=== rsa_job_ctrl_flat ===
rsa_job_ctrl_flat/clock_map.png
Bar = 20 µm.
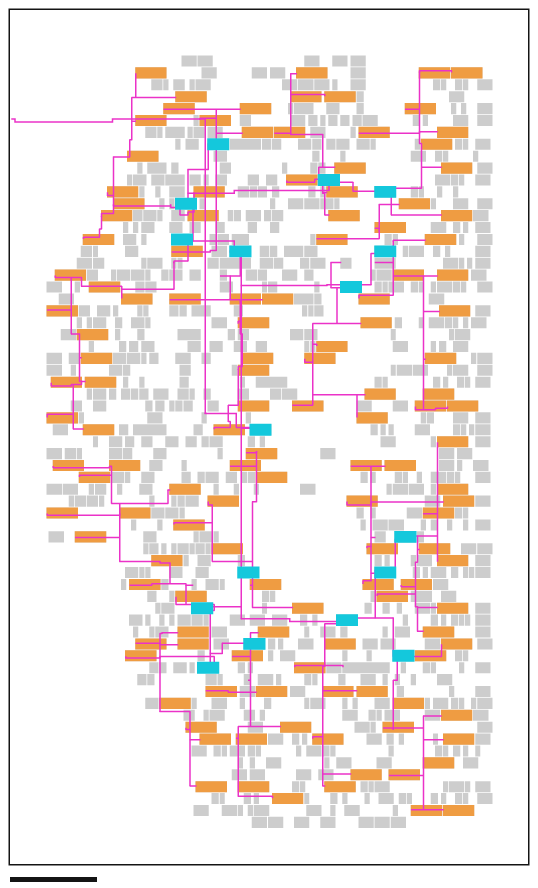

<file path="config.mk">
export PLATFORM = sky130hd
export DESIGN_NAME = rsa_job_ctrl_flat
export DESIGN_NICKNAME = d
export VERILOG_FILES = /design/src/rtl/rsa_job_if.sv /design/src/rtl/rsa_job_ctrl.sv /design/src/flat_wrapper.sv
export SDC_FILE = /design/constraint.sdc
export NUM_CORES = 1
export LEC_CHECK = 0
export CAP_MARGIN = 10
export CORE_ASPECT_RATIO = 1.75
export CORE_MARGIN = 8
export CORE_UTILIZATION = 30
export CTS_BUF_LIST = sky130_fd_sc_hd__clkbuf_8
export DETAILED_ROUTE_END_ITERATION = 12
export HOLD_SLACK_MARGIN = 0.15
export PLACE_DENSITY_LB_ADDON = 0.2
export SLEW_MARGIN = 10
export SYNTH_ARGS = -nofsm -noshare
export SYNTH_HDL_FRONTEND = slang
export SYNTH_SLANG_ARGS = --single-unit
</file>
<file path="constraint.sdc">
create_clock -name clk -period 2.8 [get_ports clk]
set_input_delay 0.28 -clock clk [delete_from_list [all_inputs] [get_ports clk]]
set_output_delay 0.28 -clock clk [all_outputs]
set_load 0.03 [all_outputs]
</file>
<file path="src/rtl/rsa_job_if.sv">
// rsa_job_if: handshake and status bundle between the RSA job sequencer and its loader/engine/sender
interface rsa_job_if #(
  parameter int BITLEN = 64,
  parameter int CNTW = 24
);
  logic load_valid;
  logic rx_enable;
  logic exp_start;
  logic exp_stop;
  logic [BITLEN-1:0] exp_ans;
  logic res_valid;
  logic [BITLEN-1:0] res_data;
  logic tx_busy;
  logic clr_err;
  logic busy;
  logic err;
  logic [7:0] dropped;
  logic [CNTW-1:0] last_cycles;
  modport master (
    input load_valid, exp_stop, exp_ans, tx_busy, clr_err,
    output rx_enable, exp_start, res_valid, res_data, busy, err, dropped, last_cycles
  );
  modport slave (
    output load_valid, exp_stop, exp_ans, tx_busy, clr_err,
    input rx_enable, exp_start, res_valid, res_data, busy, err, dropped, last_cycles
  );
endinterface

</file>
<file path="src/rtl/rsa_job_ctrl.sv">
// rsa_job_ctrl: sequences one mon_exp job per load, hands the result to the UART sender and traps hung jobs
module rsa_job_ctrl #(
  parameter int BITLEN = 64,
  parameter int CNTW = 24,
  parameter logic [CNTW-1:0] TIMEOUT = 24'hFFFFFF
) (
  input logic clk,
  input logic rst,
  rsa_job_if.master bus
);
  localparam int NB = BITLEN / 8;
  localparam int NBW = $clog2(NB + 1);
  typedef enum logic [2:0] {IDLE, START, RUN, SEND, DRAIN, ERR} state_t;
  state_t state, nxt;
  logic [CNTW-1:0] cyc, cyc_inc;
  logic [NBW-1:0] nbytes, nb_inc;
  logic tx_prev, fall, tmo, last_byte;
  assign cyc_inc = cyc + CNTW'(1);
  assign nb_inc = nbytes + NBW'(1);
  assign tmo = cyc_inc >= TIMEOUT;
  assign fall = tx_prev & ~bus.tx_busy;
  assign last_byte = fall && nb_inc == NBW'(NB);
  // next state: stop beats timeout in RUN, final byte beats timeout in DRAIN
  always_comb begin
    nxt = state;
    case (state)
      IDLE:    nxt = bus.load_valid ? START : IDLE;
      START:   nxt = RUN;
      RUN:     nxt = bus.exp_stop ? SEND : tmo ? ERR : RUN;
      SEND:    nxt = DRAIN;
      DRAIN:   nxt = last_byte ? IDLE : tmo ? ERR : DRAIN;
      ERR:     nxt = bus.clr_err ? IDLE : ERR;
      default: nxt = IDLE;
    endcase
  end
  // state, counters, result capture and registered outputs decoded from the next state
  always_ff @(posedge clk) begin
    if (rst) begin
      state <= IDLE;
      cyc <= '0;
      nbytes <= '0;
      tx_prev <= 1'b0;
      bus.rx_enable <= 1'b1;
      bus.exp_start <= 1'b0;
      bus.res_valid <= 1'b0;
      bus.busy <= 1'b0;
      bus.err <= 1'b0;
      bus.res_data <= '0;
      bus.dropped <= '0;
      bus.last_cycles <= '0;
    end else begin
      state <= nxt;
      tx_prev <= bus.tx_busy;
      cyc <= (state == START) ? '0 : (state == RUN || state == DRAIN) ? cyc_inc : cyc;
      nbytes <= (state == SEND) ? '0 : (state == DRAIN && fall) ? nb_inc : nbytes;
      if (state == RUN && bus.exp_stop) begin
        bus.res_data <= bus.exp_ans;
        bus.last_cycles <= cyc_inc;
      end
      if (bus.load_valid && state != IDLE && bus.dropped != 8'hFF)
        bus.dropped <= bus.dropped + 8'd1;
      bus.rx_enable <= nxt == IDLE;
      bus.exp_start <= nxt == START;
      bus.res_valid <= nxt == SEND;
      bus.busy <= nxt != IDLE;
      bus.err <= nxt == ERR;
    end
  end
endmodule

</file>
<file path="src/flat_wrapper.sv">
// flat-port wrapper written by rule: the top's interface ports become plain ports
module rsa_job_ctrl_flat 
#(
  parameter int BITLEN = 64,
  parameter int CNTW = 24,
  parameter logic [CNTW-1:0] TIMEOUT = 24'hFFFFFF
)
  (clk, rst, bus_load_valid, bus_exp_stop, bus_exp_ans, bus_tx_busy, bus_clr_err, bus_rx_enable, bus_exp_start, bus_res_valid, bus_res_data, bus_busy, bus_err, bus_dropped, bus_last_cycles);
  rsa_job_if #(.BITLEN(BITLEN), .CNTW(CNTW)) bus_i ();
  input logic clk;
  input logic rst;
  input wire logic [$bits(bus_i.load_valid)-1:0] bus_load_valid;
  input wire logic [$bits(bus_i.exp_stop)-1:0] bus_exp_stop;
  input wire logic [$bits(bus_i.exp_ans)-1:0] bus_exp_ans;
  input wire logic [$bits(bus_i.tx_busy)-1:0] bus_tx_busy;
  input wire logic [$bits(bus_i.clr_err)-1:0] bus_clr_err;
  output wire logic [$bits(bus_i.rx_enable)-1:0] bus_rx_enable;
  output wire logic [$bits(bus_i.exp_start)-1:0] bus_exp_start;
  output wire logic [$bits(bus_i.res_valid)-1:0] bus_res_valid;
  output wire logic [$bits(bus_i.res_data)-1:0] bus_res_data;
  output wire logic [$bits(bus_i.busy)-1:0] bus_busy;
  output wire logic [$bits(bus_i.err)-1:0] bus_err;
  output wire logic [$bits(bus_i.dropped)-1:0] bus_dropped;
  output wire logic [$bits(bus_i.last_cycles)-1:0] bus_last_cycles;
  assign bus_i.load_valid = bus_load_valid;
  assign bus_i.exp_stop = bus_exp_stop;
  assign bus_i.exp_ans = bus_exp_ans;
  assign bus_i.tx_busy = bus_tx_busy;
  assign bus_i.clr_err = bus_clr_err;
  assign bus_rx_enable = bus_i.rx_enable;
  assign bus_exp_start = bus_i.exp_start;
  assign bus_res_valid = bus_i.res_valid;
  assign bus_res_data = bus_i.res_data;
  assign bus_busy = bus_i.busy;
  assign bus_err = bus_i.err;
  assign bus_dropped = bus_i.dropped;
  assign bus_last_cycles = bus_i.last_cycles;
  rsa_job_ctrl #(.BITLEN(BITLEN), .CNTW(CNTW), .TIMEOUT(TIMEOUT)) u_core (.clk(clk), .rst(rst), .bus(bus_i));
endmodule
</file>
=== counter_bank ===
==> src/rtl/counter_bank.sv <==
// Bank of step accumulators with wrap/saturate arithmetic, sticky overflow,
// an atomic snapshot streamed over valid/ready, and a free-running heartbeat.
module counter_bank #(
    parameter int CHANNELS = 8,
    parameter int WIDTH    = 16,
    parameter int HB_WIDTH = 32,
    parameter int HB_BITS  = 8,
    localparam int CHAN_W  = (CHANNELS > 1) ? $clog2(CHANNELS) : 1
) (
    input  logic                clk,
    input  logic                rst,
    input  logic                en,
    input  logic                sat_mode,
    input  logic                clear,
    input  logic                cfg_we,
    input  logic [CHAN_W-1:0]   cfg_chan,
    input  logic [WIDTH-1:0]    cfg_step,
    input  logic                snap_req,
    output logic                busy,
    output logic                out_valid,
    input  logic                out_ready,
    output logic [CHAN_W-1:0]   out_chan,
    output logic [WIDTH-1:0]    out_data,
    output logic                out_ovf,
    output logic                out_last,
    output logic [HB_BITS-1:0]  hb_out
);

    // Stream handshake: a beat transfers on any rising edge where out_valid
    // and out_ready are both high; while out_valid && !out_ready every out_*
    // output holds its value.

    typedef enum logic {IDLE, STREAM} state_t;

    localparam logic [CHAN_W-1:0] LAST_IDX = CHAN_W'(CHANNELS - 1);

    state_t              state;
    logic [WIDTH-1:0]    acc    [CHANNELS];
    logic [WIDTH-1:0]    step   [CHANNELS];
    logic [WIDTH-1:0]    shadow [CHANNELS];
    logic [WIDTH:0]      sum    [CHANNELS];
    logic [CHANNELS-1:0] ovf;
    logic [CHANNELS-1:0] shadow_ovf;
    logic [HB_WIDTH-1:0] hb;
    logic [CHAN_W-1:0]   idx;
    logic [CHAN_W-1:0]   next_idx;
    logic                step_hit;

    assign hb_out   = hb[HB_WIDTH-1 -: HB_BITS];
    assign next_idx = idx + 1'b1;
    assign step_hit = cfg_we && (int'(cfg_chan) < CHANNELS);

    // One extra bit so the carry out of each channel is visible.
    always_comb begin
        for (int i = 0; i < CHANNELS; i++) begin
            sum[i] = {1'b0, acc[i]} + {1'b0, step[i]};
        end
    end

    always_ff @(posedge clk) begin
        if (rst) begin
            for (int i = 0; i < CHANNELS; i++) begin
                acc[i]  <= '0;
                step[i] <= WIDTH'(i);
                ovf[i]  <= 1'b0;
            end
            hb <= '0;
        end else begin
            hb <= hb + 1'b1;
            for (int i = 0; i < CHANNELS; i++) begin
                if (clear) begin
                    acc[i] <= '0;
                    ovf[i] <= 1'b0;
                end else if (en) begin
                    if (sum[i][WIDTH]) begin
                        acc[i] <= sat_mode ? {WIDTH{1'b1}} : sum[i][WIDTH-1:0];
                        ovf[i] <= 1'b1;
                    end else begin
                        acc[i] <= sum[i][WIDTH-1:0];
                    end
                end
            end
            // The accumulate above reads the old step on this same edge.
            if (step_hit) begin
                step[cfg_chan] <= cfg_step;
            end
        end
    end

    always_ff @(posedge clk) begin
        if (rst) begin
            state      <= IDLE;
            idx        <= '0;
            busy       <= 1'b0;
            out_valid  <= 1'b0;
            out_chan   <= '0;
            out_data   <= '0;
            out_ovf    <= 1'b0;
            out_last   <= 1'b0;
            shadow_ovf <= '0;
            for (int i = 0; i < CHANNELS; i++) begin
                shadow[i] <= '0;
            end
        end else begin
            case (state)
                IDLE: begin
                    if (snap_req) begin
                        for (int i = 0; i < CHANNELS; i++) begin
                            shadow[i] <= acc[i];
                        end
                        shadow_ovf <= ovf;
                        state      <= STREAM;
                        idx        <= '0;
                        busy       <= 1'b1;
                        out_valid  <= 1'b1;
                        out_chan   <= '0;
                        out_data   <= acc[0];
                        out_ovf    <= ovf[0];
                        out_last   <= (LAST_IDX == CHAN_W'(0));
                    end
                end
                STREAM: begin
                    if (out_ready) begin
                        if (idx == LAST_IDX) begin
                            state     <= IDLE;
                            idx       <= '0;
                            busy      <= 1'b0;
                            out_valid <= 1'b0;
                            out_chan  <= '0;
                            out_data  <= '0;
                            out_ovf   <= 1'b0;
                            out_last  <= 1'b0;
                        end else begin
                            idx      <= next_idx;
                            out_chan <= next_idx;
                            out_data <= shadow[next_idx];
                            out_ovf  <= shadow_ovf[next_idx];
                            out_last <= (next_idx == LAST_IDX);
                        end
                    end
                end
                default: state <= IDLE;
            endcase
        end
    end

endmodule

==> config.mk <==
export PLATFORM = sky130hd
export DESIGN_NAME = counter_bank
export DESIGN_NICKNAME = d
export VERILOG_FILES = /design/src/rtl/counter_bank.sv
export SDC_FILE = /design/constraint.sdc
export NUM_CORES = 1
export LEC_CHECK = 0
export ABC_AREA = 0
export ABC_CLOCK_PERIOD_IN_PS = 18000
export CORE_ASPECT_RATIO = 1.2
export CORE_MARGIN = 4
export CORE_UTILIZATION = 47
export DETAILED_ROUTE_END_ITERATION = 12
export SYNTH_ARGS = -nofsm -noshare
export SYNTH_HDL_FRONTEND = slang
export SYNTH_SLANG_ARGS = --single-unit
==> constraint.sdc <==
create_clock -name clk -period 18 [get_ports clk]
set_input_delay 4.5 -clock clk [delete_from_list [all_inputs] [get_ports clk]]
set_output_delay 4.5 -clock clk [all_outputs]
set_load 0.02 [all_outputs]
=== onehot_sequencer ===
--- src/rtl/onehot_sequencer.sv ---
// Registered one-hot select sequencer. An index register is decoded to a
// one-hot bus. The index can be loaded, stepped up or down with wrap modulo
// OUTS, or the sequencer can be cleared back to idle.
module onehot_sequencer #(
  parameter int unsigned WIDTH      = 4,
  parameter int unsigned OUTS       = 1 << WIDTH,
  parameter bit          ACTIVE_LOW = 1'b0
) (
  input  logic             clk,
  input  logic             rst,
  input  logic             en,
  input  logic             clr,
  input  logic             load,
  input  logic [WIDTH-1:0] binary,
  input  logic             step,
  input  logic             dir,
  output logic [OUTS-1:0]  one_hot,
  output logic [WIDTH-1:0] index,
  output logic             valid,
  output logic             wrap,
  output logic             err
);

  typedef enum logic [0:0] {StIdle, StActive} state_e;

  // OUTS may equal 2**WIDTH, so the range check needs one extra bit.
  localparam logic [WIDTH:0]   OutsW    = (WIDTH + 1)'(OUTS);
  localparam logic [WIDTH-1:0] MaxIdx   = WIDTH'(OUTS - 1);
  localparam logic [OUTS-1:0]  Inactive = {OUTS{ACTIVE_LOW}};

  state_e            state_q, state_d;
  logic [WIDTH-1:0]  index_q, index_d;
  logic [OUTS-1:0]   one_hot_q, one_hot_d;
  logic              valid_q, valid_d;
  logic              wrap_q, wrap_d;
  logic              err_q, err_d;
  logic [OUTS-1:0]   dec;
  logic              in_range;

  assign in_range = ({1'b0, binary} < OutsW);

  // Next-state: command priority clr > load > step; outputs precomputed from next state.
  always_comb begin
    state_d = state_q;
    index_d = index_q;
    wrap_d  = 1'b0;
    err_d   = 1'b0;
    dec     = '0;

    if (clr) begin
      state_d = StIdle;
    end else if (load) begin
      if (in_range) begin
        index_d = binary;
        state_d = StActive;
      end else begin
        err_d = 1'b1;
      end
    end else if (step && (state_q == StActive) && en) begin
      if (dir) begin
        if (index_q == MaxIdx) begin
          index_d = '0;
          wrap_d  = 1'b1;
        end else begin
          index_d = index_q + WIDTH'(1);
        end
      end else begin
        if (index_q == '0) begin
          index_d = MaxIdx;
          wrap_d  = 1'b1;
        end else begin
          index_d = index_q - WIDTH'(1);
        end
      end
    end

    valid_d = (state_d == StActive) && en;

    for (int i = 0; i < OUTS; i++) begin
      dec[i] = (index_d == WIDTH'(i));
    end
    one_hot_d = valid_d ? (dec ^ Inactive) : Inactive;
  end

  // State and output registers with synchronous reset.
  always_ff @(posedge clk) begin
    if (rst) begin
      state_q   <= StIdle;
      index_q   <= '0;
      one_hot_q <= Inactive;
      valid_q   <= 1'b0;
      wrap_q    <= 1'b0;
      err_q     <= 1'b0;
    end else begin
      state_q   <= state_d;
      index_q   <= index_d;
      one_hot_q <= one_hot_d;
      valid_q   <= valid_d;
      wrap_q    <= wrap_d;
      err_q     <= err_d;
    end
  end

  assign one_hot = one_hot_q;
  assign index   = index_q;
  assign valid   = valid_q;
  assign wrap    = wrap_q;
  assign err     = err_q;

endmodule

--- config.mk ---
export PLATFORM = sky130hd
export DESIGN_NAME = onehot_sequencer
export DESIGN_NICKNAME = d
export VERILOG_FILES = /design/src/rtl/onehot_sequencer.sv
export SDC_FILE = /design/constraint.sdc
export NUM_CORES = 1
export LEC_CHECK = 0
export ABC_AREA = 1
export CAP_MARGIN = 5
export CORE_MARGIN = 2
export CORE_UTILIZATION = 40
export DETAILED_ROUTE_END_ITERATION = 7
export PLACE_DENSITY = 0.8
export SLEW_MARGIN = 40
export SYNTH_ARGS = -nofsm -noshare
export SYNTH_HDL_FRONTEND = slang
export SYNTH_SLANG_ARGS = --single-unit
--- constraint.sdc ---
create_clock -name clk -period 1.4 [get_ports clk]
set_input_delay 0.42 -clock clk [delete_from_list [all_inputs] [get_ports clk]]
set_output_delay 0.42 -clock clk [all_outputs]
set_load 0.01 [all_outputs]
=== inst_slot_arbiter ===
### src/rtl/inst_slot_arbiter_pkg.sv
// rtl/inst_slot_arbiter_pkg.sv - shared types and constants for the instruction slot arbiter
package inst_slot_arbiter_pkg;

   // Width of one instruction word carried through the arbiter
   localparam int INST_LENGTH   = 32;

   // Default number of consecutive beats one slot may hold the path
   localparam int MAX_BURST_DEF = 2;

   // IDLE: no slot owns the path; OWN: a slot is mid-burst
   typedef enum logic [0:0] {
      ARB_IDLE,
      ARB_OWN
   } arb_state_e;

endpackage

### src/rtl/Configurable_Multiplexer.sv
// rtl/Configurable_Multiplexer.sv - one-of-N data selector for the instruction slots
module Configurable_Multiplexer
   import inst_slot_arbiter_pkg::*;
#(
   parameter int INPUT_SLOT = 4,
   parameter int DATA_W     = INST_LENGTH,
   localparam int SW        = $clog2(INPUT_SLOT)
) (
   input  logic [SW-1:0]                      sel,
   input  logic [INPUT_SLOT-1:0][DATA_W-1:0]  data_in,
   output logic [DATA_W-1:0]                  data_out
);

   // Select the addressed slot; unused select codes (non-power-of-two) give zero
   always_comb begin
      data_out = '0;
      for (int i = 0; i < INPUT_SLOT; i++) begin
         if (sel == SW'(i)) begin
            data_out = data_in[i];
         end
      end
   end

endmodule

### src/rtl/inst_slot_arbiter.sv
// rtl/inst_slot_arbiter.sv - round-robin burst arbiter feeding a one-entry instruction buffer
module inst_slot_arbiter
   import inst_slot_arbiter_pkg::*;
#(
   parameter int INPUT_SLOT = 4,
   parameter int MAX_BURST  = MAX_BURST_DEF,
   localparam int SW        = $clog2(INPUT_SLOT)
) (
   input  logic                                     clk,
   input  logic                                     rst,
   input  logic [INPUT_SLOT-1:0]                    req_valid,
   input  logic [INPUT_SLOT-1:0][INST_LENGTH-1:0]   req_inst,
   output logic [INPUT_SLOT-1:0]                    req_ready,
   output logic                                     out_valid,
   output logic [INST_LENGTH-1:0]                   out_inst,
   output logic [SW-1:0]                            out_slot,
   input  logic                                     out_ready,
   input  logic                                     flush
);

   localparam int BW = $clog2(MAX_BURST + 1);

   arb_state_e             state_q;
   logic [SW-1:0]          owner_q;
   logic [SW-1:0]          ptr_q;
   logic [BW-1:0]          burst_q;
   logic                   out_valid_q;
   logic [INST_LENGTH-1:0] out_inst_q;
   logic [SW-1:0]          out_slot_q;

   logic                   can_load;
   logic                   own_hold;
   logic [SW-1:0]          search_ptr;
   logic [SW:0]            pick;
   logic                   grant_valid;
   logic [SW-1:0]          grant_idx;
   logic [BW-1:0]          burst_d;
   logic [INST_LENGTH-1:0] mux_out;

   // Next slot index with wrap at INPUT_SLOT-1 (legal for non-power-of-two counts)
   function automatic logic [SW-1:0] slot_inc(input logic [SW-1:0] s);
      return (s == SW'(INPUT_SLOT - 1)) ? '0 : s + 1'b1;
   endfunction

   // First valid slot at or after start, wrapping; MSB flags that one was found
   function automatic logic [SW:0] rr_pick(input logic [INPUT_SLOT-1:0] v,
                                           input logic [SW-1:0]         start);
      logic [SW:0] res;
      int          j;
      res = '0;
      for (int k = INPUT_SLOT - 1; k >= 0; k--) begin
         j = int'(start) + k;
         if (j >= INPUT_SLOT) j = j - INPUT_SLOT;
         if (v[SW'(j)]) res = {1'b1, SW'(j)};
      end
      return res;
   endfunction

   // Grant decision: owner keeps the path while valid, otherwise search round-robin
   always_comb begin
      can_load    = !out_valid_q || out_ready;
      own_hold    = (state_q == ARB_OWN) && req_valid[owner_q];
      search_ptr  = (state_q == ARB_OWN) ? slot_inc(owner_q) : ptr_q;
      pick        = rr_pick(req_valid, search_ptr);
      grant_valid = !rst && can_load && !flush && (own_hold || pick[SW]);
      grant_idx   = own_hold ? owner_q : pick[SW-1:0];
      burst_d     = burst_q + 1'b1;
      req_ready   = '0;
      if (grant_valid) req_ready[grant_idx] = 1'b1;
   end

   Configurable_Multiplexer #(
      .INPUT_SLOT (INPUT_SLOT),
      .DATA_W     (INST_LENGTH)
   ) u_mux (
      .sel      (grant_idx),
      .data_in  (req_inst),
      .data_out (mux_out)
   );

   // Arbitration FSM together with the output buffer it loads
   always_ff @(posedge clk or posedge rst) begin
      if (rst) begin
         state_q     <= ARB_IDLE;
         owner_q     <= '0;
         ptr_q       <= '0;
         burst_q     <= '0;
         out_valid_q <= 1'b0;
         out_inst_q  <= '0;
         out_slot_q  <= '0;
      end else if (flush) begin
         out_valid_q <= 1'b0;
         state_q     <= ARB_IDLE;
         burst_q     <= '0;
      end else if (can_load) begin
         out_valid_q <= grant_valid;
         if (grant_valid) begin
            out_inst_q <= mux_out;
            out_slot_q <= grant_idx;
         end
         if (own_hold) begin
            burst_q <= burst_d;
            if (burst_d == BW'(MAX_BURST)) begin
               ptr_q   <= slot_inc(owner_q);
               state_q <= ARB_IDLE;
            end
         end else if (grant_valid) begin
            burst_q <= BW'(1);
            if (MAX_BURST > 1) begin
               state_q <= ARB_OWN;
               owner_q <= grant_idx;
               ptr_q   <= search_ptr;
            end else begin
               state_q <= ARB_IDLE;
               ptr_q   <= slot_inc(grant_idx);
            end
         end else begin
            ptr_q   <= search_ptr;
            state_q <= ARB_IDLE;
            burst_q <= '0;
         end
      end
   end

   assign out_valid = out_valid_q;
   assign out_inst  = out_inst_q;
   assign out_slot  = out_slot_q;

   a_ready_onehot0 : assert property (@(posedge clk) disable iff (rst) $onehot0(req_ready));
   a_no_grant_full : assert property (@(posedge clk) disable iff (rst) !can_load |-> (req_ready == '0));
   a_out_stable    : assert property (@(posedge clk) disable iff (rst)
                        (out_valid_q && !out_ready) |=> ($stable(out_inst_q) && $stable(out_slot_q)));

endmodule

### config.mk
export PLATFORM = sky130hd
export DESIGN_NAME = inst_slot_arbiter
export DESIGN_NICKNAME = d
export VERILOG_FILES = /design/src/rtl/inst_slot_arbiter_pkg.sv /design/src/rtl/Configurable_Multiplexer.sv /design/src/rtl/inst_slot_arbiter.sv
export SDC_FILE = /design/constraint.sdc
export NUM_CORES = 1
export LEC_CHECK = 0
export CORE_ASPECT_RATIO = 0.8
export CORE_MARGIN = 10
export CORE_UTILIZATION = 35
export DETAILED_ROUTE_END_ITERATION = 10
export GPL_ROUTABILITY_DRIVEN = 0
export HOLD_SLACK_MARGIN = 0.02
export PLACE_DENSITY = 0.82
export SLEW_MARGIN = 0
export SYNTH_ARGS = -nofsm -noshare
export SYNTH_HDL_FRONTEND = slang
export SYNTH_SLANG_ARGS = --single-unit
### constraint.sdc
create_clock -name clk -period 2.59 [get_ports clk]
set_clock_uncertainty 0.05 [all_clocks]
set_input_delay 0.259 -clock clk [delete_from_list [all_inputs] [get_ports clk]]
set_output_delay 0.259 -clock clk [all_outputs]
set_load 0.02 [all_outputs]

## Gallery

Clock network drawn from the DEF.
Plate I
Bar = 20 µm.
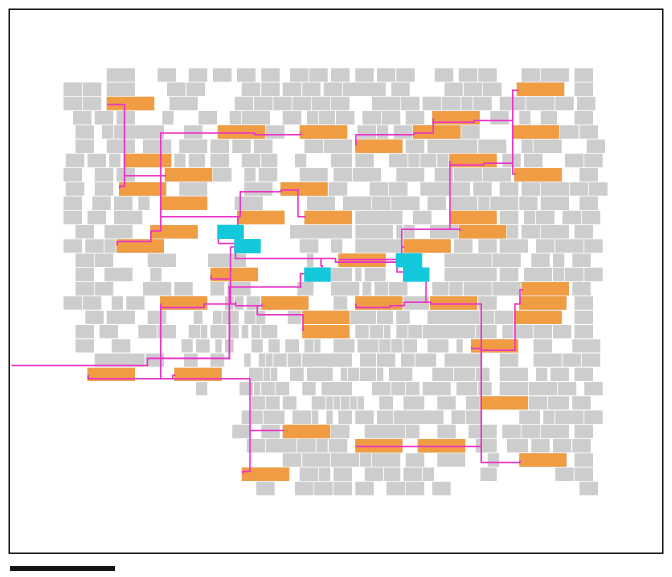
Plate II
Bar = 50 µm.
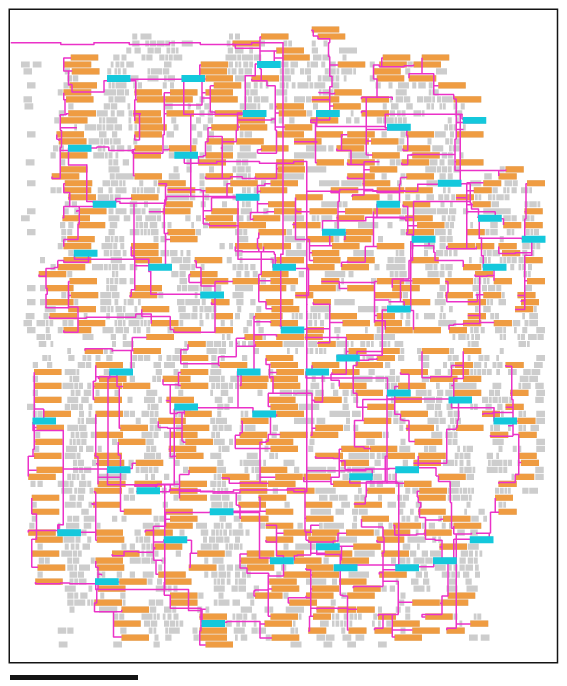
Plate III
Bar = 20 µm.
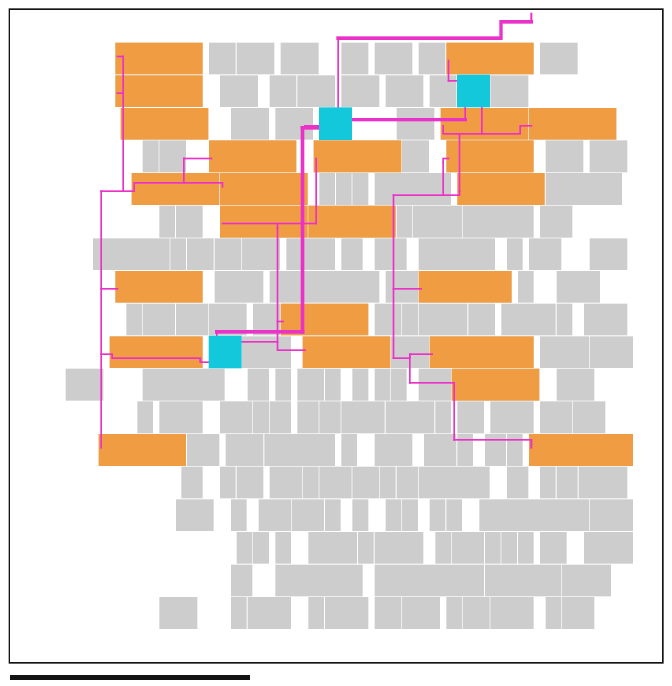
Of these, fewest sequential cells: Plate III
Of these, largest die: Plate II
For inst_slot_arbiter, see Plate I.
For onehot_sequencer, see Plate III.
For counter_bank, see Plate II.

Key to Plate I:
legend:
  magenta:
    item: clock wires
    length: 597 µm
  orange:
    item: flip-flops
    count: 42
  cyan:
    item: cells driving clock nets
    count: 5
routed clock nets: 6

counter_bank/metal_stack.png
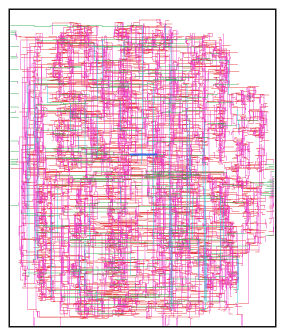
legend:
  red:
    layer: met1
    wire_length: 26.9 mm
  cyan:
    layer: met4
    wire_length: 2280 µm
  blue:
    layer: met5
    wire_length: 20.2 µm
  green:
    layer: met3
    wire_length: 4710 µm
  magenta:
    layer: met2
    wire_length: 27.6 mm
GRT Util Overall: 22.7%
per-cell routed wire length: 22.5 µm
DRT Wirelength: 61.5 mm
via count: 15.9k

==> flow_summary.ini, counter_bank <==
; implementation run metrics
[final_layout]
inverters = 43
instances_no_fill = 2738
nClkBuffers = 68
seqCellArea_um2 = 13000
fin_area_um2 = 26400
num-fill-cells = 4274
n_all_buffers = 71
post-route-util_pct = 53.4
drive_gt1_share_pct = 7.43
largest_registers = acc (128), shadow (128), step (128)
mostFrequentLayoutCells = edfxtp_1 (384), and2_1 (211), a21oi_1 (139), o21ai_0 (133), ha_1 (132)
seq_cells = 455

[global_route]
antenna_found_initial = 11
grt_max_degree = 91
overflow = 0

[power_and_ir_drop]
combPwrFrac_pct = 14.0
vdd_drop_max_uv = 70.1
p_int_uw = 1950
power.density_nw_per_um2 = 99.7

[logic_synthesis]
ys_sh_aoi_pct = 11.8
synth.most_common_cell = edfxtp_1
synth-async-reset-ratio_pct = 0
netlist_instances = 2020
top_area_share_pct = 48.7
ff_type = edfxtp_1
yosys_warnings = 0
synth.cell_area_um2 = 23700
logic_family = simple AND/OR/NAND/NOR gates

[setup_path]
path_buffers = 3
cp.depth = 6
cp-start-kind = primary input
cp-end-kind = register
cp_max_fo = 72
reg2reg_from = step[7][0]
endpoint = acc[0][85]
cpLargestDelayFamily = buffers and inverters
worstPathCellList = buf_4 > buf_4 > nor2_1 > nand2_4 > buf_4 > o21ai_0
r2r_cells = 11
cp_data_required_time_ns = 18.29

[routing]
drtPass1Iterations = 7
vias_per_cell = 5.80
route.detailed.drc = 0

[final_timing]
max_slew_margin_pct = 26.4
skew_ns = 0.0227
fmax_mhz = 134
drv_slew = 0
worst_slew_pin_slew_ns = 1.10

[die]
rows = 89
fp.dieH_um = 254
taps = 637

[hold_path]
min_to = shadow_ovf[5]

[clock_network]
cts.clk_slew.worst_paths_ns = 0.06
root_buffer = clkbuf_16
cts_tree = yes
postCtsSetupBuffers = 0

[place]
placed_area_um2 = 24800
port_buffers = 57
dpl.hpwl_mm = 42.7
place_congestion = 0.880

[outcome]
status = completed

[flow_run]
warnings = 27
-- counter_bank: power by group through the flow --
stage	registers (µW)	logic (µW)	clock network (µW)
floorplan	1260	262	0
global placement	1280	358	0
detailed placement	1280	366	0
CTS	1260	368	1020
global route	1260	407	1060
finish	1260	368	1010
-- counter_bank: per-layer routing --
layer | track usage (%) | up-vias | part of all wire [%]
li1 | - | 7508 | -
met1 | 32.4 | 7748 | 44
met2 | 35.1 | 505 | 45
met3 | 4.33 | 108 | 7.7
met4 | 7.95 | 2 | 3.7
met5 | 0 | - | 0.033
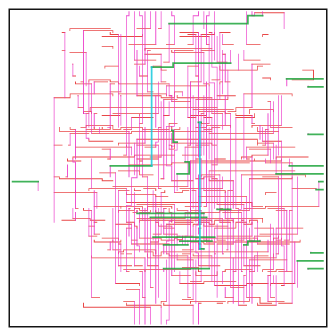
onehot_sequencer/metal_stack.png
legend:
  magenta:
    layer: met2
    wire_length: 1630 µm
  green:
    layer: met3
    wire_length: 143 µm
  cyan:
    layer: met4
    wire_length: 38.8 µm
  red:
    layer: met1
    wire_length: 1270 µm

onehot_sequencer/cell_classes.png
Fill, decap, tap and diode cells in grey.
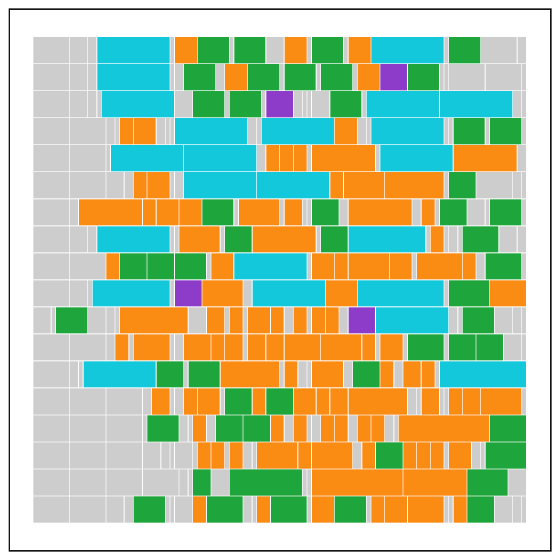
legend:
  orange:
    class: all other logic
    cells: 105
    share_of_their_area: 44%
  cyan:
    class: flops
    cells: 23
    share_of_their_area: 28%
  green:
    class: other buffers and delay cells
    cells: 51
    share_of_their_area: 26%
  purple:
    class: clock drivers and dummy loads
    cells: 4
    share_of_their_area: 1.8%
row count: 18
Final Cell Area: 1740 µm²
final core utilization: 71.3%
core area: 2430 µm²

==> flow_summary.ini, onehot_sequencer <==
; implementation run metrics
[outcome]
status = complete, but fails checks
violations = negative setup slack

[final_timing]
rsz0062_at_grt = true
worst_slew_pin_slew_ns = 0.503
finalWorstSetupSlack_ns = -0.135
finalSetupViolCount = 17

[global_route]
use_met3_pct = 5.74

[setup_path]
r2r_cells = 9
cp-end-kind = register
cp-start-kind = register
crit_slowest_cell = dfxtp_4

[logic_synthesis]
yosys_warnings = 0
largest_area_cell = dfxtp_1
yosys_area_um2 = 1010

[routing]
met1_length_mm = 1.27
routed.top_layer = met4

[power_and_ir_drop]
pg_seq_uw = 675
combPwrFrac_pct = 22.5
vdd_drop_max_uv = 610

[clock_network]
root_buffer = clkbuf_4

[place]
dpl.hpwl_mm = 2.05
pre_cts_ws_ns = -0.513
[onehot_sequencer: cell type report]
cell class,count,area (µm²)
Clock inverter,1,7.51
Clock buffer,3,22.5
Sequential cell,23,470
Multi-Input combinational cell,86,671
Tap cell,30,37.5
Fill cell,183,697
Inverter,19,78.8
Timing Repair Buffer,51,448
[onehot_sequencer: logic make-up after synthesis]
family                   Yosys count  synth area share (%)
AND-OR/OR-AND                     11                  9.74
adder cells (fa/ha/maj)            2                  2.47
flip-flops                        23                  45.4
buffers and inverters             21                  8.26
other                              1                 0.370
AND/OR/NAND/NOR                   72                  33.8
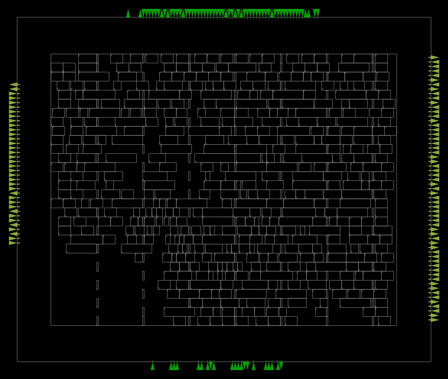
inst_slot_arbiter/final_placement.png
Seq area share: 18.3%
Fillers: 665
core area: 8480 µm²

inst_slot_arbiter/cell_classes.png
Fill, decap, tap and diode cells in grey.
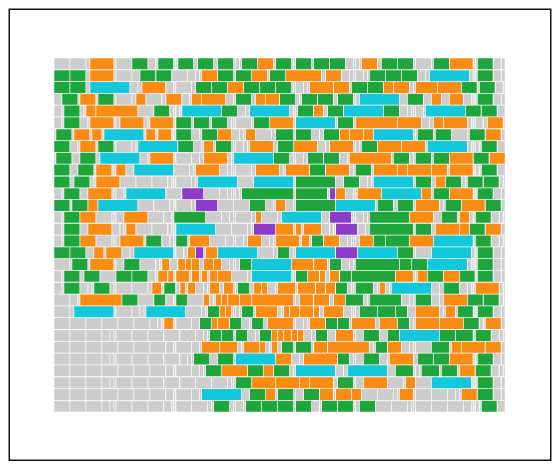
legend:
  green:
    class: other buffers and delay cells
    cells: 222
    share_of_their_area: 41%
  cyan:
    class: flops
    cells: 42
    share_of_their_area: 19%
  orange:
    class: all other logic
    cells: 210
    share_of_their_area: 38%
  purple:
    class: clock drivers and dummy loads
    cells: 8
    share_of_their_area: 1.6%
Final Cell Area: 5730 µm²
final core utilization: 67.6%
row count: 30

==> flow_summary.ini, inst_slot_arbiter <==
; implementation run metrics
[outcome]
status = complete, but fails checks
violations = negative setup slack

[logic_synthesis]
netlist_instances = 284
yosys_cells = 284
logic_family = AND-OR/OR-AND gates
top_area_share_pct = 34.4
mux_share_pct = 12.3
simple_gate_area_share_pct = 7.50
avgSynthCellArea_um2 = 10.7
yosys_warnings = 0
fp_nets = 422
ys_seq_share_pct = 34.4
ff_type = dfrtp_1

[clock_network]
numCtsBuffers = 5
h-tree-depth = 2
cts_tree = yes
cts.clk_slew.worst_paths_ns = 0.09
cts_buffer_depth = 2

[routing]
route.detailed.drc = 0
wl_met3_um = 879
dr_wl_met2_mm = 6.70
vias_per_cell = 5.79
wl_per_cell_um = 22.5
routed_wl_mm = 13.4

[global_route]
grt.met2_usage_pct = 30.1
grt_most_used_layer = met2

[final_layout]
multi_input_comb_cells = 204
largest_cell_class = non-clock buffers
diodes = 0
mostFrequentLayoutCells = clkdlybuf4s50_1 (170), a221oi_2 (54), dfrtp_1 (42), o22ai_1 (33), buf_4 (32)
n_all_buffers = 222
inverters = 6
lay_top_count = clkdlybuf4s50_1
sh_comb_area_pct = 37.0

[setup_path]
cpLargestDelayFamily = AND-OR/OR-AND gates
cp.depth = 8
path_buffers = 2
cp-start-kind = register
cp_max_fo = 4
cp_data_required_time_ns = 2.28
endpoint = req_ready[1]
critPathArrivalTime_ns = 2.53
timing.rr.end = out_inst[11]
reg2reg_from = owner_q[0]
critical_path.startpoint = owner_q[0]

[hold_path]
hp-class = register to register

[power_and_ir_drop]
p_total_uw = 6660
p_sw_uw = 2850
power.density_nw_per_um2 = 1160
p_int_uw = 3820

[die]
die_area_um2 = 12900
fp.dieH_um = 104
die_x_um = 124

[final_timing]
finalWorstSetupSlack_ns = -0.248
finalSetupViolCount = 37
min_period_over_period_pct = 110

[flow_run]
warnings = 29
drv_cap = 0

[place]
dpl.hpwl_mm = 9.34
## inst_slot_arbiter: per-stage QoR
stage / setup WS, ns / std cells
after floorplan: -0.0153 / 284
final: -0.248 / 594
after CTS: -0.243 / 587
after global routing: -0.325 / 594
after detailed placement: -0.500 / 576
after global placement: -0.388 / 576
## inst_slot_arbiter: cell families (layout without fill, tap and decap cells)
logic type | Yosys count | after routing
DFF | 42 | 42
and+or+nand+nor | 42 | 42
buffers and inverters | 38 | 236
AOI/OAI and AO/OA | 123 | 123
adders and majority gates | 2 | 2
muxes | 37 | 37
rsa_job_ctrl_flat/metal_stack.png
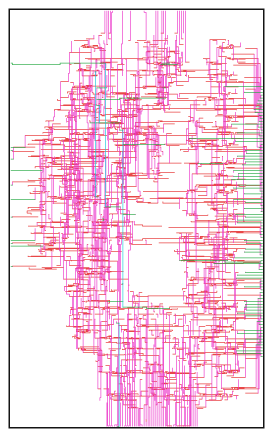
legend:
  cyan:
    layer: met4
    wire_length: 265 µm
  green:
    layer: met3
    wire_length: 884 µm
  red:
    layer: met1
    wire_length: 6930 µm
  magenta:
    layer: met2
    wire_length: 8540 µm

rsa_job_ctrl_flat/cell_classes.png
Fill, decap, tap and diode cells in grey.
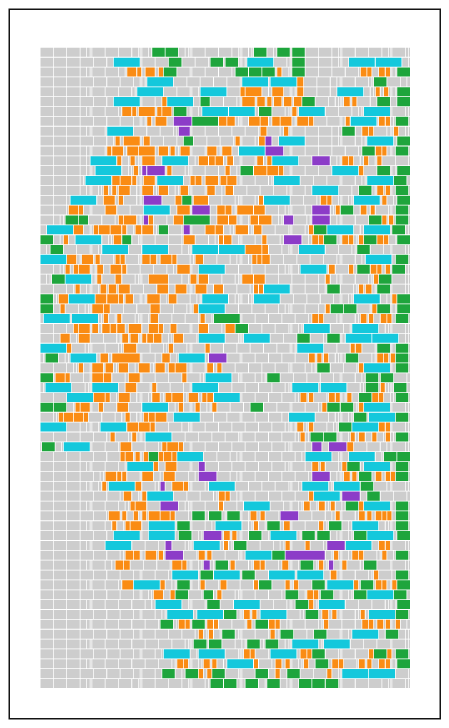
legend:
  green:
    class: other buffers and delay cells
    cells: 180
    share_of_their_area: 24%
  purple:
    class: clock drivers and dummy loads
    cells: 32
    share_of_their_area: 4.7%
  cyan:
    class: flops
    cells: 133
    share_of_their_area: 36%
  orange:
    class: all other logic
    cells: 488
    share_of_their_area: 35%

Notes on rsa_job_ctrl_flat/clock_map.png above:
legend:
  cyan:
    item: cells driving clock nets
    count: 17
  magenta:
    item: clock wires
    length: 1840 µm
  orange:
    item: flip-flops
    count: 133
routed clock nets: 18
Late-Pin Clk Latency: 0.44 ns
Clk. pwr: 1460 µW
final setup skew: 0.0138 ns
Clk network pwr share: 35.3%

==> flow_summary.ini, rsa_job_ctrl_flat <==
; implementation run metrics
[routing]
route.detailed.drc = 0
routed_wl_mm = 16.6
ant_nets = 0

[logic_synthesis]
ys_sh_adder_pct = 1.14
mux_share_pct = 0.727
logic_family = simple AND/OR/NAND/NOR gates
fp_nets = 746
ff_type = dfxtp_1
synth.most_common_cell = nand2_1
avgSynthCellArea_um2 = 8.21
ys_sh_aoi_pct = 13.4

[setup_path]
crit_slowest_cell = or3_1
cp-start-kind = register
cp_max_fo = 8
reg2reg_from = u_core.cyc[0]

[hold_path]
hp-class = primary input to register

[clock_network]
cts.sinks = 133
post_cts_resized = 0
cts_buffer_depth = 2
cts_tree = yes
postCtsSetupBuffers = 0

[global_route]
antenna_found_initial = 0
grt.met2_usage_pct = 26.1
grt_max_degree = 83

[flow_run]
warnings = 28
drv_cap = 0

[place]
dpl.hpwl_mm = 12.2
dp.cells = 1035
place_congestion = 0.814

[power_and_ir_drop]
power.density_nw_per_um2 = 531
vdd_drop_max_uv = 225

[final_layout]
regMostFlops = u_core.bus.res_data
mostFrequentLayoutCells = clkdlybuf4s50_1 (169), nand2_1 (158), dfxtp_1 (133), a21oi_1 (71), nor2_1 (71)
clk_share_pct = 4.57
largest_reg_flops = 64

[final_timing]
min_period_ns = 2.42
report.final.hold_viol_count = 0

[outcome]
status = completed
==> rsa_job_ctrl_flat: where the power goes <==
| part | switching, µW | total [µW] | internal (µW) |
|---|---|---|---|
| sequential | 50.4 | 2020 | 1970 |
| combinational | 365 | 655 | 291 |
| clock | 732 | 1460 | 728 |
==> rsa_job_ctrl_flat: per-stage QoR <==
stage	instance area (µm²)	util, %
after global routing	7780	43.1
after detailed placement	7420	41.1
after global placement	7420	41.1
final	7780	43.1
after CTS	7780	43.1
after floorplan	5510	-

=== alu_op_sequencer ===
alu_op_sequencer/cell_classes.png
Fill, decap, tap and diode cells in grey.
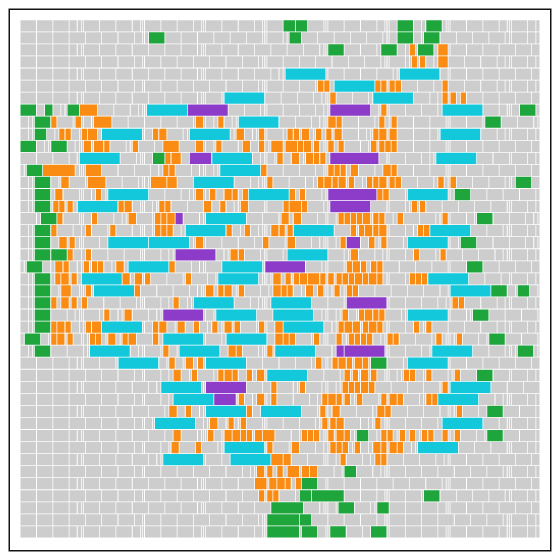

$ cat config.mk
export PLATFORM = sky130hd
export DESIGN_NAME = alu_op_sequencer
export DESIGN_NICKNAME = d
export VERILOG_FILES = /design/src/rtl/alu_op_sequencer.sv
export SDC_FILE = /design/constraint.sdc
export NUM_CORES = 1
export LEC_CHECK = 0
export ABC_AREA = 1
export CORE_MARGIN = 2
export CORE_UTILIZATION = 25
export CTS_CLUSTER_SIZE = 24
export DETAILED_ROUTE_END_ITERATION = 10
export GPL_ROUTABILITY_DRIVEN = 1
export PLACE_DENSITY = 0.54
export SYNTH_ARGS = -nofsm -noshare
export SYNTH_HDL_FRONTEND = slang
export SYNTH_SLANG_ARGS = --single-unit
$ cat constraint.sdc
create_clock -name clk -period 3.1 [get_ports clk]
set_input_delay 0.775 -clock clk [delete_from_list [all_inputs] [get_ports clk]]
set_output_delay 0.775 -clock clk [all_outputs]
set_load 0.03 [all_outputs]
$ cat src/rtl/alu_op_sequencer.sv
// Command sequencer and 4x8 register file feeding an external 8-bit ALU.
// Takes one command per handshake, registers ALU operands, writes back the result or an immediate.
module alu_op_sequencer (
  input  logic       clk,
  input  logic       rst_n,
  input  logic       cmd_valid,
  output logic       cmd_ready,
  input  logic       cmd_ldi,
  input  logic [2:0] cmd_op,
  input  logic [1:0] cmd_rd,
  input  logic [1:0] cmd_ra,
  input  logic [1:0] cmd_rb,
  input  logic [7:0] cmd_imm,
  output logic [7:0] alu_a,
  output logic [7:0] alu_b,
  output logic [2:0] alu_sel,
  input  logic [7:0] alu_out,
  input  logic [1:0] dbg_addr,
  output logic [7:0] dbg_data,
  output logic       done,
  output logic       zero
);

  // state | meaning
  // IDLE  | ready; accept latches rd and either operands (ALU) or the immediate (LDI)
  // EXEC  | ALU sees stable registered operands; capture alu_out into result
  // WB    | done pulse; R[rd] and zero updated on the closing edge
  typedef enum logic [1:0] {
    IDLE = 2'd0,
    EXEC = 2'd1,
    WB   = 2'd2
  } state_t;

  state_t     state;
  state_t     state_nxt;
  logic [7:0] regs [4];
  logic [7:0] result;
  logic [1:0] rd_q;
  logic       accept;

  always_ff @(posedge clk or negedge rst_n) begin
    if (!rst_n) begin
      state <= IDLE;
    end else begin
      state <= state_nxt;
    end
  end

  // cmd_ready is gated by rst_n so it reads 0 for the whole reset window.
  always_comb begin
    state_nxt = state;
    cmd_ready = 1'b0;
    done      = 1'b0;
    accept    = 1'b0;
    case (state)
      IDLE: begin
        cmd_ready = rst_n;
        accept    = cmd_valid && rst_n;
        if (accept) begin
          state_nxt = cmd_ldi ? WB : EXEC;
        end
      end
      EXEC: begin
        state_nxt = WB;
      end
      WB: begin
        done      = 1'b1;
        state_nxt = IDLE;
      end
      default: begin
        state_nxt = IDLE;
      end
    endcase
  end

  // Sources are sampled at accept, so a command whose rd aliases ra/rb uses the old value.
  always_ff @(posedge clk or negedge rst_n) begin
    if (!rst_n) begin
      for (int i = 0; i < 4; i++) begin
        regs[i] <= 8'h00;
      end
      alu_a   <= 8'h00;
      alu_b   <= 8'h00;
      alu_sel <= 3'b000;
      result  <= 8'h00;
      rd_q    <= 2'd0;
      zero    <= 1'b0;
    end else begin
      case (state)
        IDLE: begin
          if (accept) begin
            rd_q <= cmd_rd;
            if (cmd_ldi) begin
              result <= cmd_imm;
            end else begin
              alu_a   <= regs[cmd_ra];
              alu_b   <= regs[cmd_rb];
              alu_sel <= cmd_op;
            end
          end
        end
        EXEC: begin
          result <= alu_out;
        end
        WB: begin
          regs[rd_q] <= result;
          zero       <= (result == 8'h00);
        end
        default: begin
        end
      endcase
    end
  end

  assign dbg_data = regs[dbg_addr];

endmodule

=== hazard_fwd_ctrl_flat ===
**src/rtl/hazard_fwd_ctrl_if.sv**
```systemverilog
// Execute-stage hazard bundle between the pipeline datapath and hazard_fwd_ctrl.
// The master is the pipeline; the slave is the hazard controller.
interface hazard_fwd_ctrl_if;
    logic        x_valid;
    logic [4:0]  x_rs1;
    logic [4:0]  x_rs2;
    logic        x_use_rs1;
    logic        x_use_rs2;
    logic [4:0]  x_rd;
    logic        x_regwen;
    logic        x_is_load;
    logic        x_redirect;
    logic [1:0]  data_asel;
    logic [1:0]  data_bsel;
    logic        stall;
    logic        flush;
    logic [31:0] stall_count;
    logic [31:0] flush_count;

    modport master (
        output x_valid, x_rs1, x_rs2, x_use_rs1, x_use_rs2,
               x_rd, x_regwen, x_is_load, x_redirect,
        input  data_asel, data_bsel, stall, flush, stall_count, flush_count
    );

    modport slave (
        input  x_valid, x_rs1, x_rs2, x_use_rs1, x_use_rs2,
               x_rd, x_regwen, x_is_load, x_redirect,
        output data_asel, data_bsel, stall, flush, stall_count, flush_count
    );
endinterface

```
**src/rtl/hazard_fwd_ctrl.sv**
```systemverilog
// Hazard controller for the 3-stage RV32I core: operand forwarding selects,
// load-use stall, redirect flush sequencing and saturating perf counters.
module hazard_fwd_ctrl #(
    parameter bit          LOAD_STALL   = 1'b1,
    parameter int unsigned FLUSH_CYCLES = 1
) (
    input  logic              clk,
    input  logic              rst,
    hazard_fwd_ctrl_if.slave  hz
);
    localparam int unsigned REG_W = 5;
    localparam int unsigned CNT_W = 32;
    localparam int unsigned FC_W  = 2;

    localparam logic [1:0] SEL_REG = 2'b00;
    localparam logic [1:0] SEL_D   = 2'b10;
    localparam logic [1:0] SEL_D1  = 2'b11;

    typedef struct packed {
        logic             valid;
        logic [REG_W-1:0] rd;
        logic             regwen;
        logic             is_load;
    } hist_t;

    typedef enum logic {ST_RUN, ST_FLUSH} state_t;

    hist_t            w_q, w1_q, w_d;
    state_t           state_q, state_d;
    logic [FC_W-1:0]  fcnt_q, fcnt_d;
    logic [CNT_W-1:0] stall_cnt_q, flush_cnt_q;
    logic             stall_c, flush_c, redirect_acc, in_flush;
    logic             w_hit1, w_hit2, w1_hit1, w1_hit2;

    function automatic logic hit(input hist_t e, input logic [REG_W-1:0] rs,
                                 input logic use_rs, input logic valid);
        return e.valid && e.regwen && (e.rd != '0) && (e.rd == rs) && use_rs && valid;
    endfunction

    function automatic logic [1:0] pick(input logic hit_w, input logic hit_w1);
        if (hit_w)       return SEL_D;
        else if (hit_w1) return SEL_D1;
        else             return SEL_REG;
    endfunction

    assign in_flush = (state_q == ST_FLUSH);

    assign w_hit1  = hit(w_q,  hz.x_rs1, hz.x_use_rs1, hz.x_valid);
    assign w_hit2  = hit(w_q,  hz.x_rs2, hz.x_use_rs2, hz.x_valid);
    assign w1_hit1 = hit(w1_q, hz.x_rs1, hz.x_use_rs1, hz.x_valid);
    assign w1_hit2 = hit(w1_q, hz.x_rs2, hz.x_use_rs2, hz.x_valid);

    // Load data only reaches the bypass one cycle after MW, so a W-hit on a load waits.
    assign stall_c = LOAD_STALL && hz.x_valid && (w_hit1 || w_hit2) && w_q.is_load;

    always_comb begin
        hz.data_asel = SEL_REG;
        hz.data_bsel = SEL_REG;
        if (!stall_c) begin
            hz.data_asel = pick(w_hit1, w1_hit1);
            hz.data_bsel = pick(w_hit2, w1_hit2);
        end
    end

    // Redirect acceptance and flush sequencing.
    always_comb begin
        state_d      = state_q;
        fcnt_d       = fcnt_q;
        flush_c      = 1'b0;
        redirect_acc = 1'b0;
        case (state_q)
            ST_RUN: begin
                if (hz.x_redirect && hz.x_valid && !stall_c) begin
                    redirect_acc = 1'b1;
                    flush_c      = 1'b1;
                    if (FLUSH_CYCLES > 1) begin
                        fcnt_d  = FC_W'(FLUSH_CYCLES - 1);
                        state_d = ST_FLUSH;
                    end
                end
            end
            ST_FLUSH: begin
                flush_c = 1'b1;
                fcnt_d  = fcnt_q - FC_W'(1);
                if (fcnt_q == FC_W'(1)) state_d = ST_RUN;
            end
            default: state_d = ST_RUN;
        endcase
    end

    // Stalled or flushed slots enter MW as bubbles.
    always_comb begin
        w_d         = '0;
        w_d.valid   = hz.x_valid && !stall_c && !in_flush;
        w_d.rd      = hz.x_rd;
        w_d.regwen  = hz.x_regwen;
        w_d.is_load = hz.x_is_load;
    end

    always_ff @(posedge clk) begin
        if (rst) begin
            w_q         <= '0;
            w1_q        <= '0;
            state_q     <= ST_RUN;
            fcnt_q      <= '0;
            stall_cnt_q <= '0;
            flush_cnt_q <= '0;
        end else begin
            w1_q    <= w_q;
            w_q     <= w_d;
            state_q <= state_d;
            fcnt_q  <= fcnt_d;
            if (stall_c && (stall_cnt_q != '1))
                stall_cnt_q <= stall_cnt_q + CNT_W'(1);
            if (redirect_acc && (flush_cnt_q != '1))
                flush_cnt_q <= flush_cnt_q + CNT_W'(1);
        end
    end

    assign hz.stall       = stall_c;
    assign hz.flush       = flush_c;
    assign hz.stall_count = stall_cnt_q;
    assign hz.flush_count = flush_cnt_q;
endmodule

```
**src/flat_wrapper.sv**
```systemverilog
// flat-port wrapper written by rule: the top's interface ports become plain ports
module hazard_fwd_ctrl_flat 
#(
    parameter bit          LOAD_STALL   = 1'b1,
    parameter int unsigned FLUSH_CYCLES = 1
)
  (clk, rst, hz_x_valid, hz_x_rs1, hz_x_rs2, hz_x_use_rs1, hz_x_use_rs2, hz_x_rd, hz_x_regwen, hz_x_is_load, hz_x_redirect, hz_data_asel, hz_data_bsel, hz_stall, hz_flush, hz_stall_count, hz_flush_count);
  hazard_fwd_ctrl_if hz_i ();
  input  logic clk;
  input  logic rst;
  input wire logic [$bits(hz_i.x_valid)-1:0] hz_x_valid;
  input wire logic [$bits(hz_i.x_rs1)-1:0] hz_x_rs1;
  input wire logic [$bits(hz_i.x_rs2)-1:0] hz_x_rs2;
  input wire logic [$bits(hz_i.x_use_rs1)-1:0] hz_x_use_rs1;
  input wire logic [$bits(hz_i.x_use_rs2)-1:0] hz_x_use_rs2;
  input wire logic [$bits(hz_i.x_rd)-1:0] hz_x_rd;
  input wire logic [$bits(hz_i.x_regwen)-1:0] hz_x_regwen;
  input wire logic [$bits(hz_i.x_is_load)-1:0] hz_x_is_load;
  input wire logic [$bits(hz_i.x_redirect)-1:0] hz_x_redirect;
  output wire logic [$bits(hz_i.data_asel)-1:0] hz_data_asel;
  output wire logic [$bits(hz_i.data_bsel)-1:0] hz_data_bsel;
  output wire logic [$bits(hz_i.stall)-1:0] hz_stall;
  output wire logic [$bits(hz_i.flush)-1:0] hz_flush;
  output wire logic [$bits(hz_i.stall_count)-1:0] hz_stall_count;
  output wire logic [$bits(hz_i.flush_count)-1:0] hz_flush_count;
  assign hz_i.x_valid = hz_x_valid;
  assign hz_i.x_rs1 = hz_x_rs1;
  assign hz_i.x_rs2 = hz_x_rs2;
  assign hz_i.x_use_rs1 = hz_x_use_rs1;
  assign hz_i.x_use_rs2 = hz_x_use_rs2;
  assign hz_i.x_rd = hz_x_rd;
  assign hz_i.x_regwen = hz_x_regwen;
  assign hz_i.x_is_load = hz_x_is_load;
  assign hz_i.x_redirect = hz_x_redirect;
  assign hz_data_asel = hz_i.data_asel;
  assign hz_data_bsel = hz_i.data_bsel;
  assign hz_stall = hz_i.stall;
  assign hz_flush = hz_i.flush;
  assign hz_stall_count = hz_i.stall_count;
  assign hz_flush_count = hz_i.flush_count;
  hazard_fwd_ctrl #(.LOAD_STALL(LOAD_STALL), .FLUSH_CYCLES(FLUSH_CYCLES)) u_core (.clk(clk), .rst(rst), .hz(hz_i));
endmodule
```
**config.mk**
```make
export PLATFORM = sky130hd
export DESIGN_NAME = hazard_fwd_ctrl_flat
export DESIGN_NICKNAME = d
export VERILOG_FILES = /design/src/rtl/hazard_fwd_ctrl_if.sv /design/src/rtl/hazard_fwd_ctrl.sv /design/src/flat_wrapper.sv
export SDC_FILE = /design/constraint.sdc
export NUM_CORES = 1
export LEC_CHECK = 0
export CAP_MARGIN = 20
export CORE_UTILIZATION = 40
export CTS_CLUSTER_SIZE = 30
export DETAILED_ROUTE_END_ITERATION = 10
export GPL_TIMING_DRIVEN = 1
export PLACE_DENSITY_LB_ADDON = 0.3
export RECOVER_POWER = 25
export SYNTH_ARGS = -nofsm -noshare
export SYNTH_HDL_FRONTEND = slang
export SYNTH_SLANG_ARGS = --single-unit
```
**constraint.sdc**
```tcl
create_clock -name clk -period 4.7 [get_ports clk]
set_input_delay 0.47 -clock clk [delete_from_list [all_inputs] [get_ports clk]]
set_output_delay 0.47 -clock clk [all_outputs]
set_load 0.02 [all_outputs]
```
=== md_unit ===
File: config.mk
export PLATFORM = sky130hd
export DESIGN_NAME = md_unit
export DESIGN_NICKNAME = d
export VERILOG_FILES = /design/src/rtl/md_unit.sv
export SDC_FILE = /design/constraint.sdc
export NUM_CORES = 1
export LEC_CHECK = 0
export CAP_MARGIN = 15
export CORE_AREA = 2 2 181 183
export CTS_BUF_LIST = sky130_fd_sc_hd__clkbuf_2
export DETAILED_ROUTE_END_ITERATION = 10
export DIE_AREA = 0 0 183 185
export PLACE_DENSITY = 0.61
export RECOVER_POWER = 25
export SLEW_MARGIN = 25
export SYNTH_ARGS = -nofsm -noshare
export SYNTH_HDL_FRONTEND = slang
export SYNTH_SLANG_ARGS = --single-unit
File: constraint.sdc
create_clock -name clk -period 5.5 [get_ports clk]
set_input_delay 1.1 -clock clk [delete_from_list [all_inputs] [get_ports clk]]
set_output_delay 1.1 -clock clk [all_outputs]
set_load 0.03 [all_outputs]
File: src/rtl/md_unit.sv
// rtl/md_unit.sv - iterative RV32M multiply/divide stage; optional fast path under MD_UNIT_EARLY_OUT_EN
module md_unit #(
    parameter int XLEN  = 32,
    parameter int CNT_W = 6
) (
    input  logic            clk,
    input  logic            rst,
    input  logic            start,
    input  logic [2:0]      funct3,
    input  logic [XLEN-1:0] rs1_data,
    input  logic [XLEN-1:0] rs2_data,
    input  logic [4:0]      rd_in,
    output logic            busy,
    output logic            done,
    output logic [XLEN-1:0] result,
    output logic [4:0]      target_reg,
    output logic            write_reg
);
    typedef enum logic [1:0] {S_IDLE, S_CALC, S_DONE} state_t;

    localparam logic [CNT_W-1:0]  CNT_LAST = CNT_W'(XLEN);
    localparam logic [XLEN-1:0]   ONE      = XLEN'(1);
    localparam logic [2*XLEN-1:0] ONE2     = (2*XLEN)'(1);

    state_t              state_q, state_d;
    logic [CNT_W-1:0]    cnt_q, cnt_d;
    logic [2:0]          op_q, op_d;
    logic [4:0]          rd_q, rd_d;
    logic [4:0]          target_q, target_d;
    logic [XLEN-1:0]     opnd_q, opnd_d;
    logic [XLEN-1:0]     result_q, result_d;
    logic [2*XLEN-1:0]   acc_q, acc_d;
    logic                neg_res_q, neg_res_d;
    logic                neg_rem_q, neg_rem_d;

    logic                in_a_sgn, in_b_sgn, in_b_zero;
    logic [XLEN-1:0]     in_a_mag, in_b_mag;

    always_comb begin
        in_a_sgn  = rs1_data[XLEN-1] & ((funct3 == 3'b001) | (funct3 == 3'b010) |
                                        (funct3 == 3'b100) | (funct3 == 3'b110));
        in_b_sgn  = rs2_data[XLEN-1] & ((funct3 == 3'b001) | (funct3 == 3'b100) |
                                        (funct3 == 3'b110));
        in_b_zero = (rs2_data == '0);
        in_a_mag  = in_a_sgn ? (~rs1_data + ONE) : rs1_data;
        in_b_mag  = in_b_sgn ? (~rs2_data + ONE) : rs2_data;
    end

    // acc low half holds the multiplier (mul) or dividend/quotient (div); opnd_q is multiplicand or divisor
    logic [XLEN:0]       mul_sum, div_shift, div_diff;
    logic                div_ge;
    logic [2*XLEN-1:0]   mul_next, div_next, prod_fin;
    logic [XLEN-1:0]     quo_fin, rem_fin, calc_result;

    always_comb begin
        mul_sum   = {1'b0, acc_q[2*XLEN-1:XLEN]} + (acc_q[0] ? {1'b0, opnd_q} : '0);
        mul_next  = {mul_sum, acc_q[XLEN-1:1]};
        div_shift = {acc_q[2*XLEN-1:XLEN], acc_q[XLEN-1]};
        div_ge    = (div_shift >= {1'b0, opnd_q});
        div_diff  = div_shift - {1'b0, opnd_q};
        div_next  = {(div_ge ? div_diff[XLEN-1:0] : div_shift[XLEN-1:0]), acc_q[XLEN-2:0], div_ge};
        prod_fin  = neg_res_q ? (~acc_q + ONE2) : acc_q;
        quo_fin   = neg_res_q ? (~acc_q[XLEN-1:0] + ONE) : acc_q[XLEN-1:0];
        rem_fin   = neg_rem_q ? (~acc_q[2*XLEN-1:XLEN] + ONE) : acc_q[2*XLEN-1:XLEN];
        case (op_q)
            3'b000:                 calc_result = prod_fin[XLEN-1:0];
            3'b001, 3'b010, 3'b011: calc_result = prod_fin[2*XLEN-1:XLEN];
            3'b100, 3'b101:         calc_result = quo_fin;
            default:                calc_result = rem_fin;
        endcase
    end

`ifdef MD_UNIT_EARLY_OUT_EN
    localparam logic [XLEN-1:0] MIN_NEG = {1'b1, {(XLEN-1){1'b0}}};

    logic            eo_hit;
    logic [XLEN-1:0] eo_result;

    always_comb begin
        eo_hit    = 1'b0;
        eo_result = '0;
        if (funct3[2]) begin
            if (in_b_zero) begin
                eo_hit    = 1'b1;
                eo_result = funct3[1] ? rs1_data : '1;
            end else if (~funct3[0] && (rs1_data == MIN_NEG) && (rs2_data == '1)) begin
                eo_hit    = 1'b1;
                eo_result = funct3[1] ? '0 : MIN_NEG;
            end
        end else if ((rs1_data == '0) || in_b_zero) begin
            eo_hit    = 1'b1;
            eo_result = '0;
        end
    end
`endif

    always_comb begin
        state_d   = state_q;
        cnt_d     = cnt_q;
        op_d      = op_q;
        rd_d      = rd_q;
        target_d  = target_q;
        opnd_d    = opnd_q;
        result_d  = result_q;
        acc_d     = acc_q;
        neg_res_d = neg_res_q;
        neg_rem_d = neg_rem_q;
        case (state_q)
            S_IDLE: begin
                if (start) begin
                    op_d      = funct3;
                    rd_d      = rd_in;
                    cnt_d     = '0;
                    opnd_d    = funct3[2] ? in_b_mag : in_a_mag;
                    acc_d     = {{XLEN{1'b0}}, (funct3[2] ? in_a_mag : in_b_mag)};
                    // a zero divisor must yield all-ones quotient regardless of dividend sign
                    neg_res_d = (in_a_sgn ^ in_b_sgn) & ~(funct3[2] & in_b_zero);
                    neg_rem_d = in_a_sgn;
                    state_d   = S_CALC;
`ifdef MD_UNIT_EARLY_OUT_EN
                    if (eo_hit) begin
                        result_d = eo_result;
                        target_d = rd_in;
                        state_d  = S_DONE;
                    end
`endif
                end
            end
            S_CALC: begin
                if (cnt_q == CNT_LAST) begin
                    result_d = calc_result;
                    target_d = rd_q;
                    state_d  = S_DONE;
                end else begin
                    acc_d = op_q[2] ? div_next : mul_next;
                    cnt_d = cnt_q + 1'b1;
                end
            end
            default: state_d = S_IDLE;
        endcase
    end

    always_ff @(posedge clk) begin
        if (rst) begin
            state_q   <= S_IDLE;
            cnt_q     <= '0;
            op_q      <= '0;
            rd_q      <= '0;
            target_q  <= '0;
            opnd_q    <= '0;
            result_q  <= '0;
            acc_q     <= '0;
            neg_res_q <= 1'b0;
            neg_rem_q <= 1'b0;
        end else begin
            state_q   <= state_d;
            cnt_q     <= cnt_d;
            op_q      <= op_d;
            rd_q      <= rd_d;
            target_q  <= target_d;
            opnd_q    <= opnd_d;
            result_q  <= result_d;
            acc_q     <= acc_d;
            neg_res_q <= neg_res_d;
            neg_rem_q <= neg_rem_d;
        end
    end

    always_comb begin
        busy       = (state_q != S_IDLE);
        done       = (state_q == S_DONE);
        write_reg  = (state_q == S_DONE) && (target_q != 5'd0);
        result     = result_q;
        target_reg = target_q;
    end
endmodule

md_unit/final_placement.png
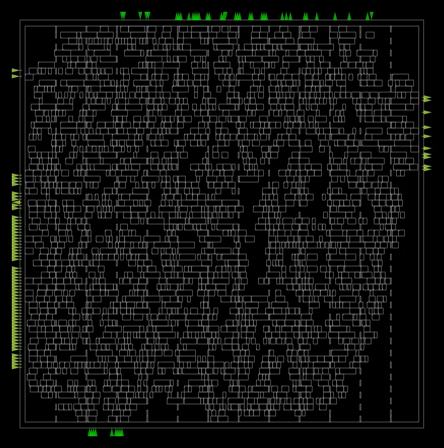
Seq area share: 19.2%
non-filler instance count after layout: 2424
final core utilization: 49.2%
core area: 32000 µm²
row count: 66

md_unit/clock_map.png
Bar = 50 µm.
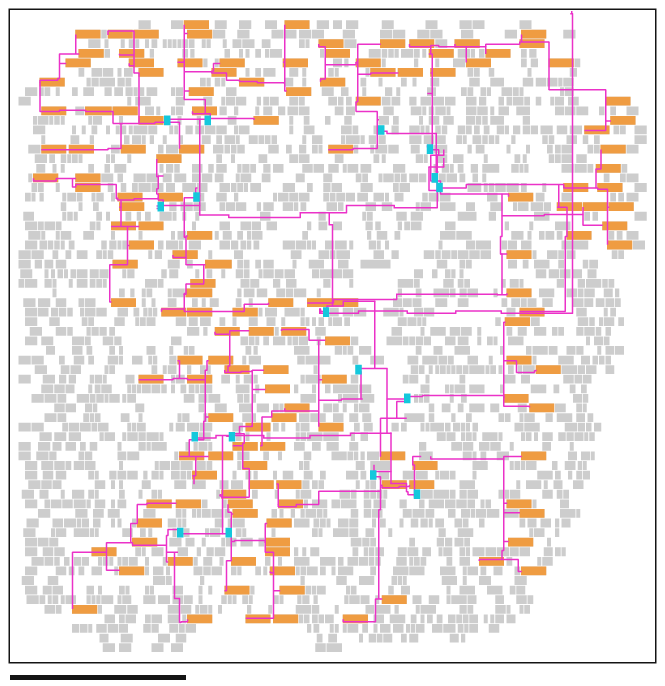
legend:
  orange:
    item: flip-flops
    count: 151
  magenta:
    item: clock wires
    length: 2340 µm
  cyan:
    item: cells driving clock nets
    count: 17
routed clock nets: 18

==> flow_summary.ini, md_unit <==
; implementation run metrics
[place]
port_buffers = 114
pre_cts_ws_ns = 1.01

[final_layout]
nClkBuffers = 17
regMostFlops = acc_q
largest_reg_flops = 64
lay_top_count = nand2_1
inverters = 76
layout.area.comb_um2 = 10400
mostFrequentLayoutCells = nand2_1 (232), a21oi_1 (191), nor2_1 (184), dfxtp_1 (148), o21ai_0 (143)
diodes = 2

[clock_network]
post_cts_resized = 0
root_buffer = clkbuf_2
postCtsSetupBuffers = 0
cts-hold-fix-buffers = 0

[outcome]
violations = max-capacitance violations, max-slew violations
status = complete, but fails checks

[routing]
met1_length_mm = 23.1
wl_met3_mm = 3.96

[setup_path]
critPathArrivalTime_ns = 5.32
r2r_cells = 6
worstSetupPathType = register to register
cp-start-kind = register

[logic_synthesis]
simple_gate_area_share_pct = 20.6
ys_ff = 151
ff_type = dfxtp_1
yosys_area_um2 = 14200
mux_share_pct = 4.39
common_cells = nand2_1 (232), a21oi_1 (191), nor2_1 (186), dfxtp_1 (151), clkbuf_1 (145)
yosys_cells = 1995

[final_timing]
drv_slew = 103
skew_ns = 0.0690
max_slew_margin_pct = -66.2
rsz0062_at_grt = false
finalSetupTns_ns = 0
min_period_ns = 4.57

[hold_path]
hp-class = register to register
min_to = opnd_q[3]

[flow_run]
warnings = 28
drv_cap = 2

[die]
fp.dieH_um = 185
-- md_unit: worst max-delay path, cell delays in order, from the launching register on --
cell and delay, ns:
dfxtp_1 0.44, nand2b_1 1.43, nor2_1 0.52, nor2_1 0.95, clkbuf_1 0.69, a311oi_1 0.14
a211oi_1 0.32
-- md_unit: report_power, final --
group          total (µW)  leakage [µW]  internal [µW]  switching [µW]
Clock                 675      0.000136            148             527
Sequential           1260       0.00123           1160             101
Combinational        1170       0.00476            453             713
Total                3100       0.00613           1760            1340
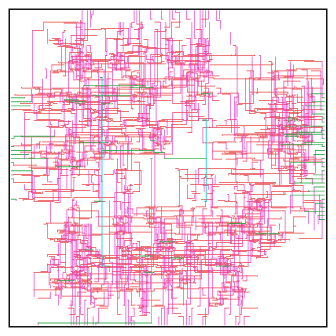
hazard_fwd_ctrl_flat/metal_stack.png
legend:
  cyan:
    layer: met4
    wire_length: 146 µm
  green:
    layer: met3
    wire_length: 436 µm
  red:
    layer: met1
    wire_length: 5180 µm
  magenta:
    layer: met2
    wire_length: 5240 µm

==> flow_summary.ini, hazard_fwd_ctrl_flat <==
; implementation run metrics
[clock_network]
cts-hold-fix-buffers = 0
h-tree-depth = 3
cts.clk_slew.worst_paths_ns = 0.08
post_cts_resized = 0
postCtsSetupBuffers = 0

[place]
port_buffers = 92
dp.cells = 721
pre_cts_ws_ns = 0.987

[global_route]
grt_pass1_vias = 3743
antenna_found_initial = 0
overflow = 0
grt_use_total_pct = 19.4
grt_pass1_wl_mm = 17.8

[logic_synthesis]
synthTopCellsByArea = dfxtp_1 (38%), a21oi_1 (5.0%), nor2b_1 (4.8%)
ys_sh_aoi_pct = 12.1
yosys_cells = 522
fp_nets = 548
ys_seq_share_pct = 38.0
avgSynthCellArea_um2 = 8.27
yosys_area_um2 = 4320
synth.most_common_cell = dfxtp_1
synth.cell_area_um2 = 4320

[final_timing]
drv_slew = 107
max_slew_margin_pct = -35.2
min_period_over_period_pct = 65.3
finalWorstSetupSlack_ns = 1.63
fmax_mhz = 326

[routing]
wl_met3_um = 435
wl_per_cell_um = 15.0

[final_layout]
layout.area.comb_um2 = 2530
post-route-util_pct = 52.6
drive_gt1_share_pct = 7.17
fin_nets = 623

[setup_path]
cp_max_fo = 2
critPathArrivalTime_ns = 2.60
ff2ff_setup_slack_ns = 1.85
worstPathCellList = clkdlybuf4s50_1 > xnor2_1 > nand4_1 > nor3_1 > nand2_1 > a21oi_1 > clkdlybuf4s50_1
r2r_cells = 6
path_common_cell = clkdlybuf4s50_1
endpoint = hz_data_asel[1]
cp.depth = 7
cpLargestDelayFamily = buffers and inverters

[outcome]
status = complete, but fails checks
violations = max-capacitance violations, max-slew violations

[flow_run]
drv_cap = 1
warnings = 28

[power_and_ir_drop]
power.density_nw_per_um2 = 224
power-top-group = sequential cells
combPwrFrac_pct = 6.1
p_leak_uw = 0.00187

[die]
die_x_um = 106
core_um2 = 10400

[hold_path]
whs_path_depth = 1
[hazard_fwd_ctrl_flat: layout make-up]
type / count / area share [%]
multi-input combinational: 402 / 46.2
tap: 136 / 3.10
inverter: 6 / 0.411
sequential: 82 / 29.9
clock inverter: 4 / 0.365
timing repair buffer: 96 / 17.5
clock buffer: 10 / 2.51
[hazard_fwd_ctrl_flat: worst register-to-register path, cell delays in order, from the launching register on]
cell and delay (ns):
dfxtp_1 0.46, nand4_1 0.21, nor4_1 0.58, nand4b_1 0.57
nand2_1 0.52, nor3_1 0.11, mux2_2 0.29
alu_op_sequencer/final_placement.png
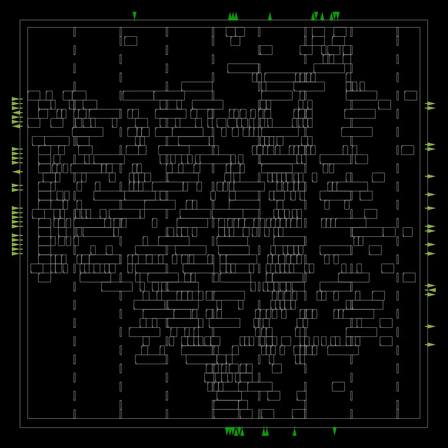
Seq cells: 64
final core utilization: 33.3%

## Picture notes: alu_op_sequencer/cell_classes.png
legend:
  orange:
    class: all other logic
    cells: 401
    share_of_their_area: 40%
  cyan:
    class: flops
    cells: 64
    share_of_their_area: 37%
  green:
    class: other buffers and delay cells
    cells: 67
    share_of_their_area: 16%
  purple:
    class: clock drivers and dummy loads
    cells: 16
    share_of_their_area: 7.6%
Final Cell Area: 4570 µm²
row count: 43
core area: 13700 µm²
Seq area share: 35.0%

==> flow_summary.ini, alu_op_sequencer <==
; implementation run metrics
[outcome]
status = completed

[place]
pre_cts_ws_ns = 0.398

[die]
taps = 180

[logic_synthesis]
yosys_warnings = 0
synthDistinctLibCells = 21
synthTopCellsByArea = dfrtp_1 (46%), nand2_1 (24%), nand3_1 (7.2%)
synth.cell_area_um2 = 3470

[setup_path]
critical_path.startpoint = dbg_addr[0]
r2r_cells = 6
cp-end-kind = output port

[final_timing]
holdWs_ns = 0.470
finalWorstSetupSlack_ns = 0.385
finalSetupViolCount = 0

[hold_path]
whs_path_depth = 2
min_to = alu_sel[2]

[power_and_ir_drop]
pwr-share-clk_pct = 29.9
power-top-group = sequential cells

[routing]
drtPass1Iterations = 5
route.detailed.drc = 0

[final_layout]
bufAreaShareNonClock_pct = 14.8

[clock_network]
numCtsBuffers = 9

[global_route]
overflow = 0

[flow_run]
drv_cap = 0
-- alu_op_sequencer: worst max-delay path by stage --
stage          cells after the start           to  slack [ns]
4_1_cts                            6  dbg_data[7]        0.40
2_1_floorplan                      4  dbg_data[0]        0.71
3_3_place_gp                       6  dbg_data[1]        0.42
6_report                           6  dbg_data[7]        0.38
5_1_grt                            6  dbg_data[4]        0.32
3_5_place_dp                       6  dbg_data[7]        0.40
-- alu_op_sequencer: flip-flops by register name (all words and copies together) (netlist names) --
register  flops
alu_b         8
zero          1
rd_q          2
regs         32
alu_a         8
alu_sel       3
result        8
state         2

=== eeg_pea_out_col_flat ===
eeg_pea_out_col_flat/metal_stack.png
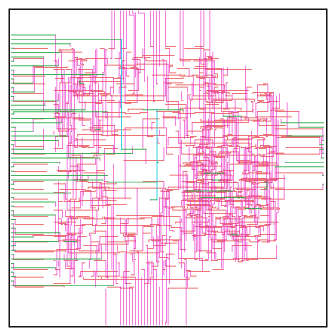

<file path="config.mk">
export PLATFORM = sky130hd
export DESIGN_NAME = eeg_pea_out_col_flat
export DESIGN_NICKNAME = d
export VERILOG_FILES = /design/src/rtl/eeg_pea_pkg.sv /design/src/rtl/eeg_pea_out_col_if.sv /design/src/rtl/eeg_pea_rr_arb.sv /design/src/rtl/eeg_pea_out_col.sv /design/src/flat_wrapper.sv
export SDC_FILE = /design/constraint.sdc
export NUM_CORES = 1
export LEC_CHECK = 0
export CORE_MARGIN = 10
export CORE_UTILIZATION = 38
export CTS_CLUSTER_DIAMETER = 40
export DETAILED_ROUTE_END_ITERATION = 6
export GPL_TIMING_DRIVEN = 0
export PLACE_DENSITY = 0.89
export SLEW_MARGIN = 5
export SYNTH_ARGS = -nofsm -noshare
export SYNTH_HDL_FRONTEND = slang
export SYNTH_HIERARCHICAL = 1
export SYNTH_SLANG_ARGS = --single-unit
</file>
<file path="constraint.sdc">
create_clock -name clk -period 2.9 [get_ports clk]
set_input_delay 0.725 -clock clk [delete_from_list [all_inputs] [get_ports clk]]
set_output_delay 0.725 -clock clk [all_outputs]
set_load 0.03 [all_outputs]
</file>
<file path="src/rtl/eeg_pea_pkg.sv">
// Shared types and helpers for the PE-array output stage: the layer state
// encoding, the default widths and the bank address composition.
package eeg_pea_pkg;

    typedef enum logic [1:0] {
        ST_IDLE  = 2'd0,
        ST_RUN   = 2'd1,
        ST_FLUSH = 2'd2,
        ST_DONE  = 2'd3
    } state_t;

    localparam int DEF_NUM_SRC     = 4;
    localparam int DEF_OUT_DW      = 8;
    localparam int DEF_OMUX_ADD_AW = 8;
    localparam int DEF_SRC_AW      = $clog2(DEF_NUM_SRC);
    localparam int DEF_ORAM_ADD_AW = DEF_OMUX_ADD_AW + DEF_SRC_AW;

    // Source index in the upper bits, PE-local address below: pure concatenation.
    function automatic logic [31:0] oram_addr(input logic [31:0] src,
                                              input logic [31:0] loc,
                                              input int unsigned loc_w);
        return (src << loc_w) | loc;
    endfunction

endpackage

</file>
<file path="src/rtl/eeg_pea_out_col_if.sv">
// Bundle of the per-PE input streams and the output-RAM bank write port.
// A beat moves on a clock edge where valid and ready are both high; valid
// never waits for ready, and a presented beat holds until it is taken.
interface eeg_pea_out_col_if #(
    parameter int NUM_SRC     = 4,
    parameter int OUT_DW      = 8,
    parameter int OMUX_ADD_AW = 8
);
    localparam int SRC_AW      = $clog2(NUM_SRC);
    localparam int ORAM_ADD_AW = OMUX_ADD_AW + SRC_AW;

    logic [NUM_SRC-1:0]                  IN_VLD;
    logic [NUM_SRC-1:0]                  IN_LST;
    logic [NUM_SRC-1:0]                  IN_RDY;
    logic [NUM_SRC-1:0][OUT_DW-1:0]      IN_DAT;
    logic [NUM_SRC-1:0][OMUX_ADD_AW-1:0] IN_ADD;
    logic                                ORAM_WEN;
    logic                                ORAM_RDY;
    logic [ORAM_ADD_AW-1:0]              ORAM_ADD;
    logic [OUT_DW-1:0]                   ORAM_DAT;

    // master: the PE row and the RAM bank around the collector
    modport master (
        output IN_VLD, IN_LST, IN_DAT, IN_ADD, ORAM_RDY,
        input  IN_RDY, ORAM_WEN, ORAM_ADD, ORAM_DAT
    );

    // slave: the collector itself
    modport slave (
        input  IN_VLD, IN_LST, IN_DAT, IN_ADD, ORAM_RDY,
        output IN_RDY, ORAM_WEN, ORAM_ADD, ORAM_DAT
    );
endinterface

</file>
<file path="src/rtl/eeg_pea_rr_arb.sv">
// Round-robin arbiter: grants the first request at or after the pointer,
// and moves the pointer just past the winner when advance is asserted.
module eeg_pea_rr_arb #(
    parameter  int NUM_SRC = 4,
    localparam int SRC_AW  = $clog2(NUM_SRC)
) (
    input  logic               clk,
    input  logic               rst,
    input  logic [NUM_SRC-1:0] req,
    input  logic               en,
    input  logic               adv,
    output logic [NUM_SRC-1:0] gnt,
    output logic [SRC_AW-1:0]  idx
);
    logic [SRC_AW-1:0] ptr;
    logic [SRC_AW-1:0] cand;
    logic              found;

    // NUM_SRC is a power of two, so index arithmetic wraps by itself.
    always_comb begin
        gnt   = '0;
        idx   = '0;
        cand  = '0;
        found = 1'b0;
        for (int k = 0; k < NUM_SRC; k++) begin
            cand = ptr + SRC_AW'(k);
            if (en && !found && req[cand]) begin
                found     = 1'b1;
                gnt[cand] = 1'b1;
                idx       = cand;
            end
        end
    end

    always_ff @(posedge clk or posedge rst) begin
        if (rst) begin
            ptr <= '0;
        end else if (adv) begin
            ptr <= idx + 1'b1;
        end
    end
endmodule

</file>
<file path="src/rtl/eeg_pea_out_col.sv">
// Per-row output collector: merges the PE output streams of one row onto the
// bank write port. Optional beat counter: define EEG_PEA_OUT_BEAT_CNT_EN.
module eeg_pea_out_col
    import eeg_pea_pkg::*;
#(
    parameter  int NUM_SRC     = DEF_NUM_SRC,
    parameter  int OUT_DW      = DEF_OUT_DW,
    parameter  int OMUX_ADD_AW = DEF_OMUX_ADD_AW,
    localparam int SRC_AW      = $clog2(NUM_SRC),
    localparam int ORAM_ADD_AW = OMUX_ADD_AW + SRC_AW
) (
    input  logic               clk,
    input  logic               rst,
    input  logic               CFG_START,
    input  logic [NUM_SRC-1:0] CFG_SRC_MSK,
    output logic               IS_IDLE,
    output logic               DONE,
    output state_t             dbg_state,
`ifdef EEG_PEA_OUT_BEAT_CNT_EN
    output logic [15:0]        BEAT_CNT,
`endif
    eeg_pea_out_col_if.slave   bus
);
    state_t             state, state_nxt;
    logic [NUM_SRC-1:0] msk_q, lst_seen, elig, gnt;
    logic [SRC_AW-1:0]  gnt_idx;
    logic               run, slot_free, accept, all_done;

    assign elig      = bus.IN_VLD & msk_q & ~lst_seen;
    assign slot_free = ~bus.ORAM_WEN | bus.ORAM_RDY;
    assign accept    = |gnt;
    // Includes the beat accepted this cycle, so the last accept and the
    // move to FLUSH happen on the same edge.
    assign all_done  = &(lst_seen | (gnt & bus.IN_LST) | ~msk_q);
    assign bus.IN_RDY = gnt;
    assign dbg_state  = state;

    eeg_pea_rr_arb #(.NUM_SRC(NUM_SRC)) u_arb (
        .clk (clk),
        .rst (rst),
        .req (elig),
        .en  (run & slot_free),
        .adv (accept),
        .gnt (gnt),
        .idx (gnt_idx)
    );

    always_ff @(posedge clk or posedge rst) begin
        if (rst) state <= ST_IDLE;
        else     state <= state_nxt;
    end

    always_comb begin
        state_nxt = state;
        case (state)
            ST_IDLE:  if (CFG_START) state_nxt = ST_RUN;
            ST_RUN:   if (all_done)  state_nxt = ST_FLUSH;
            ST_FLUSH: if (slot_free) state_nxt = ST_DONE;
            ST_DONE:  state_nxt = ST_IDLE;
            default:  state_nxt = ST_IDLE;
        endcase
    end

    always_comb begin
        IS_IDLE = (state == ST_IDLE);
        DONE    = (state == ST_DONE);
        run     = (state == ST_RUN);
    end

    always_ff @(posedge clk or posedge rst) begin
        if (rst) begin
            bus.ORAM_WEN <= 1'b0;
            bus.ORAM_ADD <= '0;
            bus.ORAM_DAT <= '0;
            msk_q        <= '0;
            lst_seen     <= '0;
        end else begin
            if (IS_IDLE && CFG_START) begin
                msk_q    <= CFG_SRC_MSK;
                lst_seen <= '0;
            end else begin
                lst_seen <= lst_seen | (gnt & bus.IN_LST);
            end
            if (accept) begin
                bus.ORAM_WEN <= 1'b1;
                bus.ORAM_ADD <= ORAM_ADD_AW'(oram_addr(32'(gnt_idx),
                                    32'(bus.IN_ADD[gnt_idx]), OMUX_ADD_AW));
                bus.ORAM_DAT <= bus.IN_DAT[gnt_idx];
            end else if (bus.ORAM_RDY) begin
                bus.ORAM_WEN <= 1'b0;
            end
        end
    end

`ifdef EEG_PEA_OUT_BEAT_CNT_EN
    always_ff @(posedge clk or posedge rst) begin
        if (rst) begin
            BEAT_CNT <= '0;
        end else if (IS_IDLE && CFG_START) begin
            BEAT_CNT <= '0;
        end else if (accept && BEAT_CNT != 16'hFFFF) begin
            BEAT_CNT <= BEAT_CNT + 16'd1;
        end
    end
`endif
endmodule

</file>
<file path="src/flat_wrapper.sv">
// flat-port wrapper written by rule: the top's interface ports become plain ports
module eeg_pea_out_col_flat import eeg_pea_pkg::*;
#(
    parameter  int NUM_SRC     = DEF_NUM_SRC,
    parameter  int OUT_DW      = DEF_OUT_DW,
    parameter  int OMUX_ADD_AW = DEF_OMUX_ADD_AW,
    localparam int SRC_AW      = $clog2(NUM_SRC),
    localparam int ORAM_ADD_AW = OMUX_ADD_AW + SRC_AW
)
  (clk, rst, CFG_START, CFG_SRC_MSK, IS_IDLE, DONE, dbg_state, bus_IN_VLD, bus_IN_LST, bus_IN_DAT, bus_IN_ADD, bus_ORAM_RDY, bus_IN_RDY, bus_ORAM_WEN, bus_ORAM_ADD, bus_ORAM_DAT);
  eeg_pea_out_col_if #(.NUM_SRC(NUM_SRC), .OUT_DW(OUT_DW), .OMUX_ADD_AW(OMUX_ADD_AW)) bus_i ();
  input  logic clk;
  input  logic rst;
  input  logic CFG_START;
  input  logic [NUM_SRC-1:0] CFG_SRC_MSK;
  output logic IS_IDLE;
  output logic DONE;
  output state_t dbg_state;
  input wire logic [$bits(bus_i.IN_VLD)-1:0] bus_IN_VLD;
  input wire logic [$bits(bus_i.IN_LST)-1:0] bus_IN_LST;
  input wire logic [$bits(bus_i.IN_DAT)-1:0] bus_IN_DAT;
  input wire logic [$bits(bus_i.IN_ADD)-1:0] bus_IN_ADD;
  input wire logic [$bits(bus_i.ORAM_RDY)-1:0] bus_ORAM_RDY;
  output wire logic [$bits(bus_i.IN_RDY)-1:0] bus_IN_RDY;
  output wire logic [$bits(bus_i.ORAM_WEN)-1:0] bus_ORAM_WEN;
  output wire logic [$bits(bus_i.ORAM_ADD)-1:0] bus_ORAM_ADD;
  output wire logic [$bits(bus_i.ORAM_DAT)-1:0] bus_ORAM_DAT;
  assign bus_i.IN_VLD = bus_IN_VLD;
  assign bus_i.IN_LST = bus_IN_LST;
  assign bus_i.IN_DAT = bus_IN_DAT;
  assign bus_i.IN_ADD = bus_IN_ADD;
  assign bus_i.ORAM_RDY = bus_ORAM_RDY;
  assign bus_IN_RDY = bus_i.IN_RDY;
  assign bus_ORAM_WEN = bus_i.ORAM_WEN;
  assign bus_ORAM_ADD = bus_i.ORAM_ADD;
  assign bus_ORAM_DAT = bus_i.ORAM_DAT;
  eeg_pea_out_col #(.NUM_SRC(NUM_SRC), .OUT_DW(OUT_DW), .OMUX_ADD_AW(OMUX_ADD_AW)) u_core (.clk(clk), .rst(rst), .CFG_START(CFG_START), .CFG_SRC_MSK(CFG_SRC_MSK), .IS_IDLE(IS_IDLE), .DONE(DONE), .dbg_state(dbg_state), .bus(bus_i));
endmodule
</file>
=== alu_issue_queue ===
<file path="config.mk">
export PLATFORM = sky130hd
export DESIGN_NAME = alu_issue_queue
export DESIGN_NICKNAME = d
export VERILOG_FILES = /design/src/rtl/alu_issue_queue.sv
export SDC_FILE = /design/constraint.sdc
export NUM_CORES = 1
export LEC_CHECK = 0
export ABC_CLOCK_PERIOD_IN_PS = 3500
export CAP_MARGIN = 0
export CORE_MARGIN = 2
export CORE_UTILIZATION = 50
export CTS_BUF_LIST = sky130_fd_sc_hd__clkbuf_2
export CTS_CLUSTER_SIZE = 20
export DETAILED_ROUTE_END_ITERATION = 16
export GPL_TIMING_DRIVEN = 0
export MAX_ROUTING_LAYER = met4
export PLACE_DENSITY = 0.76
export SYNTH_ARGS = -nofsm -noshare
export SYNTH_HDL_FRONTEND = slang
export SYNTH_SLANG_ARGS = --single-unit
</file>
<file path="constraint.sdc">
create_clock -name clk -period 3.5 [get_ports clk]
set_input_delay 0.7 -clock clk [delete_from_list [all_inputs] [get_ports clk]]
set_output_delay 0.7 -clock clk [all_outputs]
set_load 0.02 [all_outputs]
</file>
<file path="src/rtl/alu_issue_queue.sv">
// Buffered issue stage for the 32-bit ALU: request FIFO, head drive onto the ALU operand ports,
// and a registered result stage with its own valid/ready handshake toward the consumer.
module alu_issue_queue #(
  parameter int unsigned DATA_WIDTH = 32,
  parameter int unsigned DEPTH      = 4
) (
  input  logic                  clk,
  input  logic                  resetn,
  input  logic                  in_valid,
  output logic                  in_ready,
  input  logic [DATA_WIDTH-1:0] in_A,
  input  logic [DATA_WIDTH-1:0] in_B,
  input  logic [2:0]            in_ALUop,
  output logic [DATA_WIDTH-1:0] alu_A,
  output logic [DATA_WIDTH-1:0] alu_B,
  output logic [2:0]            alu_ALUop,
  input  logic [DATA_WIDTH-1:0] alu_Result,
  input  logic                  alu_Overflow,
  input  logic                  alu_CarryOut,
  input  logic                  alu_Zero,
  output logic                  out_valid,
  input  logic                  out_ready,
  output logic [DATA_WIDTH-1:0] out_Result,
  output logic                  out_Overflow,
  output logic                  out_CarryOut,
  output logic                  out_Zero,
  output logic [2:0]            out_ALUop,
  output logic                  out_illegal,
  output logic [15:0]           done_count
);

  localparam int unsigned PtrW = $clog2(DEPTH);
  localparam logic [PtrW-1:0] PtrOne    = 1;
  localparam logic [PtrW:0]   CntOne    = 1;
  localparam logic [PtrW:0]   FullCount = (PtrW + 1)'(DEPTH);

  logic [DATA_WIDTH-1:0] mem_a  [DEPTH];
  logic [DATA_WIDTH-1:0] mem_b  [DEPTH];
  logic [2:0]            mem_op [DEPTH];

  logic [PtrW-1:0] wr_ptr;
  logic [PtrW-1:0] rd_ptr;
  logic [PtrW:0]   count;

  logic full;
  logic empty;
  logic push;
  logic pop;
  logic out_fire;
  logic head_illegal;

  assign full  = (count == FullCount);
  assign empty = (count == '0);

  // Gated by resetn so the producer sees no space while reset is held.
  assign in_ready = resetn && !full;
  assign push     = in_valid && in_ready;
  assign pop      = !empty && (!out_valid || out_ready);
  assign out_fire = out_valid && out_ready;

  always_comb begin
    alu_A     = '0;
    alu_B     = '0;
    alu_ALUop = 3'b000;
    if (!empty) begin
      alu_A     = mem_a[rd_ptr];
      alu_B     = mem_b[rd_ptr];
      alu_ALUop = mem_op[rd_ptr];
    end
  end

  always_comb begin
    unique case (alu_ALUop)
      3'b000, 3'b001, 3'b010, 3'b110, 3'b111: head_illegal = 1'b0;
      default:                                head_illegal = 1'b1;
    endcase
  end

  // Storage needs no reset: entries are only observed while count says they are valid.
  always_ff @(posedge clk) begin
    if (push) begin
      mem_a[wr_ptr]  <= in_A;
      mem_b[wr_ptr]  <= in_B;
      mem_op[wr_ptr] <= in_ALUop;
    end
  end

  always_ff @(posedge clk or negedge resetn) begin
    if (!resetn) begin
      wr_ptr       <= '0;
      rd_ptr       <= '0;
      count        <= '0;
      out_valid    <= 1'b0;
      out_Result   <= '0;
      out_Overflow <= 1'b0;
      out_CarryOut <= 1'b0;
      out_Zero     <= 1'b0;
      out_ALUop    <= 3'b000;
      out_illegal  <= 1'b0;
      done_count   <= '0;
    end else begin
      if (push) wr_ptr <= wr_ptr + PtrOne;
      if (pop)  rd_ptr <= rd_ptr + PtrOne;

      case ({push, pop})
        2'b10:   count <= count + CntOne;
        2'b01:   count <= count - CntOne;
        default: count <= count;
      endcase

      if (pop) begin
        out_valid    <= 1'b1;
        out_ALUop    <= alu_ALUop;
        out_illegal  <= head_illegal;
        out_Result   <= head_illegal ? '0 : alu_Result;
        out_Overflow <= !head_illegal && alu_Overflow;
        out_CarryOut <= !head_illegal && alu_CarryOut;
        out_Zero     <= !head_illegal && alu_Zero;
      end else if (out_fire) begin
        out_valid <= 1'b0;
      end

      if (out_fire) done_count <= done_count + 16'd1;
    end
  end

endmodule

</file>
eeg_pea_out_col_flat/clock_map.png
Bar = 20 µm.
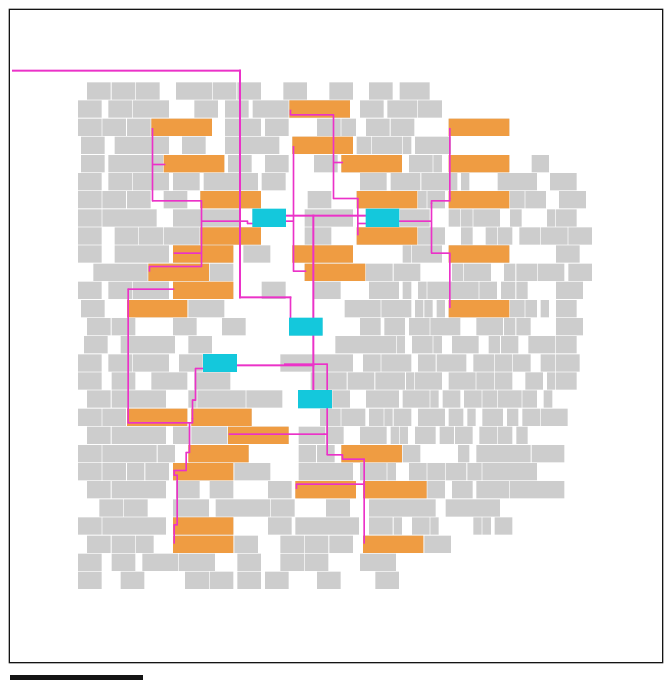
legend:
  orange:
    item: flip-flops
    count: 31
  magenta:
    item: clock wires
    length: 434 µm
  cyan:
    item: cells driving clock nets
    count: 5
routed clock nets: 6
Clk network pwr share: 8.5%
Late-Pin Clk Latency: 0.27 ns

About eeg_pea_out_col_flat/metal_stack.png:
legend:
  magenta:
    layer: met2
    wire_length: 4050 µm
  cyan:
    layer: met4
    wire_length: 61.9 µm
  red:
    layer: met1
    wire_length: 3000 µm
  green:
    layer: met3
    wire_length: 775 µm
GRT Util Overall: 15.7%
per-cell routed wire length: 19.2 µm
via count: 2207

==> flow_summary.ini, eeg_pea_out_col_flat <==
; implementation run metrics
[outcome]
status = complete, but fails checks
violations = negative setup slack

[final_timing]
worst_slew_pin_slew_ns = 1.12
finalWorstSetupSlack_ns = -0.361
drv_slew = 0
min_period_over_period_pct = 112
finalSetupViolCount = 27
report.final.hold_viol_count = 0

[routing]
drtPass1Iterations = 4
wl_met3_um = 775
routed.top_layer = met4
met1_length_mm = 3.00

[logic_synthesis]
synthDistinctLibCells = 42
fp_nets = 284
yosys_warnings = 6
netlist_instances = 195
synthTopCellsByArea = dfrtp_1 (34%), mux4_2 (14%), mux2_2 (11%)
ys_ff = 31
yosys_area_um2 = 2300
largest_area_cell = dfrtp_1
edf_count = 0
yosys_cells = 195

[final_layout]
n_all_buffers = 146
mostFrequentLayoutCells = clkdlybuf4s50_1 (98), dfrtp_1 (30), buf_4 (27), mux2_4 (19), mux4_2 (16)
largest_reg_flops = 10
sh_seq_area_pct = 19.0
fin_area_um2 = 4100
seq_cells = 31
clk_share_pct = 2.51
drive_gt1_share_pct = 39.9
largest_registers = u_core/bus.ORAM_ADD (10), u_core/bus.ORAM_DAT (8)
nClkBuffers = 6

[global_route]
overflow = 0
grt_most_used_layer = met2
met1_usage_pct = 16.4
antenna_found_initial = 0

[hold_path]
whs_path_depth = 1

[setup_path]
cp-start-kind = register
r2r_cells = 14
max_stage_delay_ns = 0.59
path_common_cell = buf_6
timing.rr.end = u_core/dbg_state[1]
cpLargestDelayFamily = multiplexers

[power_and_ir_drop]
p_leak_uw = 0.00176

[die]
ios = 107
die_x_um = 97.8

[clock_network]
cts-hold-fix-buffers = 0

[place]
dp.cells = 376
## eeg_pea_out_col_flat: cells by family (layout without fill, tap and decap cells)
family | count (synthesis) | in the layout | share of synthesized area (%)
compound gates | 35 | 35 | 11.7
fa+ha+maj | 9 | 9 | 4.89
simple gates | 43 | 43 | 9.40
mux | 48 | 48 | 33.3
flops | 31 | 31 | 33.7
buf+inv | 28 | 169 | 6.68
xor+xnor | 1 | 1 | 0.381
## eeg_pea_out_col_flat: where the power goes
part           switching (µW)  internal [µW]
Sequential                134            645
Combinational            1630           1910
Clock                     151            252
alu_issue_queue/cell_classes.png
Fill, decap, tap and diode cells in grey.
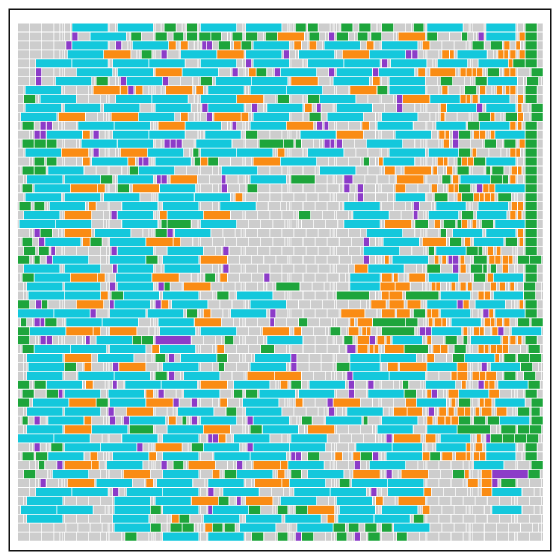
legend:
  purple:
    class: clock drivers and dummy loads
    cells: 147
    share_of_their_area: 4.7%
  cyan:
    class: flops
    cells: 331
    share_of_their_area: 60%
  green:
    class: other buffers and delay cells
    cells: 273
    share_of_their_area: 17%
  orange:
    class: all other logic
    cells: 329
    share_of_their_area: 19%
core area: 25300 µm²
Final Cell Area: 16500 µm²
row count: 58
final core utilization: 65.5%
Seq area share: 58.2%

==> flow_summary.ini, alu_issue_queue <==
; implementation run metrics
[place]
port_buffers = 229
placed_area_um2 = 15700

[setup_path]
r2r_cells = 11
cp-start-kind = register
reg2reg_from = count[0]
ff2ff_setup_slack_ns = 0.93
worstSetupPathType = register to output port
cp_data_required_time_ns = 2.80
cp_max_fo = 6

[global_route]
grt_pass1_vias = 7887
antenna_found_initial = 2
overflow = 0
met1_usage_pct = 24.1
grt_pass1_wl_mm = 41.6

[final_layout]
drive_gt1_share_pct = 23.0
area_delta_synth_final_pct = 28.5
mostFrequentLayoutCells = edfxtp_1 (268), clkdlybuf4s50_1 (162), clkbuf_2 (131), mux4_2 (67), nor2b_1 (67)
n_all_buffers = 273
fin_nets = 1129
num-fill-cells = 1883
clk_share_pct = 4.61
inverters = 8
sh_comb_area_pct = 18.4

[die]
taps = 330
initial_utilization_pct = 51.0
die_x_um = 164
ios = 230
die_area_um2 = 27000

[final_timing]
finalWorstSetupSlack_ns = 0.173
drv_slew = 0
holdWs_ns = 0.406
rsz0062_at_grt = true
finalSetupTns_ns = 0
worst_slew_pin_slew_ns = 0.713
report.final.hold_viol_count = 0

[power_and_ir_drop]
clock_power_uw = 2530
p_int_uw = 8570
pwr-share-clk_pct = 18.9
power.density_nw_per_um2 = 810
p_seq_share_pct = 38.6
powerComb_uw = 5680
vdd_drop_max_uv = 460

[clock_network]
cts.sinks = 331
postCtsSetupBuffers = 0
clk-insertion-delay-late_ns = 0.86
numCtsBuffers = 81
cts_tree = yes
post_cts_resized = 96

[routing]
wl_met3_mm = 2.75
route.detailed.drc = 0
met1_length_mm = 10.4
routed.top_layer = met4
dr_wl_met2_mm = 13.7
vias_per_cell = 5.22
wl_per_cell_um = 19.4

[flow_run]
warnings = 31

[logic_synthesis]
edf_count = 268
fp_nets = 810
common_cells = edfxtp_1 (268), mux4_2 (67), nor2b_1 (67), dfrtp_1 (63), nand2_1 (53)
logic_family = multiplexers
synth-async-reset-ratio_pct = 19.0
top_area_share_pct = 62.5
ys_sh_xor_pct = 1.43
simple_gate_area_share_pct = 7.68
ys_sh_adder_pct = 0.739
yosys_warnings = 0

[outcome]
status = completed

[hold_path]
hp-class = primary input to asynchronous set/reset pin
## alu_issue_queue: per-stage QoR
stage / std cells / util, % / power, µW
global route: 1412 / 65.5 / 14200
global placement: 1256 / 61.7 / 11200
finish: 1413 / 65.5 / 13400
detailed placement: 1260 / 62.2 / 11300
floorplan: 697 / - / 8710
CTS: 1409 / 65.4 / 13600
## alu_issue_queue: worst max-delay path: stages, from the launching register on
cell,delay [ns]
dfrtp_1,0.36
buf_6,0.16
mux4_2,0.58
nor2b_1,0.19
clkdlybuf4s50_1,0.57

=== s_to_p_frame_flat ===
s_to_p_frame_flat/clock_map.png
Bar = 20 µm.
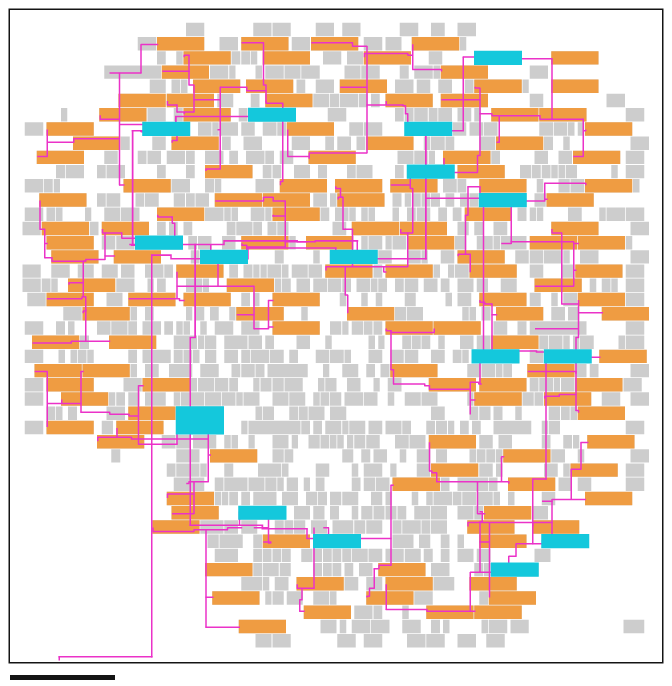

[config.mk]
export PLATFORM = sky130hd
export DESIGN_NAME = s_to_p_frame_flat
export DESIGN_NICKNAME = d
export VERILOG_FILES = /design/src/rtl/s_to_p_frame_if.sv /design/src/rtl/s_to_p_frame.sv /design/src/flat_wrapper.sv
export SDC_FILE = /design/constraint.sdc
export NUM_CORES = 1
export LEC_CHECK = 0
export ABC_AREA = 0
export ABC_CLOCK_PERIOD_IN_PS = 3730
export CORE_MARGIN = 2
export CORE_UTILIZATION = 50
export DETAILED_ROUTE_END_ITERATION = 8
export HOLD_SLACK_MARGIN = 0.06
export PLACE_DENSITY = 0.78
export SLEW_MARGIN = 20
export SYNTH_ARGS = -nofsm -noshare
export SYNTH_HDL_FRONTEND = slang
export SYNTH_SLANG_ARGS = --single-unit
[constraint.sdc]
create_clock -name clk -period 3.73 [get_ports clk]
set_input_delay 0.373 -clock clk [delete_from_list [all_inputs] [get_ports clk]]
set_output_delay 0.373 -clock clk [all_outputs]
set_load 0.02 [all_outputs]
[src/rtl/s_to_p_frame_if.sv]
// Handshake bundle for s_to_p_frame: serial bit input side plus parallel frame output side.
// Port set grows by i_flush/o_partial when S2P_FLUSH_EN is defined.
interface s_to_p_frame_if #(
  parameter int IWIDTH = 8,
  parameter int OWIDTH = 8
);
  logic                      i_data;
  logic                      i_valid;
  logic                      i_ready;
  logic                      i_msb_first;
  logic [IWIDTH*OWIDTH-1:0]  o_data;
  logic                      o_valid;
  logic                      o_ready;
`ifdef S2P_FLUSH_EN
  logic                      i_flush;
  logic                      o_partial;

  modport slave (
    input  i_data, i_valid, i_msb_first, o_ready, i_flush,
    output i_ready, o_data, o_valid, o_partial
  );
  modport master (
    output i_data, i_valid, i_msb_first, o_ready, i_flush,
    input  i_ready, o_data, o_valid, o_partial
  );
`else
  modport slave (
    input  i_data, i_valid, i_msb_first, o_ready,
    output i_ready, o_data, o_valid
  );
  modport master (
    output i_data, i_valid, i_msb_first, o_ready,
    input  i_ready, o_data, o_valid
  );
`endif
endinterface

[src/rtl/s_to_p_frame.sv]
// Serial-to-parallel framer: packs 1-bit stream into OWIDTH symbols of IWIDTH bits each.
// Optional early-completion flush enabled with S2P_FLUSH_EN.
//
//   state | meaning
//   FILL  | accepting bits into the assembly register (i_ready=1)
//   HOLD  | assembled frame waiting for the output register to free up (i_ready=0)
module s_to_p_frame #(
  parameter int IWIDTH = 8,
  parameter int OWIDTH = 8
) (
  input logic           clk,
  input logic           rst,
  s_to_p_frame_if.slave bus
);
  localparam int W  = IWIDTH * OWIDTH;
  localparam int BW = (IWIDTH > 1) ? $clog2(IWIDTH) : 1;
  localparam int SW = (OWIDTH > 1) ? $clog2(OWIDTH) : 1;
  localparam logic [BW-1:0] B_LAST = BW'(IWIDTH - 1);
  localparam logic [SW-1:0] S_LAST = SW'(OWIDTH - 1);

  typedef enum logic {FILL, HOLD} state_t;

  state_t        state;
  logic [W-1:0]  asm_q;
  logic [W-1:0]  frame_next;
  logic [BW-1:0] b_ctr;
  logic [SW-1:0] s_ctr;
  logic          msb_q;
  logic          accept;
  logic          first;
  logic          order;
  logic          last_bit;
  logic          flush_go;
  logic          done;
  logic          slot_free;
`ifdef S2P_FLUSH_EN
  logic          part_pend;
`endif

  assign bus.i_ready = (state == FILL);

  always_comb begin
    accept     = bus.i_valid && (state == FILL);
    first      = (b_ctr == '0) && (s_ctr == '0);
    // order is live-sampled on the first bit of a frame, latched thereafter
    order      = first ? bus.i_msb_first : msb_q;
    frame_next = asm_q;
    if (accept) begin
      for (int s = 0; s < OWIDTH; s++) begin
        for (int k = 0; k < IWIDTH; k++) begin
          if ((s_ctr == SW'(s)) && (b_ctr == BW'(k))) begin
            if (order) frame_next[s*IWIDTH + IWIDTH-1-k] = bus.i_data;
            else       frame_next[s*IWIDTH + k]          = bus.i_data;
          end
        end
      end
    end
    last_bit  = accept && (b_ctr == B_LAST) && (s_ctr == S_LAST);
`ifdef S2P_FLUSH_EN
    flush_go  = (state == FILL) && bus.i_flush && (accept || !first);
`else
    flush_go  = 1'b0;
`endif
    done      = last_bit || flush_go;
    slot_free = !bus.o_valid || bus.o_ready;
  end

  always_ff @(posedge clk or negedge rst) begin
    if (!rst) begin
      state         <= FILL;
      asm_q         <= '0;
      b_ctr         <= '0;
      s_ctr         <= '0;
      msb_q         <= 1'b0;
      bus.o_data    <= '0;
      bus.o_valid   <= 1'b0;
`ifdef S2P_FLUSH_EN
      bus.o_partial <= 1'b0;
      part_pend     <= 1'b0;
`endif
    end else begin
      case (state)
        FILL: begin
          if (done) begin
            b_ctr <= '0;
            s_ctr <= '0;
            msb_q <= 1'b0;
            if (slot_free) begin
              bus.o_data    <= frame_next;
              bus.o_valid   <= 1'b1;
              asm_q         <= '0;
`ifdef S2P_FLUSH_EN
              bus.o_partial <= !last_bit;
`endif
            end else begin
              asm_q     <= frame_next;
`ifdef S2P_FLUSH_EN
              part_pend <= !last_bit;
`endif
              state     <= HOLD;
            end
          end else begin
            if (accept) begin
              asm_q <= frame_next;
              if (first) msb_q <= bus.i_msb_first;
              if (b_ctr == B_LAST) begin
                b_ctr <= '0;
                s_ctr <= s_ctr + SW'(1);
              end else begin
                b_ctr <= b_ctr + BW'(1);
              end
            end
            if (bus.o_valid && bus.o_ready) bus.o_valid <= 1'b0;
          end
        end
        HOLD: begin
          if (bus.o_ready) begin
            bus.o_data    <= asm_q;
            bus.o_valid   <= 1'b1;
`ifdef S2P_FLUSH_EN
            bus.o_partial <= part_pend;
`endif
            asm_q         <= '0;
            state         <= FILL;
          end
        end
        default: state <= FILL;
      endcase
    end
  end
endmodule

[src/flat_wrapper.sv]
// flat-port wrapper written by rule: the top's interface ports become plain ports
module s_to_p_frame_flat 
#(
  parameter int IWIDTH = 8,
  parameter int OWIDTH = 8
)
  (clk, rst, bus_i_data, bus_i_valid, bus_i_msb_first, bus_o_ready, bus_i_ready, bus_o_data, bus_o_valid);
  s_to_p_frame_if #(.IWIDTH(IWIDTH), .OWIDTH(OWIDTH)) bus_i ();
  input logic clk;
  input logic rst;
  input wire logic [$bits(bus_i.i_data)-1:0] bus_i_data;
  input wire logic [$bits(bus_i.i_valid)-1:0] bus_i_valid;
  input wire logic [$bits(bus_i.i_msb_first)-1:0] bus_i_msb_first;
  input wire logic [$bits(bus_i.o_ready)-1:0] bus_o_ready;
  output wire logic [$bits(bus_i.i_ready)-1:0] bus_i_ready;
  output wire logic [$bits(bus_i.o_data)-1:0] bus_o_data;
  output wire logic [$bits(bus_i.o_valid)-1:0] bus_o_valid;
  assign bus_i.i_data = bus_i_data;
  assign bus_i.i_valid = bus_i_valid;
  assign bus_i.i_msb_first = bus_i_msb_first;
  assign bus_i.o_ready = bus_o_ready;
  assign bus_i_ready = bus_i.i_ready;
  assign bus_o_data = bus_i.o_data;
  assign bus_o_valid = bus_i.o_valid;
  s_to_p_frame #(.IWIDTH(IWIDTH), .OWIDTH(OWIDTH)) u_core (.clk(clk), .rst(rst), .bus(bus_i));
endmodule
=== kgd_vram_arb ===
### src/rtl/kgd_vram_arb.sv
// Video RAM arbiter: a Wishbone classic CPU port and a video-refresh fetch port share one single-port VRAM.
// Optional macro KGD_ARB_STARVE_EN bounds consecutive video grants while a CPU request waits.
module kgd_vram_arb #(
    parameter int VID_BURST_MAX = 8
) (
    input  logic        wb_clk_i,
    input  logic        wb_rst_n_i,
    input  logic        wb_cyc_i,
    input  logic        wb_stb_i,
    input  logic        wb_we_i,
    input  logic [13:0] wb_adr_i,
    input  logic [15:0] wb_dat_i,
    input  logic [1:0]  wb_sel_i,
    output logic [15:0] wb_dat_o,
    output logic        wb_ack_o,
    input  logic        vid_req_i,
    input  logic [13:0] vid_adr_i,
    output logic        vid_gnt_o,
    output logic        vid_valid_o,
    output logic [7:0]  vid_dat_o,
    output logic [13:0] ram_adr_o,
    output logic        ram_we_o,
    output logic [7:0]  ram_d_o,
    input  logic [7:0]  ram_q_i,
    output logic [1:0]  cpu_state
);

    typedef enum logic [1:0] {
        ST_IDLE  = 2'd0,
        ST_ISSUE = 2'd1,
        ST_WAIT  = 2'd2,
        ST_ACK   = 2'd3
    } cpu_state_t;

    cpu_state_t state, state_nxt;
    logic       write_q;
    logic       cpu_pending;
    logic       cpu_win;
    logic       vid_win;
    logic       vid_gnt_q;
    logic       unused_bits;

    assign unused_bits = ^{wb_dat_i[15:8], wb_sel_i[1]};

    // Handshakes: a CPU request is accepted in the cycle it wins (the FSM leaves IDLE) and
    // completes on the single-cycle wb_ack_o; a video request is accepted in any cycle where
    // vid_gnt_o=1, and its data appears with vid_valid_o exactly two cycles later.
    assign cpu_pending = wb_cyc_i & wb_stb_i & (state == ST_IDLE) & ~wb_ack_o;

`ifdef KGD_ARB_STARVE_EN
    logic [3:0] starve_cnt;
    logic       starve_hit;

    assign starve_hit = (starve_cnt == 4'(VID_BURST_MAX));
    assign cpu_win    = cpu_pending & (~vid_req_i | starve_hit);

    always_ff @(posedge wb_clk_i or negedge wb_rst_n_i) begin
        if (!wb_rst_n_i) begin
            starve_cnt <= 4'd0;
        end else if (cpu_win || !cpu_pending) begin
            starve_cnt <= 4'd0;
        end else if (vid_win) begin
            starve_cnt <= starve_cnt + 4'd1;
        end
    end
`else
    assign cpu_win = cpu_pending & ~vid_req_i;
`endif

    assign vid_win   = wb_rst_n_i & vid_req_i & ~cpu_win;
    assign vid_gnt_o = vid_win;
    assign wb_ack_o  = (state == ST_ACK);
    assign vid_dat_o = ram_q_i;
    assign cpu_state = state;

    always_comb begin
        state_nxt = state;
        case (state)
            ST_IDLE:  if (cpu_win) state_nxt = ST_ISSUE;
            ST_ISSUE: state_nxt = write_q ? ST_ACK : ST_WAIT;
            ST_WAIT:  state_nxt = ST_ACK;
            ST_ACK:   state_nxt = ST_IDLE;
            default:  state_nxt = ST_IDLE;
        endcase
    end

    // The sequence never looks at wb_cyc_i after the grant, so a dropped cycle still completes.
    always_ff @(posedge wb_clk_i or negedge wb_rst_n_i) begin
        if (!wb_rst_n_i) begin
            state    <= ST_IDLE;
            write_q  <= 1'b0;
            wb_dat_o <= 16'h0000;
        end else begin
            state <= state_nxt;
            if (cpu_win) write_q <= wb_we_i;
            if (state == ST_WAIT) wb_dat_o <= {8'h00, ram_q_i};
        end
    end

    // The slot: RAM controls for the winner of the previous cycle; address holds between slots.
    always_ff @(posedge wb_clk_i or negedge wb_rst_n_i) begin
        if (!wb_rst_n_i) begin
            ram_adr_o <= 14'h0000;
            ram_we_o  <= 1'b0;
            ram_d_o   <= 8'h00;
        end else if (cpu_win) begin
            ram_adr_o <= wb_adr_i;
            ram_we_o  <= wb_we_i & wb_sel_i[0];
            if (wb_we_i) ram_d_o <= wb_dat_i[7:0];
        end else if (vid_win) begin
            ram_adr_o <= vid_adr_i;
            ram_we_o  <= 1'b0;
        end else begin
            ram_we_o  <= 1'b0;
        end
    end

    always_ff @(posedge wb_clk_i or negedge wb_rst_n_i) begin
        if (!wb_rst_n_i) begin
            vid_gnt_q   <= 1'b0;
            vid_valid_o <= 1'b0;
        end else begin
            vid_gnt_q   <= vid_win;
            vid_valid_o <= vid_gnt_q;
        end
    end

endmodule

### config.mk
export PLATFORM = sky130hd
export DESIGN_NAME = kgd_vram_arb
export DESIGN_NICKNAME = d
export VERILOG_FILES = /design/src/rtl/kgd_vram_arb.sv
export SDC_FILE = /design/constraint.sdc
export NUM_CORES = 1
export LEC_CHECK = 0
export CORE_ASPECT_RATIO = 1.1
export CORE_MARGIN = 2
export CORE_UTILIZATION = 36
export DETAILED_ROUTE_END_ITERATION = 8
export PLACE_DENSITY_LB_ADDON = 0.25
export SYNTH_ARGS = -nofsm -noshare
export SYNTH_HDL_FRONTEND = slang
export SYNTH_SLANG_ARGS = --single-unit
### constraint.sdc
create_clock -name wb_clk_i -period 2.5 [get_ports wb_clk_i]
set_input_delay 0.75 -clock wb_clk_i [delete_from_list [all_inputs] [get_ports wb_clk_i]]
set_output_delay 0.75 -clock wb_clk_i [all_outputs]
set_load 0.02 [all_outputs]
=== bus_req_order_queue ===
`src/rtl/bus_req_order_queue.sv`:
```
// Arrival-order queue for bus requesters: captures new requests (edge or level),
// enqueues requester IDs one per cycle by fixed priority, and pops oldest-first.
module bus_req_order_queue #(
  parameter int unsigned NUM_REQ    = 8,
  parameter int unsigned DEPTH      = 8,
  parameter int unsigned ID_W       = 4,
  parameter int unsigned LEVEL_MODE = 0
) (
  input  logic                     clk,
  input  logic                     rst,
  input  logic [NUM_REQ-1:0]       req_i,
  input  logic                     deq_ready_i,
  output logic                     deq_valid_o,
  output logic [ID_W-1:0]          deq_id_o,
  output logic [$clog2(DEPTH):0]   count_o,
  output logic                     full_o,
  output logic                     empty_o,
  output logic                     lost_o,
  input  logic                     clr_lost_i
);

  localparam int unsigned PTR_W = $clog2(DEPTH);
  localparam int unsigned CNT_W = PTR_W + 1;

  logic [PTR_W-1:0]   wr_ptr_q, wr_ptr_d;
  logic [PTR_W-1:0]   rd_ptr_q, rd_ptr_d;
  logic [CNT_W-1:0]   count_q, count_d;
  logic [NUM_REQ-1:0] prev_req_q, prev_req_d;
  logic [NUM_REQ-1:0] pending_q, pending_d;
  logic [NUM_REQ-1:0] queued_q, queued_d;
  logic               lost_q, lost_d;
  logic [ID_W-1:0]    mem_q [DEPTH];

  logic [NUM_REQ-1:0] rise, cand, win_oh, pop_oh;
  logic [ID_W-1:0]    win_id, head_id;
  logic               found, pop, wr_en, loss;

  // Capture, fixed-priority winner selection and next-state computation
  always_comb begin
    rise       = req_i & ~prev_req_q;
    cand       = (LEVEL_MODE != 0) ? (req_i & ~queued_q) : (pending_q | rise);
    pop        = (count_q != '0) && deq_ready_i;
    head_id    = mem_q[rd_ptr_q];
    win_oh     = '0;
    win_id     = '0;
    found      = 1'b0;
    pop_oh     = '0;
    for (int i = 0; i < NUM_REQ; i++) begin
      if (cand[i] && !found) begin
        win_oh[i] = 1'b1;
        win_id    = ID_W'(i + 1);
        found     = 1'b1;
      end
      pop_oh[i] = pop && (head_id == ID_W'(i + 1));
    end
    wr_en      = found && ((count_q < CNT_W'(DEPTH)) || pop);
    loss       = (LEVEL_MODE == 0) && ((rise & pending_q) != '0);

    wr_ptr_d   = wr_en ? (wr_ptr_q + PTR_W'(1)) : wr_ptr_q;
    rd_ptr_d   = pop ? (rd_ptr_q + PTR_W'(1)) : rd_ptr_q;
    count_d    = count_q;
    if (wr_en && !pop) begin
      count_d = count_q + CNT_W'(1);
    end else if (!wr_en && pop) begin
      count_d = count_q - CNT_W'(1);
    end

    prev_req_d = '0;
    pending_d  = '0;
    queued_d   = '0;
    if (LEVEL_MODE != 0) begin
      queued_d = (queued_q & ~pop_oh) | (wr_en ? win_oh : '0);
    end else begin
      prev_req_d = req_i;
      pending_d  = cand & ~(wr_en ? win_oh : '0);
    end

    // A new loss wins over a clear in the same cycle
    lost_d = loss ? 1'b1 : (clr_lost_i ? 1'b0 : lost_q);
  end

  always_ff @(posedge clk or posedge rst) begin
    if (rst) begin
      wr_ptr_q   <= '0;
      rd_ptr_q   <= '0;
      count_q    <= '0;
      prev_req_q <= '0;
      pending_q  <= '0;
      queued_q   <= '0;
      lost_q     <= 1'b0;
    end else begin
      wr_ptr_q   <= wr_ptr_d;
      rd_ptr_q   <= rd_ptr_d;
      count_q    <= count_d;
      prev_req_q <= prev_req_d;
      pending_q  <= pending_d;
      queued_q   <= queued_d;
      lost_q     <= lost_d;
    end
  end

  // Storage is not reset; validity is tracked by count_q
  always_ff @(posedge clk) begin
    if (wr_en) begin
      mem_q[wr_ptr_q] <= win_id;
    end
  end

  assign deq_valid_o = (count_q != '0);
  assign deq_id_o    = (count_q != '0) ? head_id : '0;
  assign count_o     = count_q;
  assign full_o      = (count_q == CNT_W'(DEPTH));
  assign empty_o     = (count_q == '0);
  assign lost_o      = lost_q;

endmodule
```
`config.mk`:
```
export PLATFORM = sky130hd
export DESIGN_NAME = bus_req_order_queue
export DESIGN_NICKNAME = d
export VERILOG_FILES = /design/src/rtl/bus_req_order_queue.sv
export SDC_FILE = /design/constraint.sdc
export NUM_CORES = 1
export LEC_CHECK = 0
export ABC_AREA = 1
export CAP_MARGIN = 20
export CORE_UTILIZATION = 61
export DETAILED_ROUTE_END_ITERATION = 12
export PLACE_DENSITY = 0.84
export SYNTH_ARGS = -nofsm -noshare
export SYNTH_HDL_FRONTEND = slang
export SYNTH_SLANG_ARGS = --single-unit
```
`constraint.sdc`:
```
create_clock -name clk -period 6.9 [get_ports clk]
set_input_delay 1.38 -clock clk [delete_from_list [all_inputs] [get_ports clk]]
set_output_delay 1.38 -clock clk [all_outputs]
set_load 0.02 [all_outputs]
```
=== ro_puf_sequencer_flat ===
<file path="config.mk">
export PLATFORM = sky130hd
export DESIGN_NAME = ro_puf_sequencer_flat
export DESIGN_NICKNAME = d
export VERILOG_FILES = /design/src/rtl/ro_puf_if.sv /design/src/rtl/ro_puf_sequencer.sv /design/src/flat_wrapper.sv
export SDC_FILE = /design/constraint.sdc
export NUM_CORES = 1
export LEC_CHECK = 0
export CAP_MARGIN = 20
export CORE_MARGIN = 1
export CORE_UTILIZATION = 50
export DETAILED_ROUTE_END_ITERATION = 10
export DONT_BUFFER_PORTS = 1
export SLEW_MARGIN = 5
export SYNTH_ARGS = -nofsm -noshare
export SYNTH_HDL_FRONTEND = slang
export SYNTH_SLANG_ARGS = --single-unit
</file>
<file path="constraint.sdc">
create_clock -name clk -period 4 [get_ports clk]
set_input_delay 0.8 -clock clk [delete_from_list [all_inputs] [get_ports clk]]
set_output_delay 0.8 -clock clk [all_outputs]
set_load 0.05 [all_outputs]
</file>
<file path="src/rtl/ro_puf_if.sv">
// ---------------------------------------------------------------------------
// ro_puf_if
//   Bundles every non-clock signal of the RO PUF sequencer.
//   The bundle covers the host challenge/response handshake and the RO bank/counter
//   control and result lines.
//   master : host + RO bank/counter side (drives req, challenge, resp_ready,
//            cnt_done, count1, count2)
//   slave  : the sequencer (drives ro_en, ro_sel, cnt_start, busy, response,
//            resp_valid, tie_cnt, timeout_err)
// Parameters must match those of the attached ro_puf_sequencer.
// ---------------------------------------------------------------------------
interface ro_puf_if #(
    parameter int SEL_W     = 4,
    parameter int RESP_BITS = 16
) ();
    // host request side
    logic                 req;
    logic [SEL_W-1:0]     challenge;
    logic                 resp_ready;
    // RO bank / race counter side
    logic                 ro_en;
    logic [SEL_W-1:0]     ro_sel;
    logic                 cnt_start;
    logic                 cnt_done;
    logic [7:0]           count1;
    logic [7:0]           count2;
    // status / response side
    logic                 busy;
    logic [RESP_BITS-1:0] response;
    logic                 resp_valid;
    logic [6:0]           tie_cnt;
    logic                 timeout_err;

    modport master (
        output req, challenge, resp_ready, cnt_done, count1, count2,
        input  ro_en, ro_sel, cnt_start, busy, response, resp_valid,
               tie_cnt, timeout_err
    );

    modport slave (
        input  req, challenge, resp_ready, cnt_done, count1, count2,
        output ro_en, ro_sel, cnt_start, busy, response, resp_valid,
               tie_cnt, timeout_err
    );
endinterface

</file>
<file path="src/rtl/ro_puf_sequencer.sv">
// ---------------------------------------------------------------------------
// ro_puf_sequencer
//   Drives the ring-oscillator race counter to build a RESP_BITS-wide PUF
//   response. For every response bit: select an RO pair, let it settle with
//   the counter held clear, run one race, compare the two counts.
//
// Ports
//   clk     system clock
//   rst_n   asynchronous active-low reset; aborts any request in flight
//   bus     ro_puf_if.slave
//             req/challenge      start request + first pair index (IDLE only)
//             resp_ready         host accepts response in DONE
//             ro_en/ro_sel       RO bank enable and pair select
//             cnt_start          counter run (low holds the counter cleared)
//             cnt_done           race finished (looked at only in MEASURE)
//             count1/count2      race counts of RO A / RO B
//             busy               high in every state except IDLE
//             response           bit i = result of race i
//             resp_valid         response word valid (DONE)
//             tie_cnt            races with count1 == count2, saturating
//             timeout_err        sticky: some race ran out of time
//
// The challenge is expected to be below NUM_PAIRS; the pointer wraps from
// NUM_PAIRS-1 back to 0.
// ---------------------------------------------------------------------------
module ro_puf_sequencer #(
    parameter int NUM_PAIRS      = 16,
    parameter int SEL_W          = 4,
    parameter int RESP_BITS      = 16,
    parameter int SETTLE_CYCLES  = 8,
    parameter int TIMEOUT_CYCLES = 4096
) (
    input  logic     clk,
    input  logic     rst_n,
    ro_puf_if.slave  bus
);
    localparam int IDX_W = (RESP_BITS > 1) ? $clog2(RESP_BITS) : 1;
    localparam int SET_W = $clog2(SETTLE_CYCLES);
    localparam int TO_W  = $clog2(TIMEOUT_CYCLES);

    localparam logic [IDX_W-1:0] LAST_IDX     = IDX_W'(RESP_BITS - 1);
    localparam logic [SEL_W-1:0] LAST_PAIR    = SEL_W'(NUM_PAIRS - 1);
    localparam logic [SET_W-1:0] SETTLE_LOAD  = SET_W'(SETTLE_CYCLES - 1);
    localparam logic [TO_W-1:0]  TIMEOUT_LOAD = TO_W'(TIMEOUT_CYCLES - 1);

    typedef enum logic [2:0] {
        IDLE,
        SELECT,
        MEASURE,
        COMPARE,
        RELEASE,
        DONE
    } state_t;

    state_t               state_reg;
    logic [SEL_W-1:0]     ptr_reg;
    logic [IDX_W-1:0]     idx_reg;
    logic [SET_W-1:0]     settle_reg;
    logic [TO_W-1:0]      tmo_reg;
    logic                 race_to_reg;    // current race ended by timeout
    logic                 ro_en_reg;
    logic [SEL_W-1:0]     ro_sel_reg;
    logic                 cnt_start_reg;
    logic                 busy_reg;
    logic [RESP_BITS-1:0] response_reg;
    logic                 resp_valid_reg;
    logic [6:0]           tie_cnt_reg;
    logic                 timeout_err_reg;

    logic [SEL_W-1:0]     ptr_next;
    logic [RESP_BITS-1:0] bit_mask;
    logic                 race_bit;
    logic                 race_tie;

    // One-hot mask of the response bit owned by the current race.
    for (genvar gi = 0; gi < RESP_BITS; gi++) begin : g_bit_mask
        assign bit_mask[gi] = (idx_reg == IDX_W'(gi));
    end

    // Next pair wraps at NUM_PAIRS-1, not at the select width.
    always_comb begin
        ptr_next = ptr_reg + SEL_W'(1);
        if (ptr_reg == LAST_PAIR) begin
            ptr_next = '0;
        end
    end

    // A timed-out race has no trustworthy counts: its bit is forced to 0
    // and it is not reported as a tie.
    always_comb begin
        race_bit = 1'b0;
        race_tie = 1'b0;
        if (!race_to_reg) begin
            race_bit = (bus.count1 > bus.count2);
            race_tie = (bus.count1 == bus.count2);
        end
    end

    // Outputs are registered: each output takes its new value on the same
    // edge that enters the state in which that value applies.
    always_ff @(posedge clk or negedge rst_n) begin
        if (!rst_n) begin
            state_reg       <= IDLE;
            ptr_reg         <= '0;
            idx_reg         <= '0;
            settle_reg      <= '0;
            tmo_reg         <= '0;
            race_to_reg     <= 1'b0;
            ro_en_reg       <= 1'b0;
            ro_sel_reg      <= '0;
            cnt_start_reg   <= 1'b0;
            busy_reg        <= 1'b0;
            response_reg    <= '0;
            resp_valid_reg  <= 1'b0;
            tie_cnt_reg     <= '0;
            timeout_err_reg <= 1'b0;
        end else begin
            case (state_reg)
                IDLE: begin
                    if (bus.req) begin
                        ptr_reg         <= bus.challenge;
                        ro_sel_reg      <= bus.challenge;
                        idx_reg         <= '0;
                        tie_cnt_reg     <= '0;
                        timeout_err_reg <= 1'b0;
                        response_reg    <= '0;
                        settle_reg      <= SETTLE_LOAD;
                        ro_en_reg       <= 1'b1;
                        busy_reg        <= 1'b1;
                        state_reg       <= SELECT;
                    end
                end

                SELECT: begin
                    // Oscillators run with the counter held clear.
                    if (settle_reg == '0) begin
                        cnt_start_reg <= 1'b1;
                        tmo_reg       <= TIMEOUT_LOAD;
                        race_to_reg   <= 1'b0;
                        state_reg     <= MEASURE;
                    end else begin
                        settle_reg <= settle_reg - SET_W'(1);
                    end
                end

                MEASURE: begin
                    // A done arriving on the last allowed cycle still counts
                    // as a normal finish.
                    if (bus.cnt_done) begin
                        state_reg <= COMPARE;
                    end else if (tmo_reg == '0) begin
                        race_to_reg     <= 1'b1;
                        timeout_err_reg <= 1'b1;
                        state_reg       <= COMPARE;
                    end else begin
                        tmo_reg <= tmo_reg - TO_W'(1);
                    end
                end

                COMPARE: begin
                    // cnt_start is still high here, so the counts are frozen.
                    response_reg <= (response_reg & ~bit_mask)
                                  | (race_bit ? bit_mask : '0);
                    if (race_tie && (tie_cnt_reg != 7'd127)) begin
                        tie_cnt_reg <= tie_cnt_reg + 7'd1;
                    end
                    cnt_start_reg <= 1'b0;
                    ro_en_reg     <= 1'b0;
                    state_reg     <= RELEASE;
                end

                RELEASE: begin
                    ptr_reg <= ptr_next;
                    idx_reg <= idx_reg + IDX_W'(1);
                    if (idx_reg == LAST_IDX) begin
                        resp_valid_reg <= 1'b1;
                        state_reg      <= DONE;
                    end else begin
                        ro_sel_reg <= ptr_next;
                        ro_en_reg  <= 1'b1;
                        settle_reg <= SETTLE_LOAD;
                        state_reg  <= SELECT;
                    end
                end

                DONE: begin
                    if (bus.resp_ready) begin
                        resp_valid_reg <= 1'b0;
                        busy_reg       <= 1'b0;
                        state_reg      <= IDLE;
                    end
                end

                default: begin
                    state_reg <= IDLE;
                end
            endcase
        end
    end

    assign bus.ro_en       = ro_en_reg;
    assign bus.ro_sel      = ro_sel_reg;
    assign bus.cnt_start   = cnt_start_reg;
    assign bus.busy        = busy_reg;
    assign bus.response    = response_reg;
    assign bus.resp_valid  = resp_valid_reg;
    assign bus.tie_cnt     = tie_cnt_reg;
    assign bus.timeout_err = timeout_err_reg;

endmodule

</file>
<file path="src/flat_wrapper.sv">
// flat-port wrapper written by rule: the top's interface ports become plain ports
module ro_puf_sequencer_flat 
#(
    parameter int NUM_PAIRS      = 16,
    parameter int SEL_W          = 4,
    parameter int RESP_BITS      = 16,
    parameter int SETTLE_CYCLES  = 8,
    parameter int TIMEOUT_CYCLES = 4096
)
  (clk, rst_n, bus_req, bus_challenge, bus_resp_ready, bus_cnt_done, bus_count1, bus_count2, bus_ro_en, bus_ro_sel, bus_cnt_start, bus_busy, bus_response, bus_resp_valid, bus_tie_cnt, bus_timeout_err);
  ro_puf_if #(.SEL_W(SEL_W), .RESP_BITS(RESP_BITS)) bus_i ();
  input  logic clk;
  input  logic rst_n;
  input wire logic [$bits(bus_i.req)-1:0] bus_req;
  input wire logic [$bits(bus_i.challenge)-1:0] bus_challenge;
  input wire logic [$bits(bus_i.resp_ready)-1:0] bus_resp_ready;
  input wire logic [$bits(bus_i.cnt_done)-1:0] bus_cnt_done;
  input wire logic [$bits(bus_i.count1)-1:0] bus_count1;
  input wire logic [$bits(bus_i.count2)-1:0] bus_count2;
  output wire logic [$bits(bus_i.ro_en)-1:0] bus_ro_en;
  output wire logic [$bits(bus_i.ro_sel)-1:0] bus_ro_sel;
  output wire logic [$bits(bus_i.cnt_start)-1:0] bus_cnt_start;
  output wire logic [$bits(bus_i.busy)-1:0] bus_busy;
  output wire logic [$bits(bus_i.response)-1:0] bus_response;
  output wire logic [$bits(bus_i.resp_valid)-1:0] bus_resp_valid;
  output wire logic [$bits(bus_i.tie_cnt)-1:0] bus_tie_cnt;
  output wire logic [$bits(bus_i.timeout_err)-1:0] bus_timeout_err;
  assign bus_i.req = bus_req;
  assign bus_i.challenge = bus_challenge;
  assign bus_i.resp_ready = bus_resp_ready;
  assign bus_i.cnt_done = bus_cnt_done;
  assign bus_i.count1 = bus_count1;
  assign bus_i.count2 = bus_count2;
  assign bus_ro_en = bus_i.ro_en;
  assign bus_ro_sel = bus_i.ro_sel;
  assign bus_cnt_start = bus_i.cnt_start;
  assign bus_busy = bus_i.busy;
  assign bus_response = bus_i.response;
  assign bus_resp_valid = bus_i.resp_valid;
  assign bus_tie_cnt = bus_i.tie_cnt;
  assign bus_timeout_err = bus_i.timeout_err;
  ro_puf_sequencer #(.NUM_PAIRS(NUM_PAIRS), .SEL_W(SEL_W), .RESP_BITS(RESP_BITS), .SETTLE_CYCLES(SETTLE_CYCLES), .TIMEOUT_CYCLES(TIMEOUT_CYCLES)) u_core (.clk(clk), .rst_n(rst_n), .bus(bus_i));
endmodule
</file>
bus_req_order_queue/final_placement.png
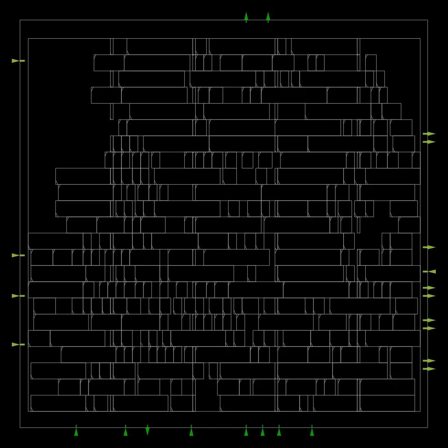
Tapcells: 50
non-filler instance count after layout: 350
final core utilization: 77.0%

bus_req_order_queue/clock_map.png
Bar = 20 µm.
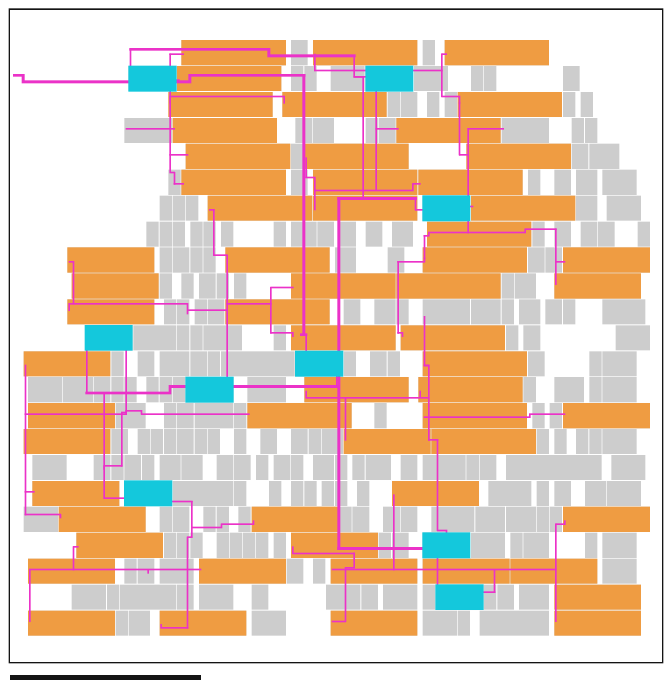
legend:
  orange:
    item: flip-flops
    count: 59
  cyan:
    item: cells driving clock nets
    count: 9
  magenta:
    item: clock wires
    length: 671 µm
routed clock nets: 10
flops lie: all over the die
Late-Pin Clk Latency: 0.33 ns
Clk. pwr: 282 µW

==> flow_summary.ini, bus_req_order_queue <==
; implementation run metrics
[outcome]
status = completed

[logic_synthesis]
synthTopCellsByArea = edfxtp_1 (36%), dfrtp_1 (25%), nor2_1 (6.0%)
mux_share_pct = 0
yosys_area_um2 = 2690
ys_sh_aoi_pct = 9.63
yosys_cells = 265

[routing]
dr_wl_met2_mm = 2.58
first_iter_violations = 115
routed.top_layer = met4

[final_layout]
largest_cell_class = sequential cells
seqCellArea_um2 = 1640
drive_gt1_share_pct = 10.0
clk_share_pct = 5.76
diodes = 0
regMostFlops = mem_q
n_all_buffers = 24
area_delta_synth_final_pct = 17.9

[power_and_ir_drop]
p_seq_share_pct = 40.5

[global_route]
grt_pass1_vias = 1743
antenna_found_initial = 0
grt.met2_usage_pct = 41.5

[setup_path]
cp_max_fo = 18
reg2reg_from = pending_q[0]
cp.depth = 6
crit_slowest_cell = clkdlybuf4s50_1
cpLargestDelayFamily = buffers and inverters
critPathArrivalTime_ns = 2.45

[clock_network]
cts.sinks = 59
post_cts_resized = 0
postCtsSetupBuffers = 0
cts.clk_slew.worst_paths_ns = 0.06

[die]
fp.dieH_um = 68.4

[final_timing]
max_slew_margin_pct = 48.2

[flow_run]
drv_cap = 0
## bus_req_order_queue: stage by stage
| stage | hold slack [ns] | utilization, % | worst slack [ns] |
|---|---|---|---|
| 2_1_floorplan | 0.538 | - | 3.61 |
| 3_3_place_gp | 0.510 | 71.9 | 2.96 |
| 3_5_place_dp | 0.529 | 71.9 | 2.79 |
| 4_1_cts | 0.539 | 76.4 | 3.08 |
| 5_1_grt | 0.561 | 77.0 | 2.90 |
| 6_report | 0.535 | 77.0 | 3.07 |
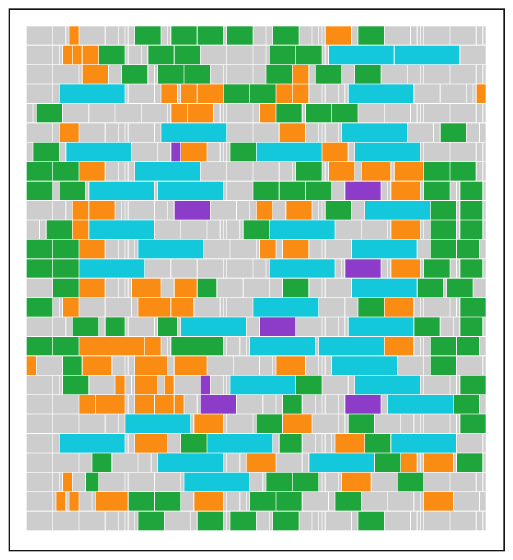
kgd_vram_arb/cell_classes.png
Fill, decap, tap and diode cells in grey.
legend:
  orange:
    class: all other logic
    cells: 72
    share_of_their_area: 24%
  purple:
    class: clock drivers and dummy loads
    cells: 8
    share_of_their_area: 3.4%
  green:
    class: other buffers and delay cells
    cells: 101
    share_of_their_area: 38%
  cyan:
    class: flops
    cells: 36
    share_of_their_area: 34%
Seq area share: 33.6%
Final Cell Area: 2680 µm²
core area: 4550 µm²

==> flow_summary.ini, kgd_vram_arb <==
; implementation run metrics
[outcome]
status = completed

[setup_path]
endpoint = vid_gnt_o
cp-end-kind = output port
reg2reg_from = cpu_state[1]

[die]
die_area_um2 = 5230
rows = 26
initial_utilization_pct = 36.9

[final_layout]
seq_cells = 36
largest_registers = ram_adr_o (14), ram_d_o (8), wb_dat_o (8)
largest_cell_class = non-clock buffers
num-fill-cells = 384
diodes = 0
instances_no_fill = 273

[logic_synthesis]
ys_ff = 36
synthTopCellsByArea = dfrtp_1 (54%), mux2_1 (11%), a221o_1 (8.3%)
common_cells = dfrtp_1 (36), buf_4 (17), mux2_1 (16), a221o_1 (14), and3_1 (14)
yosys_area_um2 = 1680
ff_type = dfrtp_1

[flow_run]
warnings = 39

[final_timing]
finalSetupViolCount = 0

[power_and_ir_drop]
pwr-share-clk_pct = 16.2
vdd_drop_max_uv = 400

[clock_network]
h-tree-depth = 2
cts.sinks = 36

[routing]
routed_wl_mm = 3.93
## kgd_vram_arb: logic make-up (layout without fill, tap and decap cells)
logic type	count (synthesis)	count (layout)	synth area share, %
flip-flops	36	36	53.6
buffers and inverters	25	111	10.8
adder cells (fa/ha/maj)	5	5	3.72
AND-OR/OR-AND	18	18	10.3
multiplexers	18	18	12.1
AND/OR/NAND/NOR	21	21	9.31
other	1	8	0.223
## kgd_vram_arb: layer usage
layer	GRT usage (%)	up-vias	share of wire, %
li1	-	616	-
met1	15.2	638	38
met2	27.5	56	54
met3	4.23	9	5.4
met4	7.63	0	3.0
met5	0	-	0
s_to_p_frame_flat/final_placement.png
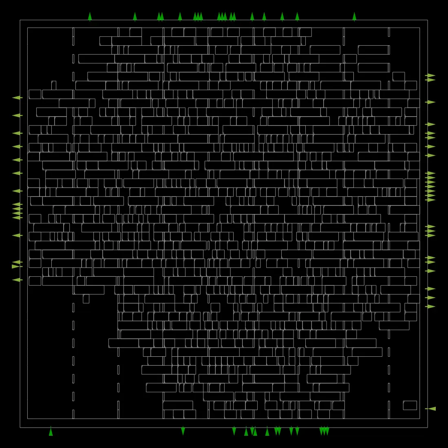
core area: 14400 µm²
Seq area share: 39.3%
Fillers: 1194
Tapcells: 184
final core utilization: 60.7%

About s_to_p_frame_flat/clock_map.png:
legend:
  magenta:
    item: clock wires
    length: 1770 µm
  orange:
    item: flip-flops
    count: 137
  cyan:
    item: cells driving clock nets
    count: 17
routed clock nets: 18

==> flow_summary.ini, s_to_p_frame_flat <==
; implementation run metrics
[outcome]
status = completed

[place]
dp.cells = 995
port_buffers = 71
dpl.hpwl_mm = 14.1

[final_layout]
lay_top_count = dfrtp_1
seq_cells = 137
sh_comb_area_pct = 40.7
layout.area.comb_um2 = 3550
largest_registers = u_core.asm_q (64), u_core.bus.o_data (64)
area_delta_synth_final_pct = 19.7
multi_input_comb_cells = 565
mostFrequentLayoutCells = dfrtp_1 (137), nand2_1 (107), o21ai_0 (84), o211ai_1 (74), clkdlybuf4s50_1 (70)
seqCellArea_um2 = 3430
n_all_buffers = 92
instances_no_fill = 1026

[clock_network]
cts_tree = yes
cts-hold-fix-buffers = 0
root_buffer = clkbuf_16

[final_timing]
drv_slew = 0
finalSetupViolCount = 0
report.final.hold_viol_count = 0
holdWs_ns = 0.0255
finalWorstSetupSlack_ns = 0.763

[logic_synthesis]
edf_count = 0
yosys_area_um2 = 7290
largest_area_cell = dfrtp_1
yosys_cells = 777
logic_family = AND-OR/OR-AND gates
common_cells = dfrtp_1 (137), nand2_1 (107), o21ai_0 (84), o211ai_1 (74), a21oi_1 (44)
ys_ff = 137
netlist_instances = 777
simple_gate_area_share_pct = 15.1
synth-async-reset-ratio_pct = 100

[setup_path]
critPathArrivalTime_ns = 3.28
path_buffers = 1
critical_path.startpoint = u_core.b_ctr[2]
cp-end-kind = register
timing.rr.end = u_core.bus.o_data[21]
worstPathCellList = ha_1 > and3_1 > o21ai_4 > nor2_1 > buf_4 > a22o_1 > a31o_2

[power_and_ir_drop]
p_seq_share_pct = 36.7
p_total_uw = 5010
p_leak_uw = 0.00373
power.density_nw_per_um2 = 574

[global_route]
grt_pass1_wl_mm = 34.8
grt_pass1_vias = 6402
grt_max_degree = 93
antenna_found_initial = 0

[routing]
routed_wl_mm = 21.6
first_iter_violations = 861
ant_nets = 0

[die]
rows = 44
fp.dieH_um = 125
s_to_p_frame_flat: metal layers:
layer / routed length [µm] / global-route usage [%] / share of wire (%)
met4: 758 / 13.2 / 3.5
met5: 0 / 0 / 0
met3: 1910 / 5.88 / 8.9
met1: 9140 / 39.8 / 42
met2: 9760 / 41.9 / 45
s_to_p_frame_flat: power by group through the flow:
stage	clock [µW]	sequential, µW	combinational, µW
after CTS	1670	1830	1480
final	1650	1840	1520
after detailed placement	0	1850	1470
after floorplan	0	1780	1120
after global placement	0	1840	1440
after global routing	1740	1860	1650
ro_puf_sequencer_flat/final_placement.png
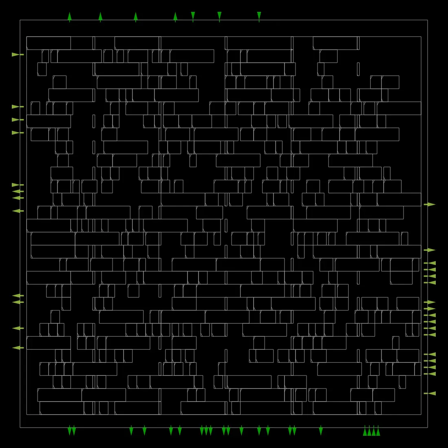
non-filler instance count after layout: 458
Tapcells: 77

ro_puf_sequencer_flat/pins.png
Pins as bars across the die edge, other pins in grey.
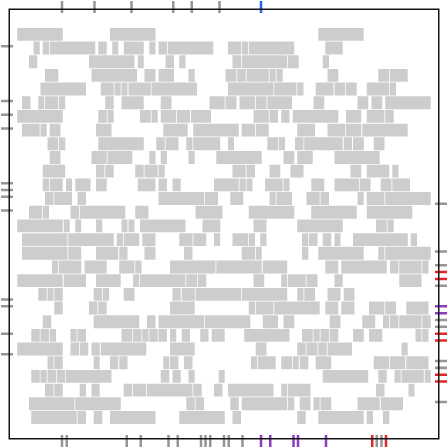
legend:
  blue:
    port: bus_cnt_done
    pins: 1
    direction: input
    edge: top
  red:
    port: bus_count2
    pins: 8
    direction: input
    edge: 6 right, 2 bottom
  purple:
    port: bus_tie_cnt
    pins: 7
    direction: output
    edge: 5 bottom, 2 right
all pins by edge: 21 bottom, 17 right, 12 left, 7 top

==> flow_summary.ini, ro_puf_sequencer_flat <==
; implementation run metrics
[global_route]
use_met3_pct = 7.68
grt_most_used_layer = met2
grt_max_degree = 60

[final_timing]
fmax_mhz = 402
finalSetupTns_ns = 0

[setup_path]
cp-end-kind = register

[logic_synthesis]
synthDistinctLibCells = 56
ff_type = dfrtp_1
yosys_area_um2 = 3450
fp_nets = 426
netlist_instances = 383

[routing]
dr_wl_met2_mm = 3.54

[outcome]
status = completed

[clock_network]
cts_tree = yes

[final_layout]
largest_cell_class = logic gates
layout.area.comb_um2 = 1810
sh_seq_area_pct = 40.1

[flow_run]
warnings = 31

[place]
placed_area_um2 = 3480

[hold_path]
hp-class = primary input to asynchronous set/reset pin
[ro_puf_sequencer_flat: through the flow]
| step | utilization, % | instances |
|---|---|---|
| floorplan | - | 383 |
| detailed placement | 53.6 | 442 |
| global placement | 53.6 | 442 |
| CTS | 56.7 | 458 |
| finish | 56.7 | 458 |
| global route | 56.7 | 458 |
[ro_puf_sequencer_flat: power breakdown]
| group | total [µW] | leakage (µW) | internal [µW] | switching (µW) |
|---|---|---|---|---|
| clock | 556 | 0.0000987 | 304 | 252 |
| combinational | 583 | 0.000690 | 241 | 342 |
| sequential | 1020 | 0.000717 | 703 | 316 |

==> gallery <==
Signal wires by layer.
shot_01.png
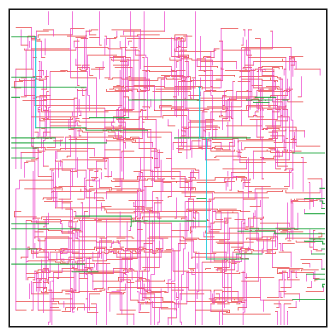
shot_02.png
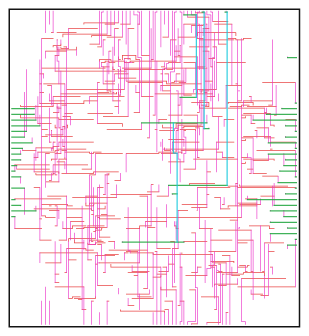
shot_03.png
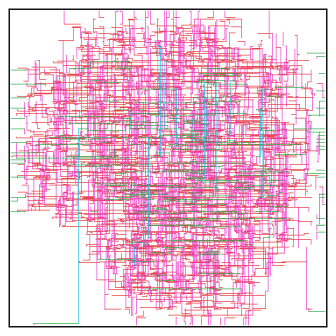
shot_04.png
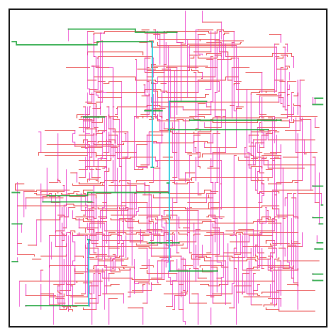
shot_03.png: s_to_p_frame_flat
shot_02.png: kgd_vram_arb
shot_04.png: bus_req_order_queue
shot_01.png: ro_puf_sequencer_flat
- most wire: shot_03.png
- least wire: shot_02.png

Key to shot_03.png:
legend:
  green:
    layer: met3
    wire_length: 1910 µm
  red:
    layer: met1
    wire_length: 9140 µm
  cyan:
    layer: met4
    wire_length: 758 µm
  magenta:
    layer: met2
    wire_length: 9760 µm



## Gallery

Signal wires by layer.
(a)
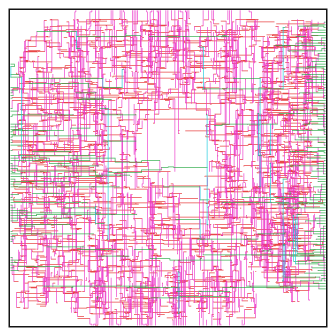
(b)
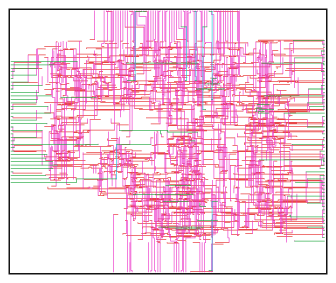
(c)
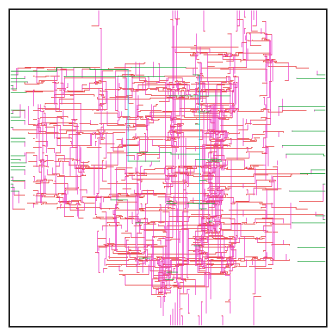
(d)
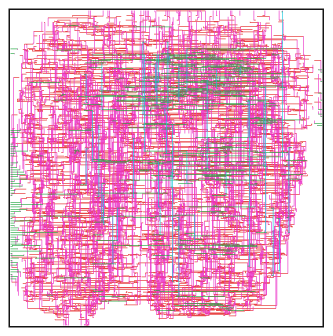
alu_issue_queue is (a).
inst_slot_arbiter is (b).
md_unit is (d).
alu_op_sequencer is (c).
The one with the most wire is (d).
The one with the least wire is (c).


==> notes/layouts.md <==
Pictures saved along the way, in no particular order.

I/O pins on the die edge.
Pins as bars across the die edge, other pins in grey.
panel A
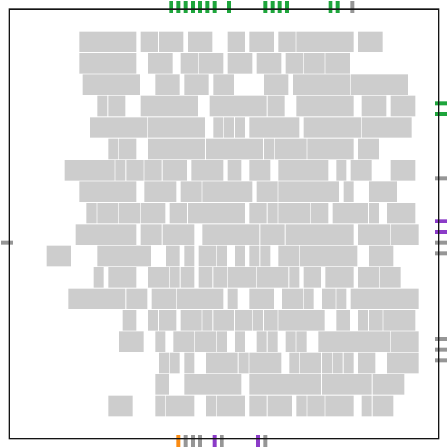
panel B
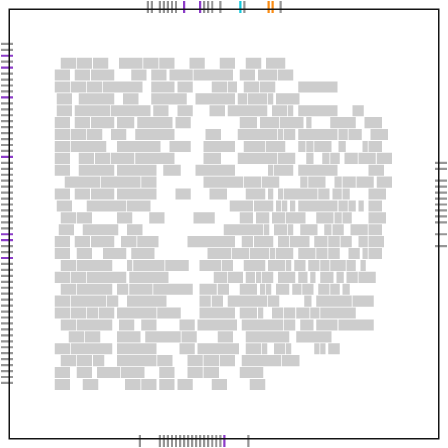
panel C
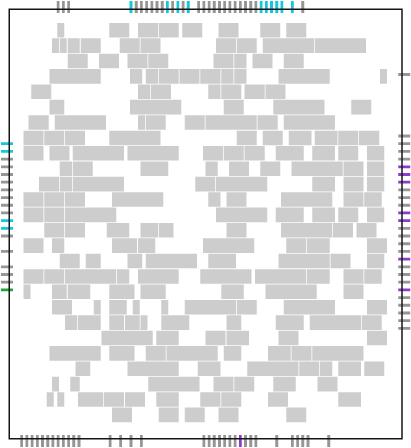
panel D
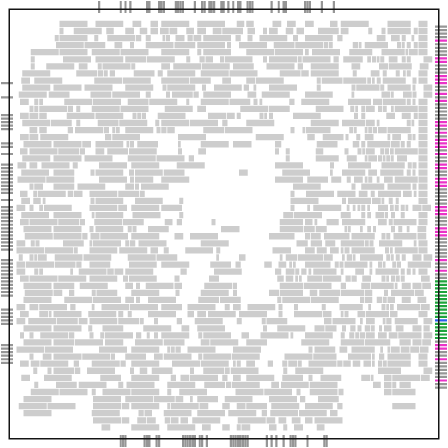
panel E
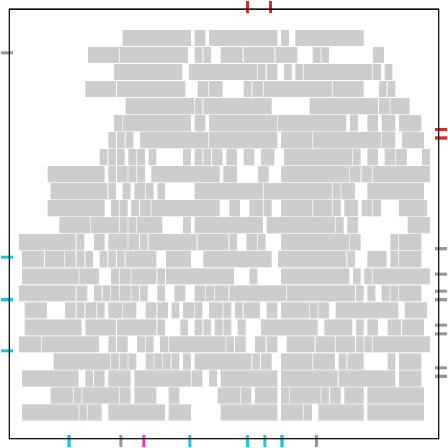
panel F
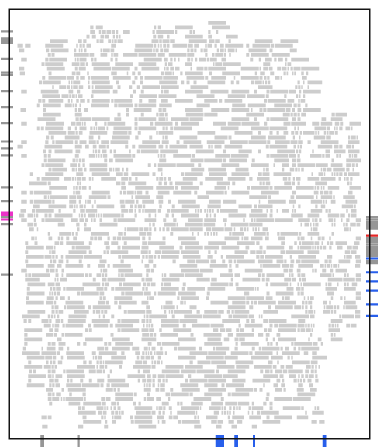
onehot_sequencer is panel A.
alu_issue_queue is panel D.
kgd_vram_arb is panel C.
counter_bank is panel F.
bus_req_order_queue is panel E.
eeg_pea_out_col_flat is panel B.
- fewest pins: panel E
- most pins: panel D

Power figures rest on the tool's default switching activity, not on a simulated workload.
